######## sincos_sched_flat ########
===== config.mk =====
export PLATFORM = sky130hd
export DESIGN_NAME = sincos_sched_flat
export DESIGN_NICKNAME = d
export VERILOG_FILES = /design/src/rtl/sincos_sched_if.sv /design/src/rtl/sincos_sched.sv /design/src/flat_wrapper.sv
export SDC_FILE = /design/constraint.sdc
export NUM_CORES = 1
export LEC_CHECK = 0
export CAP_MARGIN = 20
export CORE_MARGIN = 8
export CORE_UTILIZATION = 47
export DETAILED_ROUTE_END_ITERATION = 12
export GPL_TIMING_DRIVEN = 0
export PLACE_DENSITY_LB_ADDON = 0.05
export SLEW_MARGIN = 20
export SYNTH_ARGS = -nofsm -noshare
export SYNTH_HDL_FRONTEND = slang
export SYNTH_SLANG_ARGS = --single-unit

===== constraint.sdc =====
create_clock -name clk -period 11.5 [get_ports clk]
set_clock_uncertainty 0.15 [all_clocks]
set_input_delay 1.15 -clock clk [delete_from_list [all_inputs] [get_ports clk]]
set_output_delay 1.15 -clock clk [all_outputs]
set_load 0.01 [all_outputs]

===== src/rtl/sincos_sched_if.sv =====
// Bundle of the requester-side handshake and the sine-unit side of sincos_sched.
// slave  : the scheduler itself.
// master : whoever drives requests and hosts the sine unit.
interface sincos_sched_if #(
  parameter int NREQ = 4,
  parameter int IDW  = 2
);
  logic                 en;
  logic [NREQ-1:0]      req;
  logic [27*NREQ-1:0]   req_angle;
  logic [NREQ-1:0]      req_cos;
  logic [NREQ-1:0]      gnt;
  logic                 trig_en;
  logic [26:0]          trig_angle;
  logic [26:0]          trig_result;
  logic                 rsp_valid;
  logic [IDW-1:0]       rsp_id;
  logic [26:0]          rsp_data;
  logic [NREQ-1:0]      busy;

  modport slave (
    input  en, req, req_angle, req_cos, trig_result,
    output gnt, trig_en, trig_angle, rsp_valid, rsp_id, rsp_data, busy
  );

  modport master (
    output en, req, req_angle, req_cos, trig_result,
    input  gnt, trig_en, trig_angle, rsp_valid, rsp_id, rsp_data, busy
  );
endinterface


===== src/rtl/sincos_sched.sv =====
// Round-robin scheduler sharing one fixed-latency pipelined sine unit among
// NREQ requesters. Cos requests are turned into sine by adding PI/2 (402 in
// 8-fractional-bit units). Each issue is tagged with the requester ID so the
// result can be routed back TRIG_LAT+1 enabled edges later.
// Optional build macro: SINCOS_RANGE_REDUCE_EN folds the issued angle into
// [-PI, PI] with a single +/-2PI step; without it the angle passes through.
module sincos_sched #(
  parameter int NREQ     = 4,
  parameter int IDW      = 2,
  parameter int TRIG_LAT = 4
) (
  input logic           clk,
  input logic           reset_n,
  sincos_sched_if.slave bus
);
  localparam logic [26:0] HALF_PI = 27'd402;
`ifdef SINCOS_RANGE_REDUCE_EN
  localparam logic signed [26:0] PI_S   = 27'sd804;
  localparam logic [26:0]        TWO_PI = 27'd1608;
`endif

  logic [IDW-1:0]  ptr_q;
  logic [IDW-1:0]  gnt_id;
  logic            gnt_any;
  logic [NREQ-1:0] elig;
  logic [NREQ-1:0] gnt_vec;
  logic [NREQ-1:0] busy_q;
  logic [NREQ-1:0] busy_nxt;
  logic [IDW:0]    scan_w;
  logic [IDW-1:0]  scan_idx;
  logic [26:0]     sel_angle;
  logic [26:0]     sum_angle;
  logic [26:0]     red_angle;
  logic [26:0]     trig_angle_q;
  logic [TRIG_LAT:0] tag_v_q;
  logic [IDW-1:0]  tag_id_q [TRIG_LAT+1];
  logic            tag_out_v;
  logic [IDW-1:0]  tag_out_id;
  logic            rsp_valid_q;
  logic [IDW-1:0]  rsp_id_q;
  logic [26:0]     rsp_data_q;

  assign tag_out_v  = tag_v_q[TRIG_LAT];
  assign tag_out_id = tag_id_q[TRIG_LAT];

  // Pick the first eligible requester at or after the pointer, wrapping.
  // Grant is forced low while reset is asserted so nothing leaks out.
  always_comb begin
    gnt_any  = 1'b0;
    gnt_id   = '0;
    gnt_vec  = '0;
    scan_w   = '0;
    scan_idx = '0;
    elig     = bus.req & ~busy_q & {NREQ{bus.en}};
    for (int k = 0; k < NREQ; k++) begin
      scan_w = {1'b0, ptr_q} + (IDW+1)'(k);
      if (scan_w >= (IDW+1)'(NREQ)) scan_w = scan_w - (IDW+1)'(NREQ);
      scan_idx = scan_w[IDW-1:0];
      if (!gnt_any && elig[scan_idx]) begin
        gnt_any = 1'b1;
        gnt_id  = scan_idx;
      end
    end
    if (!reset_n) begin
      gnt_any = 1'b0;
      gnt_id  = '0;
    end
    if (gnt_any) gnt_vec[gnt_id] = 1'b1;
  end

  // Angle of the granted requester, cos phase shift, optional single-step wrap.
  always_comb begin
    sel_angle = bus.req_angle[gnt_id*27 +: 27];
    sum_angle = sel_angle + (bus.req_cos[gnt_id] ? HALF_PI : 27'd0);
`ifdef SINCOS_RANGE_REDUCE_EN
    if ($signed(sum_angle) > PI_S)       red_angle = sum_angle - TWO_PI;
    else if ($signed(sum_angle) < -PI_S) red_angle = sum_angle + TWO_PI;
    else                                 red_angle = sum_angle;
`else
    red_angle = sum_angle;
`endif
  end

  // Busy: release when the tag retires, claim on grant (never the same ID).
  always_comb begin
    busy_nxt = busy_q;
    if (tag_out_v) busy_nxt[tag_out_id] = 1'b0;
    if (gnt_any)   busy_nxt[gnt_id]     = 1'b1;
  end

  // Issue register, tag pipeline, busy and response; all frozen while en is low.
  always_ff @(posedge clk or negedge reset_n) begin
    if (!reset_n) begin
      ptr_q        <= '0;
      trig_angle_q <= '0;
      tag_v_q      <= '0;
      busy_q       <= '0;
      rsp_valid_q  <= 1'b0;
      rsp_id_q     <= '0;
      rsp_data_q   <= '0;
      for (int k = 0; k <= TRIG_LAT; k++) tag_id_q[k] <= '0;
    end else if (bus.en) begin
      if (gnt_any) begin
        ptr_q        <= (gnt_id == IDW'(NREQ-1)) ? '0 : gnt_id + 1'b1;
        trig_angle_q <= red_angle;
      end
      tag_v_q     <= {tag_v_q[TRIG_LAT-1:0], gnt_any};
      tag_id_q[0] <= gnt_id;
      for (int k = 1; k <= TRIG_LAT; k++) tag_id_q[k] <= tag_id_q[k-1];
      busy_q      <= busy_nxt;
      rsp_valid_q <= tag_out_v;
      if (tag_out_v) begin
        rsp_id_q   <= tag_out_id;
        rsp_data_q <= bus.trig_result;
      end
    end else begin
      rsp_valid_q <= 1'b0;
    end
  end

  assign bus.gnt        = gnt_vec;
  assign bus.trig_en    = bus.en;
  assign bus.trig_angle = trig_angle_q;
  assign bus.rsp_valid  = rsp_valid_q;
  assign bus.rsp_id     = rsp_id_q;
  assign bus.rsp_data   = rsp_data_q;
  assign bus.busy       = busy_q;
endmodule

===== src/flat_wrapper.sv =====
// flat-port wrapper written by rule: the top's interface ports become plain ports
module sincos_sched_flat 
#(
  parameter int NREQ     = 4,
  parameter int IDW      = 2,
  parameter int TRIG_LAT = 4
)
  (clk, reset_n, bus_en, bus_req, bus_req_angle, bus_req_cos, bus_trig_result, bus_gnt, bus_trig_en, bus_trig_angle, bus_rsp_valid, bus_rsp_id, bus_rsp_data, bus_busy);
  sincos_sched_if #(.NREQ(NREQ), .IDW(IDW)) bus_i ();
  input logic clk;
  input logic reset_n;
  input wire logic [$bits(bus_i.en)-1:0] bus_en;
  input wire logic [$bits(bus_i.req)-1:0] bus_req;
  input wire logic [$bits(bus_i.req_angle)-1:0] bus_req_angle;
  input wire logic [$bits(bus_i.req_cos)-1:0] bus_req_cos;
  input wire logic [$bits(bus_i.trig_result)-1:0] bus_trig_result;
  output wire logic [$bits(bus_i.gnt)-1:0] bus_gnt;
  output wire logic [$bits(bus_i.trig_en)-1:0] bus_trig_en;
  output wire logic [$bits(bus_i.trig_angle)-1:0] bus_trig_angle;
  output wire logic [$bits(bus_i.rsp_valid)-1:0] bus_rsp_valid;
  output wire logic [$bits(bus_i.rsp_id)-1:0] bus_rsp_id;
  output wire logic [$bits(bus_i.rsp_data)-1:0] bus_rsp_data;
  output wire logic [$bits(bus_i.busy)-1:0] bus_busy;
  assign bus_i.en = bus_en;
  assign bus_i.req = bus_req;
  assign bus_i.req_angle = bus_req_angle;
  assign bus_i.req_cos = bus_req_cos;
  assign bus_i.trig_result = bus_trig_result;
  assign bus_gnt = bus_i.gnt;
  assign bus_trig_en = bus_i.trig_en;
  assign bus_trig_angle = bus_i.trig_angle;
  assign bus_rsp_valid = bus_i.rsp_valid;
  assign bus_rsp_id = bus_i.rsp_id;
  assign bus_rsp_data = bus_i.rsp_data;
  assign bus_busy = bus_i.busy;
  sincos_sched #(.NREQ(NREQ), .IDW(IDW), .TRIG_LAT(TRIG_LAT)) u_core (.clk(clk), .reset_n(reset_n), .bus(bus_i));
endmodule

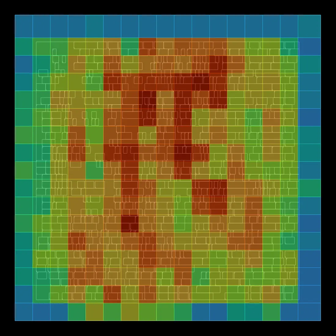
sincos_sched_flat/final_congestion.png
met1 track demand over resource in global routing: 25.7%
GR Util All Layers: 22.8%
routing layer with the top usage in global route: met2
grt met2 use: 39.6%
average wire length per cell after detail routing: 18.7 um

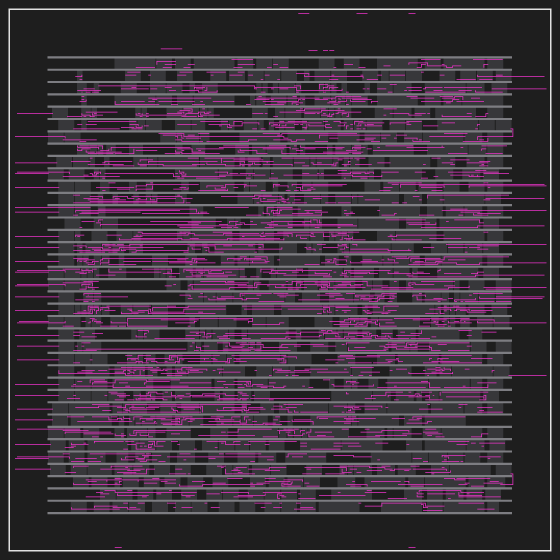
sincos_sched_flat/met1.png
Supply wires on this layer in gray.
- wire length on this layer: 6430 um
- longest straight run: 34.5 um
- main direction: horizontal
via total after detailed routing: 4684
final wirelength: 16.3 mm

==> results_dict.tcl <==
# place-and-route summary
set metrics [dict create \
    setup_viol_count_final 0 \
    timing_worst_slew_pin_value_ns 0.990 \
    vertical_die_dimension_um 119 \
    clkbuf_count 9 \
    timing.critical_path.cells "clkdlybuf4s50_1, nor2b_1, a21oi_2, o2111a_1, buf_6, inv_4, clkbuf_1, clkbuf_1, buf_1, nand2_1, a31oi_1, ha_1, and2_1, nor4b_2, a311oi_2, o31ai_4, buf_6, and3_1, a41oi_1, nand2_1" \
    r2r_setup_slack_ns 6.04 \
    period_minus_slack_ns 6.31 \
    rsz0062_at_grt "no" \
    layout_top_cells_excl_fill_tap "210 x sky130_fd_sc_hd__clkdlybuf4s50_1, 106 x sky130_fd_sc_hd__nand2_1, 78 x sky130_fd_sc_hd__dfrtp_1" \
    whs_ns 0.341 \
    mux_area_share_pct 19.7 \
    adder_share_pct 2.25 \
    seq_area_frac_synth_pct 38.9 \
    ys.flops 78 \
    timing.hold.worst.start "u_core.bus.trig_angle[6]" \
    path_delay_family "buffers and inverters" \
    dominant_cells "logic gates" \
    detail_route.iter0.violations 255 \
    floorplan.nets 661 \
    synthMostInstantiatedCell "sky130_fd_sc_hd__nand2_1" \
    syn2layout_area_growth_pct 50.0 \
    worstSetupPathDepth 20 \
    netlist_instances 506 \
    top_logic_kind "multiplexers" \
    num_tap_cells 136 \
    number_of_global_route_vias_before_repair 5037 \
    number_of_warnings_in_the_stage_logs 29 \
    slew-limit-headroom_pct 33.2 \
    yosys.area_share.aoi_pct 12.3 \
    hpwl_mm 13.1 \
    place.detailed.instances 854 \
    worstHoldPathCells 2 \
    critical_path.max_stage_delay_ns 0.50 \
    timing.final.ws_setup_ns 5.19 \
    timing.critical_path.buf_inv 7 \
    met2_wirelength_mm 8.19 \
    timing.critical_path.slowest_stage_cell "sky130_fd_sc_hd__buf_1" \
    critPathLaunch "bus_req[1]" \
    result_of_the_run "complete, no violations" \
    post_synthesis_simple_gate_area_fraction_pct 19.4 \
    end_kind "register" \
    critical_path.reg2reg.startpoint "u_core.bus.busy[1]" \
    cts_hold_repair.buffers 0 \
    rows 37 \
    initial_antenna_violation_count 0 \
    async_reset_ff_share_pct 100 \
    post_synth.cell_area_avg_um2 9.91 \
    buf_share_pct 31.0 \
    hold_wc_path_type "register to register" \
    met3_wirelength_mm 1.21 \
    final_layout_size_suffix_gt1_share_pct 14.2 \
    slew_violations 0 \
    syn_warnings 0 \
    cts.root.buffer_cell "sky130_fd_sc_hd__clkbuf_8" \
    routabilityCongestion 0.875 \
]
per-layer routing:
layer	GRT usage (%)	vias to the layer above
li1	-	2237
met1	25.7	2228
met2	39.6	188
met3	6.66	31
met4	9.49	0
met5	0	-
power by group:
group / internal, W / switching (W)
Combinational: 0.000403 / 0.000345
Clock: 0.000104 / 0.000113
Sequential: 0.000392 / 0.0000681
state kept, by name, summed over array words and instances, names as in the netlist, 2 cells and up:
name	cells
u_core.bus.rsp_id	2
u_core.tag_out_id	2
u_core.tag_v_q	5
u_core.tag_id_q	8
u_core.bus.rsp_data	27
u_core.ptr_q	2
u_core.bus.trig_angle	27
u_core.bus.busy	4

######## benes_switch_sequencer ########
benes_switch_sequencer/met1.png
Supply wires on this layer in gray.
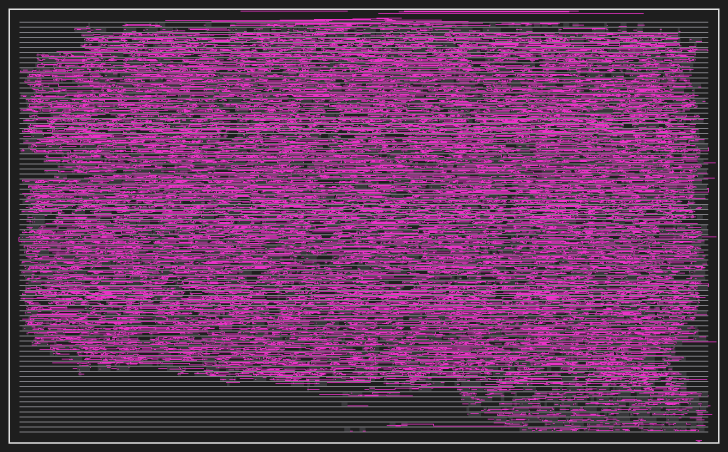
benes_switch_sequencer/met2.png
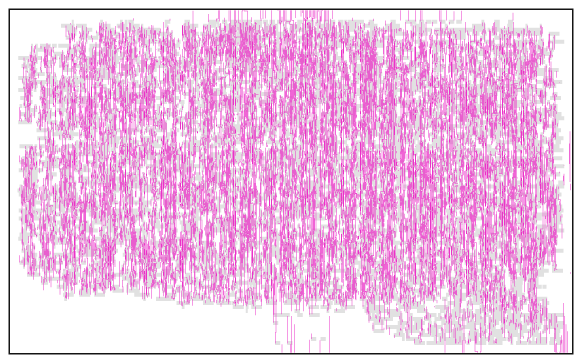
[config.mk]
export PLATFORM = sky130hd
export DESIGN_NAME = benes_switch_sequencer
export DESIGN_NICKNAME = d
export VERILOG_FILES = /design/src/rtl/benes_switch_sequencer_pkg.sv /design/src/rtl/benes_switch_sequencer_cfg_table.sv /design/src/rtl/benes_switch_sequencer.sv
export SDC_FILE = /design/constraint.sdc
export NUM_CORES = 2
export LEC_CHECK = 0
export CAP_MARGIN = 20
export CORE_ASPECT_RATIO = 0.6
export CORE_MARGIN = 5
export CORE_UTILIZATION = 54
export CTS_BUF_LIST = sky130_fd_sc_hd__clkbuf_2
export CTS_CLUSTER_SIZE = 28
export DETAILED_ROUTE_END_ITERATION = 7
export HOLD_SLACK_MARGIN = 0.03
export PLACE_DENSITY = 0.71
export SLEW_MARGIN = 5
export SYNTH_ARGS = -nofsm -noshare
export SYNTH_HDL_FRONTEND = slang
export SYNTH_SLANG_ARGS = --single-unit
[constraint.sdc]
create_clock -name clk -period 4.45 [get_ports clk]
set_clock_uncertainty 0.2 [all_clocks]
set_input_delay 0.445 -clock clk [delete_from_list [all_inputs] [get_ports clk]]
set_output_delay 0.445 -clock clk [all_outputs]
set_load 0.005 [all_outputs]
[src/rtl/benes_switch_sequencer_pkg.sv]
// Shared sizing, types and latency helper for the Benes switch sequencer.
// Build option BENES_SEQ_SKEW_EN (used by the top) selects per-stage skewed switch words.
package FHE_ALU_PKG;

  localparam int SIZE       = 16;
  localparam int SWITCH_NUM = SIZE / 2;
  localparam int STAGE_NUM  = 2 * $clog2(SIZE) - 1;
  localparam int PERM_NUM   = 16;
  localparam int STAGE_LAT  = 2;
  localparam int LAST_LAT   = 1;

  typedef logic [$clog2(PERM_NUM)-1:0] perm_id_t;
  typedef logic [SWITCH_NUM-1:0]       sw_word_t;

  typedef enum logic [1:0] {IDLE, RUN, DRAIN} seq_state_e;

  // Cycles from fire to out_valid: one cycle to reach stage 0 i_port, then the stage chain.
  function automatic int net_latency(input int stage_num, input int stage_lat, input int last_lat);
    return 1 + (stage_num - 1) * stage_lat + last_lat;
  endfunction

endpackage

[src/rtl/benes_switch_sequencer_cfg_table.sv]
// Switch-setting table: [PERM_NUM][STAGE_NUM] words, one write port, one read port per stage.
// Read port s looks up the word for stage s of the permutation given on rd_id_i[s].
module benes_cfg_table #(
  parameter  int PERM_NUM   = FHE_ALU_PKG::PERM_NUM,
  parameter  int STAGE_NUM  = FHE_ALU_PKG::STAGE_NUM,
  parameter  int SWITCH_NUM = FHE_ALU_PKG::SWITCH_NUM,
  localparam int PID_W      = $clog2(PERM_NUM),
  localparam int STG_W      = $clog2(STAGE_NUM)
) (
  input  logic                                  clk,
  input  logic                                  rst,
  input  logic                                  we_i,
  input  logic [PID_W-1:0]                      wr_id_i,
  input  logic [STG_W-1:0]                      wr_stage_i,
  input  logic [SWITCH_NUM-1:0]                 wr_word_i,
  input  logic [STAGE_NUM-1:0][PID_W-1:0]       rd_id_i,
  output logic [STAGE_NUM-1:0][SWITCH_NUM-1:0]  rd_word_o
);

  localparam logic [STG_W-1:0] LAST_STG = STG_W'(STAGE_NUM - 1);

  logic [PERM_NUM-1:0][STAGE_NUM-1:0][SWITCH_NUM-1:0] mem_q;

  // Writes naming a stage beyond the network are silently dropped.
  always_ff @(posedge clk) begin
    if (rst) begin
      mem_q <= '0;
    end else if (we_i && (wr_stage_i <= LAST_STG)) begin
      mem_q[wr_id_i][wr_stage_i] <= wr_word_i;
    end
  end

  for (genvar s = 0; s < STAGE_NUM; s++) begin : g_rd
    assign rd_word_o[s] = mem_q[rd_id_i[s]][s];
  end

endmodule

[src/rtl/benes_switch_sequencer.sv]
// Drives Benes network switch_set from stored permutation tables, tracking frames in flight.
// BENES_SEQ_SKEW_EN: per-stage skewed words; otherwise all stages follow the last fired ID.
module benes_switch_sequencer #(
  parameter  int SIZE       = FHE_ALU_PKG::SIZE,
  parameter  int SWITCH_NUM = SIZE / 2,
  parameter  int STAGE_NUM  = 2 * $clog2(SIZE) - 1,
  parameter  int PERM_NUM   = FHE_ALU_PKG::PERM_NUM,
  parameter  int STAGE_LAT  = FHE_ALU_PKG::STAGE_LAT,
  parameter  int LAST_LAT   = FHE_ALU_PKG::LAST_LAT,
  localparam int PID_W      = $clog2(PERM_NUM),
  localparam int STG_W      = $clog2(STAGE_NUM)
) (
  input  logic                                  clk,
  input  logic                                  rst,
  input  logic                                  cfg_we,
  output logic                                  cfg_ready,
  input  logic [PID_W-1:0]                      cfg_perm_id,
  input  logic [STG_W-1:0]                      cfg_stage,
  input  logic [SWITCH_NUM-1:0]                 cfg_word,
  input  logic                                  in_valid,
  output logic                                  in_ready,
  input  logic [PID_W-1:0]                      in_perm_id,
  output logic [STAGE_NUM-1:0][SWITCH_NUM-1:0]  switch_set,
  output logic                                  out_valid,
  output logic [PID_W-1:0]                      out_perm_id,
  output logic                                  busy
);
  import FHE_ALU_PKG::*;

  localparam int DEPTH = net_latency(STAGE_NUM, STAGE_LAT, LAST_LAT);
  localparam int CNT_W = $clog2(STAGE_NUM * STAGE_LAT + LAST_LAT + 1);

  seq_state_e                           state_q;
  logic [CNT_W-1:0]                     count_q, count_d;
  logic [DEPTH:1]                       vld_pipe_q;
  logic [DEPTH:1][PID_W-1:0]            id_pipe_q;
  logic [STAGE_NUM-1:0][PID_W-1:0]      rd_id;
  logic [STAGE_NUM-1:0][SWITCH_NUM-1:0] rd_word;
  logic [STAGE_NUM-1:0][SWITCH_NUM-1:0] switch_set_q;
  logic                                 fire;
  logic                                 cfg_acc;

  assign fire    = in_valid & in_ready;
  assign cfg_acc = cfg_we & cfg_ready;

  benes_cfg_table #(
    .PERM_NUM   (PERM_NUM),
    .STAGE_NUM  (STAGE_NUM),
    .SWITCH_NUM (SWITCH_NUM)
  ) u_table (
    .clk        (clk),
    .rst        (rst),
    .we_i       (cfg_acc),
    .wr_id_i    (cfg_perm_id),
    .wr_stage_i (cfg_stage),
    .wr_word_i  (cfg_word),
    .rd_id_i    (rd_id),
    .rd_word_o  (rd_word)
  );

  // Token k of the pipe is live during the k-th cycle after its fire.
  always_ff @(posedge clk) begin
    if (rst) begin
      vld_pipe_q <= '0;
      id_pipe_q  <= '0;
    end else begin
      vld_pipe_q <= {vld_pipe_q[DEPTH-1:1], fire};
      id_pipe_q  <= {id_pipe_q[DEPTH-1:1], in_perm_id};
    end
  end

`ifdef BENES_SEQ_SKEW_EN
  logic [STAGE_NUM-1:0] rd_vld;

  // Stage s word is loaded one cycle before its token goes live so the register lines up.
  assign rd_vld[0] = fire;
  assign rd_id[0]  = in_perm_id;
  for (genvar s = 1; s < STAGE_NUM; s++) begin : g_tap
    assign rd_vld[s] = vld_pipe_q[s*STAGE_LAT];
    assign rd_id[s]  = id_pipe_q[s*STAGE_LAT];
  end

  always_ff @(posedge clk) begin
    if (rst) begin
      switch_set_q <= '0;
    end else begin
      for (int s = 0; s < STAGE_NUM; s++) begin
        if (rd_vld[s]) switch_set_q[s] <= rd_word[s];
      end
    end
  end
`else
  logic [PID_W-1:0] cur_id_q;
  logic [PID_W-1:0] sel_id;

  assign sel_id = fire ? in_perm_id : cur_id_q;
  for (genvar s = 0; s < STAGE_NUM; s++) begin : g_tap
    assign rd_id[s] = sel_id;
  end

  always_ff @(posedge clk) begin
    if (rst) begin
      cur_id_q     <= '0;
      switch_set_q <= '0;
    end else begin
      if (fire) cur_id_q <= in_perm_id;
      switch_set_q <= rd_word;
    end
  end
`endif

  always_comb begin
    count_d = count_q;
    if (fire && !out_valid)      count_d = count_q + CNT_W'(1);
    else if (!fire && out_valid) count_d = count_q - CNT_W'(1);
  end

  always_ff @(posedge clk) begin
    if (rst) begin
      state_q <= IDLE;
      count_q <= '0;
    end else begin
      count_q <= count_d;
      case (state_q)
        IDLE:    if (fire) state_q <= RUN;
        RUN: begin
          if (cfg_we)                state_q <= DRAIN;
          else if (count_d == '0)    state_q <= IDLE;
        end
        DRAIN:   if (count_d == '0) state_q <= IDLE;
        default: state_q <= IDLE;
      endcase
    end
  end

  // Config wins over issue; table writes only land with the pipeline empty.
  always_comb begin
    cfg_ready = 1'b0;
    in_ready  = 1'b0;
    if (!rst) begin
      case (state_q)
        IDLE: begin
          cfg_ready = cfg_we;
          in_ready  = !cfg_we;
        end
        RUN:     in_ready = !cfg_we;
        default: ;
      endcase
    end
`ifndef BENES_SEQ_SKEW_EN
    if (busy && (in_perm_id != cur_id_q)) in_ready = 1'b0;
`endif
  end

  assign switch_set  = switch_set_q;
  assign out_valid   = vld_pipe_q[DEPTH];
  assign out_perm_id = id_pipe_q[DEPTH];
  assign busy        = (count_q != '0);

endmodule
==> results_dict.tcl <==
# place-and-route summary
set metrics [dict create \
    synth_largest_type_area_fraction_pct 46.4 \
    failed_checks "design-rule violations" \
    rsz0062_at_grt "no" \
    ant_nets 0 \
    final_cells 6933 \
    cts.root.buffer_cell "sky130_fd_sc_hd__clkbuf_2" \
    maxPowerGroup "registers" \
    result_of_the_run "complete, but fails checks" \
    synth_area_leader_cell "sky130_fd_sc_hd__dfxtp_1" \
    area.combinational_mm2 0.0217 \
    area_leaders "sky130_fd_sc_hd__dfxtp_1 46%, sky130_fd_sc_hd__a21oi_1 10%, sky130_fd_sc_hd__nand2_1 9.2%" \
    number_of_global_route_vias_before_repair 40593 \
    async_reset_ff_share_pct 0 \
    die_x_size_um 381 \
    area_of_the_chip_mm2 0.0884 \
    grt_overflow 0 \
    largest-register "u_table.mem_q" \
    layout.filler_cells 7380 \
    max_clock_freq_mhz 232 \
    layout_top_cells_excl_fill_tap "1088 x sky130_fd_sc_hd__nand2_1, 1030 x sky130_fd_sc_hd__dfxtp_1, 902 x sky130_fd_sc_hd__a21oi_1" \
    setup_total_negative_slack_ns 0 \
    critical_path.max_stage_delay_ns 0.67 \
    required_ns 5.70 \
    hold_wc_path_type "input port to register" \
    syn_warnings 0 \
    drc_markers 12 \
    worstHoldEndpoint "cur_id_q[2]" \
    rows 81 \
    timing.critical_path.cells "xor2_1, o41ai_2, dlygate4sd3_1, nand4b_1, dlygate4sd3_1, a21oi_1, dlygate4sd3_1, o21a_1, dlygate4sd3_1" \
]
Notes on benes_switch_sequencer/met1.png above:
- main direction: horizontal
- nets with wire on the layer: 5428
- wire length on this layer: 70.3 mm

Notes on benes_switch_sequencer/met2.png above:
- share of all routed wire: 39%
- nets with wire on the layer: 4303
- main direction: vertical
- longest straight run: 112 um
- wire length on this layer: 65.2 mm
grt met2 use: 48.3%
final wirelength: 166 mm
via total after detailed routing: 44.8k

## layout make-up
class                           instances  area share, %
Multi-Input combinational cell       4030           43.8
Sequential cell                      1032           41.7
Timing Repair Buffer                  355           7.34
Clock buffer                          355           3.59
Tap cell                             1079           2.73
Clock inverter                         65          0.715
Inverter                                9         0.0733
Antenna cell                            8         0.0404
## cell usage after synthesis (all sizes together), types with 44 or more instances
cell type,instances
clkbuf,495
mux2i,201
nand3,418
and3,195
a22o,45
a21oi,903
o21ai,552
buf,82
dfxtp,1032
a211oi,170
a31oi,56
nor2b,75
nand2,1092
a222oi,44
a2111oi,44
nor2,93

######## mmio_uart_tx ########
mmio_uart_tx/met2.png
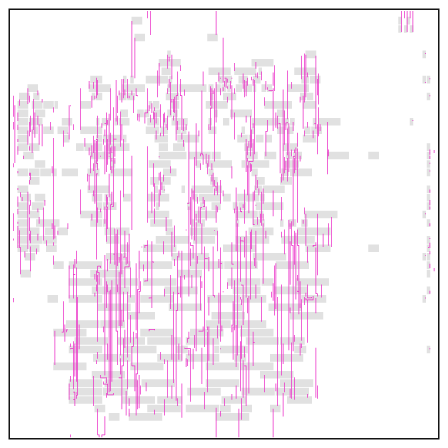
mmio_uart_tx/registers.png
Other sequential cells in the stronger gray, the rest of the logic in the fainter gray.
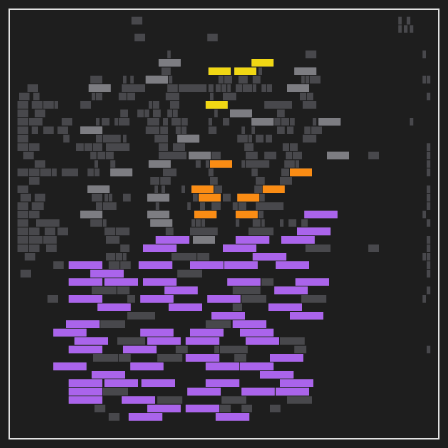
--- src/rtl/mmio_uart_tx.sv ---
// Memory-mapped UART transmitter: DATA stores are queued in a byte FIFO and sent as 8N1 frames.
// STATUS and COUNT are readable combinationally so a single-cycle core can poll them.
module mmio_uart_tx #(
  parameter logic [31:0] BASE_ADDR    = 32'h0000_FF00,
  parameter int          CLKS_PER_BIT = 16,
  parameter int          FIFO_DEPTH   = 8
) (
  input  logic        clk,
  input  logic        rst,
  input  logic [31:0] addr_mem,
  input  logic [31:0] wr_mem_data,
  input  logic        we_mem,
  output logic        sel,
  output logic [31:0] rd_data,
  output logic        tx,
  output logic        busy
);

  localparam int PTR_W  = $clog2(FIFO_DEPTH);
  localparam int CNT_W  = PTR_W + 1;
  localparam int BAUD_W = $clog2(CLKS_PER_BIT);
  localparam logic [CNT_W-1:0]  DEPTH_CNT = CNT_W'(FIFO_DEPTH);
  localparam logic [BAUD_W-1:0] BAUD_LAST = BAUD_W'(CLKS_PER_BIT - 1);

  typedef enum logic [1:0] {IDLE, START, DATA, STOP} state_t;

  logic [3:0]       offset;
  logic             wr_data_reg;
  logic             wr_status_reg;
  logic             full;
  logic             empty;
  logic             push;
  logic             pop;
  logic             ovf;
  logic [PTR_W-1:0] wr_ptr;
  logic [PTR_W-1:0] rd_ptr;
  logic [CNT_W-1:0] count;
  logic [7:0]       fifo_mem [FIFO_DEPTH];

  state_t            state, state_next;
  logic [7:0]        shift, shift_next;
  logic [2:0]        bit_idx, bit_idx_next;
  logic [BAUD_W-1:0] baud, baud_next;
  logic              baud_done;
  logic              tx_next;
  logic              unused_bits;

  assign unused_bits = ^{wr_mem_data[31:8]};

  assign offset        = addr_mem[3:0];
  assign sel           = (addr_mem[31:4] == BASE_ADDR[31:4]);
  assign wr_data_reg   = we_mem && sel && (offset == 4'h0);
  assign wr_status_reg = we_mem && sel && (offset == 4'h4);
  assign full          = (count == DEPTH_CNT);
  assign empty         = (count == '0);
  // Full is judged on the pre-edge count, so a pop in the same cycle does not make room.
  assign push          = wr_data_reg && !full;
  assign pop           = (state == IDLE) && !empty;
  assign busy          = (state != IDLE);

  always_comb begin
    rd_data = '0;
    if (sel) begin
      case (offset)
        4'h4:    rd_data = {28'd0, ovf, busy, empty, full};
        4'h8:    rd_data = 32'(count);
        default: rd_data = '0;
      endcase
    end
  end

  always_ff @(posedge clk) begin
    if (push) begin
      fifo_mem[wr_ptr] <= wr_mem_data[7:0];
    end
  end

  always_ff @(posedge clk) begin
    if (rst) begin
      wr_ptr <= '0;
      rd_ptr <= '0;
      count  <= '0;
      ovf    <= 1'b0;
    end else begin
      if (push) begin
        wr_ptr <= wr_ptr + PTR_W'(1);
      end
      if (pop) begin
        rd_ptr <= rd_ptr + PTR_W'(1);
      end
      case ({push, pop})
        2'b10:   count <= count + CNT_W'(1);
        2'b01:   count <= count - CNT_W'(1);
        default: count <= count;
      endcase
      if (wr_data_reg && full) begin
        ovf <= 1'b1;
      end else if (wr_status_reg && wr_mem_data[3]) begin
        ovf <= 1'b0;
      end
    end
  end

  always_ff @(posedge clk) begin
    if (rst) begin
      state   <= IDLE;
      shift   <= '0;
      bit_idx <= '0;
      baud    <= '0;
      tx      <= 1'b1;
    end else begin
      state   <= state_next;
      shift   <= shift_next;
      bit_idx <= bit_idx_next;
      baud    <= baud_next;
      tx      <= tx_next;
    end
  end

  assign baud_done = (baud == BAUD_LAST);

  always_comb begin
    state_next   = state;
    shift_next   = shift;
    bit_idx_next = bit_idx;
    baud_next    = baud;
    case (state)
      IDLE: begin
        if (!empty) begin
          shift_next = fifo_mem[rd_ptr];
          baud_next  = '0;
          state_next = START;
        end
      end
      START: begin
        if (baud_done) begin
          baud_next    = '0;
          bit_idx_next = '0;
          state_next   = DATA;
        end else begin
          baud_next = baud + BAUD_W'(1);
        end
      end
      DATA: begin
        if (baud_done) begin
          baud_next  = '0;
          shift_next = shift >> 1;
          if (bit_idx == 3'd7) begin
            state_next = STOP;
          end else begin
            bit_idx_next = bit_idx + 3'd1;
          end
        end else begin
          baud_next = baud + BAUD_W'(1);
        end
      end
      STOP: begin
        if (baud_done) begin
          baud_next  = '0;
          state_next = IDLE;
        end else begin
          baud_next = baud + BAUD_W'(1);
        end
      end
      default: state_next = IDLE;
    endcase
  end

  // The line level is derived from the upcoming state so tx leaves a flop and never glitches.
  always_comb begin
    tx_next = 1'b1;
    case (state_next)
      START:   tx_next = 1'b0;
      DATA:    tx_next = shift_next[0];
      default: tx_next = 1'b1;
    endcase
  end

endmodule
--- config.mk ---
export PLATFORM = sky130hd
export DESIGN_NAME = mmio_uart_tx
export DESIGN_NICKNAME = d
export VERILOG_FILES = /design/src/rtl/mmio_uart_tx.sv
export SDC_FILE = /design/constraint.sdc
export NUM_CORES = 1
export LEC_CHECK = 0
export CAP_MARGIN = 20
export CORE_MARGIN = 2
export CORE_UTILIZATION = 25
export CTS_CLUSTER_SIZE = 16
export DETAILED_ROUTE_END_ITERATION = 8
export HOLD_SLACK_MARGIN = 0.08
export PLACE_DENSITY_LB_ADDON = 0.2
export SETUP_SLACK_MARGIN = 0.05
export SYNTH_ARGS = -nofsm -noshare
export SYNTH_HDL_FRONTEND = slang
export SYNTH_SLANG_ARGS = --single-unit
--- constraint.sdc ---
create_clock -name clk -period 3.9 [get_ports clk]
set_input_delay 0.78 -clock clk [delete_from_list [all_inputs] [get_ports clk]]
set_output_delay 0.78 -clock clk [all_outputs]
set_load 0.03 [all_outputs]
==> results_dict.tcl <==
# place-and-route summary
set metrics [dict create \
    adder_share_pct 2.23 \
    post_synthesis_simple_gate_area_fraction_pct 13.3 \
    cts.repair_timing.setup_buffer_count 0 \
    vertical_die_dimension_um 138 \
    cts.root.buffer_cell "sky130_fd_sc_hd__clkbuf_16" \
    hold_wc_path_type "register to register" \
    finalHoldViolCount 0 \
    reg2reg_depth 11 \
    grt_max_degree 20 \
    pre_cts_ws_ns 0.191 \
    slew_violations 0 \
    final_layout_top_logic_cell "sky130_fd_sc_hd__edfxtp_1" \
    initial_antenna_violation_count 0 \
    num-nets-final 450 \
    synth_top_flop_cell "sky130_fd_sc_hd__edfxtp_1" \
    area_of_the_chip_mm2 0.0191 \
    setup.worst_path.class "input port to output pin" \
    synthMostInstantiatedCell "sky130_fd_sc_hd__edfxtp_1" \
    p_seq_w 0.00108 \
    netsw_w 0.000474 \
    netlist_instances 327 \
    detail_route.iter0.violations 145 \
    yosys.area_share.aoi_pct 7.16 \
    rsz0062_at_grt "no" \
    buf_share_pct 9.91 \
    result_of_the_run "complete, no violations" \
    ys.flops 96 \
    power_share_of_the_sequential_group_pct 52.9 \
    setup_total_negative_slack_ns 0 \
    synth_largest_type_area_fraction_pct 42.8 \
    r2r_setup_slack_ns 1.32 \
    final_design_area_no_fill_mm2 0.00540 \
]
## Picture notes: mmio_uart_tx/met2.png
- wire length on this layer: 4290 um
- nets with wire on the layer: 380
- main direction: vertical
- share of all routed wire: 47%
via total after detailed routing: 2705
grt met2 use: 15.8%
final wirelength: 9.08 mm

## Picture notes: mmio_uart_tx/registers.png
- fifo_mem: purple (placed flops 64)
- shift: orange (placed flops 8; where center)
- baud: yellow (placed flops 4; where top center)

worst min-delay path by stage:
stage | from | to | slack [ns]
2_1_floorplan | baud[3] | baud[3] | 0.43
3_3_place_gp | baud[3] | baud[3] | 0.46
3_5_place_dp | baud[3] | baud[3] | 0.46
4_1_cts | baud[3] | baud[3] | 0.47
5_1_grt | baud[3] | baud[3] | 0.51
6_report | baud[3] | baud[3] | 0.48
per-layer routing:
metal | vias up | wire (um)
li1 | 1283 | -
met1 | 1326 | 4210
met2 | 85 | 4290
met3 | 11 | 433
met4 | 0 | 147
met5 | - | 0

######## reset_sequencer ########
### config.mk
export PLATFORM = sky130hd
export DESIGN_NAME = reset_sequencer
export DESIGN_NICKNAME = d
export VERILOG_FILES = /design/src/rtl/reset_sequencer.sv
export SDC_FILE = /design/constraint.sdc
export NUM_CORES = 1
export LEC_CHECK = 0
export ABC_AREA = 1
export CAP_MARGIN = 20
export CORE_MARGIN = 1
export CORE_UTILIZATION = 54
export CTS_BUF_LIST = sky130_fd_sc_hd__clkbuf_2 sky130_fd_sc_hd__clkbuf_4 sky130_fd_sc_hd__clkbuf_8
export DETAILED_ROUTE_END_ITERATION = 10
export PLACE_DENSITY = 0.77
export SLEW_MARGIN = 20
export SYNTH_ARGS = -nofsm -noshare
export SYNTH_HDL_FRONTEND = slang
export SYNTH_SLANG_ARGS = --single-unit
### constraint.sdc
create_clock -name clock_in -period 1.5 [get_ports clock_in]
set_input_delay 0.3 -clock clock_in [delete_from_list [all_inputs] [get_ports clock_in]]
set_output_delay 0.3 -clock clock_in [all_outputs]
set_load 0.03 [all_outputs]
### src/rtl/reset_sequencer.sv
`default_nettype none
// ============================================================================
// Module   : reset_sequencer
// Purpose  : Asserts reset asynchronously and releases it synchronously.
//            The reset is stretched to a minimum width, then released to
//            NUM_OUTPUTS domains one at a time at a fixed stagger.
//            Optional soft reset input: define RESET_SEQUENCER_SOFT_RESET_EN.
// Revision : 1.0  initial release
// ============================================================================
module reset_sequencer #(
    parameter int SYNC_STAGES    = 2,
    parameter int NUM_OUTPUTS    = 4,
    parameter int STRETCH_CYCLES = 16,
    parameter int STAGGER_CYCLES = 8
) (
    input  logic                   clock_in,
    input  logic                   n_reset_in,
`ifdef RESET_SEQUENCER_SOFT_RESET_EN
    input  logic                   soft_reset_in,
`endif
    output logic [NUM_OUTPUTS-1:0] n_reset_out,
    output logic                   reset_done_out
);

    localparam int c_CNT_MAX = (STRETCH_CYCLES > STAGGER_CYCLES) ? STRETCH_CYCLES : STAGGER_CYCLES;
    localparam int c_CNT_W   = $clog2(c_CNT_MAX + 1);
    localparam int c_IDX_W   = $clog2(NUM_OUTPUTS + 1);

    localparam logic [c_CNT_W-1:0] c_STRETCH_LAST = c_CNT_W'(STRETCH_CYCLES - 1);
    localparam logic [c_CNT_W-1:0] c_STAGGER_LAST = c_CNT_W'((STAGGER_CYCLES > 0) ? STAGGER_CYCLES - 1 : 0);
    localparam logic [c_CNT_W-1:0] c_CNT_ONE      = c_CNT_W'(1);
    localparam logic [c_IDX_W-1:0] c_IDX_LAST     = c_IDX_W'(NUM_OUTPUTS - 1);
    localparam logic [c_IDX_W-1:0] c_IDX_ONE      = c_IDX_W'(1);

    typedef enum logic [1:0] {
        S_HOLD    = 2'd0,
        S_STRETCH = 2'd1,
        S_RELEASE = 2'd2,
        S_DONE    = 2'd3
    } state_t;

    logic [SYNC_STAGES-1:0] sync_q;
    logic                   sync_ok;
    state_t                 state_q;
    logic [c_CNT_W-1:0]     cnt_q;
    logic [c_IDX_W-1:0]     idx_q;
    logic [NUM_OUTPUTS-1:0] n_reset_q;
    logic                   done_q;
    logic                   first_release;

    always_ff @(posedge clock_in or negedge n_reset_in) begin
        if (!n_reset_in) begin
            sync_q <= '0;
        end else begin
            sync_q <= {sync_q[SYNC_STAGES-2:0], 1'b1};
        end
    end

    assign sync_ok = sync_q[SYNC_STAGES-1];

    // The HOLD exit edge already counts as the first stretch cycle.
    assign first_release = ((state_q == S_HOLD) && sync_ok && (STRETCH_CYCLES == 1)) ||
                           ((state_q == S_STRETCH) && (cnt_q == c_STRETCH_LAST));

    always_ff @(posedge clock_in or negedge n_reset_in) begin
        if (!n_reset_in) begin
            state_q   <= S_HOLD;
            cnt_q     <= '0;
            idx_q     <= '0;
            n_reset_q <= '0;
            done_q    <= 1'b0;
        end
`ifdef RESET_SEQUENCER_SOFT_RESET_EN
        else if (soft_reset_in) begin
            // Stay in HOLD until the synchroniser is ready, so a soft request
            // can never shorten the hard-reset timing.
            n_reset_q <= '0;
            done_q    <= 1'b0;
            cnt_q     <= '0;
            idx_q     <= '0;
            state_q   <= sync_ok ? S_STRETCH : S_HOLD;
        end
`endif
        else if (first_release) begin
            cnt_q <= '0;
            if ((NUM_OUTPUTS == 1) || (STAGGER_CYCLES == 0)) begin
                n_reset_q <= '1;
                state_q   <= S_DONE;
            end else begin
                n_reset_q[0] <= 1'b1;
                idx_q        <= c_IDX_ONE;
                state_q      <= S_RELEASE;
            end
        end else begin
            case (state_q)
                S_HOLD: begin
                    if (sync_ok) begin
                        state_q <= S_STRETCH;
                        cnt_q   <= c_CNT_ONE;
                    end
                end
                S_STRETCH: begin
                    cnt_q <= cnt_q + c_CNT_ONE;
                end
                S_RELEASE: begin
                    if (cnt_q == c_STAGGER_LAST) begin
                        cnt_q <= '0;
                        for (int i = 0; i < NUM_OUTPUTS; i++) begin
                            if (idx_q == c_IDX_W'(i)) begin
                                n_reset_q[i] <= 1'b1;
                            end
                        end
                        if (idx_q == c_IDX_LAST) begin
                            state_q <= S_DONE;
                        end else begin
                            idx_q <= idx_q + c_IDX_ONE;
                        end
                    end else begin
                        cnt_q <= cnt_q + c_CNT_ONE;
                    end
                end
                S_DONE: begin
                    done_q <= 1'b1;
                end
                default: begin
                    state_q <= S_HOLD;
                end
            endcase
        end
    end

    assign n_reset_out    = n_reset_q;
    assign reset_done_out = done_q;

endmodule
`default_nettype wire

==> results_dict.tcl <==
# place-and-route summary
set metrics [dict create \
    timing.final.ws_setup_ns -0.0271 \
    maximum_capacitance_violations 0 \
    cts.repair_timing.setup_buffer_count 2 \
    setup_viol_count_final 4 \
    place_area_mm2 0.00116 \
    drc_markers 0 \
    synth_top_flop_cell "sky130_fd_sc_hd__dfrtp_1" \
    cellPowerDensity_mw_per_mm2 1060 \
    detail_route.iter0.violations 31 \
    seq_area_frac_synth_pct 41.9 \
    critical_path.startpoint_type "register" \
    comb-cell-share_pct 45.8 \
    failed_checks "negative setup slack" \
    globalRouteMet3Util_pct 5.60 \
    final_layout_size_suffix_gt1_share_pct 27.2 \
    result_of_the_run "complete, but fails checks" \
    number_of_global_route_vias_before_repair 811 \
    power.total_w 0.00133 \
    count_of_h_tree_levels_built_during_cts 1 \
    syn2layout_area_growth_pct 23.7 \
    maxUsedRoutingLayer "met4" \
    initCoreUtil_pct 58.1 \
    num-nets-final 150 \
]
-- path summary, 6_finish.rpt --
path                       cells past startpoint  slack, ns       start        endpoint
min                                            2       0.33  n_reset_in        cnt_q[2]
max                                            9      -0.03    cnt_q[0]        cnt_q[4]
min reg2reg                                    0       0.37   sync_q[0]       sync_q[1]
max in group asynchronous                      2       0.99  n_reset_in  n_reset_out[1]
min in group clock_in                          0       0.37   sync_q[0]       sync_q[1]
max reg2reg                                    9      -0.03    cnt_q[0]        cnt_q[4]
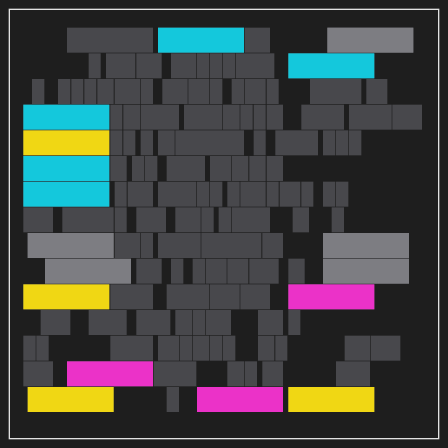
reset_sequencer/registers.png
Other sequential cells in the stronger gray, the rest of the logic in the fainter gray.
- idx_q: magenta (placed flops 3)
- cnt_q: cyan (placed flops 5)
- n_reset_out: yellow (placed flops 4)
sequential standard cell area: 425 um^2
final core utilization: 71.9%
reported sequential group power: 0.000561 W
proportion of cell area occupied by registers: 33.9%

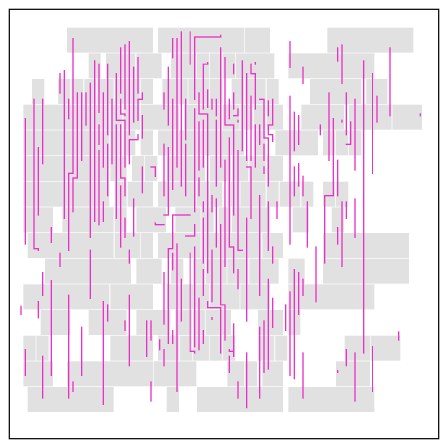
reset_sequencer/met2.png
- wire length on this layer: 1030 um
- share of all routed wire: 49%
- longest straight run: 30.9 um
- nets with wire on the layer: 123
final wirelength: 2.12 mm
via total after detailed routing: 836
grt met2 use: 38.8%

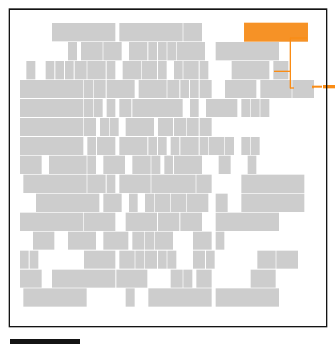
reset_sequencer/port_nets.png
Scale bar: 10 um.
- reset_done_out: orange (direction output; edge right; end cells 1; wire 13.5 um)


######## data_collector_arb ########
data_collector_arb/final_congestion.png
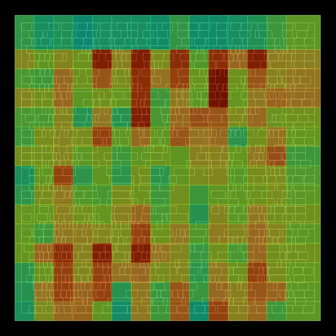
[src/rtl/data_collector_arb.sv]
// Round-robin collector that drains NUM_CH read-latency-1 FIFOs into one downstream write stream.
// Optional source-channel tag on the output (wr_ch) is enabled with DATA_COLLECTOR_CH_TAG_EN.
module data_collector_arb #(
   parameter int RAH_PACKET_WIDTH = 48,
   parameter int NUM_CH = 4,
   parameter int BURST_MAX = 8,
   localparam int CH_ID_WIDTH = (NUM_CH > 1) ? $clog2(NUM_CH) : 1
) (
   input  logic                               clk,
   input  logic                               rst,
   input  logic [NUM_CH*RAH_PACKET_WIDTH-1:0] fifo_read_data,
   input  logic [NUM_CH-1:0]                  f_empty,
   input  logic [NUM_CH-1:0]                  f_a_empty,
   output logic [NUM_CH-1:0]                  fifo_read_en,
   input  logic                               out_a_full,
   output logic [RAH_PACKET_WIDTH-1:0]        fifo_write_data,
   output logic                               wr_en
`ifdef DATA_COLLECTOR_CH_TAG_EN
   ,
   output logic [CH_ID_WIDTH-1:0]             wr_ch
`endif
);

   typedef enum logic {IDLE, READ} state_t;

   state_t                        state_q, state_d;
   logic [CH_ID_WIDTH-1:0]        grant_q, grant_d;
   logic [CH_ID_WIDTH-1:0]        rr_ptr_q, rr_ptr_d;
   logic [CH_ID_WIDTH-1:0]        rd_ch_q, rd_ch_d;
   logic [7:0]                    burst_cnt_q, burst_cnt_d;
   logic [NUM_CH-1:0]             rd_en_q, rd_en_d;
   logic                          rd_v_q, rd_v_d;
   logic                          wr_en_q, wr_en_d;
   logic [RAH_PACKET_WIDTH-1:0]   data_q, data_d;
   logic                          can_read;
   logic                          found;
   int                            idx;

   always_comb begin
      state_d     = state_q;
      grant_d     = grant_q;
      rr_ptr_d    = rr_ptr_q;
      burst_cnt_d = burst_cnt_q;
      rd_en_d     = '0;
      can_read    = 1'b0;
      found       = 1'b0;
      idx         = 0;
      // Data for the read strobed this cycle arrives next cycle; remember its source.
      rd_v_d      = |rd_en_q;
      rd_ch_d     = grant_q;
      wr_en_d     = rd_v_q;
      data_d      = rd_v_q ? fifo_read_data[int'(rd_ch_q)*RAH_PACKET_WIDTH +: RAH_PACKET_WIDTH]
                           : data_q;
      case (state_q)
         IDLE: begin
            if (!out_a_full) begin
               for (int k = 0; k < NUM_CH; k++) begin
                  idx = (int'(rr_ptr_q) + k) % NUM_CH;
                  if (!found && !f_empty[idx]) begin
                     found   = 1'b1;
                     grant_d = CH_ID_WIDTH'(idx);
                  end
               end
            end
            if (found) begin
               burst_cnt_d = '0;
               state_d     = READ;
            end
         end
         READ: begin
            // A read strobed this cycle has not popped yet, so one entry left means none to spare.
            can_read = !f_empty[grant_q]
                       && !(f_a_empty[grant_q] && rd_en_q[grant_q])
                       && !out_a_full
                       && (burst_cnt_q < 8'(BURST_MAX));
            if (can_read) begin
               rd_en_d[grant_q] = 1'b1;
               burst_cnt_d      = burst_cnt_q + 8'd1;
            end else begin
               rr_ptr_d = CH_ID_WIDTH'((int'(grant_q) + 1) % NUM_CH);
               state_d  = IDLE;
            end
         end
         default: state_d = IDLE;
      endcase
   end

   always_ff @(posedge clk) begin
      if (rst) begin
         state_q     <= IDLE;
         grant_q     <= '0;
         rr_ptr_q    <= '0;
         rd_ch_q     <= '0;
         burst_cnt_q <= '0;
         rd_en_q     <= '0;
         rd_v_q      <= 1'b0;
         wr_en_q     <= 1'b0;
         data_q      <= '0;
      end else begin
         state_q     <= state_d;
         grant_q     <= grant_d;
         rr_ptr_q    <= rr_ptr_d;
         rd_ch_q     <= rd_ch_d;
         burst_cnt_q <= burst_cnt_d;
         rd_en_q     <= rd_en_d;
         rd_v_q      <= rd_v_d;
         wr_en_q     <= wr_en_d;
         data_q      <= data_d;
      end
   end

   assign fifo_read_en    = rd_en_q;
   assign wr_en           = wr_en_q;
   assign fifo_write_data = data_q;

`ifdef DATA_COLLECTOR_CH_TAG_EN
   logic [CH_ID_WIDTH-1:0] wr_ch_q, wr_ch_d;

   always_comb begin
      wr_ch_d = rd_v_q ? rd_ch_q : wr_ch_q;
   end

   always_ff @(posedge clk) begin
      if (rst) begin
         wr_ch_q <= '0;
      end else begin
         wr_ch_q <= wr_ch_d;
      end
   end

   assign wr_ch = wr_ch_q;
`endif

endmodule

[config.mk]
export PLATFORM = sky130hd
export DESIGN_NAME = data_collector_arb
export DESIGN_NICKNAME = d
export VERILOG_FILES = /design/src/rtl/data_collector_arb.sv
export SDC_FILE = /design/constraint.sdc
export NUM_CORES = 1
export LEC_CHECK = 0
export ABC_AREA = 1
export CORE_MARGIN = 2
export CORE_UTILIZATION = 38
export DETAILED_ROUTE_END_ITERATION = 8
export PLACE_DENSITY_LB_ADDON = 0.05
export SLEW_MARGIN = 15
export SYNTH_ARGS = -nofsm -noshare
export SYNTH_HDL_FRONTEND = slang
export SYNTH_SLANG_ARGS = --single-unit
[constraint.sdc]
create_clock -name clk -period 1.53 [get_ports clk]
set_input_delay 0.306 -clock clk [delete_from_list [all_inputs] [get_ports clk]]
set_output_delay 0.306 -clock clk [all_outputs]
set_load 0.005 [all_outputs]
==> results_dict.tcl <==
# place-and-route summary
set metrics [dict create \
    floorplan.core_area_mm2 0.0108 \
    critPathCapture "burst_cnt_q[5]" \
    failed_checks "negative setup slack" \
    cts_repair_resize_count 13 \
    pre_cts_ws_ns -0.385 \
    worstHoldPathCells 2 \
    power_frac_clock_pct 27.6 \
    mux_area_share_pct 11.5 \
    timing.final.ws_setup_ns -0.0103 \
    result_of_the_run "complete, but fails checks" \
    enable_flop_cells 0 \
    setup_viol_count_final 4 \
    highest_fanout_seen_on_the_critical_path 7 \
    finalHoldViolCount 0 \
    required_ns 1.80 \
    place.detailed.instances 957 \
    ys_area_mm2 0.00417 \
    r2r_setup_slack_ns -0.01 \
    flop_area_mm2 0.00141 \
    die_x_size_um 109 \
    layout.filler_cells 907 \
    final_layout_top_logic_cell "sky130_fd_sc_hd__clkdlybuf4s50_1" \
    combinational_power_w 0.00155 \
    detail_route.iter0.violations 306 \
    ys.flops 69 \
    portBuffers 255 \
    drt_pass1_iterations 4 \
    avgRoutedWirePerCell_um 15.6 \
    grt_max_degree 56 \
    clkbuf_count 10 \
    slew_violations 0 \
    clock_group_power_w 0.00133 \
    hpwl_mm 11.1 \
    cts.repair_timing.setup_buffer_count 0 \
    setup.worst_path.class "register to register" \
    worstHoldEndpoint "burst_cnt_q[7]" \
    maxUsedRoutingLayer "met4" \
    critPathLaunch "rr_ptr_q[0]" \
    met3_wirelength_mm 1.55 \
    netlist_instances 588 \
    routabilityCongestion 0.807 \
    whs_ns 0.451 \
    rsz0062_at_grt "yes" \
    path_delay_family "simple AND/OR/NAND/NOR gates" \
    maximum_capacitance_violations 0 \
    number_of_warnings_in_the_stage_logs 30 \
    ant_nets 0 \
    drc_markers 0 \
    synth_top_flop_cell "sky130_fd_sc_hd__dfxtp_1" \
    p_seq_w 0.00192 \
    layout.sequential_cells 69 \
    end_kind "register" \
    comb-cell-share_pct 32.4 \
    async_reset_ff_share_pct 0 \
    hold_wc_path_type "register to register" \
    grt_pass1_wl_mm 22.3 \
    post_synth.cell_area_avg_um2 7.09 \
    final_layout_size_suffix_gt1_share_pct 9.69 \
    boundaryPins 256 \
]
Notes on data_collector_arb/final_congestion.png above:
met1 track demand over resource in global routing: 27.6%
final core utilization: 67.7%
GR Util All Layers: 23.7%
routing layer with the top usage in global route: met2
grt met2 use: 41.4%

[state kept, by name, indices dropped and copies added (netlist names)]
name	count
rd_ch_q	2
grant_q	2
fifo_read_en	4
fifo_write_data	48
rr_ptr_q	2
rd_v_q	1
state_q	1
burst_cnt_q	8
wr_en	1
[worst reg2reg max path: cells and delay by family, from the launching register on]
family | cells | cell delay [ns]
simple gates | 9 | 0.76
buf+inv | 2 | 0.13
compound gates | 1 | 0.16
flops | 1 | 0.43

######## fetch_stage ########
fetch_stage/final_congestion.png
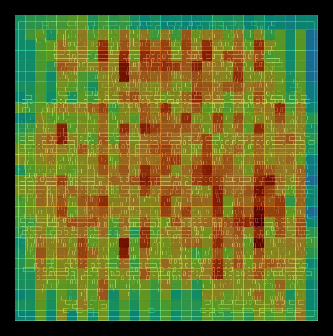
fetch_stage/met2.png
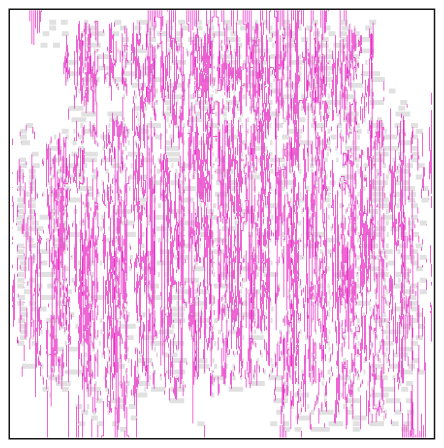
fetch_stage/met1.png
Supply wires on this layer in gray.
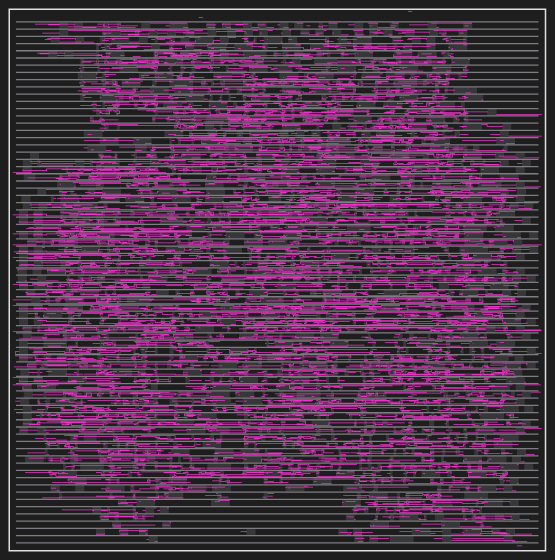
### src/rtl/fetch_pkg.sv
// fetch_pkg: fetch-stage state encoding, instruction field positions and default reset PC
package fetch_pkg;
  typedef enum logic [1:0] {RUN, WAIT, HOLD, HALT} state_t;
  localparam int STOP_BIT = 31;
  localparam int TYPE_MSB = 30;
  localparam int TYPE_LSB = 29;
  localparam logic [31:0] DEFAULT_RESET_PC = 32'h0000_0000;
endpackage

### src/rtl/fetch_skid_buffer.sv
// fetch_skid_buffer: one-entry {instr, pc} register (clk, rst, i_load/i_unload/i_clear, i_instr/i_pc in, o_valid/o_instr/o_pc out)
module fetch_skid_buffer
  import fetch_pkg::*;
(
  input  logic        clk,
  input  logic        rst,
  input  logic        i_load,
  input  logic        i_unload,
  input  logic        i_clear,
  input  logic [31:0] i_instr,
  input  logic [31:0] i_pc,
  output logic        o_valid,
  output logic [31:0] o_instr,
  output logic [31:0] o_pc
);
  logic        r_valid;
  logic [31:0] r_instr;
  logic [31:0] r_pc;
  always_ff @(posedge clk) begin
    if (rst) begin
      r_valid <= 1'b0;
      r_instr <= '0;
      r_pc    <= '0;
    end else if (i_clear) begin
      r_valid <= 1'b0;
    end else if (i_load) begin
      r_valid <= 1'b1;
      r_instr <= i_instr;
      r_pc    <= i_pc;
    end else if (i_unload) begin
      r_valid <= 1'b0;
    end
  end
  assign o_valid = r_valid;
  assign o_instr = r_instr;
  assign o_pc    = r_pc;
endmodule

### src/rtl/fetch_stage.sv
// fetch_stage: PC + imem handshake + skid + IF/ID (clk, rst, stall, redirect_*, imem_* in/out, if_valid/Instruction/PC_Reg/PC_Next/halted out)
module fetch_stage
  import fetch_pkg::*;
#(
  parameter logic [31:0] RESET_PC = DEFAULT_RESET_PC,
  parameter bit          HALT_EN  = 1'b1
) (
  input  logic        clk,
  input  logic        rst,
  input  logic        stall,
  input  logic        redirect_valid,
  input  logic [31:0] redirect_target,
  output logic        imem_req,
  output logic [31:0] imem_addr,
  input  logic        imem_ready,
  input  logic        imem_rvalid,
  input  logic [31:0] imem_rdata,
  output logic        if_valid,
  output logic [31:0] Instruction,
  output logic [31:0] PC_Reg,
  output logic [31:0] PC_Next,
  output logic        halted
);
  state_t      r_state;
  logic [31:0] r_pc;
  logic [31:0] r_req_pc;
  logic [31:0] r_pc_next;
  logic        r_drop;
  logic        r_live;
  logic        r_halted;
  logic        w_accept;
  logic        w_free;
  logic        w_pending;
  logic        w_rsp;
  logic        w_drain;
  logic        w_ifid_load;
  logic        w_skid_load;
  logic        w_stop;
  logic        w_skid_valid;
  logic [31:0] w_ifid_instr;
  logic [31:0] w_ifid_pc;
  logic [31:0] w_skid_instr;
  logic [31:0] w_skid_pc;
  assign imem_req     = r_state == RUN && r_live && !(if_valid && stall);
  assign imem_addr    = r_pc;
  assign w_accept     = imem_req && imem_ready;
  assign w_free       = !if_valid || !stall;
  assign w_pending    = (r_state == WAIT && !imem_rvalid) || w_accept;
  assign w_rsp        = !redirect_valid && r_state == WAIT && imem_rvalid && !r_drop;
  assign w_drain      = !redirect_valid && r_state == HOLD && w_skid_valid && !stall;
  assign w_ifid_load  = (w_rsp && w_free) || w_drain;
  assign w_skid_load  = w_rsp && !w_free;
  assign w_ifid_instr = w_drain ? w_skid_instr : imem_rdata;
  assign w_ifid_pc    = w_drain ? w_skid_pc : r_req_pc;
  assign w_stop       = HALT_EN && w_ifid_load && w_ifid_instr[STOP_BIT];
  assign PC_Next      = r_pc_next;
  assign halted       = r_halted;
  fetch_skid_buffer u_ifid (
    .clk      (clk),
    .rst      (rst),
    .i_load   (w_ifid_load),
    .i_unload (!stall),
    .i_clear  (redirect_valid),
    .i_instr  (w_ifid_instr),
    .i_pc     (w_ifid_pc),
    .o_valid  (if_valid),
    .o_instr  (Instruction),
    .o_pc     (PC_Reg)
  );
  fetch_skid_buffer u_skid (
    .clk      (clk),
    .rst      (rst),
    .i_load   (w_skid_load),
    .i_unload (w_drain),
    .i_clear  (redirect_valid),
    .i_instr  (imem_rdata),
    .i_pc     (r_req_pc),
    .o_valid  (w_skid_valid),
    .o_instr  (w_skid_instr),
    .o_pc     (w_skid_pc)
  );
  always_ff @(posedge clk) begin
    if (rst) begin
      r_state   <= RUN;
      r_pc      <= RESET_PC;
      r_req_pc  <= '0;
      r_pc_next <= '0;
      r_drop    <= 1'b0;
      r_live    <= 1'b0;
      r_halted  <= 1'b0;
    end else begin
      r_live <= 1'b1;
      if (w_ifid_load) r_pc_next <= w_ifid_pc + 32'd1;
      if (redirect_valid) begin
        r_pc     <= redirect_target;
        r_halted <= 1'b0;
        r_drop   <= w_pending;
        r_state  <= w_pending ? WAIT : RUN;
      end else begin
        case (r_state)
          RUN: if (w_accept) begin
            r_req_pc <= r_pc;
            r_pc     <= r_pc + 32'd1;
            r_state  <= WAIT;
          end
          WAIT: if (imem_rvalid) begin
            r_drop   <= 1'b0;
            r_halted <= w_stop;
            r_state  <= r_drop ? RUN : w_skid_load ? HOLD : w_stop ? HALT : RUN;
          end
          HOLD: if (!stall) begin
            r_halted <= w_stop;
            r_state  <= w_stop ? HALT : RUN;
          end
          default: ;
        endcase
      end
    end
  end
endmodule

### config.mk
export PLATFORM = sky130hd
export DESIGN_NAME = fetch_stage
export DESIGN_NICKNAME = d
export VERILOG_FILES = /design/src/rtl/fetch_pkg.sv /design/src/rtl/fetch_skid_buffer.sv /design/src/rtl/fetch_stage.sv
export SDC_FILE = /design/constraint.sdc
export NUM_CORES = 1
export LEC_CHECK = 0
export ABC_AREA = 1
export CAP_MARGIN = 20
export CELL_PAD_IN_SITES_DETAIL_PLACEMENT = 2
export CELL_PAD_IN_SITES_GLOBAL_PLACEMENT = 2
export CORE_AREA = 2 2 199 201
export CTS_CLUSTER_SIZE = 10
export DETAILED_ROUTE_END_ITERATION = 10
export DIE_AREA = 0 0 201 203
export GPL_TIMING_DRIVEN = 0
export PLACE_DENSITY = 0.83
export RECOVER_POWER = 25
export SLEW_MARGIN = 20
export SYNTH_ARGS = -nofsm -noshare
export SYNTH_HDL_FRONTEND = slang
export SYNTH_SLANG_ARGS = --single-unit
### constraint.sdc
create_clock -name clk -period 2.8 [get_ports clk]
set_clock_uncertainty 0.05 [all_clocks]
set_input_delay 0.56 -clock clk [delete_from_list [all_inputs] [get_ports clk]]
set_output_delay 0.56 -clock clk [all_outputs]
set_load 0.005 [all_outputs]
==> results_dict.tcl <==
# place-and-route summary
set metrics [dict create \
    result_of_the_run "complete, no violations" \
    routabilityCongestion 0.874 \
    seq_area_frac_synth_pct 41.6 \
    yosys.area_share.aoi_pct 18.4 \
    timing.critical_path.slowest_stage_cell "sky130_fd_sc_hd__clkbuf_1" \
    ys.flops 231 \
    arrival_ns 3.13 \
    post_synthesis_simple_gate_area_fraction_pct 28.9 \
    flop_area_mm2 0.00462 \
    async_reset_ff_share_pct 0 \
    timing_worst_slew_pin_value_ns 0.862 \
    cts_repair_resize_count 2 \
    layout.filler_cells 4601 \
    num-nets-final 1938 \
    average_via_count_per_standard_cell 5.16 \
    utilization_pct 38.1 \
    floorplan.core_area_mm2 0.0385 \
    end_kind "register" \
    reg2reg_depth 11 \
    required_ns 3.23 \
    die_x_size_um 201 \
    met2_wirelength_mm 25.2 \
    syn2layout_area_growth_pct 32.0 \
    final_cells 2391 \
    power_leakage_nw 5.84 \
    met3_wirelength_mm 1.85 \
    adder_share_pct 0.563 \
    worstHoldEndpoint "u_skid.o_pc[30]" \
    maxPowerGroup "registers" \
    clock-sinks 231 \
    initCoreUtil_pct 28.9 \
    max_clock_freq_mhz 372 \
    final_layout_size_suffix_gt1_share_pct 6.51 \
    maximum_capacitance_violations 0 \
    boundaryPins 201 \
    whs_ns 0.413 \
    drt_pass1_iterations 5 \
    syn_warnings 0 \
    comb-cell-share_pct 37.7 \
    grt_overflow 0 \
    rows 72 \
    synth_area_leader_cell "sky130_fd_sc_hd__dfxtp_1" \
    hold_wc_path_type "register to register" \
    buf_share_pct 17.1 \
    finalHoldViolCount 0 \
    cts-buffers-inserted 29 \
    drc_markers 0 \
    globalRouteMet3Util_pct 3.35 \
    layout_top_cells_excl_fill_tap "388 x sky130_fd_sc_hd__nand2_1, 231 x sky130_fd_sc_hd__dfxtp_1, 183 x sky130_fd_sc_hd__nand3_1" \
    portBuffers 200 \
    slew_violations 0 \
    critical_path.max_stage_delay_ns 0.72 \
    r2r_end "u_ifid.o_instr[6]" \
    cts_clk_pin_slew_worst_paths_ns 0.06 \
    ys_sh_xor_pct 1.50 \
    grt_max_degree 14 \
]
Notes on fetch_stage/final_congestion.png above:
grt met2 use: 44.4%
met1 track demand over resource in global routing: 31.7%

Notes on fetch_stage/met2.png above:
- wire length on this layer: 25.2 mm
- longest straight run: 88.4 um
- share of all routed wire: 49%
- nets with wire on the layer: 1748
- main direction: vertical
final wirelength: 51.9 mm
via total after detailed routing: 12.3k

Notes on fetch_stage/met1.png above:
- wire length on this layer: 23.2 mm
- main direction: horizontal
- longest straight run: 69.7 um

==> state kept, by name (all words and copies together), names as in the netlist <==
name / count
PC_Next: 32
imem_addr: 32
r_req_pc: 32
u_ifid.o_instr: 32
u_ifid.o_pc: 32
u_skid.o_instr: 32
u_skid.o_pc: 32
r_state: 2
halted: 1
r_drop: 1
r_live: 1
u_ifid.o_valid: 1
u_skid.o_valid: 1
==> worst max-delay path: cells and delay by family <==
family	cells	cell delay, ns
AND-OR/OR-AND	2	0.45
buffers and inverters	4	2.10

######## oam_dma_ctrl ########
oam_dma_ctrl/port_nets.png
Scale bar: 20 um.
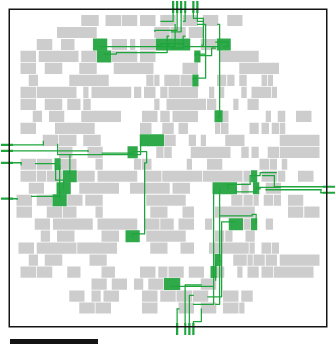
oam_dma_ctrl/final_congestion.png
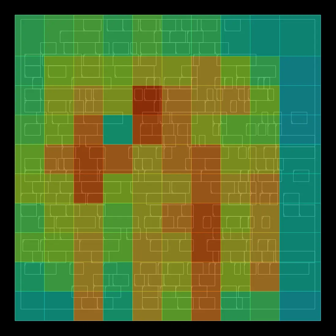
<file path="config.mk">
export PLATFORM = sky130hd
export DESIGN_NAME = oam_dma_ctrl
export DESIGN_NICKNAME = d
export VERILOG_FILES = /design/src/rtl/mem_defs.sv /design/src/rtl/oam_dma_ctrl.sv
export SDC_FILE = /design/constraint.sdc
export NUM_CORES = 1
export LEC_CHECK = 0
export ABC_CLOCK_PERIOD_IN_PS = 4950
export CELL_PAD_IN_SITES_DETAIL_PLACEMENT = 0
export CELL_PAD_IN_SITES_GLOBAL_PLACEMENT = 1
export CORE_UTILIZATION = 35
export CTS_BUF_LIST = sky130_fd_sc_hd__clkbuf_2
export DETAILED_ROUTE_END_ITERATION = 8
export PLACE_DENSITY_LB_ADDON = 0.2
export SYNTH_ARGS = -nofsm -noshare
export SYNTH_HDL_FRONTEND = slang
export SYNTH_SLANG_ARGS = --single-unit
export TNS_END_PERCENT = 50
</file>
<file path="constraint.sdc">
create_clock -name clk -period 4.95 [get_ports clk]
set_input_delay 0.495 -clock clk [delete_from_list [all_inputs] [get_ports clk]]
set_output_delay 0.495 -clock clk [all_outputs]
set_load 0.03 [all_outputs]
</file>
<file path="src/rtl/mem_defs.sv">
// Shared CPU-bus address map and OAM DMA state encoding.
package mem_defs;

  localparam logic [15:0] PPU_REG_BASE  = 16'h2000;
  localparam logic [15:0] OAM_ADDR_ADDR = 16'h2003;
  localparam logic [15:0] OAM_DATA_ADDR = 16'h2004;
  localparam logic [15:0] DMA_REG_ADDR  = 16'h4014;

  typedef logic [2:0] dma_state_t;

  localparam dma_state_t IDLE    = 3'd0;
  localparam dma_state_t ALIGN   = 3'd1;
  localparam dma_state_t RD_ADDR = 3'd2;
  localparam dma_state_t RD_WAIT = 3'd3;
  localparam dma_state_t WR      = 3'd4;

endpackage

</file>
<file path="src/rtl/oam_dma_ctrl.sv">
// Sprite-RAM DMA initiator: passes CPU traffic through when idle, and on a $4014 write
// stalls the CPU and copies page P00..PFF into sprite RAM via $2004.
module oam_dma_ctrl #(
  parameter int unsigned READ_LATENCY  = 1,
  parameter logic [15:0] DMA_REG_ADDR  = mem_defs::DMA_REG_ADDR,
  parameter logic [15:0] OAM_DATA_ADDR = mem_defs::OAM_DATA_ADDR
) (
  input  logic        clk,
  input  logic        rst,
  input  logic [15:0] core_addr,
  input  logic [7:0]  core_data_out,
  input  logic        core_write_en,
  input  logic        core_read_en,
  output logic [7:0]  core_data_in,
  output logic        core_stall,
  output logic [15:0] bus_addr,
  output logic [7:0]  bus_data_out,
  output logic        bus_write_en,
  output logic        bus_read_en,
  input  logic [7:0]  bus_data_in,
  output logic        dma_busy
);
  import mem_defs::*;

  // RD_WAIT runs READ_LATENCY cycles, so the counter starts one below that.
  localparam logic [1:0] WAIT_INIT = (READ_LATENCY == 0) ? 2'd0 : 2'(READ_LATENCY - 1);

  dma_state_t state, state_next;
  logic [7:0] page, page_next;
  logic [7:0] idx, idx_next;
  logic [7:0] data_latch, latch_next;
  logic [1:0] wait_cnt, wait_next;

  always_ff @(posedge clk or posedge rst) begin
    if (rst) begin
      state      <= IDLE;
      page       <= 8'h00;
      idx        <= 8'h00;
      data_latch <= 8'h00;
      wait_cnt   <= 2'd0;
    end else begin
      state      <= state_next;
      page       <= page_next;
      idx        <= idx_next;
      data_latch <= latch_next;
      wait_cnt   <= wait_next;
    end
  end

  always_comb begin
    state_next = state;
    page_next  = page;
    idx_next   = idx;
    latch_next = data_latch;
    wait_next  = wait_cnt;
    case (state)
      IDLE: begin
        if (core_write_en && (core_addr == DMA_REG_ADDR)) begin
          page_next  = core_data_out;
          idx_next   = 8'h00;
          state_next = ALIGN;
        end
      end
      ALIGN: state_next = RD_ADDR;
      RD_ADDR: begin
        if (READ_LATENCY == 0) begin
          latch_next = bus_data_in;
          state_next = WR;
        end else begin
          wait_next  = WAIT_INIT;
          state_next = RD_WAIT;
        end
      end
      RD_WAIT: begin
        if (wait_cnt == 2'd0) begin
          latch_next = bus_data_in;
          state_next = WR;
        end else begin
          wait_next = wait_cnt - 2'd1;
        end
      end
      WR: begin
        // idx never carries into page, so page FF ends at $FFFF.
        if (idx == 8'hFF) begin
          state_next = IDLE;
        end else begin
          idx_next   = idx + 8'd1;
          state_next = RD_ADDR;
        end
      end
      default: state_next = IDLE;
    endcase
  end

  always_comb begin
    bus_addr     = 16'h0000;
    bus_data_out = 8'h00;
    bus_write_en = 1'b0;
    bus_read_en  = 1'b0;
    core_data_in = 8'h00;
    case (state)
      IDLE: begin
        bus_addr     = core_addr;
        bus_data_out = core_data_out;
        bus_write_en = core_write_en;
        bus_read_en  = core_read_en;
        core_data_in = bus_data_in;
      end
      RD_ADDR: begin
        bus_addr    = {page, idx};
        bus_read_en = 1'b1;
      end
      RD_WAIT: bus_addr = {page, idx};
      WR: begin
        bus_addr     = OAM_DATA_ADDR;
        bus_data_out = data_latch;
        bus_write_en = 1'b1;
      end
      default: ;
    endcase
  end

  // Both derive from the async-reset state register, so they drop immediately on rst.
  assign dma_busy   = (state != IDLE);
  assign core_stall = (state != IDLE);

endmodule

</file>
==> results_dict.tcl <==
# place-and-route summary
set metrics [dict create \
    yosys.area_share.aoi_pct 18.9 \
    synth_area_leader_cell "sky130_fd_sc_hd__dfrtp_1" \
    result_of_the_run "complete, no violations" \
    power_share_of_the_sequential_group_pct 24.2 \
    count_of_h_tree_levels_built_during_cts 2 \
    number_of_warnings_in_the_stage_logs 26 \
    critical_path.reg2reg.startpoint "state[0]" \
    clkbuf_count 6 \
    ant_nets 0 \
    place.detailed.instances 287 \
    layout.filler_cells 456 \
    setup.worst_path.class "register to output pin" \
    r2r_end "page[1]" \
    area.combinational_um2 893 \
    ys_cells 169 \
]
Notes on oam_dma_ctrl/port_nets.png above:
- core_addr: green (direction input; edge 6 top, 4 left, 4 bottom, 2 right; end cells 23; wire 464 um)

Notes on oam_dma_ctrl/final_congestion.png above:
routing layer with the top usage in global route: met2
final core utilization: 52.9%
average wire length per cell after detail routing: 16.0 um

[worst max path at each step]
stage	start	end	slack (ns)	depth (start not counted)
after global routing	state[0]	bus_addr[3]	1.33	4
after global placement	state[0]	bus_addr[5]	2.01	4
after CTS	state[0]	bus_data_out[6]	1.60	3
after floorplan	state[2]	bus_addr[2]	3.00	3
after detailed placement	state[0]	bus_addr[15]	2.00	3
final	state[0]	bus_data_out[6]	1.62	3
[flip-flops by register name, summed over array words and instances (netlist names)]
name / cells
data_latch: 8
idx: 8
page: 8
state: 3
wait_cnt: 2

######## display_segment_to_char_flat ########
[config.mk]
export PLATFORM = sky130hd
export DESIGN_NAME = display_segment_to_char_flat
export DESIGN_NICKNAME = d
export VERILOG_FILES = /design/src/rtl/display_pkg.sv /design/src/rtl/display_segment_to_char_if.sv /design/src/rtl/display_segment_lookup.sv /design/src/rtl/display_segment_to_char.sv /design/src/flat_wrapper.sv
export SDC_FILE = /design/constraint.sdc
export NUM_CORES = 1
export LEC_CHECK = 0
export CORE_ASPECT_RATIO = 1.5
export CORE_MARGIN = 2
export CORE_UTILIZATION = 50
export DETAILED_ROUTE_END_ITERATION = 8
export PLACE_DENSITY = 0.71
export SLEW_MARGIN = 5
export SYNTH_ARGS = -nofsm -noshare
export SYNTH_HDL_FRONTEND = slang
export SYNTH_HIERARCHICAL = 1
export SYNTH_SLANG_ARGS = --single-unit
[constraint.sdc]
create_clock -name clk -period 4.36 [get_ports clk]
set_input_delay 0.872 -clock clk [delete_from_list [all_inputs] [get_ports clk]]
set_output_delay 0.872 -clock clk [all_outputs]
set_load 0.1 [all_outputs]
[src/rtl/display_pkg.sv]
// Shared definitions for the seven-segment display encoder/decoder pair.
// Holds segment bit positions, reserved code values, the character table
// (code -> 7-bit {G,F,E,D,C,B,A} pattern) and the payload types used on the
// readback/commit paths. Both directions use char_pattern() so they agree.
package display_pkg;

    localparam int unsigned SEG_W   = 8;   // {dot,G,F,E,D,C,B,A}
    localparam int unsigned PAT_W   = 7;   // segments without dot
    localparam int unsigned CODE_W  = 6;

    localparam int unsigned SEG_A   = 0;
    localparam int unsigned SEG_B   = 1;
    localparam int unsigned SEG_C   = 2;
    localparam int unsigned SEG_D   = 3;
    localparam int unsigned SEG_E   = 4;
    localparam int unsigned SEG_F   = 5;
    localparam int unsigned SEG_G   = 6;
    localparam int unsigned SEG_DOT = 7;

    localparam logic [CODE_W-1:0] CODE_BLANK   = 6'd0;
    localparam logic [CODE_W-1:0] CODE_DASH    = 6'd38;
    localparam logic [CODE_W-1:0] CODE_UNKNOWN = 6'd63;
    localparam int unsigned       CODE_MAX     = 38;

    typedef enum logic {
        ACQ,
        LOCKED
    } track_state_e;

    // One stored digit: matches the {dot,code} readback format.
    typedef struct packed {
        logic              dot;
        logic [CODE_W-1:0] code;
    } cell_t;

    typedef struct packed {
        logic [CODE_W-1:0] code;
        logic              unknown;
    } lookup_t;

    // Character table: 1..10 digits '0'..'9', 11..36 letters 'A'..'Z',
    // 37 '_', 38 '-'. Some letters share a glyph with a digit or another
    // letter; the decoder resolves those to the lowest code.
    function automatic logic [PAT_W-1:0] char_pattern(input logic [CODE_W-1:0] code);
        logic [PAT_W-1:0] p;
        case (code)
            6'd1:  p = 7'h3F;  6'd2:  p = 7'h06;  6'd3:  p = 7'h5B;  6'd4:  p = 7'h4F;
            6'd5:  p = 7'h66;  6'd6:  p = 7'h6D;  6'd7:  p = 7'h7D;  6'd8:  p = 7'h07;
            6'd9:  p = 7'h7F;  6'd10: p = 7'h6F;
            6'd11: p = 7'h77;  6'd12: p = 7'h7C;  6'd13: p = 7'h39;  6'd14: p = 7'h5E;
            6'd15: p = 7'h79;  6'd16: p = 7'h71;  6'd17: p = 7'h3D;  6'd18: p = 7'h76;
            6'd19: p = 7'h30;  6'd20: p = 7'h1E;  6'd21: p = 7'h75;  6'd22: p = 7'h38;
            6'd23: p = 7'h37;  6'd24: p = 7'h54;  6'd25: p = 7'h5C;  6'd26: p = 7'h73;
            6'd27: p = 7'h67;  6'd28: p = 7'h50;  6'd29: p = 7'h6D;  6'd30: p = 7'h78;
            6'd31: p = 7'h1C;  6'd32: p = 7'h1C;  6'd33: p = 7'h2A;  6'd34: p = 7'h76;
            6'd35: p = 7'h6E;  6'd36: p = 7'h5B;
            6'd37: p = 7'h08;  6'd38: p = 7'h40;
            default: p = '0;
        endcase
        return p;
    endfunction

endpackage

[src/rtl/display_segment_to_char_if.sv]
// Segment-bus monitor interface.
//  sample_en/digit_sel/segments : multiplexed display bus being observed
//  valid/code/dot/digit/err     : change report for a committed digit
//  rd_digit/rd_code             : readback of the per-digit code store
// master drives the bus and readback index; slave is the monitor.
interface display_segment_to_char_if
    import display_pkg::*;
#(
    parameter int unsigned DIGIT_W = 2
);
    logic                sample_en;
    logic [DIGIT_W-1:0]  digit_sel;
    logic [SEG_W-1:0]    segments;
    logic                valid;
    logic [CODE_W-1:0]   code;
    logic                dot;
    logic [DIGIT_W-1:0]  digit;
    logic                err;
    logic [DIGIT_W-1:0]  rd_digit;
    logic [CODE_W:0]     rd_code;

    modport master (
        output sample_en, digit_sel, segments, rd_digit,
        input  valid, code, dot, digit, err, rd_code
    );

    modport slave (
        input  sample_en, digit_sel, segments, rd_digit,
        output valid, code, dot, digit, err, rd_code
    );
endinterface

[src/rtl/display_segment_lookup.sv]
// Combinational reverse lookup of a 7-bit segment pattern into a character
// code. All-off decodes to blank; patterns not in the table decode to
// CODE_UNKNOWN with unknown=1.
//  pattern : {G,F,E,D,C,B,A}
//  result  : {code, unknown}
module display_segment_lookup
    import display_pkg::*;
(
    input  logic [PAT_W-1:0] pattern,
    output lookup_t          result
);

    // Scan from the top so the lowest matching code is the one that sticks.
    always_comb begin
        result.code    = CODE_UNKNOWN;
        result.unknown = 1'b1;
        if (pattern == '0) begin
            result.code    = CODE_BLANK;
            result.unknown = 1'b0;
        end else begin
            for (int i = int'(CODE_MAX); i >= 1; i--) begin
                if (char_pattern(CODE_W'(i)) == pattern) begin
                    result.code    = CODE_W'(i);
                    result.unknown = 1'b0;
                end
            end
        end
    end

endmodule

[src/rtl/display_segment_to_char.sv]
// Display readback monitor: debounces the time-multiplexed segment bus,
// decodes stable patterns back into character codes, keeps a per-digit
// {dot,code} store and reports store changes.
//  clk, rst : clock, asynchronous active-high reset
//  bus      : slave side of display_segment_to_char_if (sample inputs,
//             change report outputs, readback index/data)
module display_segment_to_char
    import display_pkg::*;
#(
    parameter int unsigned DIGITS     = 4,
    parameter int unsigned DIGIT_W    = 2,
    parameter int unsigned STABLE_CNT = 3
) (
    input logic                      clk,
    input logic                      rst,
    display_segment_to_char_if.slave bus
);

    localparam int unsigned CNT_W    = $clog2(STABLE_CNT + 1);
    localparam int unsigned SAMPLE_W = DIGIT_W + SEG_W;

    track_state_e          state_q, state_d;
    logic [SAMPLE_W-1:0]   last_q, last_d;
    logic [CNT_W-1:0]      cnt_q, cnt_d;
    logic                  commit_c;

    logic [SAMPLE_W-1:0]   sample_c;
    logic                  in_range_c;
    lookup_t               lk_c;
    cell_t                 new_cell_c;
    logic                  changed_c;

    cell_t                 store_q [DIGITS];
    cell_t                 rd_code_q;
    logic                  valid_q;
    logic [CODE_W-1:0]     code_q;
    logic                  dot_q;
    logic [DIGIT_W-1:0]    digit_q;
    logic                  err_q;

    assign sample_c   = {bus.digit_sel, bus.segments};
    assign in_range_c = 32'(bus.digit_sel) < DIGITS;

    display_segment_lookup u_lookup (
        .pattern (bus.segments[PAT_W-1:0]),
        .result  (lk_c)
    );

    assign new_cell_c = '{dot: bus.segments[SEG_DOT], code: lk_c.code};
    // Commits that would not alter the store are silent.
    assign changed_c  = commit_c && (store_q[bus.digit_sel] != new_cell_c);

    // Tracker state register.
    always_ff @(posedge clk or posedge rst) begin
        if (rst) begin
            state_q <= ACQ;
            last_q  <= '0;
            cnt_q   <= '0;
        end else begin
            state_q <= state_d;
            last_q  <= last_d;
            cnt_q   <= cnt_d;
        end
    end

    // Tracker next state: count consecutive identical samples, commit once.
    always_comb begin
        state_d  = state_q;
        last_d   = last_q;
        cnt_d    = cnt_q;
        commit_c = 1'b0;
        if (bus.sample_en) begin
            if (!in_range_c) begin
                // Out-of-range digit: remember it but never let it count.
                last_d  = sample_c;
                cnt_d   = '0;
                state_d = ACQ;
            end else if (sample_c != last_q) begin
                last_d = sample_c;
                cnt_d  = CNT_W'(1);
                if (STABLE_CNT == 1) begin
                    commit_c = 1'b1;
                    state_d  = LOCKED;
                end else begin
                    state_d = ACQ;
                end
            end else if (state_q == ACQ) begin
                if (cnt_q >= CNT_W'(STABLE_CNT - 1)) begin
                    cnt_d    = CNT_W'(STABLE_CNT);
                    commit_c = 1'b1;
                    state_d  = LOCKED;
                end else begin
                    cnt_d = cnt_q + CNT_W'(1);
                end
            end
        end
    end

    // Code store and change report.
    always_ff @(posedge clk or posedge rst) begin
        if (rst) begin
            for (int i = 0; i < int'(DIGITS); i++) begin
                store_q[i] <= '0;
            end
            valid_q <= 1'b0;
            code_q  <= '0;
            dot_q   <= 1'b0;
            digit_q <= '0;
            err_q   <= 1'b0;
        end else begin
            valid_q <= changed_c;
            err_q   <= changed_c && lk_c.unknown;
            if (changed_c) begin
                store_q[bus.digit_sel] <= new_cell_c;
                code_q  <= new_cell_c.code;
                dot_q   <= new_cell_c.dot;
                digit_q <= bus.digit_sel;
            end
        end
    end

    // Readback with write bypass so a same-cycle commit is visible.
    always_ff @(posedge clk or posedge rst) begin
        if (rst) begin
            rd_code_q <= '0;
        end else if (32'(bus.rd_digit) >= DIGITS) begin
            rd_code_q <= '0;
        end else if (changed_c && (bus.rd_digit == bus.digit_sel)) begin
            rd_code_q <= new_cell_c;
        end else begin
            rd_code_q <= store_q[bus.rd_digit];
        end
    end

    assign bus.valid   = valid_q;
    assign bus.code    = code_q;
    assign bus.dot     = dot_q;
    assign bus.digit   = digit_q;
    assign bus.err     = err_q;
    assign bus.rd_code = rd_code_q;

endmodule

[src/flat_wrapper.sv]
// flat-port wrapper written by rule: the top's interface ports become plain ports
module display_segment_to_char_flat import display_pkg::*;
#(
    parameter int unsigned DIGITS     = 4,
    parameter int unsigned DIGIT_W    = 2,
    parameter int unsigned STABLE_CNT = 3
)
  (clk, rst, bus_sample_en, bus_digit_sel, bus_segments, bus_rd_digit, bus_valid, bus_code, bus_dot, bus_digit, bus_err, bus_rd_code);
  display_segment_to_char_if #(.DIGIT_W(DIGIT_W)) bus_i ();
  input logic clk;
  input logic rst;
  input wire logic [$bits(bus_i.sample_en)-1:0] bus_sample_en;
  input wire logic [$bits(bus_i.digit_sel)-1:0] bus_digit_sel;
  input wire logic [$bits(bus_i.segments)-1:0] bus_segments;
  input wire logic [$bits(bus_i.rd_digit)-1:0] bus_rd_digit;
  output wire logic [$bits(bus_i.valid)-1:0] bus_valid;
  output wire logic [$bits(bus_i.code)-1:0] bus_code;
  output wire logic [$bits(bus_i.dot)-1:0] bus_dot;
  output wire logic [$bits(bus_i.digit)-1:0] bus_digit;
  output wire logic [$bits(bus_i.err)-1:0] bus_err;
  output wire logic [$bits(bus_i.rd_code)-1:0] bus_rd_code;
  assign bus_i.sample_en = bus_sample_en;
  assign bus_i.digit_sel = bus_digit_sel;
  assign bus_i.segments = bus_segments;
  assign bus_i.rd_digit = bus_rd_digit;
  assign bus_valid = bus_i.valid;
  assign bus_code = bus_i.code;
  assign bus_dot = bus_i.dot;
  assign bus_digit = bus_i.digit;
  assign bus_err = bus_i.err;
  assign bus_rd_code = bus_i.rd_code;
  display_segment_to_char #(.DIGITS(DIGITS), .DIGIT_W(DIGIT_W), .STABLE_CNT(STABLE_CNT)) u_core (.clk(clk), .rst(rst), .bus(bus_i));
endmodule
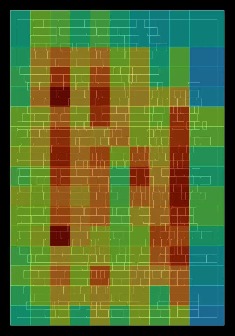
display_segment_to_char_flat/final_congestion.png
average wire length per cell after detail routing: 19.0 um
grt met2 use: 42.0%
met1 track demand over resource in global routing: 29.8%

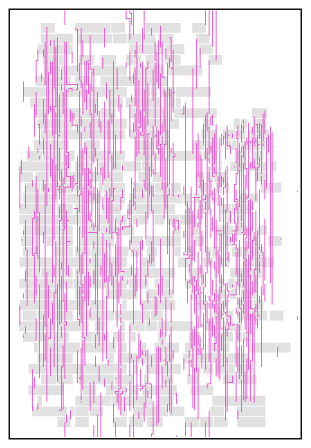
display_segment_to_char_flat/met2.png
- longest straight run: 48.3 um
- share of all routed wire: 55%
- wire length on this layer: 5000 um
- nets with wire on the layer: 350
final wirelength: 9.05 mm
via total after detailed routing: 2846

==> results_dict.tcl <==
# place-and-route summary
set metrics [dict create \
    final_cells 476 \
    wl_met1_mm 3.52 \
    floorplan.core_area_mm2 0.00718 \
    boundaryPins 33 \
    top_logic_kind "multiplexers" \
    critPathCapture "u_core/bus.digit[0]" \
    buf_share_pct 14.3 \
    r2r_setup_slack_ns 2.09 \
    place_area_mm2 0.00431 \
    groute.usage.overall_pct 25.0 \
    n_antenna_cell 0 \
    power.total_w 0.00122 \
    layout.filler_cells 560 \
    detail_route.iter0.violations 179 \
    adder_share_pct 0 \
    cts.repair_timing.setup_buffer_count 0 \
    result_of_the_run "complete, no violations" \
    final_layout_size_suffix_gt1_share_pct 36.2 \
    timing.critical_path.slowest_stage_cell "sky130_fd_sc_hd__nor3_1" \
    routabilityCongestion 0.908 \
    grt_overflow 0 \
    seq_area_frac_synth_pct 39.9 \
    utilization_pct 62.5 \
    slew-limit-headroom_pct 35.0 \
    worstHoldEndpoint "u_core/bus.code[0]" \
    max_clock_freq_mhz 250 \
    syn_area_mm2 0.00370 \
    path_delay_family "simple AND/OR/NAND/NOR gates" \
    layout_worst_path_cycle_share_pct 91.6 \
    grt_max_degree 33 \
    die_x_size_um 74.2 \
    worstHoldPathCells 1 \
    area_of_the_chip_mm2 0.00811 \
    num_tap_cells 100 \
    maxUsedRoutingLayer "met4" \
    comb-cell-share_pct 45.3 \
    pre_cts_ws_ns 0.0180 \
]
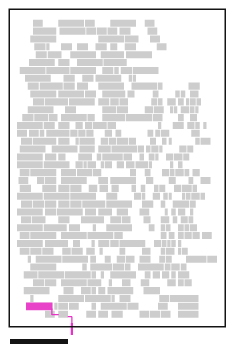
display_segment_to_char_flat/port_nets.png
Scale bar: 20 um.
- bus_valid: magenta (direction output; edge bottom; end cells 1; wire 8.60 um)

-- where the power goes --
group | total, W | internal, W | switching (W)
Clock | 0.000436 | 0.000236 | 0.000200
Sequential | 0.000571 | 0.000561 | 0.00000955
Combinational | 0.000213 | 0.0000884 | 0.000124
-- sequential cells by signal, indices dropped and copies added (netlist names) --
signal	flops
u_core/bus.err	1
u_core/state_q	1
u_core/bus.rd_code	7
u_core/bus.digit	2
u_core/bus.code	6
u_core/last_q	10
u_core/bus.valid	1
u_core/cnt_q	2
u_core/bus.dot	1
u_core/store_q	28

######## mp_pipe_core_flat ########
mp_pipe_core_flat/met2.png
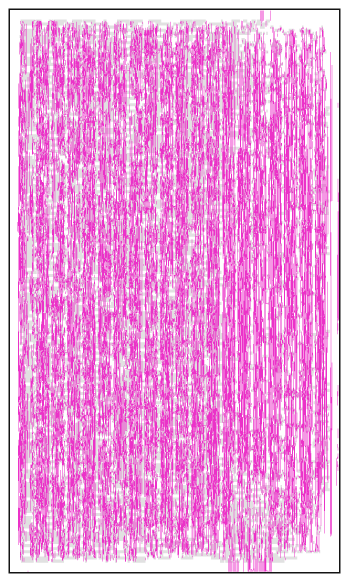
mp_pipe_core_flat/met1.png
Supply wires on this layer in gray.
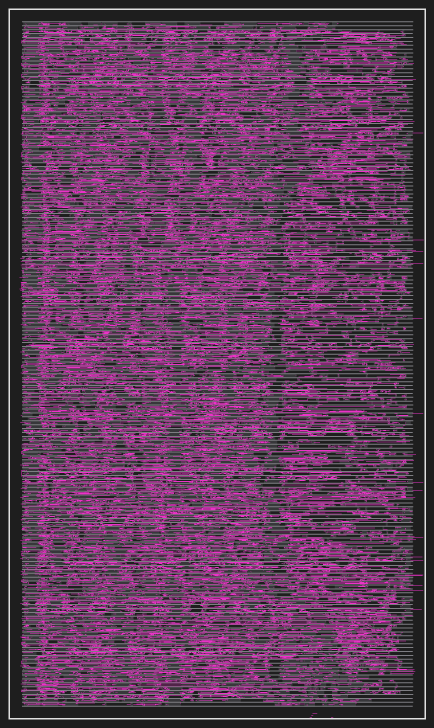
mp_pipe_core_flat/registers.png
Other sequential cells in the stronger gray, the rest of the logic in the fainter gray.
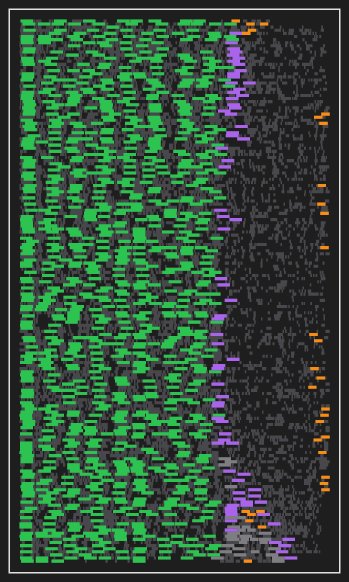
### config.mk
export PLATFORM = sky130hd
export DESIGN_NAME = mp_pipe_core_flat
export DESIGN_NICKNAME = d
export VERILOG_FILES = /design/src/rtl/mp_pipe_core_if.sv /design/src/rtl/mp_pipe_core.sv /design/src/flat_wrapper.sv
export SDC_FILE = /design/constraint.sdc
export NUM_CORES = 2
export LEC_CHECK = 0
export ABC_AREA = 1
export CAP_MARGIN = 5
export CORE_ASPECT_RATIO = 1.75
export CORE_MARGIN = 8
export CORE_UTILIZATION = 55
export DETAILED_ROUTE_END_ITERATION = 12
export PLACE_DENSITY = 0.72
export RECOVER_POWER = 50
export SLEW_MARGIN = 20
export SYNTH_ARGS = -nofsm -noshare
export SYNTH_HDL_FRONTEND = slang
export SYNTH_SLANG_ARGS = --single-unit
export TNS_END_PERCENT = 10
### constraint.sdc
create_clock -name clk -period 4.7 [get_ports clk]
set_input_delay 0.47 -clock clk [delete_from_list [all_inputs] [get_ports clk]]
set_output_delay 0.47 -clock clk [all_outputs]
set_load 0.01 [all_outputs]
### src/rtl/mp_pipe_core_if.sv
// Instruction-in / result-out handshake bundle for mp_pipe_core.
// master = instruction source and result consumer, slave = the core.
interface mp_pipe_core_if #(
  parameter int DATA_W    = 32,
  parameter int REG_DEPTH = 32
);
  localparam int ADDR_W = $clog2(REG_DEPTH);

  logic [31:0]       instruction;
  logic              in_valid;
  logic              in_ready;
  logic [DATA_W-1:0] result;
  logic [ADDR_W-1:0] out_rd;
  logic              out_illegal;
  logic              out_valid;
  logic              out_ready;

  modport master (
    output instruction, in_valid, out_ready,
    input  in_ready, result, out_rd, out_illegal, out_valid
  );

  modport slave (
    input  instruction, in_valid, out_ready,
    output in_ready, result, out_rd, out_illegal, out_valid
  );
endinterface

### src/rtl/mp_pipe_core.sv
// Two-stage register-file/ALU execution core: RD (operand read + EX forwarding), EX (ALU + writeback).
// Define MP_MUL_EN to make opcode 10 (unsigned MUL, low DATA_W bits) legal.
module mp_pipe_core #(
  parameter int DATA_W    = 32,
  parameter int REG_DEPTH = 32,
  parameter int OPC_W     = 6
) (
  input logic           clk,
  input logic           rst_n,
  mp_pipe_core_if.slave bus
);
  localparam int ADDR_W = $clog2(REG_DEPTH);
  localparam int SH_W   = $clog2(DATA_W);
  localparam int STAGES = 2;
  localparam int INS_W  = OPC_W + 3*ADDR_W;

  localparam logic [OPC_W-1:0] OP_ADD = OPC_W'(0);
  localparam logic [OPC_W-1:0] OP_SUB = OPC_W'(1);
  localparam logic [OPC_W-1:0] OP_AND = OPC_W'(2);
  localparam logic [OPC_W-1:0] OP_OR  = OPC_W'(3);
  localparam logic [OPC_W-1:0] OP_XOR = OPC_W'(4);
  localparam logic [OPC_W-1:0] OP_SLL = OPC_W'(5);
  localparam logic [OPC_W-1:0] OP_SRL = OPC_W'(6);
  localparam logic [OPC_W-1:0] OP_SLT = OPC_W'(7);
  localparam logic [OPC_W-1:0] OP_MOV = OPC_W'(8);
  localparam logic [OPC_W-1:0] OP_NOT = OPC_W'(9);
`ifdef MP_MUL_EN
  localparam logic [OPC_W-1:0] OP_MUL = OPC_W'(10);
`endif

  // Field order mirrors the instruction word: opcode in the LSBs, rd on top.
  typedef struct packed {
    logic [ADDR_W-1:0] rd;
    logic [ADDR_W-1:0] rs2;
    logic [ADDR_W-1:0] rs1;
    logic [OPC_W-1:0]  opc;
  } rd_stage_t;

  typedef struct packed {
    logic [OPC_W-1:0]  opc;
    logic [ADDR_W-1:0] rd;
    logic [DATA_W-1:0] a;
    logic [DATA_W-1:0] b;
  } ex_stage_t;

  // vld_pipe[0]=RD, [1]=EX, [2]=output register
  logic [STAGES:0]   vld_pipe;
  rd_stage_t         rd_d, rd_q;
  ex_stage_t         ex_q;
  logic [DATA_W-1:0] regs [REG_DEPTH];
  logic [DATA_W-1:0] alu, opa, opb;
  logic              legal, stall, fwd_a, fwd_b;
  logic              unused_ok;

  assign rd_d      = rd_stage_t'(bus.instruction[INS_W-1:0]);
  assign unused_ok = &{1'b0, bus.instruction};

  assign stall         = bus.out_valid & ~bus.out_ready;
  assign bus.in_ready  = ~stall;
  assign bus.out_valid = vld_pipe[STAGES];

  always_comb begin
    legal = 1'b1;
    alu   = '0;
    case (ex_q.opc)
      OP_ADD:  alu = ex_q.a + ex_q.b;
      OP_SUB:  alu = ex_q.a - ex_q.b;
      OP_AND:  alu = ex_q.a & ex_q.b;
      OP_OR:   alu = ex_q.a | ex_q.b;
      OP_XOR:  alu = ex_q.a ^ ex_q.b;
      OP_SLL:  alu = ex_q.a << ex_q.b[SH_W-1:0];
      OP_SRL:  alu = ex_q.a >> ex_q.b[SH_W-1:0];
      OP_SLT:  alu = DATA_W'($signed(ex_q.a) < $signed(ex_q.b));
      OP_MOV:  alu = ex_q.a;
      OP_NOT:  alu = ~ex_q.a;
`ifdef MP_MUL_EN
      OP_MUL:  alu = ex_q.a * ex_q.b;
`endif
      default: begin
        legal = 1'b0;
        alu   = '0;
      end
    endcase
  end

  // The EX instruction has not written back yet, so a matching read takes its ALU value.
  assign fwd_a = vld_pipe[1] & legal & (ex_q.rd == rd_q.rs1);
  assign fwd_b = vld_pipe[1] & legal & (ex_q.rd == rd_q.rs2);
  assign opa   = fwd_a ? alu : regs[rd_q.rs1];
  assign opb   = fwd_b ? alu : regs[rd_q.rs2];

  always_ff @(posedge clk) begin
    if (!rst_n) begin
      vld_pipe        <= '0;
      bus.result      <= '0;
      bus.out_rd      <= '0;
      bus.out_illegal <= 1'b0;
      for (int i = 0; i < REG_DEPTH; i++) regs[i] <= '0;
    end else if (!stall) begin
      vld_pipe <= {vld_pipe[STAGES-1:0], bus.in_valid};
      if (bus.in_valid) rd_q <= rd_d;
      ex_q <= '{opc: rd_q.opc, rd: rd_q.rd, a: opa, b: opb};
      bus.result      <= alu;
      bus.out_rd      <= ex_q.rd;
      bus.out_illegal <= ~legal;
      if (vld_pipe[1] && legal) regs[ex_q.rd] <= alu;
    end
  end
endmodule

### src/flat_wrapper.sv
// flat-port wrapper written by rule: the top's interface ports become plain ports
module mp_pipe_core_flat 
#(
  parameter int DATA_W    = 32,
  parameter int REG_DEPTH = 32,
  parameter int OPC_W     = 6
)
  (clk, rst_n, bus_instruction, bus_in_valid, bus_out_ready, bus_in_ready, bus_result, bus_out_rd, bus_out_illegal, bus_out_valid);
  mp_pipe_core_if #(.DATA_W(DATA_W), .REG_DEPTH(REG_DEPTH)) bus_i ();
  input logic clk;
  input logic rst_n;
  input wire logic [$bits(bus_i.instruction)-1:0] bus_instruction;
  input wire logic [$bits(bus_i.in_valid)-1:0] bus_in_valid;
  input wire logic [$bits(bus_i.out_ready)-1:0] bus_out_ready;
  output wire logic [$bits(bus_i.in_ready)-1:0] bus_in_ready;
  output wire logic [$bits(bus_i.result)-1:0] bus_result;
  output wire logic [$bits(bus_i.out_rd)-1:0] bus_out_rd;
  output wire logic [$bits(bus_i.out_illegal)-1:0] bus_out_illegal;
  output wire logic [$bits(bus_i.out_valid)-1:0] bus_out_valid;
  assign bus_i.instruction = bus_instruction;
  assign bus_i.in_valid = bus_in_valid;
  assign bus_i.out_ready = bus_out_ready;
  assign bus_in_ready = bus_i.in_ready;
  assign bus_result = bus_i.result;
  assign bus_out_rd = bus_i.out_rd;
  assign bus_out_illegal = bus_i.out_illegal;
  assign bus_out_valid = bus_i.out_valid;
  mp_pipe_core #(.DATA_W(DATA_W), .REG_DEPTH(REG_DEPTH), .OPC_W(OPC_W)) u_core (.clk(clk), .rst_n(rst_n), .bus(bus_i));
endmodule
==> results_dict.tcl <==
# place-and-route summary
set metrics [dict create \
    met3_wirelength_mm 27.9 \
    multiInputCombCellCount 6179 \
    num-nets-final 9054 \
    layout.filler_cells 11521 \
    utilization_pct 59.6 \
    netlist_instances 9232 \
    failed_checks "max-capacitance violations, max-slew violations" \
    timing.critical_path.slowest_stage_cell "sky130_fd_sc_hd__inv_1" \
    arrival_ns 5.04 \
    reg2reg_depth 12 \
    power_frac_clock_pct 35.5 \
    slew-limit-headroom_pct -72.4 \
    largest_register_ff_count 1024 \
    period_minus_slack_ns 4.48 \
    drt_pass1_iterations 9 \
    setup_viol_count_final 0 \
    groute.usage.overall_pct 39.8 \
    flop_area_mm2 0.0345 \
    synth_top_flop_cell "sky130_fd_sc_hd__edfxtp_1" \
    slew_violations 95 \
    clock-sinks 1161 \
    critPathMostFrequentCell "sky130_fd_sc_hd__nand2_1" \
    yosys.cell_types.count 45 \
    reg_top3 "u_core.regs x1024, u_core.ex_q x75, u_core.bus.result x32" \
    result_of_the_run "complete, but fails checks" \
    buf_share_pct 4.18 \
    timing.critical_path.buf_inv 4 \
    setup_total_negative_slack_ns 0 \
    max_clock_freq_mhz 223 \
    floorplan.core_area_mm2 0.129 \
    internal_power_consumption_w 0.0179 \
    r2r_end "u_core.ex_q[35]" \
    hold_wc_path_type "input port to register" \
    power_leakage_nw 33.0 \
    cellPowerDensity_mw_per_mm2 333 \
    p_seq_w 0.0120 \
    vdd_ir_max_mv 0.366 \
    ant_nets 0 \
    num_tap_cells 1681 \
    required_ns 5.26 \
    finClkSkew_ns 0.0397 \
    cts-buffers-inserted 105 \
    final_cells 10694 \
    synth_largest_type_area_fraction_pct 47.2 \
    timing.critical_path.cells "inv_1, clkbuf_1, nand2_1, nand3_1, nand3_1, o21ai_0, o21ai_0, buf_4, o211ai_1, buf_4, nand2_1, nand2_1" \
    die_x_size_um 288 \
    rows 175 \
    comb-cell-share_pct 38.2 \
    final-clk-cell-share_pct 4.63 \
    maximum_capacitance_violations 2 \
    layout_top_cells_excl_fill_tap "1536 x sky130_fd_sc_hd__nand2_1, 1249 x sky130_fd_sc_hd__o21ai_0, 1121 x sky130_fd_sc_hd__inv_1" \
    synth_area_leader_cell "sky130_fd_sc_hd__edfxtp_1" \
    path_delay_family "buffers and inverters" \
    cts.root.buffer_cell "sky130_fd_sc_hd__clkbuf_16" \
    area_leaders "sky130_fd_sc_hd__edfxtp_1 47%, sky130_fd_sc_hd__o21ai_0 8.8%, sky130_fd_sc_hd__nand2_1 8.1%" \
    cts-root-to-sink-buffers 3 \
    met2_wirelength_mm 143 \
    setup.worst_path.class "register to register" \
    cts.repair_timing.setup_buffer_count 0 \
    clock_group_power_w 0.00910 \
    maxPowerGroup "registers" \
    critical_path.reg2reg.startpoint "u_core.ex_q[0]" \
    grt_max_degree 175 \
    whs_ns 0.0579 \
    floorplan.nets 9370 \
    async_reset_ff_share_pct 0 \
    final_layout_size_suffix_gt1_share_pct 5.32 \
    number_of_global_route_vias_before_repair 64701 \
    power.total_w 0.0257 \
]
About mp_pipe_core_flat/met2.png:
- wire length on this layer: 143 mm
- share of all routed wire: 49%

About mp_pipe_core_flat/met1.png:
- share of all routed wire: 30%
- main direction: horizontal

About mp_pipe_core_flat/registers.png:
- u_core.bus.result: orange (placed flops 32; where a column on the right)
- u_core.ex_q: purple (placed flops 75)
- u_core.regs: green (placed flops 1024)
- not colored: 30

==> logic make-up after synthesis <==
kind of cell | after synthesis | share of synthesized area [%]
compound gates | 2375 | 17.9
flops | 1161 | 48.3
fa+ha+maj | 102 | 1.81
mux | 2 | 0.0281
xor+xnor | 7 | 0.0860
buf+inv | 1892 | 10.4
simple gates | 3693 | 21.5
==> per-layer routing <==
layer / track usage [%] / vias to the layer above
li1: - / 30332
met1: 40.7 / 31533
met2: 68.8 / 4610
met3: 6.29 / 1314
met4: 37.1 / 2
met5: 0 / -

######## uart_tx_fifo ########
uart_tx_fifo/port_nets.png
Scale bar: 50 um.
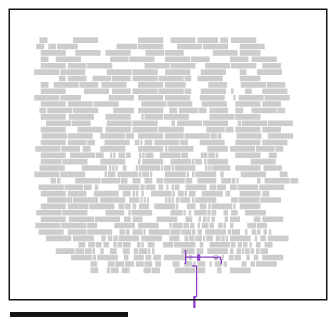
uart_tx_fifo/registers.png
Other sequential cells in the stronger gray, the rest of the logic in the fainter gray.
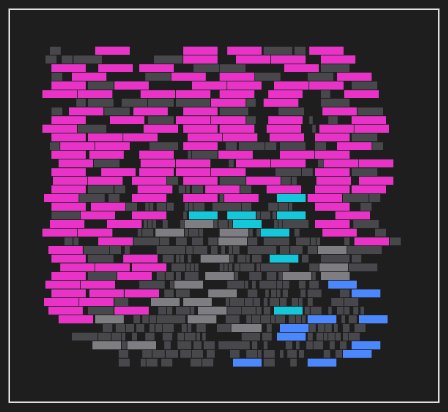
uart_tx_fifo/met2.png
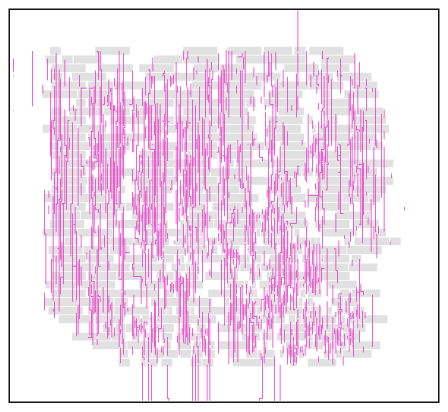
**config.mk**
```make
export PLATFORM = sky130hd
export DESIGN_NAME = uart_tx_fifo
export DESIGN_NICKNAME = d
export VERILOG_FILES = /design/src/rtl/uart_tx_fifo.sv
export SDC_FILE = /design/constraint.sdc
export NUM_CORES = 1
export LEC_CHECK = 0
export ABC_CLOCK_PERIOD_IN_PS = 4500
export CAP_MARGIN = 20
export CORE_ASPECT_RATIO = 0.9
export CORE_MARGIN = 10
export CORE_UTILIZATION = 60
export CTS_CLUSTER_SIZE = 24
export DETAILED_ROUTE_END_ITERATION = 16
export GPL_TIMING_DRIVEN = 0
export HOLD_SLACK_MARGIN = 0.05
export PLACE_DENSITY = 0.8
export SLEW_MARGIN = 20
export SYNTH_ARGS = -nofsm -noshare
export SYNTH_HDL_FRONTEND = slang
export SYNTH_SLANG_ARGS = --single-unit
```
**constraint.sdc**
```tcl
create_clock -name clk -period 4.5 [get_ports clk]
set_input_delay 0.9 -clock clk [delete_from_list [all_inputs] [get_ports clk]]
set_output_delay 0.9 -clock clk [all_outputs]
set_load 0.02 [all_outputs]
```
**src/rtl/uart_tx_fifo.sv**
```systemverilog
// 8N1 UART transmitter with a write-strobe FIFO in front of it.
// Bytes are popped by the line FSM when idle and shifted out LSB first.
module uart_tx_fifo #(
    parameter int CLK_FREQ   = 100_000_000,
    parameter int BAUD       = 115200,
    parameter int FIFO_DEPTH = 16,
    parameter int AW         = 4
) (
    input  logic          clk,
    input  logic          rst_n,
    input  logic          wr_en,
    input  logic [7:0]    wr_data,
    output logic          full,
    output logic          empty,
    output logic [AW:0]   count,
    output logic          busy,
    output logic          overflow,
    output logic          UART_RXD_OUT
);

    localparam int DIVISOR = CLK_FREQ / BAUD;
    localparam int BW      = (DIVISOR > 1) ? $clog2(DIVISOR) : 1;
    localparam logic [BW-1:0] BCNT_LAST = BW'(DIVISOR - 1);

    typedef enum logic [1:0] {
        IDLE,
        START,
        DATA,
        STOP
    } state_e;

    state_e        state_q, state_d;
    logic [BW-1:0] bcnt_q, bcnt_d;
    logic [2:0]    bi_q, bi_d;
    logic [7:0]    sh_q, sh_d;
    logic          line_q, line_d;

    logic [AW-1:0] wr_ptr_q, rd_ptr_q;
    logic [AW:0]   count_q, count_d;
    logic          overflow_q;
    logic [7:0]    mem_q [FIFO_DEPTH];

    logic push, pop, bit_end;

    assign full    = (count_q == (AW+1)'(FIFO_DEPTH));
    assign empty   = (count_q == '0);
    assign push    = wr_en && !full;
    assign pop     = (state_q == IDLE) && !empty;
    assign bit_end = (bcnt_q == BCNT_LAST);

    assign count        = count_q;
    assign busy         = (state_q != IDLE);
    assign overflow     = overflow_q;
    assign UART_RXD_OUT = line_q;

    // NOTE: storage has no reset; validity is tracked by the pointers and count.
    always_ff @(posedge clk) begin
        if (push) begin
            mem_q[wr_ptr_q] <= wr_data;
        end
    end

    always_comb begin
        count_d = count_q;
        case ({push, pop})
            2'b10:   count_d = count_q + (AW+1)'(1);
            2'b01:   count_d = count_q - (AW+1)'(1);
            default: count_d = count_q;
        endcase
    end

    // NOTE: state uses non-blocking assignments so every register samples pre-edge values.
    always_ff @(posedge clk or negedge rst_n) begin
        if (!rst_n) begin
            wr_ptr_q   <= '0;
            rd_ptr_q   <= '0;
            count_q    <= '0;
            overflow_q <= 1'b0;
        end else begin
            if (push) begin
                wr_ptr_q <= wr_ptr_q + AW'(1);
            end
            if (pop) begin
                rd_ptr_q <= rd_ptr_q + AW'(1);
            end
            count_q    <= count_d;
            overflow_q <= overflow_q | (wr_en & full);
        end
    end

    // NOTE: every next-state signal gets its hold value first, so no latches are inferred.
    always_comb begin
        state_d = state_q;
        bcnt_d  = bcnt_q;
        bi_d    = bi_q;
        sh_d    = sh_q;
        line_d  = line_q;
        case (state_q)
            IDLE: begin
                line_d = 1'b1;
                if (!empty) begin
                    sh_d    = mem_q[rd_ptr_q];
                    line_d  = 1'b0;
                    bcnt_d  = '0;
                    state_d = START;
                end
            end
            START: begin
                if (bit_end) begin
                    bcnt_d  = '0;
                    bi_d    = '0;
                    line_d  = sh_q[0];
                    state_d = DATA;
                end else begin
                    bcnt_d = bcnt_q + BW'(1);
                end
            end
            DATA: begin
                if (bit_end) begin
                    bcnt_d = '0;
                    if (bi_q != 3'd7) begin
                        bi_d   = bi_q + 3'd1;
                        line_d = sh_q[bi_q + 3'd1];
                    end else begin
                        line_d  = 1'b1;
                        state_d = STOP;
                    end
                end else begin
                    bcnt_d = bcnt_q + BW'(1);
                end
            end
            STOP: begin
                if (bit_end) begin
                    bcnt_d  = '0;
                    state_d = IDLE;
                end else begin
                    bcnt_d = bcnt_q + BW'(1);
                end
            end
            default: state_d = IDLE;
        endcase
    end

    // Reset abandons any frame in flight and drives the line high at once.
    always_ff @(posedge clk or negedge rst_n) begin
        if (!rst_n) begin
            state_q <= IDLE;
            bcnt_q  <= '0;
            bi_q    <= '0;
            sh_q    <= '0;
            line_q  <= 1'b1;
        end else begin
            state_q <= state_d;
            bcnt_q  <= bcnt_d;
            bi_q    <= bi_d;
            sh_q    <= sh_d;
            line_q  <= line_d;
        end
    end

endmodule
```
==> results_dict.tcl <==
# place-and-route summary
set metrics [dict create \
    internal_power_consumption_w 0.00284 \
    final_design_area_no_fill_mm2 0.00810 \
    routabilityCongestion 0.827 \
    final_layout_top_logic_cell "sky130_fd_sc_hd__edfxtp_1" \
    critPathMostFrequentCell "sky130_fd_sc_hd__ha_1" \
    timing.critical_path.cells "clkdlybuf4s50_1, a21boi_1, inv_1, ha_1, buf_2, xor2_1, ha_1, nor4b_1, mux2i_1, o211a_1, a2111oi_0" \
    non_clock_inverter_count 10 \
    num-nets-final 491 \
    combinational_power_w 0.000498 \
    syn_area_mm2 0.00707 \
    highest_fanout_seen_on_the_critical_path 9 \
    synth_top_flop_cell "sky130_fd_sc_hd__edfxtp_1" \
    hpwl_mm 9.23 \
    grt_overflow 0 \
    result_of_the_run "complete, no violations" \
    signal_buffers 43 \
    critical_path.max_stage_delay_ns 0.56 \
    clkbuf_count 17 \
    clock-sinks 166 \
    cts_hold_repair.buffers 0 \
    utilization_pct 70.6 \
    cellPowerDensity_mw_per_mm2 473 \
    final_layout_size_suffix_gt1_share_pct 20.5 \
    area.combinational_mm2 0.00215 \
    hold_wc_path_type "input port to async pin" \
    layout.filler_cells 769 \
    critPathCapture "count[4]" \
    critical_path.startpoint_type "input port" \
    area_of_the_chip_mm2 0.0165 \
    reg2reg_depth 12 \
    power_leakage_nw 2.82 \
    num_tap_cells 156 \
    vdd_ir_max_mv 0.386 \
    timing.final.ws_setup_ns 1.02 \
    finClkSkew_ns 0.00938 \
    pwr-share-comb_pct 13.0 \
    setup.worst_path.class "input port to register" \
    ant_nets 0 \
    whs_ns 0.434 \
    rsz0062_at_grt "no" \
]
Notes on uart_tx_fifo/port_nets.png above:
- busy: purple (direction output; edge bottom; end cells 1; wire 41.8 um)
I/O pin count: 21
Port-buffer cells: 20

Notes on uart_tx_fifo/registers.png above:
- mem_q: magenta (placed flops 128)
- sh_q: cyan (placed flops 8)
- bcnt_q: blue (placed flops 10; where lower right)
- not colored: 20

Notes on uart_tx_fifo/met2.png above:
- main direction: vertical
- wire length on this layer: 7100 um
- share of all routed wire: 51%
- longest straight run: 45.6 um
- nets with wire on the layer: 429

-- sequential cells by signal, indices dropped and copies added (netlist names), 2 cells and up --
| signal | cells |
|---|---|
| state_q | 2 |
| mem_q | 128 |
| count | 5 |
| bi_q | 3 |
| rd_ptr_q | 4 |
| sh_q | 8 |
| wr_ptr_q | 4 |
| bcnt_q | 10 |
-- per-layer routing --
| metal | GRT usage, % | wire length (um) |
|---|---|---|
| met1 | 23.5 | 6030 |
| met2 | 30.2 | 7100 |
| met3 | 5.92 | 743 |
| met4 | 4.82 | 125 |
| met5 | 0 | 0 |

######## fetch_stage_flat ########
fetch_stage_flat/final_congestion.png
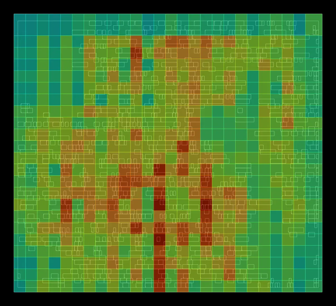
fetch_stage_flat/met1.png
Supply wires on this layer in gray.
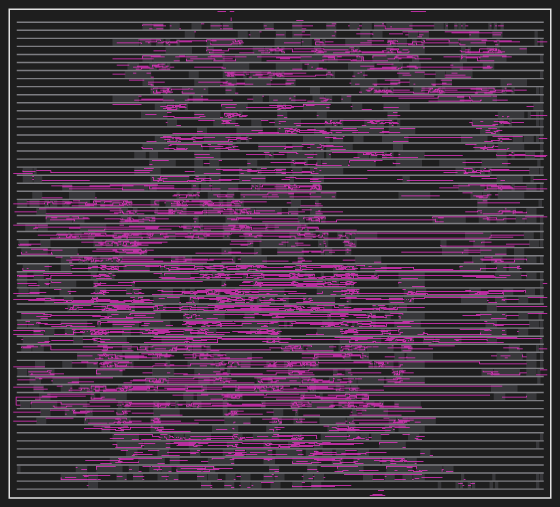
$ cat src/rtl/fetch_stage_if.sv
// Instruction-memory request/acknowledge bus between the fetch stage (master) and memory (slave).
interface fetch_stage_if;
    logic        ImemReq;
    logic [31:0] ImemAddr;
    logic        ImemAck;
    logic [31:0] ImemData;

    modport master (output ImemReq, output ImemAddr, input ImemAck, input ImemData);
    modport slave  (input ImemReq, input ImemAddr, output ImemAck, output ImemData);
endinterface

$ cat src/rtl/fetch_stage.sv
// Instruction-fetch stage and IF/ID register: single-outstanding fetch, stall hold, redirect squash.
// Optional performance counters are enabled by defining FETCH_PERF_CNT_EN.
module fetch_stage #(
    parameter logic [31:0] RESET_PC  = 32'h0000_0000,
    parameter logic [31:0] NOP_INSTR = 32'h0000_0013
) (
    input  logic        clk,
    input  logic        rst,
    input  logic        i_PCWrite,
    input  logic        i_IFIDWrite,
    input  logic        i_IFIDFlush,
    input  logic [31:0] i_BranchTarget,
    fetch_stage_if.master imem,
    output logic [31:0] o_IFIDInstruction,
    output logic [31:0] o_IFIDPC,
    output logic        o_IFIDValid,
    output logic [31:0] o_FlushCount,
    output logic [31:0] o_StallCount
);

    typedef enum logic [1:0] {
        ST_REQ  = 2'd0,
        ST_HELD = 2'd1,
        ST_DROP = 2'd2
    } state_t;

    state_t      r_state;
    logic [31:0] r_pc;
    logic [31:0] r_hold;
    logic [31:0] r_redirect;
    logic [31:0] r_ifidInstr;
    logic [31:0] r_ifidPc;
    logic        r_ifidValid;

    state_t      w_stateNext;
    logic [31:0] w_pcNext;
    logic [31:0] w_holdNext;
    logic [31:0] w_redirectNext;
    logic [31:0] w_ifidInstrNext;
    logic [31:0] w_ifidPcNext;
    logic        w_ifidValidNext;

    logic [31:0] w_target;
    logic [31:0] w_pcPlus4;
    logic        w_advance;
    logic [1:0]  w_unusedTgtLsb;

    assign w_target       = {i_BranchTarget[31:2], 2'b00};
    assign w_unusedTgtLsb = i_BranchTarget[1:0];
    assign w_pcPlus4      = r_pc + 32'd4;
    assign w_advance      = i_IFIDWrite & i_PCWrite;

    // In DROP the PC still holds the squashed address, so the request stays stable until its ack.
    assign imem.ImemReq  = ~rst & (r_state != ST_HELD);
    assign imem.ImemAddr = r_pc;

    assign o_IFIDInstruction = r_ifidInstr;
    assign o_IFIDPC          = r_ifidPc;
    assign o_IFIDValid       = r_ifidValid;

    always_ff @(posedge clk or posedge rst) begin
        if (rst) begin
            r_state     <= ST_REQ;
            r_pc        <= RESET_PC;
            r_hold      <= 32'h0;
            r_redirect  <= 32'h0;
            r_ifidInstr <= NOP_INSTR;
            r_ifidPc    <= 32'h0;
            r_ifidValid <= 1'b0;
        end else begin
            r_state     <= w_stateNext;
            r_pc        <= w_pcNext;
            r_hold      <= w_holdNext;
            r_redirect  <= w_redirectNext;
            r_ifidInstr <= w_ifidInstrNext;
            r_ifidPc    <= w_ifidPcNext;
            r_ifidValid <= w_ifidValidNext;
        end
    end

    // A flush always wins, even over a stall; bubbles keep the previous IF/ID PC.
    always_comb begin
        w_stateNext     = r_state;
        w_pcNext        = r_pc;
        w_holdNext      = r_hold;
        w_redirectNext  = r_redirect;
        w_ifidInstrNext = r_ifidInstr;
        w_ifidPcNext    = r_ifidPc;
        w_ifidValidNext = r_ifidValid;

        case (r_state)
            ST_REQ: begin
                if (i_IFIDFlush) begin
                    w_ifidInstrNext = NOP_INSTR;
                    w_ifidValidNext = 1'b0;
                    if (imem.ImemAck) begin
                        w_pcNext = w_target;
                    end else begin
                        w_redirectNext = w_target;
                        w_stateNext    = ST_DROP;
                    end
                end else if (imem.ImemAck) begin
                    if (w_advance) begin
                        w_ifidInstrNext = imem.ImemData;
                        w_ifidPcNext    = r_pc;
                        w_ifidValidNext = 1'b1;
                        w_pcNext        = w_pcPlus4;
                    end else begin
                        w_holdNext  = imem.ImemData;
                        w_stateNext = ST_HELD;
                    end
                end else if (i_IFIDWrite) begin
                    w_ifidInstrNext = NOP_INSTR;
                    w_ifidValidNext = 1'b0;
                end
            end

            ST_HELD: begin
                if (i_IFIDFlush) begin
                    w_ifidInstrNext = NOP_INSTR;
                    w_ifidValidNext = 1'b0;
                    w_pcNext        = w_target;
                    w_stateNext     = ST_REQ;
                end else if (w_advance) begin
                    w_ifidInstrNext = r_hold;
                    w_ifidPcNext    = r_pc;
                    w_ifidValidNext = 1'b1;
                    w_pcNext        = w_pcPlus4;
                    w_stateNext     = ST_REQ;
                end
            end

            ST_DROP: begin
                if (i_IFIDFlush || i_IFIDWrite) begin
                    w_ifidInstrNext = NOP_INSTR;
                    w_ifidValidNext = 1'b0;
                end
                if (i_IFIDFlush) begin
                    if (imem.ImemAck) begin
                        w_pcNext    = w_target;
                        w_stateNext = ST_REQ;
                    end else begin
                        w_redirectNext = w_target;
                    end
                end else if (imem.ImemAck) begin
                    w_pcNext    = r_redirect;
                    w_stateNext = ST_REQ;
                end
            end

            default: begin
                w_stateNext = ST_REQ;
            end
        endcase
    end

`ifdef FETCH_PERF_CNT_EN
    logic [31:0] r_flushCount;
    logic [31:0] r_stallCount;

    // Both counters saturate rather than wrap.
    always_ff @(posedge clk or posedge rst) begin
        if (rst) begin
            r_flushCount <= 32'h0;
            r_stallCount <= 32'h0;
        end else begin
            if (i_IFIDFlush && (r_flushCount != 32'hFFFF_FFFF)) begin
                r_flushCount <= r_flushCount + 32'd1;
            end
            if (!i_IFIDWrite && !i_IFIDFlush && (r_stallCount != 32'hFFFF_FFFF)) begin
                r_stallCount <= r_stallCount + 32'd1;
            end
        end
    end

    assign o_FlushCount = r_flushCount;
    assign o_StallCount = r_stallCount;
`else
    assign o_FlushCount = 32'h0;
    assign o_StallCount = 32'h0;
`endif

endmodule

$ cat src/flat_wrapper.sv
// flat-port wrapper written by rule: the top's interface ports become plain ports
module fetch_stage_flat 
#(
    parameter logic [31:0] RESET_PC  = 32'h0000_0000,
    parameter logic [31:0] NOP_INSTR = 32'h0000_0013
)
  (clk, rst, i_PCWrite, i_IFIDWrite, i_IFIDFlush, i_BranchTarget, o_IFIDInstruction, o_IFIDPC, o_IFIDValid, o_FlushCount, o_StallCount, imem_ImemReq, imem_ImemAddr, imem_ImemAck, imem_ImemData);
  fetch_stage_if imem_i ();
  input  logic clk;
  input  logic rst;
  input  logic i_PCWrite;
  input  logic i_IFIDWrite;
  input  logic i_IFIDFlush;
  input  logic [31:0] i_BranchTarget;
  output logic [31:0] o_IFIDInstruction;
  output logic [31:0] o_IFIDPC;
  output logic o_IFIDValid;
  output logic [31:0] o_FlushCount;
  output logic [31:0] o_StallCount;
  output wire logic [$bits(imem_i.ImemReq)-1:0] imem_ImemReq;
  output wire logic [$bits(imem_i.ImemAddr)-1:0] imem_ImemAddr;
  input wire logic [$bits(imem_i.ImemAck)-1:0] imem_ImemAck;
  input wire logic [$bits(imem_i.ImemData)-1:0] imem_ImemData;
  assign imem_ImemReq = imem_i.ImemReq;
  assign imem_ImemAddr = imem_i.ImemAddr;
  assign imem_i.ImemAck = imem_ImemAck;
  assign imem_i.ImemData = imem_ImemData;
  fetch_stage #(.RESET_PC(RESET_PC), .NOP_INSTR(NOP_INSTR)) u_core (.clk(clk), .rst(rst), .i_PCWrite(i_PCWrite), .i_IFIDWrite(i_IFIDWrite), .i_IFIDFlush(i_IFIDFlush), .i_BranchTarget(i_BranchTarget), .imem(imem_i), .o_IFIDInstruction(o_IFIDInstruction), .o_IFIDPC(o_IFIDPC), .o_IFIDValid(o_IFIDValid), .o_FlushCount(o_FlushCount), .o_StallCount(o_StallCount));
endmodule
$ cat config.mk
export PLATFORM = sky130hd
export DESIGN_NAME = fetch_stage_flat
export DESIGN_NICKNAME = d
export VERILOG_FILES = /design/src/rtl/fetch_stage_if.sv /design/src/rtl/fetch_stage.sv /design/src/flat_wrapper.sv
export SDC_FILE = /design/constraint.sdc
export NUM_CORES = 1
export LEC_CHECK = 0
export CORE_ASPECT_RATIO = 0.9
export CORE_MARGIN = 2
export CORE_UTILIZATION = 30
export CTS_CLUSTER_DIAMETER = 40
export DETAILED_ROUTE_END_ITERATION = 12
export HOLD_SLACK_MARGIN = 0.08
export PLACE_DENSITY_LB_ADDON = 0.15
export SYNTH_ARGS = -nofsm -noshare
export SYNTH_HDL_FRONTEND = slang
export SYNTH_SLANG_ARGS = --single-unit
$ cat constraint.sdc
create_clock -name clk -period 13.83 [get_ports clk]
set_clock_uncertainty 0.2 [all_clocks]
set_input_delay 1.383 -clock clk [delete_from_list [all_inputs] [get_ports clk]]
set_output_delay 1.383 -clock clk [all_outputs]
set_load 0.03 [all_outputs]
==> results_dict.tcl <==
# place-and-route summary
set metrics [dict create \
    place.detailed.instances 1316 \
    power.total_w 0.00238 \
    setup_viol_count_final 0 \
    critPathCapture "imem_ImemReq" \
    timing.critical_path.buf_inv 2 \
    met3_wirelength_mm 1.18 \
    cts.root.buffer_cell "sky130_fd_sc_hd__clkbuf_16" \
    period_minus_slack_ns 4.24 \
    final_layout_top_logic_cell "sky130_fd_sc_hd__clkdlybuf4s50_1" \
    critical_path.startpoint_type "input port" \
    wl_met1_mm 12.1 \
    final_design_area_no_fill_mm2 0.0109 \
    floorplan.core_area_mm2 0.0281 \
    synth_top_flop_cell "sky130_fd_sc_hd__dfrtp_1" \
    post_synthesis_simple_gate_area_fraction_pct 10.5 \
    yosys.cell_types.count 73 \
    vdd_ir_max_mv 0.0992 \
    r2r_setup_slack_ns 10.41 \
    whs_ns 0.279 \
    area_of_the_chip_mm2 0.0300 \
    globalRouteMet3Util_pct 2.82 \
    cts-root-to-sink-buffers 2 \
    timing.critical_path.cells "clkdlybuf4s50_1, nor2_1, clkdlybuf4s50_1" \
    cts_clk_pin_slew_worst_paths_ns 0.07 \
    r2r_end "u_core.imem.ImemAddr[26]" \
    result_of_the_run "complete, no violations" \
    critPathMostFrequentCell "sky130_fd_sc_hd__clkdlybuf4s50_1" \
    groute.usage.overall_pct 16.6 \
    detail_route.iter0.violations 550 \
    slew_violations 0 \
    met2_wirelength_mm 11.3 \
    async_reset_ff_share_pct 100 \
    setup_total_negative_slack_ns 0 \
    netSwitchingFraction_pct 41.8 \
    end_kind "output pin" \
    max_clock_freq_mhz 236 \
    enable_flop_cells 0 \
    setup.worst_path.class "input port to output pin" \
]
About fetch_stage_flat/final_congestion.png:
met1 track demand over resource in global routing: 23.9%
average wire length per cell after detail routing: 18.5 um
grt met2 use: 26.0%
routing layer with the top usage in global route: met2

About fetch_stage_flat/met1.png:
- share of all routed wire: 49%
- nets with wire on the layer: 911
final wirelength: 24.9 mm
via total after detailed routing: 6886

-- state kept, by name, summed over array words and instances (netlist names) --
signal and cells:
u_core.r_state 2, u_core.o_IFIDValid 1, u_core.o_IFIDInstruction 32, u_core.r_redirect 30, u_core.imem.ImemAddr 32, u_core.r_hold 32
u_core.o_IFIDPC 32
-- final cells by class --
type	instances	area (um^2)
fill	2767	17100
multi-input combinational	601	4060
sequential	161	4030
timing repair buffer	179	1750
clock buffer	19	453
tap	360	450
clock inverter	13	141
inverter	15	61.3

######## pixel_frame_sequencer ########
pixel_frame_sequencer/met2.png
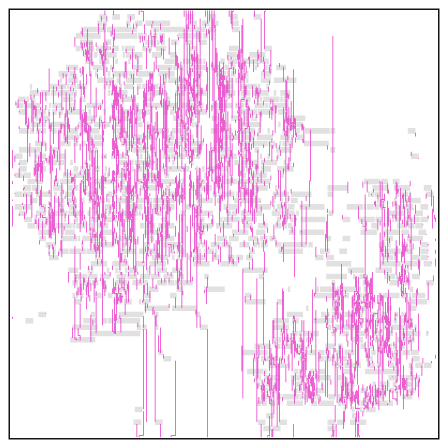
pixel_frame_sequencer/met1.png
Supply wires on this layer in gray.
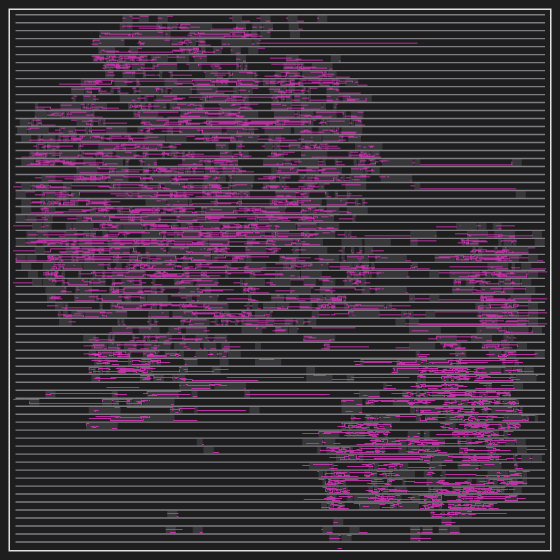
File: config.mk
export PLATFORM = sky130hd
export DESIGN_NAME = pixel_frame_sequencer
export DESIGN_NICKNAME = d
export VERILOG_FILES = /design/src/rtl/pixel_pkg.sv /design/src/rtl/panel_index_mapper.sv /design/src/rtl/pixel_frame_sequencer.sv
export SDC_FILE = /design/constraint.sdc
export NUM_CORES = 1
export LEC_CHECK = 0
export ABC_CLOCK_PERIOD_IN_PS = 11120
export CORE_MARGIN = 1.5
export CORE_UTILIZATION = 30
export DETAILED_ROUTE_END_ITERATION = 10
export GPL_TIMING_DRIVEN = 0
export SYNTH_ARGS = -nofsm -noshare
export SYNTH_HDL_FRONTEND = slang
export SYNTH_SLANG_ARGS = --single-unit
File: constraint.sdc
create_clock -name clk -period 11.12 [get_ports clk]
set_input_delay 2.224 -clock clk [delete_from_list [all_inputs] [get_ports clk]]
set_output_delay 2.224 -clock clk [all_outputs]
set_load 0.03 [all_outputs]
File: src/rtl/pixel_pkg.sv
// Shared types and helpers for the pixel frame sequencer and related pattern blocks.
package pixel_pkg;

  localparam int CHAN_W = 8;

  typedef enum logic [2:0] {
    ST_IDLE,
    ST_REQ,
    ST_WAIT,
    ST_PRESENT,
    ST_EOF
  } seq_state_t;

  // Upper byte of c*(b+1): b=255 is unity gain, b=0 gives 0.
  function automatic logic [CHAN_W-1:0] scale_chan(input logic [CHAN_W-1:0] c,
                                                   input logic [CHAN_W-1:0] b);
    logic [2*CHAN_W-1:0] prod;
    prod = {{CHAN_W{1'b0}}, c} * ({{CHAN_W{1'b0}}, b} + (2*CHAN_W)'(1));
    return prod[2*CHAN_W-1:CHAN_W];
  endfunction

endpackage

File: src/rtl/panel_index_mapper.sv
// Combinational row/col/offset to pattern index mapping with optional serpentine
// wiring and wrap-around scroll offset.
module panel_index_mapper
  import pixel_pkg::*;
#(
  parameter int COLS       = 16,
  parameter int ROWS       = 16,
  parameter int IDX_W      = 10,
  parameter int SERPENTINE = 1,
  parameter int ROW_W      = 4,
  parameter int COL_W      = 4
) (
  input  logic [ROW_W-1:0] row,
  input  logic [COL_W-1:0] col,
  input  logic [IDX_W-1:0] offset,
  output logic [IDX_W-1:0] index
);

  localparam int PX_COUNT = COLS * ROWS;

  logic [COL_W-1:0] col_phys;
  logic [IDX_W-1:0] phys;
  logic [IDX_W:0]   sum;

  always_comb begin
    col_phys = col;
    if ((SERPENTINE != 0) && row[0])
      col_phys = COL_W'(COLS - 1) - col;
    phys = IDX_W'(row) * IDX_W'(COLS) + IDX_W'(col_phys);
    // Both terms are below PX_COUNT, so one conditional subtract wraps the sum.
    sum = {1'b0, phys} + {1'b0, offset};
    if (sum >= (IDX_W+1)'(PX_COUNT))
      sum = sum - (IDX_W+1)'(PX_COUNT);
    index = sum[IDX_W-1:0];
  end

endmodule

File: src/rtl/pixel_frame_sequencer.sv
// Walks the panel pixel by pixel, fetches colour from the pattern source, scales it
// by global brightness and streams pixels plus an end-of-frame beat to the driver.
module pixel_frame_sequencer
  import pixel_pkg::*;
#(
  parameter int COLS       = 16,
  parameter int ROWS       = 16,
  parameter int IDX_W      = 10,
  parameter int SERPENTINE = 1,
  parameter int SCROLL_DIV = 1
) (
  input  logic              clk,
  input  logic              reset,
  input  logic              enable,
  input  logic              scroll_en,
  input  logic              scroll_dir,
  input  logic [CHAN_W-1:0] brightness,
  output logic              src_valid,
  output logic [IDX_W-1:0]  src_index,
  input  logic              src_ready,
  input  logic [CHAN_W-1:0] src_red,
  input  logic [CHAN_W-1:0] src_green,
  input  logic [CHAN_W-1:0] src_blue,
  output logic              drv_valid,
  input  logic              drv_ready,
  output logic [CHAN_W-1:0] drv_red,
  output logic [CHAN_W-1:0] drv_green,
  output logic [CHAN_W-1:0] drv_blue,
  output logic              drv_frame_end,
  output logic [15:0]       frame_count
);

  localparam int PX_COUNT = COLS * ROWS;
  localparam int COL_W    = (COLS > 1) ? $clog2(COLS) : 1;
  localparam int ROW_W    = (ROWS > 1) ? $clog2(ROWS) : 1;
  localparam int DIV_W    = (SCROLL_DIV > 1) ? $clog2(SCROLL_DIV) : 1;

  localparam logic [COL_W-1:0] COL_LAST = COL_W'(COLS - 1);
  localparam logic [ROW_W-1:0] ROW_LAST = ROW_W'(ROWS - 1);
  localparam logic [IDX_W-1:0] IDX_LAST = IDX_W'(PX_COUNT - 1);
  localparam logic [DIV_W-1:0] DIV_LAST = DIV_W'(SCROLL_DIV - 1);

  seq_state_t        state, state_nxt;
  logic [ROW_W-1:0]  row;
  logic [COL_W-1:0]  col;
  logic [IDX_W-1:0]  offset;
  logic [IDX_W-1:0]  index_map;
  logic [DIV_W-1:0]  div_cnt;
  logic [CHAN_W-1:0] red_p1, green_p1, blue_p1;
  logic              cap, px_hs, eof_hs, last_px;

  function automatic logic [IDX_W-1:0] step_offset(input logic [IDX_W-1:0] off,
                                                   input logic up);
    if (up)
      return (off == IDX_LAST) ? '0 : off + 1'b1;
    return (off == '0) ? IDX_LAST : off - 1'b1;
  endfunction

  panel_index_mapper #(
    .COLS      (COLS),
    .ROWS      (ROWS),
    .IDX_W     (IDX_W),
    .SERPENTINE(SERPENTINE),
    .ROW_W     (ROW_W),
    .COL_W     (COL_W)
  ) u_mapper (
    .row   (row),
    .col   (col),
    .offset(offset),
    .index (index_map)
  );

  assign last_px = (row == ROW_LAST) && (col == COL_LAST);

  always_ff @(posedge clk) begin
    if (reset)
      state <= ST_IDLE;
    else
      state <= state_nxt;
  end

  always_comb begin
    state_nxt     = state;
    src_valid     = 1'b0;
    src_index     = '0;
    drv_valid     = 1'b0;
    drv_frame_end = 1'b0;
    drv_red       = '0;
    drv_green     = '0;
    drv_blue      = '0;
    cap           = 1'b0;
    px_hs         = 1'b0;
    eof_hs        = 1'b0;
    case (state)
      ST_IDLE: begin
        if (enable)
          state_nxt = ST_REQ;
      end
      ST_REQ: begin
        src_valid = 1'b1;
        src_index = index_map;
        state_nxt = ST_WAIT;
      end
      ST_WAIT: begin
        if (src_ready) begin
          cap       = 1'b1;
          state_nxt = ST_PRESENT;
        end
      end
      ST_PRESENT: begin
        drv_valid = 1'b1;
        drv_red   = red_p1;
        drv_green = green_p1;
        drv_blue  = blue_p1;
        if (drv_ready) begin
          px_hs     = 1'b1;
          state_nxt = last_px ? ST_EOF : ST_REQ;
        end
      end
      ST_EOF: begin
        drv_valid     = 1'b1;
        drv_frame_end = 1'b1;
        if (drv_ready) begin
          eof_hs    = 1'b1;
          state_nxt = enable ? ST_REQ : ST_IDLE;
        end
      end
      default: state_nxt = ST_IDLE;
    endcase
  end

  always_ff @(posedge clk) begin
    if (reset) begin
      row         <= '0;
      col         <= '0;
      offset      <= '0;
      div_cnt     <= '0;
      frame_count <= '0;
    end else begin
      if ((state == ST_IDLE) && enable) begin
        row <= '0;
        col <= '0;
      end
      if (px_hs) begin
        if (col == COL_LAST) begin
          col <= '0;
          row <= last_px ? '0 : row + 1'b1;
        end else begin
          col <= col + 1'b1;
        end
      end
      if (eof_hs) begin
        frame_count <= frame_count + 16'd1;
        if (scroll_en) begin
          if (div_cnt == DIV_LAST) begin
            div_cnt <= '0;
            offset  <= step_offset(offset, scroll_dir);
          end else begin
            div_cnt <= div_cnt + 1'b1;
          end
        end
      end
    end
  end

  // Stage p1: scaled source colour, held for the driver until accepted.
  always_ff @(posedge clk) begin
    if (cap) begin
      red_p1   <= scale_chan(src_red, brightness);
      green_p1 <= scale_chan(src_green, brightness);
      blue_p1  <= scale_chan(src_blue, brightness);
    end
  end

endmodule

==> results_dict.tcl <==
# place-and-route summary
set metrics [dict create \
    proportion_of_cell_area_occupied_by_registers_pct 12.6 \
    critPathMostFrequentCell "sky130_fd_sc_hd__fa_1" \
    groute.usage.overall_pct 14.4 \
    result_of_the_run "complete, no violations" \
    worstHoldEndpoint "frame_count[15]" \
    timing.final.ws_setup_ns 2.49 \
    final_cells 1660 \
    p_seq_w 0.000294 \
    grt_overflow 0 \
    critical_path.reg2reg.startpoint "state[0]" \
    ant_nets 0 \
    setup.worst_path.class "input port to register" \
    ys_top_cells_by_count "171 x sky130_fd_sc_hd__and2_1, 160 x sky130_fd_sc_hd__inv_1, 121 x sky130_fd_sc_hd__fa_1" \
    synth_largest_type_area_fraction_pct 24.7 \
    syn2layout_area_growth_pct 17.9 \
    floorplan.nets 1384 \
    rows 66 \
    timing_worst_slew_pin_value_ns 0.765 \
    layout_top_cells_excl_fill_tap "171 x sky130_fd_sc_hd__and2_1, 160 x sky130_fd_sc_hd__inv_1, 121 x sky130_fd_sc_hd__fa_1" \
    cts-buffers-inserted 9 \
    critical_path.startpoint_type "input port" \
    count_of_h_tree_levels_built_during_cts 3 \
    max_clock_freq_mhz 116 \
    signal_buffers 128 \
    maxUsedRoutingLayer "met4" \
    initCoreUtil_pct 30.3 \
    synth_area_leader_cell "sky130_fd_sc_hd__fa_1" \
    power_frac_clock_pct 19.1 \
    top_usage_layer "met2" \
    power_leakage_nw 5.28 \
    comb-cell-share_pct 65.6 \
    whs_ns 0.533 \
    top_logic_kind "adder cells" \
    utilization_pct 35.7 \
    met2_wirelength_mm 11.2 \
    dominant_cells "logic gates" \
    ys_sh_xor_pct 5.45 \
    critical_path.max_stage_delay_ns 0.65 \
    grt_max_degree 25 \
    post_synthesis_simple_gate_area_fraction_pct 24.7 \
    cts.root.buffer_cell "sky130_fd_sc_hd__clkbuf_16" \
    insertion_delay_ns 0.34 \
]
About pixel_frame_sequencer/met2.png:
- nets with wire on the layer: 1255
- main direction: vertical
- share of all routed wire: 48%
- wire length on this layer: 11200 um

About pixel_frame_sequencer/met1.png:
- wire length on this layer: 10600 um
- nets with wire on the layer: 1341
- longest straight run: 54.7 um
- share of all routed wire: 46%
- main direction: horizontal
final wirelength: 23.1 mm
met1 track demand over resource in global routing: 18.8%

## worst register-to-register path, stage by stage (launching register included)
cell and delay (ns):
sky130_fd_sc_hd__dfxtp_1 0.30, sky130_fd_sc_hd__buf_6 0.13, sky130_fd_sc_hd__nor2_4 0.13, sky130_fd_sc_hd__and3_1 0.18
sky130_fd_sc_hd__buf_4 0.16, sky130_fd_sc_hd__nand2_1 0.21, sky130_fd_sc_hd__a21oi_1 0.38, sky130_fd_sc_hd__o311ai_0 0.20
sky130_fd_sc_hd__a31oi_1 0.19, sky130_fd_sc_hd__nor3_1 0.06

######## pico_ctrl ########
==> src/rtl/pico_ctrl.sv <==
// pico_ctrl: fetch/decode sequencer for the picoMips accumulator core.
// Holds the PC, addresses synchronous program memory, decodes each
// instruction into ALU / register-file controls, and handles branch,
// WAIT (Go handshake) and HALT.
module pico_ctrl #(
    parameter int unsigned PC_WIDTH = 6,
    parameter int unsigned RA_WIDTH = 3
) (
    input  logic                Clock,
    input  logic                nReset,
    input  logic [15:0]         Instr,
    input  logic [7:0]          ACC,
    input  logic                Go,
    output logic [PC_WIDTH-1:0] PCAddr,
    output logic [7:0]          Imm,
    output logic                WE,
    output logic                SelImm,
    output logic                SelSW,
    output logic                SelRegData,
    output logic                UseMul,
    output logic                UseACC,
    output logic [RA_WIDTH-1:0] RegAddr,
    output logic                RegWE,
    output logic                Halted
);

    typedef enum logic [1:0] {
        FETCH,
        EXEC,
        WAITST,
        HALT
    } state_t;

    typedef enum logic [3:0] {
        OP_NOP  = 4'd0,
        OP_LDI  = 4'd1,
        OP_LDR  = 4'd2,
        OP_LDS  = 4'd3,
        OP_ADDI = 4'd4,
        OP_ADDR = 4'd5,
        OP_MULI = 4'd6,
        OP_STR  = 4'd7,
        OP_JMP  = 4'd8,
        OP_BZ   = 4'd9,
        OP_BNZ  = 4'd10,
        OP_WAIT = 4'd11,
        OP_HALT = 4'd12
    } op_t;

    state_t              state, state_nxt;
    logic [PC_WIDTH-1:0] pc, pc_nxt, pc_inc, target;
    op_t                 op;

    assign op      = op_t'(Instr[15:12]);
    assign pc_inc  = pc + PC_WIDTH'(1);
    assign target  = Instr[PC_WIDTH-1:0];
    assign PCAddr  = pc;
    assign RegAddr = Instr[8+RA_WIDTH-1:8];

    // Register-field bits above RA_WIDTH are don't-care.
    generate
        if (RA_WIDTH < 4) begin : g_unused_reg_bits
            logic unused_reg_bits;
            assign unused_reg_bits = ^Instr[11:8+RA_WIDTH];
        end
    endgenerate

    // State and program counter register.
    always_ff @(posedge Clock or negedge nReset) begin
        if (!nReset) begin
            state <= FETCH;
            pc    <= '0;
        end else begin
            state <= state_nxt;
            pc    <= pc_nxt;
        end
    end

    // Next-state, next-PC and decoded control outputs.
    always_comb begin
        state_nxt  = state;
        pc_nxt     = pc;
        Imm        = '0;
        WE         = 1'b0;
        SelImm     = 1'b0;
        SelSW      = 1'b0;
        SelRegData = 1'b0;
        UseMul     = 1'b0;
        UseACC     = 1'b0;
        RegWE      = 1'b0;
        Halted     = 1'b0;
        case (state)
            FETCH: begin
                state_nxt = EXEC;
            end
            EXEC: begin
                state_nxt = FETCH;
                pc_nxt    = pc_inc;
                Imm       = Instr[7:0];
                case (op)
                    OP_LDI:  begin WE = 1'b1; SelImm = 1'b1; end
                    OP_LDR:  begin WE = 1'b1; SelRegData = 1'b1; end
                    OP_LDS:  begin WE = 1'b1; SelSW = 1'b1; end
                    OP_ADDI: begin WE = 1'b1; SelImm = 1'b1; UseACC = 1'b1; end
                    OP_ADDR: begin WE = 1'b1; SelRegData = 1'b1; UseACC = 1'b1; end
                    OP_MULI: begin WE = 1'b1; UseMul = 1'b1; UseACC = 1'b1; end
                    OP_STR:  RegWE = 1'b1;
                    OP_JMP:  pc_nxt = target;
                    OP_BZ:   if (ACC == '0) pc_nxt = target;
                    OP_BNZ:  if (ACC != '0) pc_nxt = target;
                    OP_WAIT: begin
                        if (!Go) begin
                            state_nxt = WAITST;
                            pc_nxt    = pc;
                        end
                    end
                    OP_HALT: begin
                        state_nxt = HALT;
                        pc_nxt    = pc;
                    end
                    default: ;
                endcase
            end
            WAITST: begin
                if (Go) begin
                    state_nxt = FETCH;
                    pc_nxt    = pc_inc;
                end
            end
            HALT: begin
                Halted = 1'b1;
            end
            default: state_nxt = FETCH;
        endcase
    end

endmodule
==> config.mk <==
export PLATFORM = sky130hd
export DESIGN_NAME = pico_ctrl
export DESIGN_NICKNAME = d
export VERILOG_FILES = /design/src/rtl/pico_ctrl.sv
export SDC_FILE = /design/constraint.sdc
export NUM_CORES = 1
export LEC_CHECK = 0
export CAP_MARGIN = 20
export CORE_MARGIN = 5
export CORE_UTILIZATION = 33
export DETAILED_ROUTE_END_ITERATION = 7
export PLACE_DENSITY = 0.72
export REMOVE_ABC_BUFFERS = 1
export SYNTH_ARGS = -nofsm -noshare
export SYNTH_HDL_FRONTEND = slang
export SYNTH_SLANG_ARGS = --single-unit
==> constraint.sdc <==
create_clock -name Clock -period 2.25 [get_ports Clock]
set_clock_uncertainty 0.05 [all_clocks]
set_input_delay 0.45 -clock Clock [delete_from_list [all_inputs] [get_ports Clock]]
set_output_delay 0.45 -clock Clock [all_outputs]
set_load 0.02 [all_outputs]
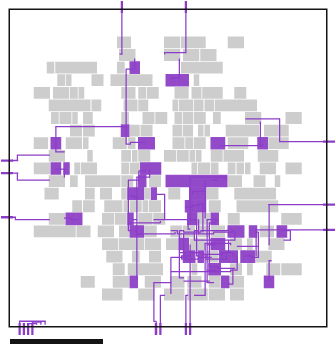
pico_ctrl/port_nets.png
Scale bar: 20 um.
- Instr: purple (direction input; edge 8 bottom, 3 right, 3 left, 2 top; end cells 41; wire 590 um)

==> results_dict.tcl <==
# place-and-route summary
set metrics [dict create \
    result_of_the_run "complete, no violations" \
    multiInputCombCellCount 119 \
    initial_antenna_violation_count 0 \
    maximum_capacitance_violations 0 \
    rows 21 \
    post_synthesis_simple_gate_area_fraction_pct 37.3 \
    synth_area_leader_cell "sky130_fd_sc_hd__dfrtp_1" \
    seq_area_frac_synth_pct 17.9 \
    maxUsedRoutingLayer "met4" \
    end_kind "register" \
    utilization_pct 55.2 \
    layout_top_cells_excl_fill_tap "32 x sky130_fd_sc_hd__buf_4, 25 x sky130_fd_sc_hd__clkdlybuf4s50_1, 16 x sky130_fd_sc_hd__nor2_1" \
    largest_register_ff_count 6 \
    drt_pass1_iterations 5 \
    path_delay_family "simple AND/OR/NAND/NOR gates" \
    number_of_global_route_vias_before_repair 1396 \
    critPathCapture "PCAddr[4]" \
    wl_met1_mm 1.62 \
    cts_clk_pin_slew_worst_paths_ns 0.06 \
    average_via_count_per_standard_cell 5.41 \
    flop_area_um2 200 \
    count_of_h_tree_levels_built_during_cts 1 \
    grt_max_degree 17 \
    finalHoldViolCount 0 \
    final_cells 258 \
    layout.sequential_cells 8 \
    required_ns 2.34 \
    syn_area_mm2 0.00112 \
    cts-buffers-inserted 3 \
    synth_top_flop_cell "sky130_fd_sc_hd__dfrtp_1" \
    timing.critical_path.cells "clkdlybuf4s50_1, nor4_4, a21oi_1, o21a_2, a41o_1, or3_1" \
    adder_share_pct 5.60 \
    clock-sinks 8 \
    rsz0062_at_grt "yes" \
    ys_cells 146 \
    power_leakage_nw 0.833 \
    met3_wirelength_um 257 \
    reg2reg_depth 8 \
    drc_markers 0 \
    cts-root-to-sink-buffers 2 \
    ys_sh_xor_pct 2.35 \
    avgRoutedWirePerCell_um 15.4 \
    globalRouteMet3Util_pct 4.43 \
    max_clock_freq_mhz 455 \
    top_logic_kind "simple AND/OR/NAND/NOR gates" \
    grt_overflow 0 \
    clock_tree_from_tritoncts "yes" \
    layout.filler_cells 324 \
    routabilityCongestion 0.882 \
    enable_flop_cells 0 \
    non_clock_inverter_count 5 \
    dominant_cells "logic gates" \
    slew_violations 0 \
    critical_path.startpoint_type "input port" \
    setup_total_negative_slack_ns 0 \
    globalRouteMet2Util_pct 33.2 \
    num_tap_cells 46 \
    vdd_ir_max_mv 0.601 \
    initCoreUtil_pct 33.7 \
    power.total_w 0.00159 \
    final-clk-cell-share_pct 1.23 \
]
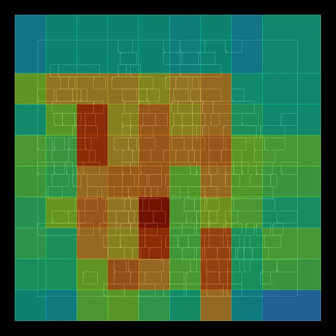
pico_ctrl/final_congestion.png
GR Util All Layers: 18.1%
met1 track demand over resource in global routing: 21.3%

[report_power, final]
| part | internal (W) | switching (W) | total (W) |
|---|---|---|---|
| clock | 0.0000618 | 0.0000599 | 0.000122 |
| sequential | 0.000208 | 0.000106 | 0.000314 |
| combinational | 0.000557 | 0.000600 | 0.00116 |
| total | 0.000827 | 0.000765 | 0.00159 |
[stage by stage]
step	hold slack [ns]	setup WS, ns	cell area [um^2]
CTS	0.462	0.00272	1810
global placement	0.531	-0.261	1800
global route	0.496	-0.00162	1830
finish	0.442	0.0539	1830
detailed placement	0.558	-0.375	1800
floorplan	0.104	0.0377	1040

######## tuple_stream_gen ########
tuple_stream_gen/met1.png
Supply wires on this layer in gray.
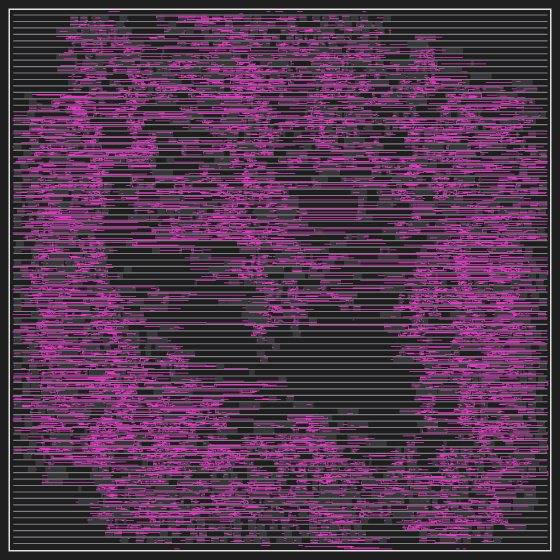
<file path="src/rtl/tuple_stream_gen.sv">
`default_nettype none
// ============================================================================
// Module      : tuple_stream_gen
// Description : Emits a stream of LANES-wide tuples; lane k yields
//               base_k + i*step_k for i = 0..count-1, with a valid/ready
//               handshake on the output. Lane arithmetic wraps modulo
//               2^WIDTH.
//               Optional feature macro: TUPLE_STREAM_GEN_LAST_EN adds a
//               _last output flagging the final tuple of a sequence.
// Revision    : 1.0 - initial release
// ============================================================================
module tuple_stream_gen #(
    parameter int WIDTH = 32,
    parameter int LANES = 4,
    parameter int CNT_W = 16
) (
    input  logic                   _clock,
    input  logic                   _reset_n,
    input  logic                   _start,
    input  logic [LANES*WIDTH-1:0] _base,
    input  logic [LANES*WIDTH-1:0] _step,
    input  logic [CNT_W-1:0]       _count,
    input  logic                   _ready,
    output logic [LANES*WIDTH-1:0] _out,
    output logic                   _valid,
    output logic                   _done
`ifdef TUPLE_STREAM_GEN_LAST_EN
    ,
    output logic                   _last
`endif
);

    typedef enum logic [1:0] {
        S_IDLE   = 2'd0,
        S_RUN    = 2'd1,
        S_FINISH = 2'd2
    } state_t;

    state_t           r_state;
    state_t           w_state_next;

    logic [WIDTH-1:0] r_acc  [LANES];
    logic [WIDTH-1:0] r_step [LANES];
    logic [CNT_W-1:0] r_count;
    logic [CNT_W-1:0] r_index;

    logic [CNT_W-1:0] w_count_m1;
    logic             w_is_last;
    logic             w_xfer;
    logic             w_load;

    // Final-element detect; r_count is never zero while in RUN, so the
    // decrement cannot underflow there. index stops at count-1 and so never
    // has to represent count itself, even at the maximum count.
    assign w_count_m1 = r_count - CNT_W'(1);
    assign w_is_last  = (r_index == w_count_m1);
    assign w_xfer     = (r_state == S_RUN) && _ready;
    assign w_load     = (r_state == S_IDLE) && _start;

    // State register
    always_ff @(posedge _clock or negedge _reset_n) begin
        if (!_reset_n) begin
            r_state <= S_IDLE;
        end else begin
            r_state <= w_state_next;
        end
    end

    // Next-state and handshake outputs; _valid is decoded from state only,
    // so it never depends combinationally on _ready
    always_comb begin
        w_state_next = r_state;
        _valid       = 1'b0;
        _done        = 1'b0;
        case (r_state)
            S_IDLE: begin
                if (_start) begin
                    w_state_next = (_count == '0) ? S_FINISH : S_RUN;
                end
            end
            S_RUN: begin
                _valid = 1'b1;
                if (_ready && w_is_last) begin
                    w_state_next = S_FINISH;
                end
            end
            S_FINISH: begin
                _done        = 1'b1;
                w_state_next = S_IDLE;
            end
            default: begin
                w_state_next = S_IDLE;
            end
        endcase
    end

    // Argument latching and per-lane accumulation; the final transfer leaves
    // the accumulators and index untouched
    always_ff @(posedge _clock or negedge _reset_n) begin
        if (!_reset_n) begin
            for (int k = 0; k < LANES; k++) begin
                r_acc[k]  <= '0;
                r_step[k] <= '0;
            end
            r_count <= '0;
            r_index <= '0;
        end else if (w_load) begin
            for (int k = 0; k < LANES; k++) begin
                r_acc[k]  <= _base[k*WIDTH +: WIDTH];
                r_step[k] <= _step[k*WIDTH +: WIDTH];
            end
            r_count <= _count;
            r_index <= '0;
        end else if (w_xfer && !w_is_last) begin
            for (int k = 0; k < LANES; k++) begin
                r_acc[k] <= r_acc[k] + r_step[k];
            end
            r_index <= r_index + CNT_W'(1);
        end
    end

    // Pack the accumulators onto the output bus, lane k at [k*WIDTH +: WIDTH]
    for (genvar g = 0; g < LANES; g++) begin : g_lane_out
        assign _out[g*WIDTH +: WIDTH] = r_acc[g];
    end

`ifdef TUPLE_STREAM_GEN_LAST_EN
    // Final-tuple flag; held under backpressure because index is frozen
    assign _last = _valid && w_is_last;
`endif

endmodule
`default_nettype wire

</file>
<file path="config.mk">
export PLATFORM = sky130hd
export DESIGN_NAME = tuple_stream_gen
export DESIGN_NICKNAME = d
export VERILOG_FILES = /design/src/rtl/tuple_stream_gen.sv
export SDC_FILE = /design/constraint.sdc
export NUM_CORES = 1
export LEC_CHECK = 0
export CORE_UTILIZATION = 35
export CTS_CLUSTER_SIZE = 12
export DETAILED_ROUTE_END_ITERATION = 7
export PLACE_DENSITY = 0.65
export SLEW_MARGIN = 10
export SYNTH_ARGS = -nofsm -noshare
export SYNTH_HDL_FRONTEND = slang
export SYNTH_SLANG_ARGS = --single-unit
</file>
<file path="constraint.sdc">
create_clock -name _clock -period 3.1 [get_ports _clock]
set_input_delay 0.62 -clock _clock [delete_from_list [all_inputs] [get_ports _clock]]
set_output_delay 0.62 -clock _clock [all_outputs]
set_load 0.01 [all_outputs]
</file>
==> results_dict.tcl <==
# place-and-route summary
set metrics [dict create \
    avgRoutedWirePerCell_um 18.9 \
    die_x_size_um 228 \
    failed_checks "negative setup slack" \
    num-nets-final 3083 \
    ys.flops 290 \
    power_frac_clock_pct 12.9 \
    maxPowerGroup "combinational logic" \
    met3_wirelength_mm 3.59 \
    pwr-share-comb_pct 66.2 \
    synth_area_leader_cell "sky130_fd_sc_hd__dfrtp_1" \
    required_ns 3.54 \
    r2r_end "_out[56]" \
    number_of_warnings_in_the_stage_logs 31 \
    utilization_pct 51.8 \
    proportion_of_cell_area_occupied_by_registers_pct 27.9 \
    slew-limit-headroom_pct 55.9 \
    synth_largest_type_area_fraction_pct 40.6 \
    worstSetupPathDepth 16 \
    layout.sequential_cells 290 \
    buf_share_pct 23.0 \
    p_seq_w 0.00724 \
    highest_fanout_seen_on_the_critical_path 3 \
    top_usage_layer "met2" \
    floorplan.nets 2507 \
    path_delay_family "AND-OR/OR-AND gates" \
    routabilityCongestion 0.941 \
    initCoreUtil_pct 35.5 \
    clkbuf_count 47 \
    power.total_w 0.0346 \
    timing.critical_path.slowest_stage_cell "sky130_fd_sc_hd__or4_1" \
    result_of_the_run "complete, but fails checks" \
    grt_max_degree 107 \
    timing.critical_path.cells "ha_2, inv_2, fa_2, nor2b_1, o21ai_2, a21boi_2, o21ai_1, buf_4, a21oi_2, a21oi_1, o21bai_1, a31o_2, a21o_1, a21oi_2, or4_1, a41o_1" \
    critical_path.max_stage_delay_ns 0.42 \
    area_of_the_chip_mm2 0.0519 \
    use_met1_pct 30.6 \
    syn_warnings 0 \
    layout_worst_path_cycle_share_pct 104 \
    via_total_after_detailed_routing 17642 \
    setup_viol_count_final 76 \
    dominant_cells "logic gates" \
    timing.final.ws_setup_ns -0.134 \
    critPathCapture "_out[56]" \
    cts-root-to-sink-buffers 3 \
    final_layout_top_logic_cell "sky130_fd_sc_hd__nand2_1" \
    period_minus_slack_ns 3.23 \
    netsw_w 0.0149 \
    multiInputCombCellCount 1683 \
    signal_buffers 622 \
    initial_antenna_violation_count 12 \
    clock_tree_from_tritoncts "yes" \
    clock-sinks 290 \
    timing_worst_slew_pin_value_ns 0.661 \
    layout_top_cells_excl_fill_tap "539 x sky130_fd_sc_hd__nand2_1, 404 x sky130_fd_sc_hd__clkdlybuf4s50_1, 290 x sky130_fd_sc_hd__dfrtp_1" \
    final-clk-cell-share_pct 4.71 \
    adder_share_pct 9.28 \
    number_of_global_route_vias_before_repair 18206 \
    combinational_power_w 0.0229 \
    timing.critical_path.buf_inv 2 \
    drc_markers 0 \
]
About tuple_stream_gen/met1.png:
- share of all routed wire: 43%
- nets with wire on the layer: 2827
- longest straight run: 58.9 um
- main direction: horizontal
- wire length on this layer: 27.5 mm

## per-stage QoR
step           instance area, um^2  instances  worst slack, ns
5_1_grt                      26000       3376           -0.286
3_5_place_dp                 23900       3257           -0.303
4_1_cts                      25700       3356           -0.128
2_1_floorplan                17900       2101          -0.0474
6_report                     26000       3376           -0.134
3_3_place_gp                 23900       3257           -0.285
## timing repair
item                                   CTS  global route
hold buffers                             0             0
buffers inserted                        34            16
setup endpoints to repair              113           144
endpoints found under the hold margin    0             0
gates resized                           83            40
cloned                                   4             0
pin swaps                               33            46

######## bit_serial_adder ########
**config.mk**
```make
export PLATFORM = sky130hd
export DESIGN_NAME = bit_serial_adder
export DESIGN_NICKNAME = d
export VERILOG_FILES = /design/src/rtl/bit_serial_adder.sv
export SDC_FILE = /design/constraint.sdc
export NUM_CORES = 1
export LEC_CHECK = 0
export CORE_MARGIN = 2
export CORE_UTILIZATION = 60
export DETAILED_ROUTE_END_ITERATION = 12
export DONT_BUFFER_PORTS = 1
export GPL_TIMING_DRIVEN = 0
export PLACE_DENSITY = 0.82
export SLEW_MARGIN = 0
export SYNTH_ARGS = -nofsm -noshare
export SYNTH_HDL_FRONTEND = slang
export SYNTH_SLANG_ARGS = --single-unit
```
**constraint.sdc**
```tcl
create_clock -name clk -period 3.2 [get_ports clk]
set_input_delay 0.64 -clock clk [delete_from_list [all_inputs] [get_ports clk]]
set_output_delay 0.64 -clock clk [all_outputs]
set_load 0.02 [all_outputs]
```
**src/rtl/bit_serial_adder.sv**
```systemverilog
// Bit-serial N-bit adder: one shared 1-bit full adder processes one bit per cycle, LSB first.
// Result, carry-out and signed overflow are registered when the last bit completes.

module adder_1 (
  input  logic a,
  input  logic b,
  input  logic c_in,
  output logic sum,
  output logic c_out
);
  assign sum   = a ^ b ^ c_in;
  assign c_out = (a & b) | (c_in & (a ^ b));
endmodule

module bit_serial_adder #(
  parameter int unsigned N = 8
) (
  input  logic         clk,
  input  logic         rst,
  input  logic         start,
  input  logic [N-1:0] a,
  input  logic [N-1:0] b,
  input  logic         c_in,
  output logic         ready,
  output logic         done,
  output logic [N-1:0] sum,
  output logic         c_out,
  output logic         overflow
);
  localparam int unsigned CW = (N > 1) ? $clog2(N) : 1;

  typedef enum logic [1:0] {
    IDLE = 2'd0,
    ADD  = 2'd1,
    DONE = 2'd2
  } state_t;

  state_t        state, state_nxt;
  logic [N-1:0]  a_sr, b_sr, ps;
  logic          carry;
  logic [CW-1:0] cnt;
  logic          fa_s, fa_co;
  logic          last;

  adder_1 u_fa (
    .a     (a_sr[0]),
    .b     (b_sr[0]),
    .c_in  (carry),
    .sum   (fa_s),
    .c_out (fa_co)
  );

  assign last = (cnt == CW'(N - 1));

  always_ff @(posedge clk or posedge rst) begin
    if (rst) state <= IDLE;
    else     state <= state_nxt;
  end

  always_comb begin
    state_nxt = state;
    ready     = 1'b0;
    done      = 1'b0;
    case (state)
      IDLE: begin
        ready = 1'b1;
        if (start) state_nxt = ADD;
      end
      ADD:     if (last) state_nxt = DONE;
      DONE: begin
        done      = 1'b1;
        state_nxt = IDLE;
      end
      default: state_nxt = IDLE;
    endcase
  end

  // carry holds the carry into the current bit, so on the last bit it is the carry into the MSB
  always_ff @(posedge clk or posedge rst) begin
    if (rst) begin
      a_sr     <= '0;
      b_sr     <= '0;
      ps       <= '0;
      carry    <= 1'b0;
      cnt      <= '0;
      sum      <= '0;
      c_out    <= 1'b0;
      overflow <= 1'b0;
    end else begin
      case (state)
        IDLE: begin
          if (start) begin
            a_sr  <= a;
            b_sr  <= b;
            carry <= c_in;
            cnt   <= '0;
          end
        end
        ADD: begin
          a_sr  <= a_sr >> 1;
          b_sr  <= b_sr >> 1;
          ps    <= {fa_s, ps[N-1:1]};
          carry <= fa_co;
          cnt   <= cnt + 1'b1;
          if (last) begin
            sum      <= {fa_s, ps[N-1:1]};
            c_out    <= fa_co;
            overflow <= carry ^ fa_co;
          end
        end
        default: ;
      endcase
    end
  end
endmodule
```
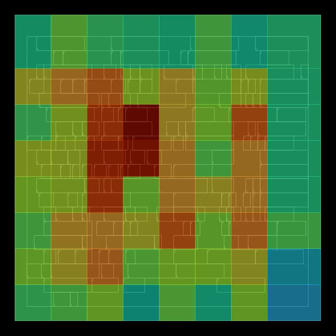
bit_serial_adder/final_congestion.png
grt met3 use: 6.81%
final core utilization: 69.0%
met1 track demand over resource in global routing: 27.0%
GR Util All Layers: 22.7%

==> results_dict.tcl <==
# place-and-route summary
set metrics [dict create \
    result_of_the_run "complete, no violations" \
    critical_path.startpoint_type "register" \
    pwr-share-comb_pct 37.3 \
    path_delay_family "simple AND/OR/NAND/NOR gates" \
    critPathLaunch "state[0]" \
    layout.filler_cells 207 \
    netlist_instances 157 \
    ys.flops 39 \
    cts.root.buffer_cell "sky130_fd_sc_hd__clkbuf_4" \
    rsz0062_at_grt "no" \
    timing.critical_path.buf_inv 1 \
    netSwitchingFraction_pct 38.1 \
    maxPowerGroup "registers" \
    met3_wirelength_um 254 \
    async_reset_ff_share_pct 100 \
    place_area_mm2 0.00185 \
    top_usage_layer "met2" \
    yosys.cell_types.count 30 \
    post_synthesis_simple_gate_area_fraction_pct 14.2 \
    clock-sinks 39 \
    flop_area_um2 976 \
]
-- area by class of cell --
| type | count | share of cell area (%) |
|---|---|---|
| timing repair buffer | 1 | 1.44 |
| inverter | 8 | 1.57 |
| clock buffer | 8 | 3.59 |
| buffer | 10 | 4.11 |
| multi-input combinational | 100 | 36.4 |
| sequential | 39 | 50.9 |
| tap | 31 | 2.02 |
-- kinds of logic (layout without fill, tap and decap cells) --
kind of cell / count (synthesis) / count (layout)
compound gates: 38 / 38
xor+xnor: 1 / 1
fa+ha+maj: 3 / 3
buf+inv: 18 / 27
flops: 39 / 39
mux: 9 / 9
simple gates: 49 / 49

######## stream_mux_rr ########
stream_mux_rr/met2.png
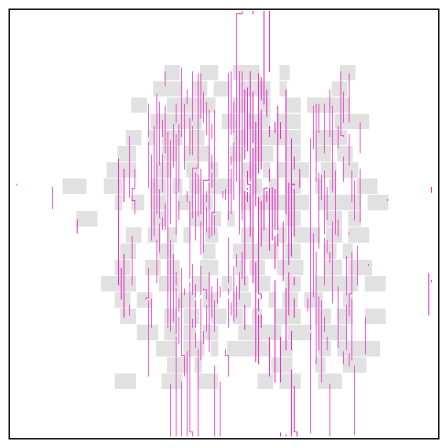
stream_mux_rr/met1.png
Supply wires on this layer in gray.
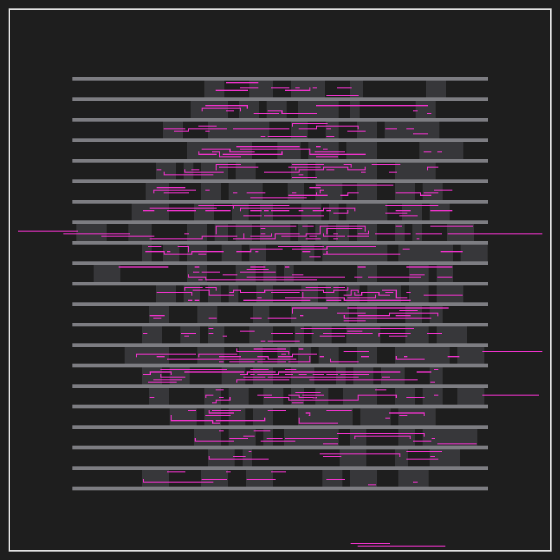
==> src/rtl/stream_mux_rr.sv <==
// stream_mux_rr
//   N-to-1 valid/ready stream multiplexer with a registered output stage.
//   mode=0 forwards the channel named by sel. mode=1 runs a round-robin
//   arbiter that starts its search at a rotating pointer. One word can move
//   per cycle, and a word reaches the output one clock after it is accepted.
//
// Ports
//   clk        rising-edge clock
//   rst        synchronous reset, active-high
//   mode       0 = fixed select, 1 = round-robin
//   sel        channel index used when mode=0
//   in_data    packed payloads, channel i at [i*DATA_W +: DATA_W]
//   in_valid   per-channel valid
//   in_ready   per-channel ready (combinational)
//   out_data   registered payload
//   out_ch     registered index of the source channel
//   out_valid  registered valid
//   out_ready  downstream ready
module stream_mux_rr #(
  parameter int NUM_CH = 4,
  parameter int DATA_W = 2
) (
  input  logic                       clk,
  input  logic                       rst,
  input  logic                       mode,
  input  logic [$clog2(NUM_CH)-1:0]  sel,
  input  logic [NUM_CH*DATA_W-1:0]   in_data,
  input  logic [NUM_CH-1:0]          in_valid,
  output logic [NUM_CH-1:0]          in_ready,
  output logic [DATA_W-1:0]          out_data,
  output logic [$clog2(NUM_CH)-1:0]  out_ch,
  output logic                       out_valid,
  input  logic                       out_ready
);

  localparam int SEL_W = $clog2(NUM_CH);

  logic [DATA_W-1:0] ch_data [NUM_CH];
  logic [DATA_W-1:0] out_data_reg;
  logic [SEL_W-1:0]  out_ch_reg;
  logic              out_valid_reg;
  logic [SEL_W-1:0]  ptr_reg;
  logic [SEL_W-1:0]  ptr_next;

  logic              load_en;
  logic              grant_valid;
  logic [SEL_W-1:0]  grant;
  logic              xfer;
  int                scan_idx;
  logic [SEL_W-1:0]  scan_ch;

  // Unpack the flat payload bus into one word per channel.
  generate
    for (genvar gi = 0; gi < NUM_CH; gi++) begin : g_unpack
      assign ch_data[gi] = in_data[gi*DATA_W +: DATA_W];
    end
  endgenerate

  // The output register can take a word when it is empty or draining now.
  assign load_en = !out_valid_reg || out_ready;

  // Grant selection. In round-robin mode the scan starts at ptr_reg and wraps,
  // so the channel served last has the lowest priority on the next pick.
  always_comb begin
    grant_valid = 1'b0;
    grant       = '0;
    scan_idx    = 0;
    scan_ch     = '0;
    if (!mode) begin
      if (int'(sel) < NUM_CH) begin
        grant_valid = 1'b1;
        grant       = sel;
      end
    end else begin
      for (int k = 0; k < NUM_CH; k++) begin
        scan_idx = int'(ptr_reg) + k;
        if (scan_idx >= NUM_CH) begin
          scan_idx = scan_idx - NUM_CH;
        end
        scan_ch = SEL_W'(scan_idx);
        if (!grant_valid && in_valid[scan_ch]) begin
          grant_valid = 1'b1;
          grant       = scan_ch;
        end
      end
    end
  end

  // Only the granted channel may see ready. In fixed mode this does not
  // depend on that channel's valid.
  generate
    for (genvar gi = 0; gi < NUM_CH; gi++) begin : g_ready
      assign in_ready[gi] = grant_valid && (grant == SEL_W'(gi)) && load_en && !rst;
    end
  endgenerate

  assign xfer = grant_valid && in_valid[grant] && load_en && !rst;

  assign ptr_next = (int'(grant) == NUM_CH - 1) ? '0 : grant + SEL_W'(1);

  always_ff @(posedge clk) begin
    if (rst) begin
      out_data_reg  <= '0;
      out_ch_reg    <= '0;
      out_valid_reg <= 1'b0;
      ptr_reg       <= '0;
    end else begin
      if (xfer) begin
        out_data_reg  <= ch_data[grant];
        out_ch_reg    <= grant;
        out_valid_reg <= 1'b1;
        // The pointer only moves on round-robin wins, so fixed-mode traffic
        // leaves the arbitration history untouched.
        if (mode) begin
          ptr_reg <= ptr_next;
        end
      end else if (out_ready) begin
        out_valid_reg <= 1'b0;
      end
    end
  end

  assign out_data  = out_data_reg;
  assign out_ch    = out_ch_reg;
  assign out_valid = out_valid_reg;

endmodule
==> config.mk <==
export PLATFORM = sky130hd
export DESIGN_NAME = stream_mux_rr
export DESIGN_NICKNAME = d
export VERILOG_FILES = /design/src/rtl/stream_mux_rr.sv
export SDC_FILE = /design/constraint.sdc
export NUM_CORES = 1
export LEC_CHECK = 0
export ABC_CLOCK_PERIOD_IN_PS = 2200
export CAP_MARGIN = 40
export CELL_PAD_IN_SITES_DETAIL_PLACEMENT = 1
export CELL_PAD_IN_SITES_GLOBAL_PLACEMENT = 2
export CORE_MARGIN = 8
export CORE_UTILIZATION = 24
export CTS_CLUSTER_SIZE = 25
export DETAILED_ROUTE_END_ITERATION = 10
export PLACE_DENSITY = 0.79
export SYNTH_ARGS = -nofsm -noshare
export SYNTH_HDL_FRONTEND = slang
export SYNTH_SLANG_ARGS = --single-unit
==> constraint.sdc <==
create_clock -name clk -period 2.2 [get_ports clk]
set_input_delay 0.44 -clock clk [delete_from_list [all_inputs] [get_ports clk]]
set_output_delay 0.44 -clock clk [all_outputs]
set_load 0.02 [all_outputs]
==> results_dict.tcl <==
# place-and-route summary
set metrics [dict create \
    result_of_the_run "complete, but fails checks" \
    failed_checks "negative setup slack" \
    die_x_size_um 71.7 \
    yosys.cell_types.count 42 \
    cts-root-to-sink-buffers 2 \
    worstHoldPathCells 2 \
    layout.filler_cells 371 \
    cellPowerDensity_mw_per_mm2 473 \
    multiInputCombCellCount 74 \
    ys_sh_xor_pct 0 \
    maximum_capacitance_violations 0 \
    netlist_instances 92 \
    rows 20 \
    ys_cells 92 \
    non_clock_inverter_count 7 \
    yosys.area_share.aoi_pct 29.1 \
    n_antenna_cell 0 \
    final_design_area_no_fill_mm2 0.00142 \
    grt_overflow 0 \
    post_synthesis_simple_gate_area_fraction_pct 33.9 \
    buf_share_pct 37.7 \
    vdd_ir_max_mv 0.140 \
    cts-buffers-inserted 3 \
    groute.usage.overall_pct 13.0 \
    pwr-share-comb_pct 58.0 \
    synth_top_flop_cell "sky130_fd_sc_hd__dfxtp_1" \
    critPathLaunch "ptr_reg[1]" \
    post_synth.cell_area_avg_um2 8.09 \
    ys_top_cells_by_count "8 x sky130_fd_sc_hd__nor2b_1, 7 x sky130_fd_sc_hd__dfxtp_1, 7 x sky130_fd_sc_hd__inv_1, 7 x sky130_fd_sc_hd__nor2_1, 6 x sky130_fd_sc_hd__a21oi_1" \
    cts_clk_pin_slew_worst_paths_ns 0.06 \
    vertical_die_dimension_um 71.7 \
    setup_viol_count_final 4 \
    hold_wc_path_type "register to register" \
    num_tap_cells 33 \
    mux_area_share_pct 7.90 \
    timing.critical_path.buf_inv 1 \
    floorplan.nets 112 \
    timing.final.ws_setup_ns -0.0896 \
    max_clock_freq_mhz 437 \
    end_kind "output pin" \
    avgRoutedWirePerCell_um 16.6 \
    maxUsedRoutingLayer "met4" \
    netsw_w 0.000246 \
    area_of_the_chip_mm2 0.00514 \
    count_of_h_tree_levels_built_during_cts 1 \
    async_reset_ff_share_pct 0 \
    enable_flop_cells 0 \
    seq_area_frac_synth_pct 18.8 \
    top_usage_layer "met2" \
    num-nets-final 177 \
    detail_route.iter0.violations 33 \
    arrival_ns 1.85 \
    drc_markers 0 \
    area_leaders "sky130_fd_sc_hd__dfxtp_1 19%, sky130_fd_sc_hd__nor2b_1 6.7%, sky130_fd_sc_hd__a21oi_1 4.0%" \
    average_via_count_per_standard_cell 5.21 \
    timing.hold.worst.start "out_data[1]" \
    timing.critical_path.slowest_stage_cell "sky130_fd_sc_hd__mux4_2" \
]
Notes on stream_mux_rr/met2.png above:
- share of all routed wire: 57%
- main direction: vertical
- wire length on this layer: 1780 um
- nets with wire on the layer: 164

Notes on stream_mux_rr/met1.png above:
- main direction: horizontal
- wire length on this layer: 1230 um
- longest straight run: 16.1 um
final wirelength: 3.15 mm
met1 track demand over resource in global routing: 13.5%
via total after detailed routing: 984

[power groups by stage]
stage	clock (W)	sequential [W]	combinational, W
5_1_grt	0.000131	0.000160	0.000420
3_5_place_dp	0	0.000162	0.000340
2_1_floorplan	0	0.000172	0.000149
3_3_place_gp	0	0.000161	0.000328
4_1_cts	0.000124	0.000158	0.000371
6_report	0.000123	0.000158	0.000388
[through the flow]
stage / total power (W) / setup TNS [ns]
final: 0.000670 / -0.306
after global routing: 0.000711 / -0.667
after CTS: 0.000653 / -0.333
after detailed placement: 0.000501 / -6.45
after global placement: 0.000489 / -5.90
after floorplan: 0.000322 / 0

######## mux_dw ########
File: config.mk
export PLATFORM = sky130hd
export DESIGN_NAME = mux_dw
export DESIGN_NICKNAME = d
export VERILOG_FILES = /design/src/rtl/mux_dw.sv
export SDC_FILE = /design/constraint.sdc
export NUM_CORES = 1
export LEC_CHECK = 0
export ABC_AREA = 1
export CORE_ASPECT_RATIO = 1.75
export CORE_MARGIN = 1.5
export CORE_UTILIZATION = 33
export CTS_CLUSTER_SIZE = 8
export DETAILED_ROUTE_END_ITERATION = 7
export PLACE_DENSITY = 0.95
export RECOVER_POWER = 50
export SKIP_LAST_GASP = 1
export SYNTH_ARGS = -nofsm -noshare
export SYNTH_HDL_FRONTEND = slang
export SYNTH_SLANG_ARGS = --single-unit
File: constraint.sdc
create_clock -name clk -period 1.9 [get_ports clk]
set_clock_uncertainty 0.15 [all_clocks]
set_input_delay 0.285 -clock clk [delete_from_list [all_inputs] [get_ports clk]]
set_output_delay 0.285 -clock clk [all_outputs]
set_load 0.01 [all_outputs]
File: src/rtl/mux_dw.sv
// Write-back data selector: picks link PC, load data or ALU result for the register file.
// Define MUX_DW_LOAD_EXT_EN to add sub-word load formatting (byte/halfword, signed/unsigned).
module mux_dw #(
   parameter int WIDTH     = 32,
   parameter int ERR_CNT_W = 8
) (
   input  logic                 clk,
   input  logic                 rst,
   input  logic [WIDTH-1:0]     pc_inc,
   input  logic [WIDTH-1:0]     data_rd,
   input  logic [WIDTH-1:0]     alu_output,
   input  logic [1:0]           dw_sel,
   input  logic [1:0]           ld_size,
   input  logic                 ld_unsigned,
   input  logic [1:0]           byte_off,
   output logic [WIDTH-1:0]     dw,
   output logic [WIDTH-1:0]     dw_q,
   output logic                 sel_err,
   output logic [ERR_CNT_W-1:0] err_cnt
);

   typedef enum logic [1:0] {
      SEL_LINK = 2'b00,
      SEL_LOAD = 2'b01,
      SEL_ALU  = 2'b10,
      SEL_BAD  = 2'b11
   } dw_sel_e;

   logic [WIDTH-1:0] ld_data;

`ifdef MUX_DW_LOAD_EXT_EN
   logic [15:0] half_v;
   logic [7:0]  byte_v;
   logic        ext_bit;

   always_comb begin
      // NOTE: every output of a combinational block gets a default first so no path infers a latch.
      ld_data = data_rd;
      half_v  = byte_off[1] ? data_rd[31:16] : data_rd[15:0];
      byte_v  = data_rd[8*byte_off +: 8];
      ext_bit = 1'b0;
      case (ld_size)
         2'b01: begin
            ext_bit = ~ld_unsigned & half_v[15];
            ld_data = {{(WIDTH-16){ext_bit}}, half_v};
         end
         2'b10: begin
            ext_bit = ~ld_unsigned & byte_v[7];
            ld_data = {{(WIDTH-8){ext_bit}}, byte_v};
         end
         default: ld_data = data_rd;
      endcase
   end
`else
   assign ld_data = data_rd;

   // Load-format controls are dead in this build; this sink is optimised away.
   logic unused_ld_ctrl;
   assign unused_ld_ctrl = ^{ld_size, ld_unsigned, byte_off};
`endif

   always_comb begin
      dw      = '0;
      sel_err = 1'b0;
      case (dw_sel_e'(dw_sel))
         SEL_LINK: dw = pc_inc;
         SEL_LOAD: dw = ld_data;
         SEL_ALU:  dw = alu_output;
         default:  sel_err = 1'b1;
      endcase
   end

   always_ff @(posedge clk) begin
      // NOTE: sequential state uses non-blocking assignments so all registers update from pre-edge values.
      if (rst) begin
         dw_q    <= '0;
         err_cnt <= '0;
      end else begin
         dw_q <= dw;
         if (sel_err && (err_cnt != {ERR_CNT_W{1'b1}}))
            err_cnt <= err_cnt + ERR_CNT_W'(1);
      end
   end

endmodule

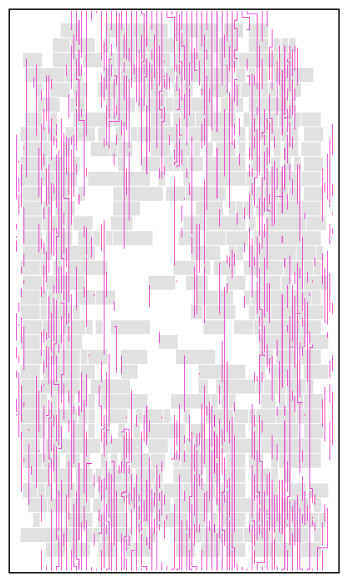
mux_dw/met2.png
- wire length on this layer: 4160 um
- nets with wire on the layer: 507

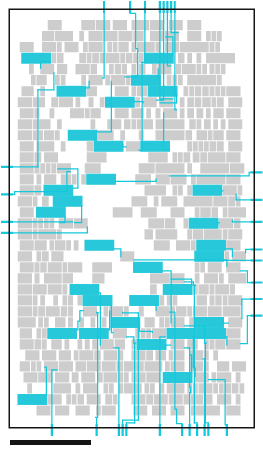
mux_dw/port_nets.png
Scale bar: 20 um.
- dw_q: cyan (direction output; edge 12 bottom, 8 right, 8 top, 4 left; end cells 32; wire 839 um)

==> per-layer routing <==
metal	share of wire, %	GRT usage (%)	wire, um	up-vias
met5	0	0	0	-
met4	3.6	13.3	270	0
met3	5.7	4.77	422	21
met2	56	44.4	4160	115
met1	34	23.6	2550	1199
li1	-	-	-	1330
==> final cells by class <==
cell class	count	share of cell area, %
clock buffer	5	1.67
clock inverter	3	0.456
inverter	42	3.83
multi-input combinational	211	21.4
sequential	40	19.5
tap	76	2.31
timing repair buffer	212	50.9
==> flip-flops by register name (all words and copies together) (netlist names) <==
register	flops
dw_q	32
err_cnt	8
==> results_dict.tcl <==
# place-and-route summary
set metrics [dict create \
    result_of_the_run "complete, but fails checks" \
    failed_checks "negative setup slack" \
    cts-buffers-inserted 5 \
    slew_violations 0 \
    top_logic_kind "simple AND/OR/NAND/NOR gates" \
    whs_ns 0.368 \
    p_seq_w 0.000896 \
    area_of_the_chip_mm2 0.00620 \
    cts.root.buffer_cell "sky130_fd_sc_hd__clkbuf_8" \
    timing.critical_path.cells "clkdlybuf4s15_2, nor2_2, buf_6, nand2_1, nand3_1, clkdlybuf4s50_1" \
    adder_share_pct 0.663 \
    highest_fanout_seen_on_the_critical_path 17 \
    synth_area_leader_cell "sky130_fd_sc_hd__dfxtp_1" \
    max_clock_freq_mhz 490 \
    post_synth.cell_area_avg_um2 6.17 \
    synth_largest_type_area_fraction_pct 42.4 \
    pwr-share-comb_pct 33.8 \
    netSwitchingFraction_pct 27.1 \
    floorplan.core_area_mm2 0.00554 \
    portBuffers 172 \
    setup_viol_count_final 1 \
    vdd_ir_max_mv 0.411 \
    critPathLaunch "dw_sel[1]" \
    number_of_warnings_in_the_stage_logs 33 \
    flop_area_um2 801 \
    post_synthesis_simple_gate_area_fraction_pct 44.0 \
    period_minus_slack_ns 2.04 \
    syn_area_mm2 0.00189 \
    arrival_ns 1.60 \
    yosys.cell_types.count 15 \
    slew-limit-headroom_pct 85.1 \
    clock_group_power_w 0.000554 \
    ys_top_cells_by_count "146 x sky130_fd_sc_hd__nand2_1, 41 x sky130_fd_sc_hd__nand3_1, 40 x sky130_fd_sc_hd__dfxtp_1, 40 x sky130_fd_sc_hd__inv_1, 13 x sky130_fd_sc_hd__nor2_1" \
    critical_path.reg2reg.startpoint "err_cnt[0]" \
    cts-root-to-sink-buffers 2 \
    r2r_end "err_cnt[7]" \
    avgRoutedWirePerCell_um 12.6 \
    rows 36 \
    r2r_setup_slack_ns 0.47 \
    critical_path.startpoint_type "input port" \
    hpwl_mm 5.66 \
    boundaryPins 178 \
    mux_area_share_pct 0 \
    timing.final.ws_setup_ns -0.139 \
    via_total_after_detailed_routing 2665 \
    timing.critical_path.buf_inv 3 \
    cts_hold_repair.buffers 0 \
    hold_wc_path_type "register to register" \
    critical_path.max_stage_delay_ns 0.54 \
    grt_pass1_wl_mm 11.2 \
    cts_clk_pin_slew_worst_paths_ns 0.08 \
    drt_pass1_iterations 4 \
    power_leakage_nw 2.18 \
    worstHoldPathCells 2 \
    initCoreUtil_pct 34.1 \
    final_layout_top_logic_cell "sky130_fd_sc_hd__nand2_1" \
    worstHoldEndpoint "err_cnt[1]" \
    maxPowerGroup "registers" \
    detail_route.wirelength_mm 7.40 \
]

######## de_hazard_ctrl ########
==> config.mk <==
export PLATFORM = sky130hd
export DESIGN_NAME = de_hazard_ctrl
export DESIGN_NICKNAME = d
export VERILOG_FILES = /design/src/rtl/de_hazard_ctrl.sv
export SDC_FILE = /design/constraint.sdc
export NUM_CORES = 1
export LEC_CHECK = 0
export CORE_MARGIN = 4
export CORE_UTILIZATION = 46
export DETAILED_ROUTE_END_ITERATION = 8
export MAX_ROUTING_LAYER = met4
export PLACE_DENSITY = 0.81
export SETUP_SLACK_MARGIN = 0.1
export SLEW_MARGIN = 10
export SYNTH_ARGS = -nofsm -noshare
export SYNTH_HDL_FRONTEND = slang
export SYNTH_SLANG_ARGS = --single-unit
==> constraint.sdc <==
create_clock -name clk -period 3.8 [get_ports clk]
set_input_delay 1.14 -clock clk [delete_from_list [all_inputs] [get_ports clk]]
set_output_delay 1.14 -clock clk [all_outputs]
set_load 0.01 [all_outputs]
==> src/rtl/de_hazard_ctrl.sv <==
// de_hazard_ctrl
// Hazard and flush control for the F/D and D/E pipeline registers of the
// barrel RISC-V core.
//   - Same-thread load-use hazards hold F and D for one cycle and insert a
//     bubble into E.
//   - Execute-stage redirects (taken branch or jump) flush the younger
//     same-thread instructions in D and F.
//   - A per-thread kill mask remembers the one stale fetch that is still in
//     flight after a redirect, and squashes it when it arrives in F.
//   - Two saturating counters record stall cycles and flush cycles.
// Ports:
//   clk, rst_n                 clock, asynchronous active-low reset
//   fetch_valid_i, tid_f_i     fetch word present in F and its thread
//   tid_d_i, rs1_d_i, rs2_d_i  thread and source registers of the D instruction
//   tid_e_i, rd_e_i            thread and destination register of the E instruction
//   reg_write_e_i, res_src_e_i E writes rd; result source (2'b01 = load)
//   pc_src_e_i                 E redirects the PC
//   stall_f_o, stall_d_o       hold F/D (and PC file), hold D/E
//   flush_d_o, flush_e_o       clear F/D, load a bubble into D/E
//   kill_mask_o                registered per-thread stale-fetch flags
//   stall_cnt_o, flush_cnt_o   saturating event counters
module de_hazard_ctrl #(
  parameter int BITS_THREADS = 3,
  parameter int CNT_WIDTH    = 16
) (
  input  logic                        clk,
  input  logic                        rst_n,
  input  logic                        fetch_valid_i,
  input  logic [BITS_THREADS-1:0]     tid_f_i,
  input  logic [BITS_THREADS-1:0]     tid_d_i,
  input  logic [4:0]                  rs1_d_i,
  input  logic [4:0]                  rs2_d_i,
  input  logic [BITS_THREADS-1:0]     tid_e_i,
  input  logic [4:0]                  rd_e_i,
  input  logic                        reg_write_e_i,
  input  logic [1:0]                  res_src_e_i,
  input  logic                        pc_src_e_i,
  output logic                        stall_f_o,
  output logic                        stall_d_o,
  output logic                        flush_d_o,
  output logic                        flush_e_o,
  output logic [(2**BITS_THREADS)-1:0] kill_mask_o,
  output logic [CNT_WIDTH-1:0]        stall_cnt_o,
  output logic [CNT_WIDTH-1:0]        flush_cnt_o
);

  localparam int THREADS = 2**BITS_THREADS;

  logic [THREADS-1:0]   kill_mask;
  logic [THREADS-1:0]   kill_next;
  logic [CNT_WIDTH-1:0] stall_cnt;
  logic [CNT_WIDTH-1:0] flush_cnt;
  logic                 lu;
  logic                 rd_x;
  logic                 sf;
  logic                 stall_core;
  logic                 flush_d_core;
  logic                 flush_e_core;

  function automatic logic [CNT_WIDTH-1:0] sat_inc(input logic [CNT_WIDTH-1:0] cnt,
                                                   input logic                 en);
    if (en && (cnt != {CNT_WIDTH{1'b1}}))
      return cnt + CNT_WIDTH'(1);
    return cnt;
  endfunction

  // Hazard detection: purely combinational from the inputs and the kill mask
  always_comb begin
    lu = (res_src_e_i == 2'b01) && reg_write_e_i && (rd_e_i != 5'd0) &&
         (tid_e_i == tid_d_i) && ((rd_e_i == rs1_d_i) || (rd_e_i == rs2_d_i));
    rd_x = pc_src_e_i;
    sf   = fetch_valid_i && kill_mask[tid_f_i];

    // A redirect discards the D instruction anyway, so it overrides the stall.
    stall_core   = lu && !rd_x;
    flush_e_core = lu || (rd_x && (tid_d_i == tid_e_i));
    flush_d_core = sf || (rd_x && fetch_valid_i && (tid_f_i == tid_e_i));
  end

  // While reset is held, force bubbles into both pipeline registers.
  assign stall_d_o   = rst_n & stall_core;
  assign stall_f_o   = rst_n & stall_core;
  assign flush_e_o   = ~rst_n | flush_e_core;
  assign flush_d_o   = ~rst_n | flush_d_core;
  assign kill_mask_o = kill_mask;
  assign stall_cnt_o = stall_cnt;
  assign flush_cnt_o = flush_cnt;

  // Kill mask next state: set wins over clear; nothing clears while F is
  // stalled because the stale word is still sitting in the F/D register.
  always_comb begin
    kill_next = kill_mask;
    for (int t = 0; t < THREADS; t++) begin
      if (rd_x && (tid_e_i == BITS_THREADS'(t)))
        kill_next[t] = 1'b1;
      else if (sf && !stall_core && (tid_f_i == BITS_THREADS'(t)))
        kill_next[t] = 1'b0;
    end
  end

  // State registers: kill mask and event counters
  always_ff @(posedge clk or negedge rst_n) begin
    if (!rst_n) begin
      kill_mask <= '0;
      stall_cnt <= '0;
      flush_cnt <= '0;
    end else begin
      kill_mask <= kill_next;
      stall_cnt <= sat_inc(stall_cnt, stall_core);
      flush_cnt <= sat_inc(flush_cnt, flush_e_core || flush_d_core);
    end
  end

endmodule

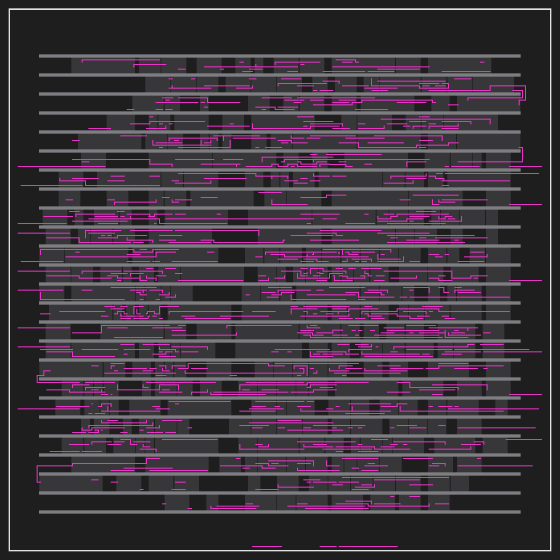
de_hazard_ctrl/met1.png
Supply wires on this layer in gray.
- share of all routed wire: 45%
- main direction: horizontal
met1 track demand over resource in global routing: 28.1%
via total after detailed routing: 2085
final wirelength: 6.16 mm

==> results_dict.tcl <==
# place-and-route summary
set metrics [dict create \
    synth_area_leader_cell "sky130_fd_sc_hd__dfrtp_1" \
    reg2reg_depth 9 \
    synth_largest_type_area_fraction_pct 45.3 \
    final_cells 383 \
    timing.critical_path.slowest_stage_cell "sky130_fd_sc_hd__clkdlybuf4s50_1" \
    initCoreUtil_pct 49.1 \
    flop_area_mm2 0.00100 \
    detail_route.iter0.violations 161 \
    worstSetupPathDepth 8 \
    r2r_end "flush_cnt_o[13]" \
    result_of_the_run "complete, no violations" \
    clock-sinks 40 \
    pre_cts_ws_ns -0.605 \
    met3_wirelength_um 319 \
    initial_antenna_violation_count 0 \
]
## layout make-up
type / instances / area share (%)
Clock inverter: 2 / 1.12
Timing Repair Buffer: 113 / 28.7
Clock buffer: 6 / 2.39
Inverter: 4 / 0.434
Sequential cell: 40 / 29.0
Tap cell: 52 / 1.88
Multi-Input combinational cell: 166 / 36.6
## per-layer routing
metal  GRT usage (%)  vias to the layer above
met1            28.1                     1018
met5               -                        -
met2            31.1                       76
li1                -                      977
met4            5.52                        0
met3            5.97                       14
## state kept, by name, summed over array words and instances (netlist names)
signal / flops
flush_cnt_o: 16
stall_cnt_o: 16
kill_mask_o: 8

######## char_motion_ctl ########
[config.mk]
export PLATFORM = sky130hd
export DESIGN_NAME = char_motion_ctl
export DESIGN_NICKNAME = d
export VERILOG_FILES = /design/src/rtl/char_motion_ctl.sv
export SDC_FILE = /design/constraint.sdc
export NUM_CORES = 1
export LEC_CHECK = 0
export CAP_MARGIN = 20
export CELL_PAD_IN_SITES_DETAIL_PLACEMENT = 2
export CELL_PAD_IN_SITES_GLOBAL_PLACEMENT = 2
export CORE_MARGIN = 3
export CORE_UTILIZATION = 29
export DETAILED_ROUTE_END_ITERATION = 10
export PLACE_DENSITY = 0.75
export SETUP_SLACK_MARGIN = 0.02
export SYNTH_ARGS = -nofsm -noshare
export SYNTH_HDL_FRONTEND = slang
export SYNTH_SLANG_ARGS = --single-unit
[constraint.sdc]
create_clock -name clk -period 6.1 [get_ports clk]
set_input_delay 0.915 -clock clk [delete_from_list [all_inputs] [get_ports clk]]
set_output_delay 0.915 -clock clk [all_outputs]
set_load 0.03 [all_outputs]
[src/rtl/char_motion_ctl.sv]
// char_motion_ctl
// Character motion controller for a Jump King style platformer. It owns the
// sprite's position, pose, facing and level. Keys and the platform surface
// are sampled only on frame_tick, and every output comes straight from a
// register or from register state.
//
// Ports
//   clk             system clock
//   rst             synchronous active-high reset
//   frame_tick      one-cycle pulse per frame, gates every motion update
//   key_space       jump key, held = charging
//   key_left        walk / steer left
//   key_right       walk / steer right
//   plat_valid      a platform exists under the sprite's current x-span
//   plat_top        y of that platform's top surface
//   value_x         sprite left x
//   value_y         sprite top y
//   character_state 00 ground, 01 charging, 10 rising, 11 falling
//   facing          1 = right, 0 = left
//   level           current screen index, 0 = bottom
//   jump_vel        current charge velocity
//   landed          one-clock pulse on the tick that ends an airborne phase
module char_motion_ctl #(
  parameter int CW         = 12,
  parameter int SCREEN_W   = 1024,
  parameter int SCREEN_H   = 768,
  parameter int CHAR_W     = 47,
  parameter int CHAR_H     = 63,
  parameter int X_INIT     = 488,
  parameter int WALK_STEP  = 2,
  parameter int VX_JUMP    = 4,
  parameter int JUMP_VMAX  = 24,
  parameter int CHARGE_DIV = 4,
  parameter int VFALL_MAX  = 16,
  parameter int LEVELS     = 4,
  localparam int LW        = (LEVELS > 1) ? $clog2(LEVELS) : 1
) (
  input  logic          clk,
  input  logic          rst,
  input  logic          frame_tick,
  input  logic          key_space,
  input  logic          key_left,
  input  logic          key_right,
  input  logic          plat_valid,
  input  logic [CW-1:0] plat_top,
  output logic [CW-1:0] value_x,
  output logic [CW-1:0] value_y,
  output logic [1:0]    character_state,
  output logic          facing,
  output logic [LW-1:0] level,
  output logic [4:0]    jump_vel,
  output logic          landed
);

  // Two guard bits let x+vx and y-vy go negative or past the screen edge
  // without wrapping, so the edge tests below are plain signed compares.
  localparam int IW    = CW + 2;
  localparam int FLOOR = SCREEN_H - CHAR_H;
  localparam int XMAX  = SCREEN_W - CHAR_W - 1;

  typedef logic signed [IW-1:0] sword_t;

  localparam sword_t ZERO_S      = sword_t'(0);
  localparam sword_t ONE_S       = sword_t'(1);
  localparam sword_t FLOOR_S     = sword_t'(FLOOR);
  localparam sword_t XMAX_S      = sword_t'(XMAX);
  localparam sword_t CHARH_S     = sword_t'(CHAR_H);
  localparam sword_t WALK_S      = sword_t'(WALK_STEP);
  localparam sword_t VXJ_S       = sword_t'(VX_JUMP);
  localparam sword_t NEG_VFALL_S = sword_t'(-VFALL_MAX);

  localparam logic [CW-1:0] X_INIT_C  = CW'(X_INIT);
  localparam logic [CW-1:0] FLOOR_C   = CW'(FLOOR);
  localparam logic [4:0]    VMAX_C    = 5'(JUMP_VMAX);
  localparam logic [15:0]   VMAX16_C  = 16'(JUMP_VMAX);
  localparam logic [15:0]   DIV_C     = 16'(CHARGE_DIV);
  localparam logic [LW-1:0] LEVEL_TOP = LW'(LEVELS - 1);

  typedef enum logic [1:0] {
    GROUND = 2'd0,
    CHARGE = 2'd1,
    AIR    = 2'd2
  } state_t;

  state_t        state_q, state_d;
  logic [CW-1:0] x_q, x_d;
  logic [CW-1:0] y_q, y_d;
  logic [LW-1:0] level_q, level_d;
  logic          facing_q, facing_d;
  logic [4:0]    jumpVel_q, jumpVel_d;
  logic          landed_q, landed_d;
  sword_t        vx_q, vx_d;
  sword_t        vy_q, vy_d;
  logic [15:0]   chargeCnt_q, chargeCnt_d;

  sword_t      xNext, yNext, vyNext;
  sword_t      xS, yS, platS;
  logic        supported, landNow, launch;
  logic [15:0] cntInc, velCalc;

  function automatic sword_t toS(input logic [CW-1:0] v);
    return sword_t'({2'b00, v});
  endfunction

  assign xS    = toS(x_q);
  assign yS    = toS(y_q);
  assign platS = toS(plat_top);

  // Standing is legal on the bottom screen's floor or flush on a platform.
  assign supported = ((level_q == '0) && (y_q == FLOOR_C)) ||
                     (plat_valid && ((yS + CHARH_S) == platS));

  // Next-state and motion for one frame tick; everything holds otherwise.
  always_comb begin
    state_d     = state_q;
    x_d         = x_q;
    y_d         = y_q;
    level_d     = level_q;
    facing_d    = facing_q;
    jumpVel_d   = jumpVel_q;
    landed_d    = 1'b0;
    vx_d        = vx_q;
    vy_d        = vy_q;
    chargeCnt_d = chargeCnt_q;
    xNext       = xS;
    yNext       = yS;
    vyNext      = vy_q;
    landNow     = 1'b0;
    launch      = 1'b0;
    cntInc      = chargeCnt_q + 16'd1;
    velCalc     = 16'd1 + (cntInc / DIV_C);

    if (frame_tick) begin
      unique case (state_q)
        GROUND: begin
          if (key_space) begin
            state_d     = CHARGE;
            chargeCnt_d = '0;
          end else if (!supported) begin
            state_d = AIR;
            vx_d    = ZERO_S;
            vy_d    = ZERO_S;
          end else if (key_right && !key_left) begin
            xNext = xS + WALK_S;
            if (xNext > XMAX_S) xNext = XMAX_S;
            x_d      = CW'(xNext);
            facing_d = 1'b1;
          end else if (key_left && !key_right) begin
            xNext = xS - WALK_S;
            if (xNext < ZERO_S) xNext = ZERO_S;
            x_d      = CW'(xNext);
            facing_d = 1'b0;
          end
        end

        CHARGE: begin
          // Steering keys only turn the sprite while crouched.
          if (key_left ^ key_right) facing_d = key_right;
          // Launch on release, or one tick after the charge saturates.
          launch = !key_space || (jumpVel_q == VMAX_C);
          if (launch) begin
            state_d   = AIR;
            vy_d      = toS(CW'(jumpVel_q));
            jumpVel_d = '0;
            if (key_right && !key_left)      vx_d = VXJ_S;
            else if (key_left && !key_right) vx_d = -VXJ_S;
            else                             vx_d = ZERO_S;
          end else begin
            chargeCnt_d = cntInc;
            jumpVel_d   = (velCalc > VMAX16_C) ? VMAX_C : 5'(velCalc);
          end
        end

        AIR: begin
          // Side walls reflect the horizontal drift and turn the sprite.
          xNext = xS + vx_q;
          if (xNext < ZERO_S) begin
            xNext    = ZERO_S;
            vx_d     = -vx_q;
            facing_d = !facing_q;
          end else if (xNext > XMAX_S) begin
            xNext    = XMAX_S;
            vx_d     = -vx_q;
            facing_d = !facing_q;
          end

          // Gravity: one unit per tick, capped at terminal fall speed.
          yNext  = yS - vy_q;
          vyNext = vy_q - ONE_S;
          if (vyNext < NEG_VFALL_S) vyNext = NEG_VFALL_S;

          // Landing only while not rising; a platform the feet swept past
          // this tick wins over the bottom floor.
          if (vy_q <= ZERO_S) begin
            if (plat_valid && ((yS + CHARH_S) <= platS) &&
                (platS <= (yNext + CHARH_S))) begin
              yNext   = platS - CHARH_S;
              landNow = 1'b1;
            end else if ((level_q == '0) && (yNext >= FLOOR_S)) begin
              yNext   = FLOOR_S;
              landNow = 1'b1;
            end
          end

          // Screen transitions are skipped on a landing tick.
          if (!landNow) begin
            if (yNext < ZERO_S) begin
              if (level_q < LEVEL_TOP) begin
                level_d = level_q + 1'b1;
                yNext   = yNext + FLOOR_S;
              end else begin
                yNext  = ZERO_S;
                vyNext = ZERO_S;
              end
            end else if ((yNext > FLOOR_S) && (level_q != '0)) begin
              level_d = level_q - 1'b1;
              yNext   = yNext - FLOOR_S;
            end
          end

          x_d = CW'(xNext);
          y_d = CW'(yNext);
          if (landNow) begin
            state_d  = GROUND;
            vx_d     = ZERO_S;
            vy_d     = ZERO_S;
            landed_d = 1'b1;
          end else begin
            vy_d = vyNext;
          end
        end

        default: state_d = GROUND;
      endcase
    end
  end

  // State register; reset wins over a frame tick in the same cycle.
  always_ff @(posedge clk) begin
    if (rst) begin
      state_q     <= GROUND;
      x_q         <= X_INIT_C;
      y_q         <= FLOOR_C;
      level_q     <= '0;
      facing_q    <= 1'b1;
      jumpVel_q   <= '0;
      landed_q    <= 1'b0;
      vx_q        <= ZERO_S;
      vy_q        <= ZERO_S;
      chargeCnt_q <= '0;
    end else begin
      state_q     <= state_d;
      x_q         <= x_d;
      y_q         <= y_d;
      level_q     <= level_d;
      facing_q    <= facing_d;
      jumpVel_q   <= jumpVel_d;
      landed_q    <= landed_d;
      vx_q        <= vx_d;
      vy_q        <= vy_d;
      chargeCnt_q <= chargeCnt_d;
    end
  end

  // Airborne pose splits on the direction of the registered velocity.
  always_comb begin
    character_state = 2'b00;
    unique case (state_q)
      GROUND:  character_state = 2'b00;
      CHARGE:  character_state = 2'b01;
      AIR:     character_state = (vy_q > ZERO_S) ? 2'b10 : 2'b11;
      default: character_state = 2'b00;
    endcase
  end

  assign value_x  = x_q;
  assign value_y  = y_q;
  assign facing   = facing_q;
  assign level    = level_q;
  assign jump_vel = jumpVel_q;
  assign landed   = landed_q;

endmodule

==> results_dict.tcl <==
# place-and-route summary
set metrics [dict create \
    non_clock_inverter_count 64 \
    r2r_setup_slack_ns 0.04 \
    flop_area_mm2 0.00159 \
    netsw_w 0.00169 \
    cellPowerDensity_mw_per_mm2 320 \
    final-clk-cell-share_pct 3.14 \
    internal_power_consumption_w 0.00184 \
    place_area_mm2 0.0102 \
    rows 63 \
    power_share_of_the_sequential_group_pct 17.8 \
    count_of_h_tree_levels_built_during_cts 3 \
    average_via_count_per_standard_cell 5.73 \
    critical_path.startpoint_type "register" \
    yosys.area_share.aoi_pct 30.7 \
    period_minus_slack_ns 6.06 \
    critical_path.max_stage_delay_ns 0.40 \
    final_design_area_no_fill_mm2 0.0110 \
    post_synth.cell_area_avg_um2 7.25 \
    ys_top_cells_by_count "140 x sky130_fd_sc_hd__nor2_1, 105 x sky130_fd_sc_hd__o21ai_0, 86 x sky130_fd_sc_hd__a21oi_1" \
    pwr-share-comb_pct 63.8 \
    area_leaders "sky130_fd_sc_hd__dfxtp_1 18%, sky130_fd_sc_hd__ha_1 9.8%, sky130_fd_sc_hd__nor2_1 5.9%" \
    synthMostInstantiatedCell "sky130_fd_sc_hd__nor2_1" \
    area.combinational_mm2 0.00709 \
    r2r_end "value_y[6]" \
    grt_max_degree 59 \
    combinational_power_w 0.00225 \
    boundaryPins 54 \
    top_logic_kind "AND-OR/OR-AND gates" \
    reg2reg_depth 31 \
    arrival_ns 6.31 \
    layout_worst_path_cycle_share_pct 99.3 \
    floorplan.core_area_mm2 0.0299 \
    ant_nets 0 \
    num_tap_cells 390 \
    required_ns 6.36 \
    floorplan.nets 1309 \
    clock-sinks 79 \
    die_x_size_um 181 \
    avgRoutedWirePerCell_um 21.8 \
    layout.sequential_cells 79 \
    cts.root.buffer_cell "sky130_fd_sc_hd__clkbuf_16" \
    critical_path.reg2reg.startpoint "value_y[0]" \
    grt_pass1_wl_mm 58.3 \
    largest-register "chargeCnt_q" \
    timing_worst_slew_pin_value_ns 0.824 \
    pre_cts_ws_ns -0.167 \
    path_delay_family "AND-OR/OR-AND gates" \
    result_of_the_run "complete, no violations" \
    maximum_capacitance_violations 0 \
    signal_buffers 153 \
    clkbuf_count 11 \
    detail_route.wirelength_mm 37.5 \
    timing.critical_path.slowest_stage_cell "sky130_fd_sc_hd__fa_2" \
    hold_wc_path_type "register to register" \
    synth_top_flop_cell "sky130_fd_sc_hd__dfxtp_1" \
    ys_sh_xor_pct 8.41 \
    vertical_die_dimension_um 181 \
    cts_clk_pin_slew_worst_paths_ns 0.07 \
    cts-root-to-sink-buffers 2 \
    worstHoldEndpoint "vy_q[5]" \
    worstSetupPathDepth 31 \
    multiInputCombCellCount 1018 \
    critPathLaunch "value_y[0]" \
    netlist_instances 1219 \
    proportion_of_cell_area_occupied_by_registers_pct 14.4 \
    largest_register_ff_count 16 \
    power_leakage_nw 4.35 \
    worstHoldPathCells 2 \
    power_frac_clock_pct 18.5 \
    detail_route.iter0.violations 589 \
]
worst reg2reg max path, delay by kind of cell, from the launching register on:
kind / cells / cell delay, ns
DFF: 1 / 0.34
xor gates and xnor gates: 2 / 0.31
and+or+nand+nor: 10 / 1.59
AOI/OAI and AO/OA: 10 / 1.87
buffers and inverters: 4 / 0.60
adders and majority gates: 4 / 1.15
muxes: 1 / 0.12
layer usage:
layer	GRT usage, %	vias to the layer above	wire length [um]
met1	29.9	4956	17700
met4	4.91	2	903
met5	0	-	13
met2	37.2	168	17600
met3	2.44	52	1280
li1	-	4679	-
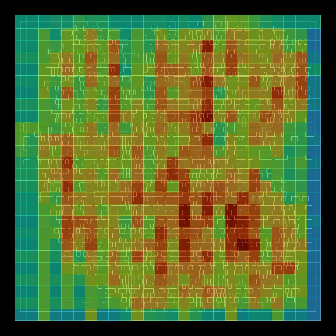
char_motion_ctl/final_congestion.png
GR Util All Layers: 21.9%
met1 track demand over resource in global routing: 29.9%


######## distortion_scheduler ########
distortion_scheduler/registers.png
Other sequential cells in the stronger gray, the rest of the logic in the fainter gray.
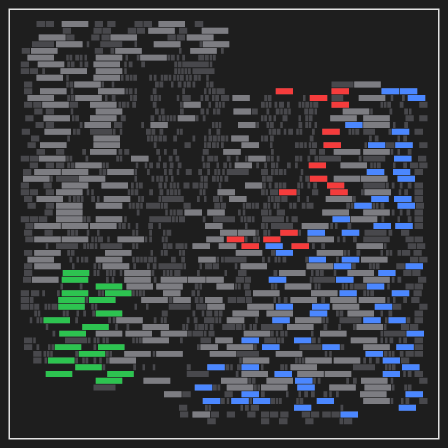
distortion_scheduler/met2.png
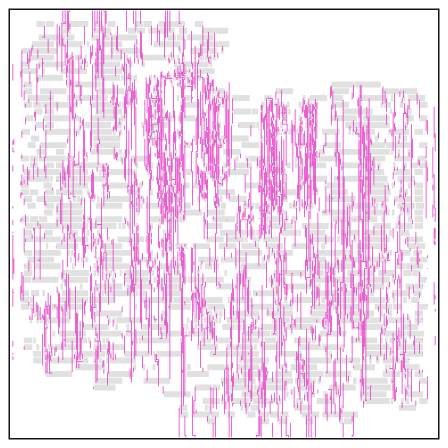
**src/rtl/distortion_pkg.sv**
```systemverilog
// rtl/distortion_pkg.sv - shared types and constants for the distortion scheduler
package distortion_pkg;
  localparam int CRUSH_LATENCY = 2;
  localparam int CFG_SHIFT_W   = 4;

  typedef enum logic [1:0] {IDLE, ISSUE, DRAIN, DONE} state_t;

  typedef struct packed {
    logic                   enable;
    logic [CFG_SHIFT_W-1:0] shift;
  } track_cfg_t;
endpackage

```
**src/rtl/crush_unit.sv**
```systemverilog
// rtl/crush_unit.sv - two-stage bit-crush pipeline carrying valid/tag alongside the sample
module crush_unit #(
  parameter int WIDTH   = 16,
  parameter int SHIFT_W = 4,
  parameter int TAG_W   = 2
) (
  input  logic               i_clk,
  input  logic               i_rst_n,
  input  logic               i_valid,
  input  logic [TAG_W-1:0]   i_tag,
  input  logic               i_enable,
  input  logic [SHIFT_W-1:0] i_shift,
  input  logic [WIDTH-1:0]   i_data,
  output logic               o_valid,
  output logic [TAG_W-1:0]   o_tag,
  output logic [WIDTH-1:0]   o_data
);
  localparam int MAX_S = WIDTH - 1;

  logic [SHIFT_W-1:0]       w_shift;
  logic signed [WIDTH-1:0]  w_sdata;
  logic [WIDTH-1:0]         w_asr;

  logic                     r_s1_valid;
  logic [TAG_W-1:0]         r_s1_tag;
  logic                     r_s1_en;
  logic [SHIFT_W-1:0]       r_s1_shift;
  logic [WIDTH-1:0]         r_s1_data;
  logic                     r_s2_valid;
  logic [TAG_W-1:0]         r_s2_tag;
  logic [WIDTH-1:0]         r_s2_data;

  // Keep the arithmetic shift in its own signed expression so the sign bit is replicated
  always_comb begin
    w_shift = i_shift;
    if (32'(i_shift) > MAX_S) w_shift = SHIFT_W'(MAX_S);
    w_sdata = i_data;
    w_asr   = w_sdata >>> w_shift;
  end

  always_ff @(posedge i_clk) begin
    if (!i_rst_n) begin
      r_s1_valid <= 1'b0;
      r_s2_valid <= 1'b0;
    end else begin
      r_s1_valid <= i_valid;
      r_s2_valid <= r_s1_valid;
    end
  end

  always_ff @(posedge i_clk) begin
    r_s1_tag   <= i_tag;
    r_s1_en    <= i_enable;
    r_s1_shift <= w_shift;
    r_s1_data  <= i_enable ? w_asr : i_data;
    r_s2_tag   <= r_s1_tag;
    r_s2_data  <= r_s1_en ? (r_s1_data << r_s1_shift) : r_s1_data;
  end

  assign o_valid = r_s2_valid;
  assign o_tag   = r_s2_tag;
  assign o_data  = r_s2_data;
endmodule

```
**src/rtl/distortion_scheduler.sv**
```systemverilog
// rtl/distortion_scheduler.sv - time-multiplexes one crush datapath across all mixer tracks
module distortion_scheduler
  import distortion_pkg::*;
#(
  parameter int WIDTH    = 16,
  parameter int N_TRACKS = 4,
  parameter int SHIFT_W  = CFG_SHIFT_W
) (
  input  logic                         clk_in,
  input  logic                         rst_in,
  input  logic                         sample_in_valid,
  input  logic [N_TRACKS*WIDTH-1:0]    samples_in,
  input  logic                         cfg_we,
  input  logic [$clog2(N_TRACKS)-1:0]  cfg_track,
  input  logic                         cfg_enable,
  input  logic [SHIFT_W-1:0]           cfg_shift,
  output logic [N_TRACKS*WIDTH-1:0]    samples_out,
  output logic                         samples_out_valid,
  output logic                         busy,
  output logic                         dropped
);
  localparam int TRK_W = $clog2(N_TRACKS);
  localparam int DR_W  = (CRUSH_LATENCY > 1) ? $clog2(CRUSH_LATENCY) : 1;

  state_t                       r_state, w_next_state;
  logic [TRK_W-1:0]             r_cnt;
  logic [DR_W-1:0]              r_drain;
  logic [WIDTH-1:0]             r_frame_buf  [N_TRACKS];
  logic [WIDTH-1:0]             r_result_buf [N_TRACKS];
  track_cfg_t                   r_pending    [N_TRACKS];
  track_cfg_t                   r_active     [N_TRACKS];
  logic [N_TRACKS*WIDTH-1:0]    r_samples_out;
  logic                         r_out_valid;
  logic                         r_dropped;

  logic                         w_accept;
  logic                         w_cu_valid;
  logic [TRK_W-1:0]             w_cu_tag;
  logic [WIDTH-1:0]             w_cu_data;

  assign w_accept = (r_state == IDLE) && sample_in_valid;

  always_comb begin
    w_next_state = r_state;
    case (r_state)
      IDLE:    if (sample_in_valid) w_next_state = ISSUE;
      ISSUE:   if (r_cnt == TRK_W'(N_TRACKS - 1)) w_next_state = DRAIN;
      DRAIN:   if (r_drain == DR_W'(CRUSH_LATENCY - 1)) w_next_state = DONE;
      DONE:    w_next_state = IDLE;
      default: w_next_state = IDLE;
    endcase
  end

  always_ff @(posedge clk_in) begin
    if (!rst_in) r_state <= IDLE;
    else         r_state <= w_next_state;
  end

  // Pending config is written with <= so a same-cycle accept copies the pre-write value
  always_ff @(posedge clk_in) begin
    if (!rst_in) begin
      r_cnt         <= '0;
      r_drain       <= '0;
      r_samples_out <= '0;
      r_out_valid   <= 1'b0;
      r_dropped     <= 1'b0;
      for (int k = 0; k < N_TRACKS; k++) begin
        r_pending[k] <= '0;
        r_active[k]  <= '0;
      end
    end else begin
      r_out_valid <= 1'b0;
      r_dropped   <= sample_in_valid && (r_state != IDLE);
      if (cfg_we && (32'(cfg_track) < N_TRACKS))
        r_pending[cfg_track] <= '{enable: cfg_enable, shift: CFG_SHIFT_W'(cfg_shift)};
      case (r_state)
        IDLE: begin
          if (sample_in_valid) begin
            r_cnt <= '0;
            for (int k = 0; k < N_TRACKS; k++) r_active[k] <= r_pending[k];
          end
        end
        ISSUE: begin
          r_cnt   <= r_cnt + 1'b1;
          r_drain <= '0;
        end
        DRAIN: r_drain <= r_drain + 1'b1;
        DONE: begin
          for (int k = 0; k < N_TRACKS; k++)
            r_samples_out[k*WIDTH +: WIDTH] <= r_result_buf[k];
          r_out_valid <= 1'b1;
        end
        default: ;
      endcase
    end
  end

  always_ff @(posedge clk_in) begin
    if (w_accept)
      for (int k = 0; k < N_TRACKS; k++) r_frame_buf[k] <= samples_in[k*WIDTH +: WIDTH];
    if (w_cu_valid) r_result_buf[w_cu_tag] <= w_cu_data;
  end

  crush_unit #(
    .WIDTH   (WIDTH),
    .SHIFT_W (CFG_SHIFT_W),
    .TAG_W   (TRK_W)
  ) u_crush (
    .i_clk    (clk_in),
    .i_rst_n  (rst_in),
    .i_valid  (r_state == ISSUE),
    .i_tag    (r_cnt),
    .i_enable (r_active[r_cnt].enable),
    .i_shift  (r_active[r_cnt].shift),
    .i_data   (r_frame_buf[r_cnt]),
    .o_valid  (w_cu_valid),
    .o_tag    (w_cu_tag),
    .o_data   (w_cu_data)
  );

  assign samples_out       = r_samples_out;
  assign samples_out_valid = r_out_valid;
  assign busy              = (r_state != IDLE);
  assign dropped           = r_dropped;
endmodule

```
**config.mk**
```make
export PLATFORM = sky130hd
export DESIGN_NAME = distortion_scheduler
export DESIGN_NICKNAME = d
export VERILOG_FILES = /design/src/rtl/distortion_pkg.sv /design/src/rtl/crush_unit.sv /design/src/rtl/distortion_scheduler.sv
export SDC_FILE = /design/constraint.sdc
export NUM_CORES = 1
export LEC_CHECK = 0
export ABC_AREA = 1
export CAP_MARGIN = 10
export CORE_MARGIN = 4
export CORE_UTILIZATION = 41
export DETAILED_ROUTE_END_ITERATION = 12
export SLEW_MARGIN = 15
export SYNTH_ARGS = -nofsm -noshare
export SYNTH_HDL_FRONTEND = slang
export SYNTH_SLANG_ARGS = --single-unit
export TNS_END_PERCENT = 1
```
**constraint.sdc**
```tcl
create_clock -name clk_in -period 3.6 [get_ports clk_in]
set_clock_uncertainty 0.1 [all_clocks]
set_input_delay 0.36 -clock clk_in [delete_from_list [all_inputs] [get_ports clk_in]]
set_output_delay 0.36 -clock clk_in [all_outputs]
set_load 0.005 [all_outputs]
```
==> results_dict.tcl <==
# place-and-route summary
set metrics [dict create \
    post_synth.cell_area_avg_um2 9.89 \
    flop_area_mm2 0.00737 \
    critPathMostFrequentCell "sky130_fd_sc_hd__nand2_1" \
    netlist_instances 1128 \
    die_x_size_um 173 \
    result_of_the_run "complete, no violations" \
    detail_route.iter0.violations 470 \
    syn2layout_area_growth_pct 23.4 \
    max_clock_freq_mhz 421 \
    r2r_end "u_crush.r_s1_data[5]" \
    grt_pass1_wl_mm 39.6 \
    final_design_area_no_fill_mm2 0.0138 \
    utilization_pct 51.2 \
    synthMostInstantiatedCell "sky130_fd_sc_hd__nand2_1" \
    slew-limit-headroom_pct 27.9 \
    power_leakage_nw 5.57 \
    cts-root-to-sink-buffers 3 \
    comb-cell-share_pct 23.6 \
    buf_share_pct 10.9 \
    syn_warnings 0 \
    signal_buffers 153 \
    boundaryPins 142 \
    ys_cells 1128 \
    drt_pass1_iterations 5 \
    reg2reg_depth 14 \
    met3_wirelength_mm 1.33 \
    internal_power_consumption_w 0.00722 \
    count_of_h_tree_levels_built_during_cts 1 \
    setup_viol_count_final 0 \
    use_met1_pct 22.0 \
    layout.sequential_cells 284 \
    required_ns 3.94 \
    critical_path.startpoint_type "register" \
    highest_fanout_seen_on_the_critical_path 44 \
    num_tap_cells 341 \
    vertical_die_dimension_um 173 \
    area_of_the_chip_mm2 0.0299 \
    number_of_warnings_in_the_stage_logs 29 \
    power.total_w 0.0109 \
    r2r_setup_slack_ns 1.23 \
    area.combinational_mm2 0.00325 \
    power_share_of_the_sequential_group_pct 44.0 \
    ys.flops 284 \
    setup.worst_path.class "register to register" \
    clock-sinks 284 \
    rows 60 \
    globalRouteMet3Util_pct 2.71 \
    power_frac_clock_pct 27.1 \
    hpwl_mm 17.2 \
]
Notes on distortion_scheduler/registers.png above:
- r_pending: green (placed flops 20; where lower left)
- u_crush.o_data: red (placed flops 16)
- samples_out: blue (placed flops 64)

Notes on distortion_scheduler/met2.png above:
- longest straight run: 73.6 um
- share of all routed wire: 46%
- main direction: vertical
final wirelength: 25.2 mm
via total after detailed routing: 8022
grt met2 use: 26.5%

cells by family after synthesis:
logic type	Yosys count	share of synthesized area, %
buf+inv	119	4.99
flops	284	66.1
compound gates	135	6.92
fa+ha+maj	5	0.561
simple gates	583	21.3
mux	2	0.180
power groups by stage:
stage | clock (W) | sequential (W) | combinational, W
global route | 0.00318 | 0.00487 | 0.00356
CTS | 0.00304 | 0.00480 | 0.00316
floorplan | 0 | 0.00461 | 0.00228
finish | 0.00296 | 0.00480 | 0.00316
detailed placement | 0 | 0.00487 | 0.00315
global placement | 0 | 0.00486 | 0.00314

######## serial_subtractor ########
$ cat config.mk
export PLATFORM = sky130hd
export DESIGN_NAME = serial_subtractor
export DESIGN_NICKNAME = d
export VERILOG_FILES = /design/src/rtl/serial_subtractor_pkg.sv /design/src/rtl/serial_subtractor_fs.sv /design/src/rtl/serial_subtractor.sv
export SDC_FILE = /design/constraint.sdc
export NUM_CORES = 1
export LEC_CHECK = 0
export ABC_CLOCK_PERIOD_IN_PS = 1600
export CELL_PAD_IN_SITES_DETAIL_PLACEMENT = 1
export CELL_PAD_IN_SITES_GLOBAL_PLACEMENT = 2
export CORE_MARGIN = 1
export CORE_UTILIZATION = 33
export CTS_CLUSTER_SIZE = 20
export DETAILED_ROUTE_END_ITERATION = 8
export PLACE_DENSITY = 0.84
export SLEW_MARGIN = 25
export SYNTH_ARGS = -nofsm -noshare
export SYNTH_HDL_FRONTEND = slang
export SYNTH_HIERARCHICAL = 1
export SYNTH_SLANG_ARGS = --single-unit
$ cat constraint.sdc
create_clock -name clk -period 1.6 [get_ports clk]
set_clock_uncertainty 0.05 [all_clocks]
set_input_delay 0.32 -clock clk [delete_from_list [all_inputs] [get_ports clk]]
set_output_delay 0.32 -clock clk [all_outputs]
set_load 0.02 [all_outputs]
$ cat src/rtl/serial_subtractor_pkg.sv
// Shared types and defaults for the bit-serial subtractor.
package sub_pkg;

  typedef enum logic [1:0] {IDLE, RUN, DONE} sub_state_t;

  localparam int DEFAULT_W = 4;

endpackage

$ cat src/rtl/serial_subtractor_fs.sv
// One-bit full subtractor cell: d = a - b - bin, with borrow out.
module full_subtractor (
  input  logic a,
  input  logic b,
  input  logic bin,
  output logic d,
  output logic bout
);

  assign d    = a ^ b ^ bin;
  assign bout = (~a & b) | (~(a ^ b) & bin);

endmodule

$ cat src/rtl/serial_subtractor.sv
// Bit-serial W-bit subtractor, LSB first, with a start/busy/done handshake.
// diff = X - Y mod 2^W; bout is the unsigned borrow and ovf is the signed overflow.
module serial_subtractor
  import sub_pkg::*;
#(
  parameter int W = DEFAULT_W
) (
  input  logic         clk,
  input  logic         rst_n,
  input  logic         start,
  input  logic [W-1:0] X,
  input  logic [W-1:0] Y,
  output logic [W-1:0] diff,
  output logic         bout,
  output logic         ovf,
  output logic         busy,
  output logic         done
);

  localparam int CW = $clog2(W + 1);

  sub_state_t   r_state;
  logic [W-1:0] r_a;
  logic [W-1:0] r_b;
  logic [W-1:0] r_res;
  logic         r_br;
  logic         r_sx;
  logic         r_sy;
  logic [CW-1:0] r_cnt;

  logic         w_d;
  logic         w_br_next;
  logic [W-1:0] w_res_next;

  full_subtractor u_fs (
    .a    (r_a[0]),
    .b    (r_b[0]),
    .bin  (r_br),
    .d    (w_d),
    .bout (w_br_next)
  );

  assign w_res_next = {w_d, r_res[W-1:1]};

  always_ff @(posedge clk) begin
    if (!rst_n) begin
      r_state <= IDLE;
      r_a     <= '0;
      r_b     <= '0;
      r_res   <= '0;
      r_br    <= 1'b0;
      r_sx    <= 1'b0;
      r_sy    <= 1'b0;
      r_cnt   <= '0;
      diff    <= '0;
      bout    <= 1'b0;
      ovf     <= 1'b0;
      busy    <= 1'b0;
      done    <= 1'b0;
    end else begin
      done <= 1'b0;
      case (r_state)
        IDLE: begin
          if (start) begin
            r_a     <= X;
            r_b     <= Y;
            r_sx    <= X[W-1];
            r_sy    <= Y[W-1];
            r_br    <= 1'b0;
            r_cnt   <= '0;
            busy    <= 1'b1;
            r_state <= RUN;
          end
        end
        RUN: begin
          r_a   <= r_a >> 1;
          r_b   <= r_b >> 1;
          r_res <= w_res_next;
          r_br  <= w_br_next;
          r_cnt <= r_cnt + CW'(1);
          // The last bit edge publishes results directly so DONE shows them at once.
          if (r_cnt == CW'(W - 1)) begin
            r_state <= DONE;
            busy    <= 1'b0;
            done    <= 1'b1;
            diff    <= w_res_next;
            bout    <= w_br_next;
            ovf     <= (r_sx != r_sy) & (w_d != r_sx);
          end
        end
        DONE: begin
          r_state <= IDLE;
        end
        default: begin
          r_state <= IDLE;
        end
      endcase
    end
  end

endmodule

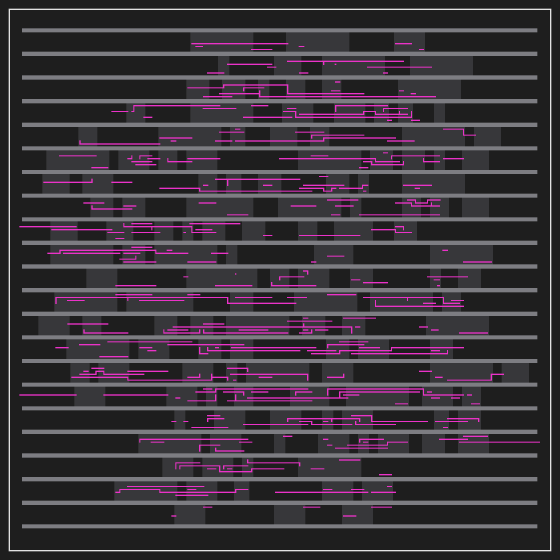
serial_subtractor/met1.png
Supply wires on this layer in gray.
- main direction: horizontal
- wire length on this layer: 1100 um
met1 track demand over resource in global routing: 16.8%
via total after detailed routing: 876
final wirelength: 2.32 mm

==> results_dict.tcl <==
# place-and-route summary
set metrics [dict create \
    ant_nets 0 \
    routabilityCongestion 0.662 \
    rsz0062_at_grt "no" \
    ys_cells 114 \
    setup_viol_count_final 0 \
    arrival_ns 1.72 \
    hpwl_mm 1.69 \
    timing_worst_slew_pin_value_ns 0.454 \
    max_clock_freq_mhz 648 \
    timing.hold.worst.start "diff[1]" \
    multiInputCombCellCount 74 \
    netsw_w 0.000304 \
    timing.final.ws_setup_ns 0.0569 \
    ys_area_mm2 0.00119 \
    signal_buffers 27 \
    cts.root.buffer_cell "sky130_fd_sc_hd__clkbuf_4" \
    result_of_the_run "complete, no violations" \
    cts-root-to-sink-buffers 2 \
    reg2reg_depth 4 \
    met3_wirelength_um 68 \
    avgRoutedWirePerCell_um 12.6 \
    vdd_ir_max_mv 0.396 \
    required_ns 1.77 \
    setup.worst_path.class "register to register" \
    n_antenna_cell 0 \
    worstHoldPathCells 2 \
    slew-limit-headroom_pct 69.6 \
    flop_area_um2 543 \
    timing.critical_path.buf_inv 1 \
    power.total_w 0.00122 \
    synth_area_leader_cell "sky130_fd_sc_hd__dfxtp_1" \
    synthMostInstantiatedCell "sky130_fd_sc_hd__dfxtp_1" \
    layout.filler_cells 397 \
    pre_cts_ws_ns -0.0580 \
    proportion_of_cell_area_occupied_by_registers_pct 36.6 \
    insertion_delay_ns 0.32 \
    detail_route.iter0.violations 28 \
    average_via_count_per_standard_cell 4.76 \
    final_layout_top_logic_cell "sky130_fd_sc_hd__dfxtp_1" \
    clock-sinks 27 \
    netSwitchingFraction_pct 25.0 \
    rows 21 \
    drt_pass1_iterations 4 \
    clock_tree_from_tritoncts "yes" \
    synth_top_flop_cell "sky130_fd_sc_hd__dfxtp_1" \
    cts-buffers-inserted 3 \
    final_layout_size_suffix_gt1_share_pct 14.5 \
    layout_top_cells_excl_fill_tap "25 x sky130_fd_sc_hd__dfxtp_1, 14 x sky130_fd_sc_hd__nor2b_1, 14 x sky130_fd_sc_hd__mux2i_1" \
    initial_antenna_violation_count 0 \
    power_leakage_nw 0.702 \
    pwr-share-comb_pct 16.2 \
]
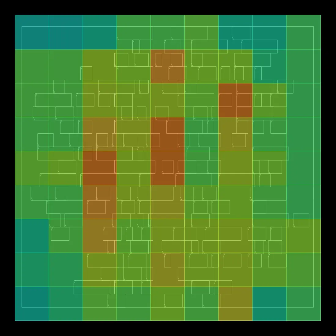
serial_subtractor/final_congestion.png
grt met2 use: 22.5%
final core utilization: 43.8%
grt met3 use: 2.76%
GR Util All Layers: 13.2%

## cells by family after synthesis
family	Yosys count	synth area share [%]
AND-OR/OR-AND	21	14.7
adder cells (fa/ha/maj)	3	3.77
buffers and inverters	13	6.18
flip-flops	27	45.2
multiplexers	14	11.7
AND/OR/NAND/NOR	36	18.4
## stage by stage
stage                     std cells  setup TNS [ns]  utilization (%)  area [um^2]
after CTS                       184               0             43.7         1480
after global placement          178               0             42.7         1450
after detailed placement        178          -0.296             42.7         1450
after floorplan                 114               0                -         1190
after global routing            184               0             43.8         1480
final                           184               0             43.8         1480

######## lcd_ctrl_flat ########
File: src/rtl/lcd_pkg.sv
// Shared types and constants for the HD44780 character LCD controller.
// Holds the memory-mapped word layout, the power-up command list and the wait-class helper.
package lcd_pkg;

    typedef enum logic [2:0] {
        ST_PWRUP,
        ST_IDLE,
        ST_SETUP,
        ST_EN_HI,
        ST_HOLD,
        ST_WAIT
    } state_t;

    localparam int LCD_ON_BIT  = 31;
    localparam int LCD_STB_BIT = 10;
    localparam int LCD_RS_BIT  = 8;

    localparam int INIT_LEN = 6;
    localparam int INIT_IW  = $clog2(INIT_LEN);

    // Element 0 is sent first: 8-bit/2-line three times, display on, clear, entry mode.
    localparam logic [INIT_LEN-1:0][7:0] INIT_LIST = {
        8'h06, 8'h01, 8'h0C, 8'h38, 8'h38, 8'h38
    };

    localparam logic [7:0] OP_CLEAR    = 8'h01;
    localparam logic [7:0] OP_HOME     = 8'h02;
    localparam logic [7:0] OP_HOME_ALT = 8'h03;

    function automatic logic is_long_cmd(input logic rs, input logic [7:0] data);
        return !rs && (data == OP_CLEAR || data == OP_HOME || data == OP_HOME_ALT);
    endfunction

endpackage

File: src/rtl/lcd_if.sv
// Bus between the memory-mapped LCD word and the character LCD pins.
// The master drives the CPU word; the slave (lcd_ctrl) drives the panel and status bits.
interface lcd_if;
    logic [31:0] io_lcd_i;
    logic [7:0]  lcd_data_o;
    logic        lcd_rs_o;
    logic        lcd_rw_o;
    logic        lcd_en_o;
    logic        lcd_on_o;
    logic        lcd_busy_o;
    logic        lcd_init_done_o;
    logic        lcd_ovf_o;

    modport master (
        output io_lcd_i,
        input  lcd_data_o, lcd_rs_o, lcd_rw_o, lcd_en_o, lcd_on_o,
        input  lcd_busy_o, lcd_init_done_o, lcd_ovf_o
    );

    modport slave (
        input  io_lcd_i,
        output lcd_data_o, lcd_rs_o, lcd_rw_o, lcd_en_o, lcd_on_o,
        output lcd_busy_o, lcd_init_done_o, lcd_ovf_o
    );
endinterface

File: src/rtl/lcd_timer.sv
// Loadable down-counter shared by every timed FSM state.
// Holds at zero until the next load; the zero flag marks the last cycle of a state.
module lcd_timer #(
    parameter int W = 20
) (
    input  logic         clk,
    input  logic         load,
    input  logic [W-1:0] load_val,
    output logic         zero
);

    logic [W-1:0] count;

    always_ff @(posedge clk) begin
        if (load) begin
            count <= load_val;
        end else if (count != '0) begin
            count <= count - W'(1);
        end
    end

    assign zero = (count == '0);

endmodule

File: src/rtl/lcd_ctrl.sv
// HD44780 sequencer: power-up init list, then one buffered CPU byte per strobe toggle,
// with setup / enable / hold / execution-wait timing enforced per byte.
module lcd_ctrl #(
    parameter int T_PWRUP = 750_000,
    parameter int T_SETUP = 2,
    parameter int T_EN    = 12,
    parameter int T_HOLD  = 2,
    parameter int T_CMD   = 2_000,
    parameter int T_CLR   = 82_000
) (
    input logic  clk_i,
    input logic  rst_i,
    lcd_if.slave bus
);
    import lcd_pkg::*;

    localparam int T_MAX = (T_PWRUP > T_CLR) ? T_PWRUP : T_CLR;
    localparam int CW    = $clog2(T_MAX + 1);

    localparam logic [CW-1:0] LD_PWRUP = CW'(T_PWRUP - 1);
    localparam logic [CW-1:0] LD_SETUP = CW'(T_SETUP - 1);
    localparam logic [CW-1:0] LD_EN    = CW'(T_EN - 1);
    localparam logic [CW-1:0] LD_HOLD  = CW'(T_HOLD - 1);
    localparam logic [CW-1:0] LD_CMD   = CW'(T_CMD - 1);
    localparam logic [CW-1:0] LD_CLR   = CW'(T_CLR - 1);
    localparam logic [INIT_IW-1:0] INIT_LAST = INIT_IW'(INIT_LEN - 1);

    state_t state, state_next;

    logic               timer_load;
    logic [CW-1:0]      timer_val;
    logic               timer_zero;

    logic               stb_q;
    logic               pend_valid;
    logic               pend_valid_next;
    logic               pend_rs;
    logic [7:0]         pend_data;
    logic               req;
    logic               take;

    logic [INIT_IW-1:0] init_idx;
    logic [INIT_IW-1:0] init_sel;
    logic               init_done;
    logic               load_init;
    logic               init_adv;
    logic               init_fin;

    logic [7:0]         data_q;
    logic               rs_q;
    logic               en_q;
    logic               on_q;
    logic               busy_q;
    logic               ovf_q;

    lcd_timer #(.W(CW)) u_timer (
        .clk      (clk_i),
        .load     (timer_load),
        .load_val (timer_val),
        .zero     (timer_zero)
    );

    assign req             = (bus.io_lcd_i[LCD_STB_BIT] != stb_q);
    assign pend_valid_next = req | (pend_valid & ~take);
    assign init_sel        = init_adv ? (init_idx + INIT_IW'(1)) : init_idx;

    always_ff @(posedge clk_i) begin
        if (rst_i) begin
            state <= ST_PWRUP;
        end else begin
            state <= state_next;
        end
    end

    // The timer is reloaded on every state entry and also during reset, so PWRUP starts full.
    always_comb begin
        state_next = state;
        timer_load = 1'b0;
        timer_val  = '0;
        take       = 1'b0;
        load_init  = 1'b0;
        init_adv   = 1'b0;
        init_fin   = 1'b0;
        if (rst_i) begin
            timer_load = 1'b1;
            timer_val  = LD_PWRUP;
        end else begin
            case (state)
                ST_PWRUP: begin
                    if (timer_zero) begin
                        load_init  = 1'b1;
                        state_next = ST_SETUP;
                        timer_load = 1'b1;
                        timer_val  = LD_SETUP;
                    end
                end
                ST_IDLE: begin
                    if (pend_valid && init_done) begin
                        take       = 1'b1;
                        state_next = ST_SETUP;
                        timer_load = 1'b1;
                        timer_val  = LD_SETUP;
                    end
                end
                ST_SETUP: begin
                    if (timer_zero) begin
                        state_next = ST_EN_HI;
                        timer_load = 1'b1;
                        timer_val  = LD_EN;
                    end
                end
                ST_EN_HI: begin
                    if (timer_zero) begin
                        state_next = ST_HOLD;
                        timer_load = 1'b1;
                        timer_val  = LD_HOLD;
                    end
                end
                ST_HOLD: begin
                    if (timer_zero) begin
                        state_next = ST_WAIT;
                        timer_load = 1'b1;
                        timer_val  = is_long_cmd(rs_q, data_q) ? LD_CLR : LD_CMD;
                    end
                end
                ST_WAIT: begin
                    if (timer_zero) begin
                        if (init_done) begin
                            state_next = ST_IDLE;
                        end else if (init_idx == INIT_LAST) begin
                            init_fin   = 1'b1;
                            state_next = ST_IDLE;
                        end else begin
                            init_adv   = 1'b1;
                            load_init  = 1'b1;
                            state_next = ST_SETUP;
                            timer_load = 1'b1;
                            timer_val  = LD_SETUP;
                        end
                    end
                end
                default: state_next = ST_IDLE;
            endcase
        end
    end

    always_ff @(posedge clk_i) begin
        if (rst_i) begin
            stb_q      <= 1'b0;
            pend_valid <= 1'b0;
            pend_rs    <= 1'b0;
            pend_data  <= '0;
            init_idx   <= '0;
            init_done  <= 1'b0;
            data_q     <= '0;
            rs_q       <= 1'b0;
            en_q       <= 1'b0;
            on_q       <= 1'b0;
            busy_q     <= 1'b1;
            ovf_q      <= 1'b0;
        end else begin
            stb_q      <= bus.io_lcd_i[LCD_STB_BIT];
            pend_valid <= pend_valid_next;
            if (req) begin
                pend_rs   <= bus.io_lcd_i[LCD_RS_BIT];
                pend_data <= bus.io_lcd_i[7:0];
            end
            // A request landing on the same edge the buffer is drained is not an overwrite.
            if (req && pend_valid && !take) begin
                ovf_q <= 1'b1;
            end
            if (init_adv) begin
                init_idx <= init_sel;
            end
            if (init_fin) begin
                init_done <= 1'b1;
            end
            if (load_init) begin
                data_q <= INIT_LIST[init_sel];
                rs_q   <= 1'b0;
            end else if (take) begin
                data_q <= pend_data;
                rs_q   <= pend_rs;
            end
            en_q   <= (state_next == ST_EN_HI);
            on_q   <= bus.io_lcd_i[LCD_ON_BIT];
            busy_q <= (state_next != ST_IDLE) || pend_valid_next;
        end
    end

    logic unused_io;
    assign unused_io = ^{bus.io_lcd_i[30:11], bus.io_lcd_i[9]};

    assign bus.lcd_data_o      = data_q;
    assign bus.lcd_rs_o        = rs_q;
    assign bus.lcd_rw_o        = 1'b0;
    assign bus.lcd_en_o        = en_q;
    assign bus.lcd_on_o        = on_q;
    assign bus.lcd_busy_o      = busy_q;
    assign bus.lcd_init_done_o = init_done;
    assign bus.lcd_ovf_o       = ovf_q;

endmodule

File: src/flat_wrapper.sv
// flat-port wrapper written by rule: the top's interface ports become plain ports
module lcd_ctrl_flat import lcd_pkg::*;
#(
    parameter int T_PWRUP = 750_000,
    parameter int T_SETUP = 2,
    parameter int T_EN    = 12,
    parameter int T_HOLD  = 2,
    parameter int T_CMD   = 2_000,
    parameter int T_CLR   = 82_000
)
  (clk_i, rst_i, bus_io_lcd_i, bus_lcd_data_o, bus_lcd_rs_o, bus_lcd_rw_o, bus_lcd_en_o, bus_lcd_on_o, bus_lcd_busy_o, bus_lcd_init_done_o, bus_lcd_ovf_o);
  lcd_if bus_i ();
  input logic clk_i;
  input logic rst_i;
  input wire logic [$bits(bus_i.io_lcd_i)-1:0] bus_io_lcd_i;
  output wire logic [$bits(bus_i.lcd_data_o)-1:0] bus_lcd_data_o;
  output wire logic [$bits(bus_i.lcd_rs_o)-1:0] bus_lcd_rs_o;
  output wire logic [$bits(bus_i.lcd_rw_o)-1:0] bus_lcd_rw_o;
  output wire logic [$bits(bus_i.lcd_en_o)-1:0] bus_lcd_en_o;
  output wire logic [$bits(bus_i.lcd_on_o)-1:0] bus_lcd_on_o;
  output wire logic [$bits(bus_i.lcd_busy_o)-1:0] bus_lcd_busy_o;
  output wire logic [$bits(bus_i.lcd_init_done_o)-1:0] bus_lcd_init_done_o;
  output wire logic [$bits(bus_i.lcd_ovf_o)-1:0] bus_lcd_ovf_o;
  assign bus_i.io_lcd_i = bus_io_lcd_i;
  assign bus_lcd_data_o = bus_i.lcd_data_o;
  assign bus_lcd_rs_o = bus_i.lcd_rs_o;
  assign bus_lcd_rw_o = bus_i.lcd_rw_o;
  assign bus_lcd_en_o = bus_i.lcd_en_o;
  assign bus_lcd_on_o = bus_i.lcd_on_o;
  assign bus_lcd_busy_o = bus_i.lcd_busy_o;
  assign bus_lcd_init_done_o = bus_i.lcd_init_done_o;
  assign bus_lcd_ovf_o = bus_i.lcd_ovf_o;
  lcd_ctrl #(.T_PWRUP(T_PWRUP), .T_SETUP(T_SETUP), .T_EN(T_EN), .T_HOLD(T_HOLD), .T_CMD(T_CMD), .T_CLR(T_CLR)) u_core (.clk_i(clk_i), .rst_i(rst_i), .bus(bus_i));
endmodule
File: config.mk
export PLATFORM = sky130hd
export DESIGN_NAME = lcd_ctrl_flat
export DESIGN_NICKNAME = d
export VERILOG_FILES = /design/src/rtl/lcd_pkg.sv /design/src/rtl/lcd_if.sv /design/src/rtl/lcd_timer.sv /design/src/rtl/lcd_ctrl.sv /design/src/flat_wrapper.sv
export SDC_FILE = /design/constraint.sdc
export NUM_CORES = 1
export LEC_CHECK = 0
export ABC_AREA = 1
export CAP_MARGIN = 20
export CORE_MARGIN = 4
export CORE_UTILIZATION = 56
export DETAILED_ROUTE_END_ITERATION = 8
export HOLD_SLACK_MARGIN = 0.06
export PLACE_DENSITY = 0.92
export SLEW_MARGIN = 20
export SYNTH_ARGS = -nofsm -noshare
export SYNTH_HDL_FRONTEND = slang
export SYNTH_SLANG_ARGS = --single-unit
export TNS_END_PERCENT = 1
File: constraint.sdc
create_clock -name clk_i -period 4.3 [get_ports clk_i]
set_input_delay 0.645 -clock clk_i [delete_from_list [all_inputs] [get_ports clk_i]]
set_output_delay 0.645 -clock clk_i [all_outputs]
set_load 0.01 [all_outputs]
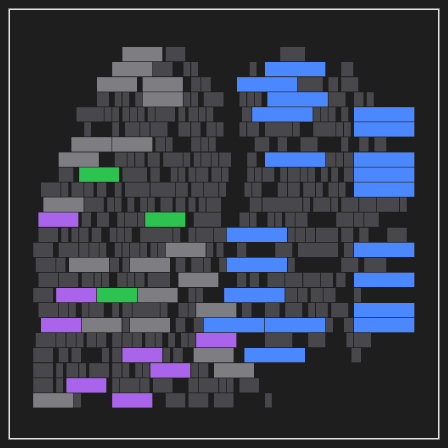
lcd_ctrl_flat/registers.png
Other sequential cells in the stronger gray, the rest of the logic in the fainter gray.
- u_core.u_timer.count: blue (placed flops 20)
- u_core.init_idx: green (placed flops 3)
- u_core.pend_data: purple (placed flops 8; where lower left)
- not colored: 20
sequential standard cell area: 0.00122 mm^2
proportion of cell area occupied by registers: 39.8%
reported sequential group power: 0.000537 W
final core utilization: 68.1%

==> results_dict.tcl <==
# place-and-route summary
set metrics [dict create \
    pwr-share-comb_pct 9.6 \
    maxPowerGroup "registers" \
    grt_pass1_wl_mm 9.16 \
    area.combinational_mm2 0.00127 \
    netsw_w 0.000216 \
    cts.root.buffer_cell "sky130_fd_sc_hd__clkbuf_8" \
    maximum_capacitance_violations 0 \
    clock-sinks 51 \
    timing.final.ws_setup_ns 1.22 \
    highest_fanout_seen_on_the_critical_path 20 \
    syn2layout_area_growth_pct 14.0 \
    detail_route.wirelength_mm 5.46 \
    final_layout_top_logic_cell "sky130_fd_sc_hd__nand2_1" \
    ys_area_mm2 0.00269 \
    layout_top_cells_excl_fill_tap "45 x sky130_fd_sc_hd__nand2_1, 41 x sky130_fd_sc_hd__nor2_1, 37 x sky130_fd_sc_hd__inv_1" \
    clock_group_power_w 0.000272 \
    async_reset_ff_share_pct 0 \
    result_of_the_run "complete, no violations" \
    drc_markers 0 \
    power_frac_clock_pct 30.4 \
    met3_wirelength_um 280 \
    post_synth.cell_area_avg_um2 8.18 \
    floorplan.nets 367 \
    setup_total_negative_slack_ns 0 \
    average_via_count_per_standard_cell 5.42 \
    final_design_area_no_fill_mm2 0.00307 \
    largest_register_ff_count 20 \
    portBuffers 26 \
    synth_area_leader_cell "sky130_fd_sc_hd__dfxtp_1" \
    slew-limit-headroom_pct 46.8 \
    vdd_ir_max_mv 0.221 \
    clkbuf_count 6 \
    comb-cell-share_pct 41.4 \
    final-clk-cell-share_pct 2.85 \
    num-nets-final 392 \
    dominant_cells "logic gates" \
    combinational_power_w 0.0000858 \
    place_area_mm2 0.00298 \
    cts.repair_timing.setup_buffer_count 0 \
    layout_worst_path_cycle_share_pct 71.6 \
    ys_cells 329 \
    area_of_the_chip_mm2 0.00598 \
    end_kind "register" \
    clock_tree_from_tritoncts "yes" \
    ys_sh_xor_pct 5.53 \
    num_tap_cells 52 \
    required_ns 4.24 \
    multiInputCombCellCount 228 \
    post_synthesis_simple_gate_area_fraction_pct 27.0 \
    power_share_of_the_sequential_group_pct 60.0 \
    power.total_w 0.000895 \
    boundaryPins 49 \
    cts-buffers-inserted 5 \
    grt_max_degree 31 \
]
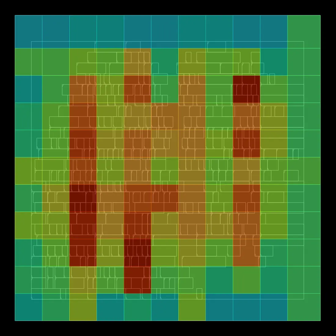
lcd_ctrl_flat/final_congestion.png
average wire length per cell after detail routing: 13.4 um
routing layer with the top usage in global route: met2
GR Util All Layers: 18.9%
grt met3 use: 4.86%

critical path, delay by kind of cell, from the launching register on:
kind	cells	cell delay, ns
adder cells (fa/ha/maj)	1	0.20
buffers and inverters	2	0.31
flip-flops	1	0.40
AND/OR/NAND/NOR	7	1.79
path summary, 6_finish.rpt:
path	slack, ns	to	from	cells past startpoint
setup / recovery	1.22	u_core.u_timer.count[8]	u_core.u_timer.count[0]	10
setup reg to reg	1.22	u_core.u_timer.count[8]	u_core.u_timer.count[0]	10
hold reg to reg	0.46	u_core.pend_data[3]	u_core.pend_data[3]	2
hold / removal	0.46	u_core.pend_data[3]	u_core.pend_data[3]	2


==> screenshots <==
Metal 1.
Supply wires on this layer in gray.
image #1
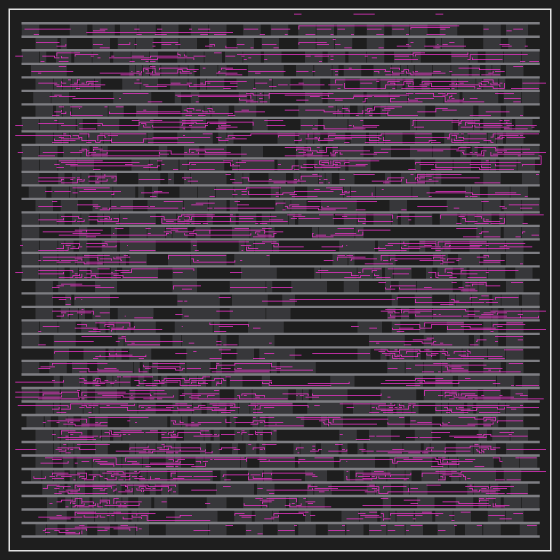
image #2
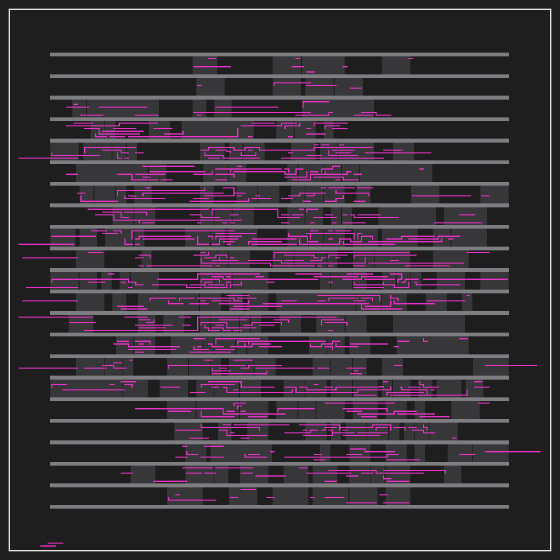
image #3
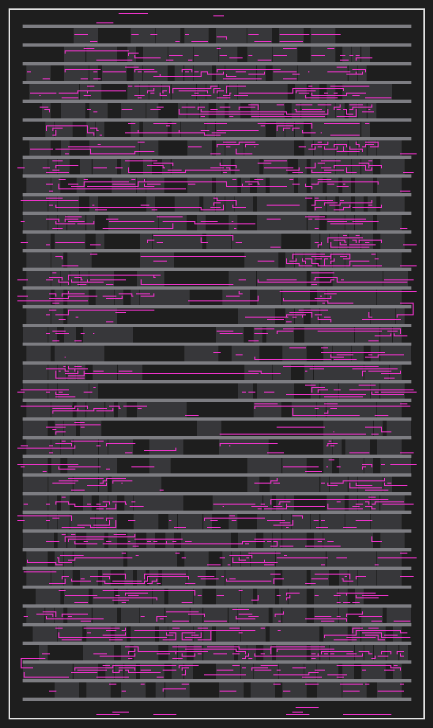
image #4
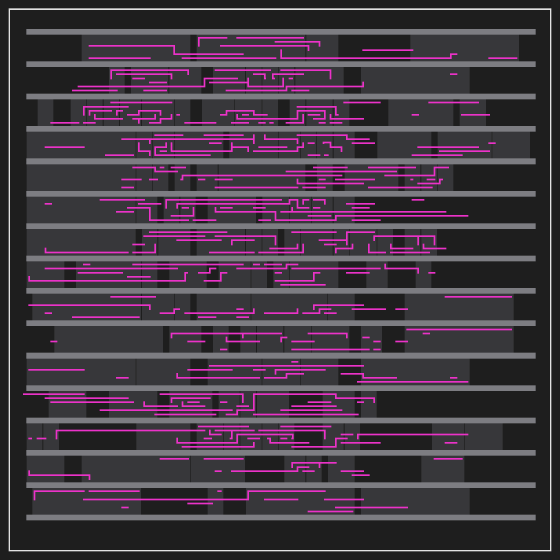
image #5
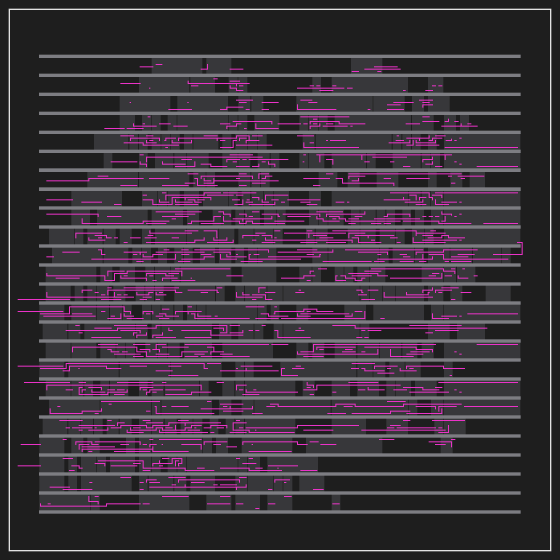
image #6
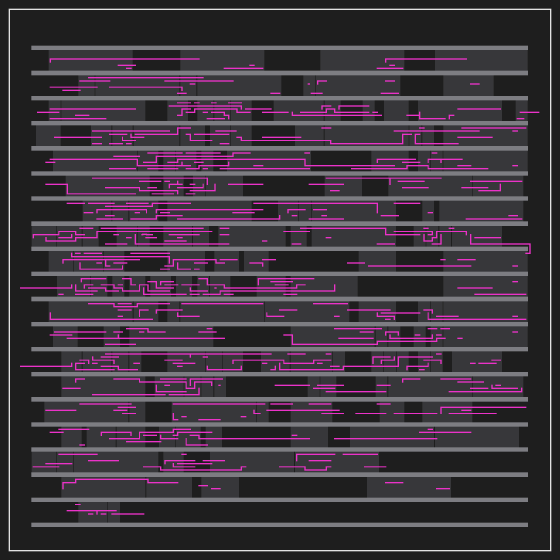
For data_collector_arb, see image #1.
For pico_ctrl, see image #2.
For reset_sequencer, see image #4.
For mux_dw, see image #3.
For lcd_ctrl_flat, see image #5.
For bit_serial_adder, see image #6.

Key to image #6:
- share of all routed wire: 41%
- wire length on this layer: 1380 um


==> notes/layouts.md <==
Pictures saved along the way, in no particular order.

Metal 1.
Supply wires on this layer in gray.
Plate I
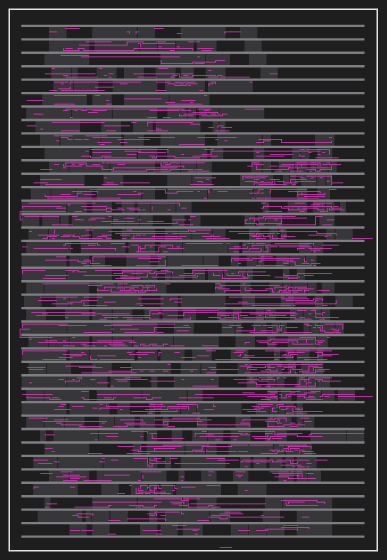
Plate II
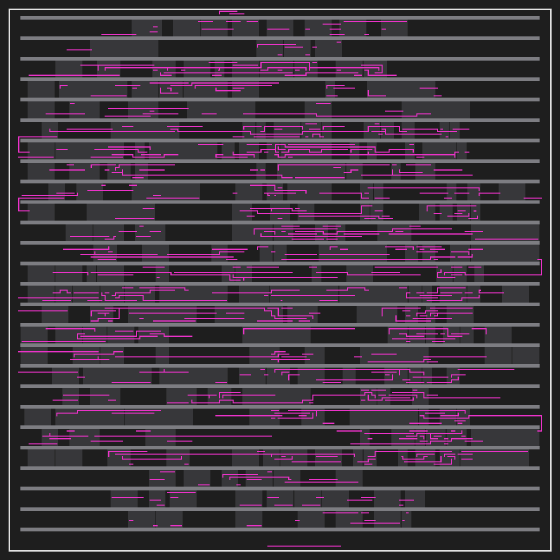
Plate III
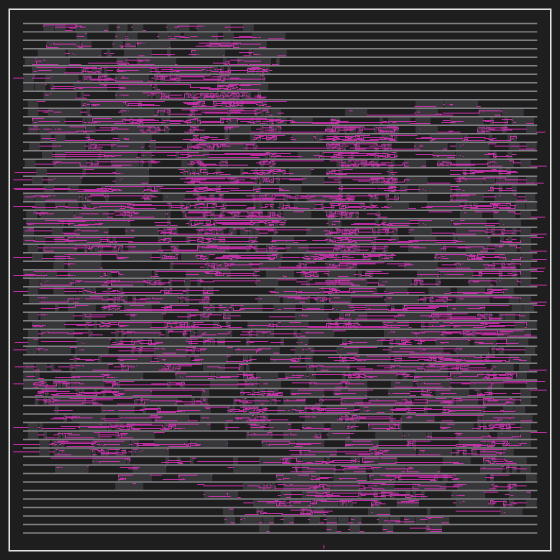
Plate IV
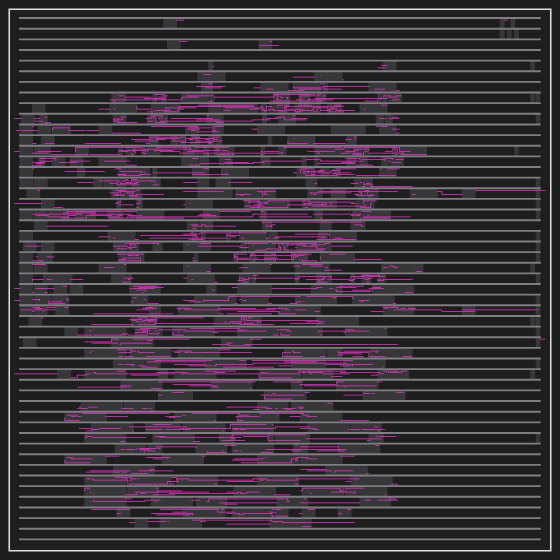
Plate V
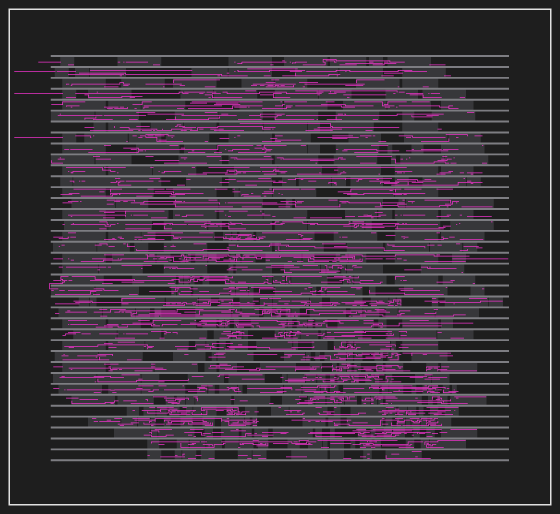
Plate VI
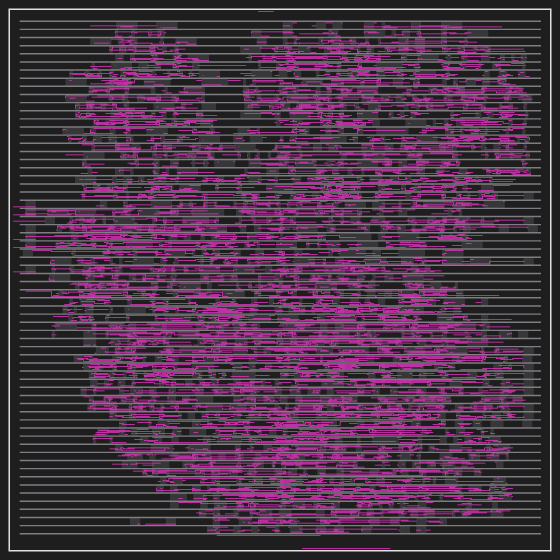
uart_tx_fifo -> Plate V
mmio_uart_tx -> Plate IV
display_segment_to_char_flat -> Plate I
char_motion_ctl -> Plate VI
oam_dma_ctrl -> Plate II
distortion_scheduler -> Plate III

No activity file was given, so power comes from the tool's default toggle rates.
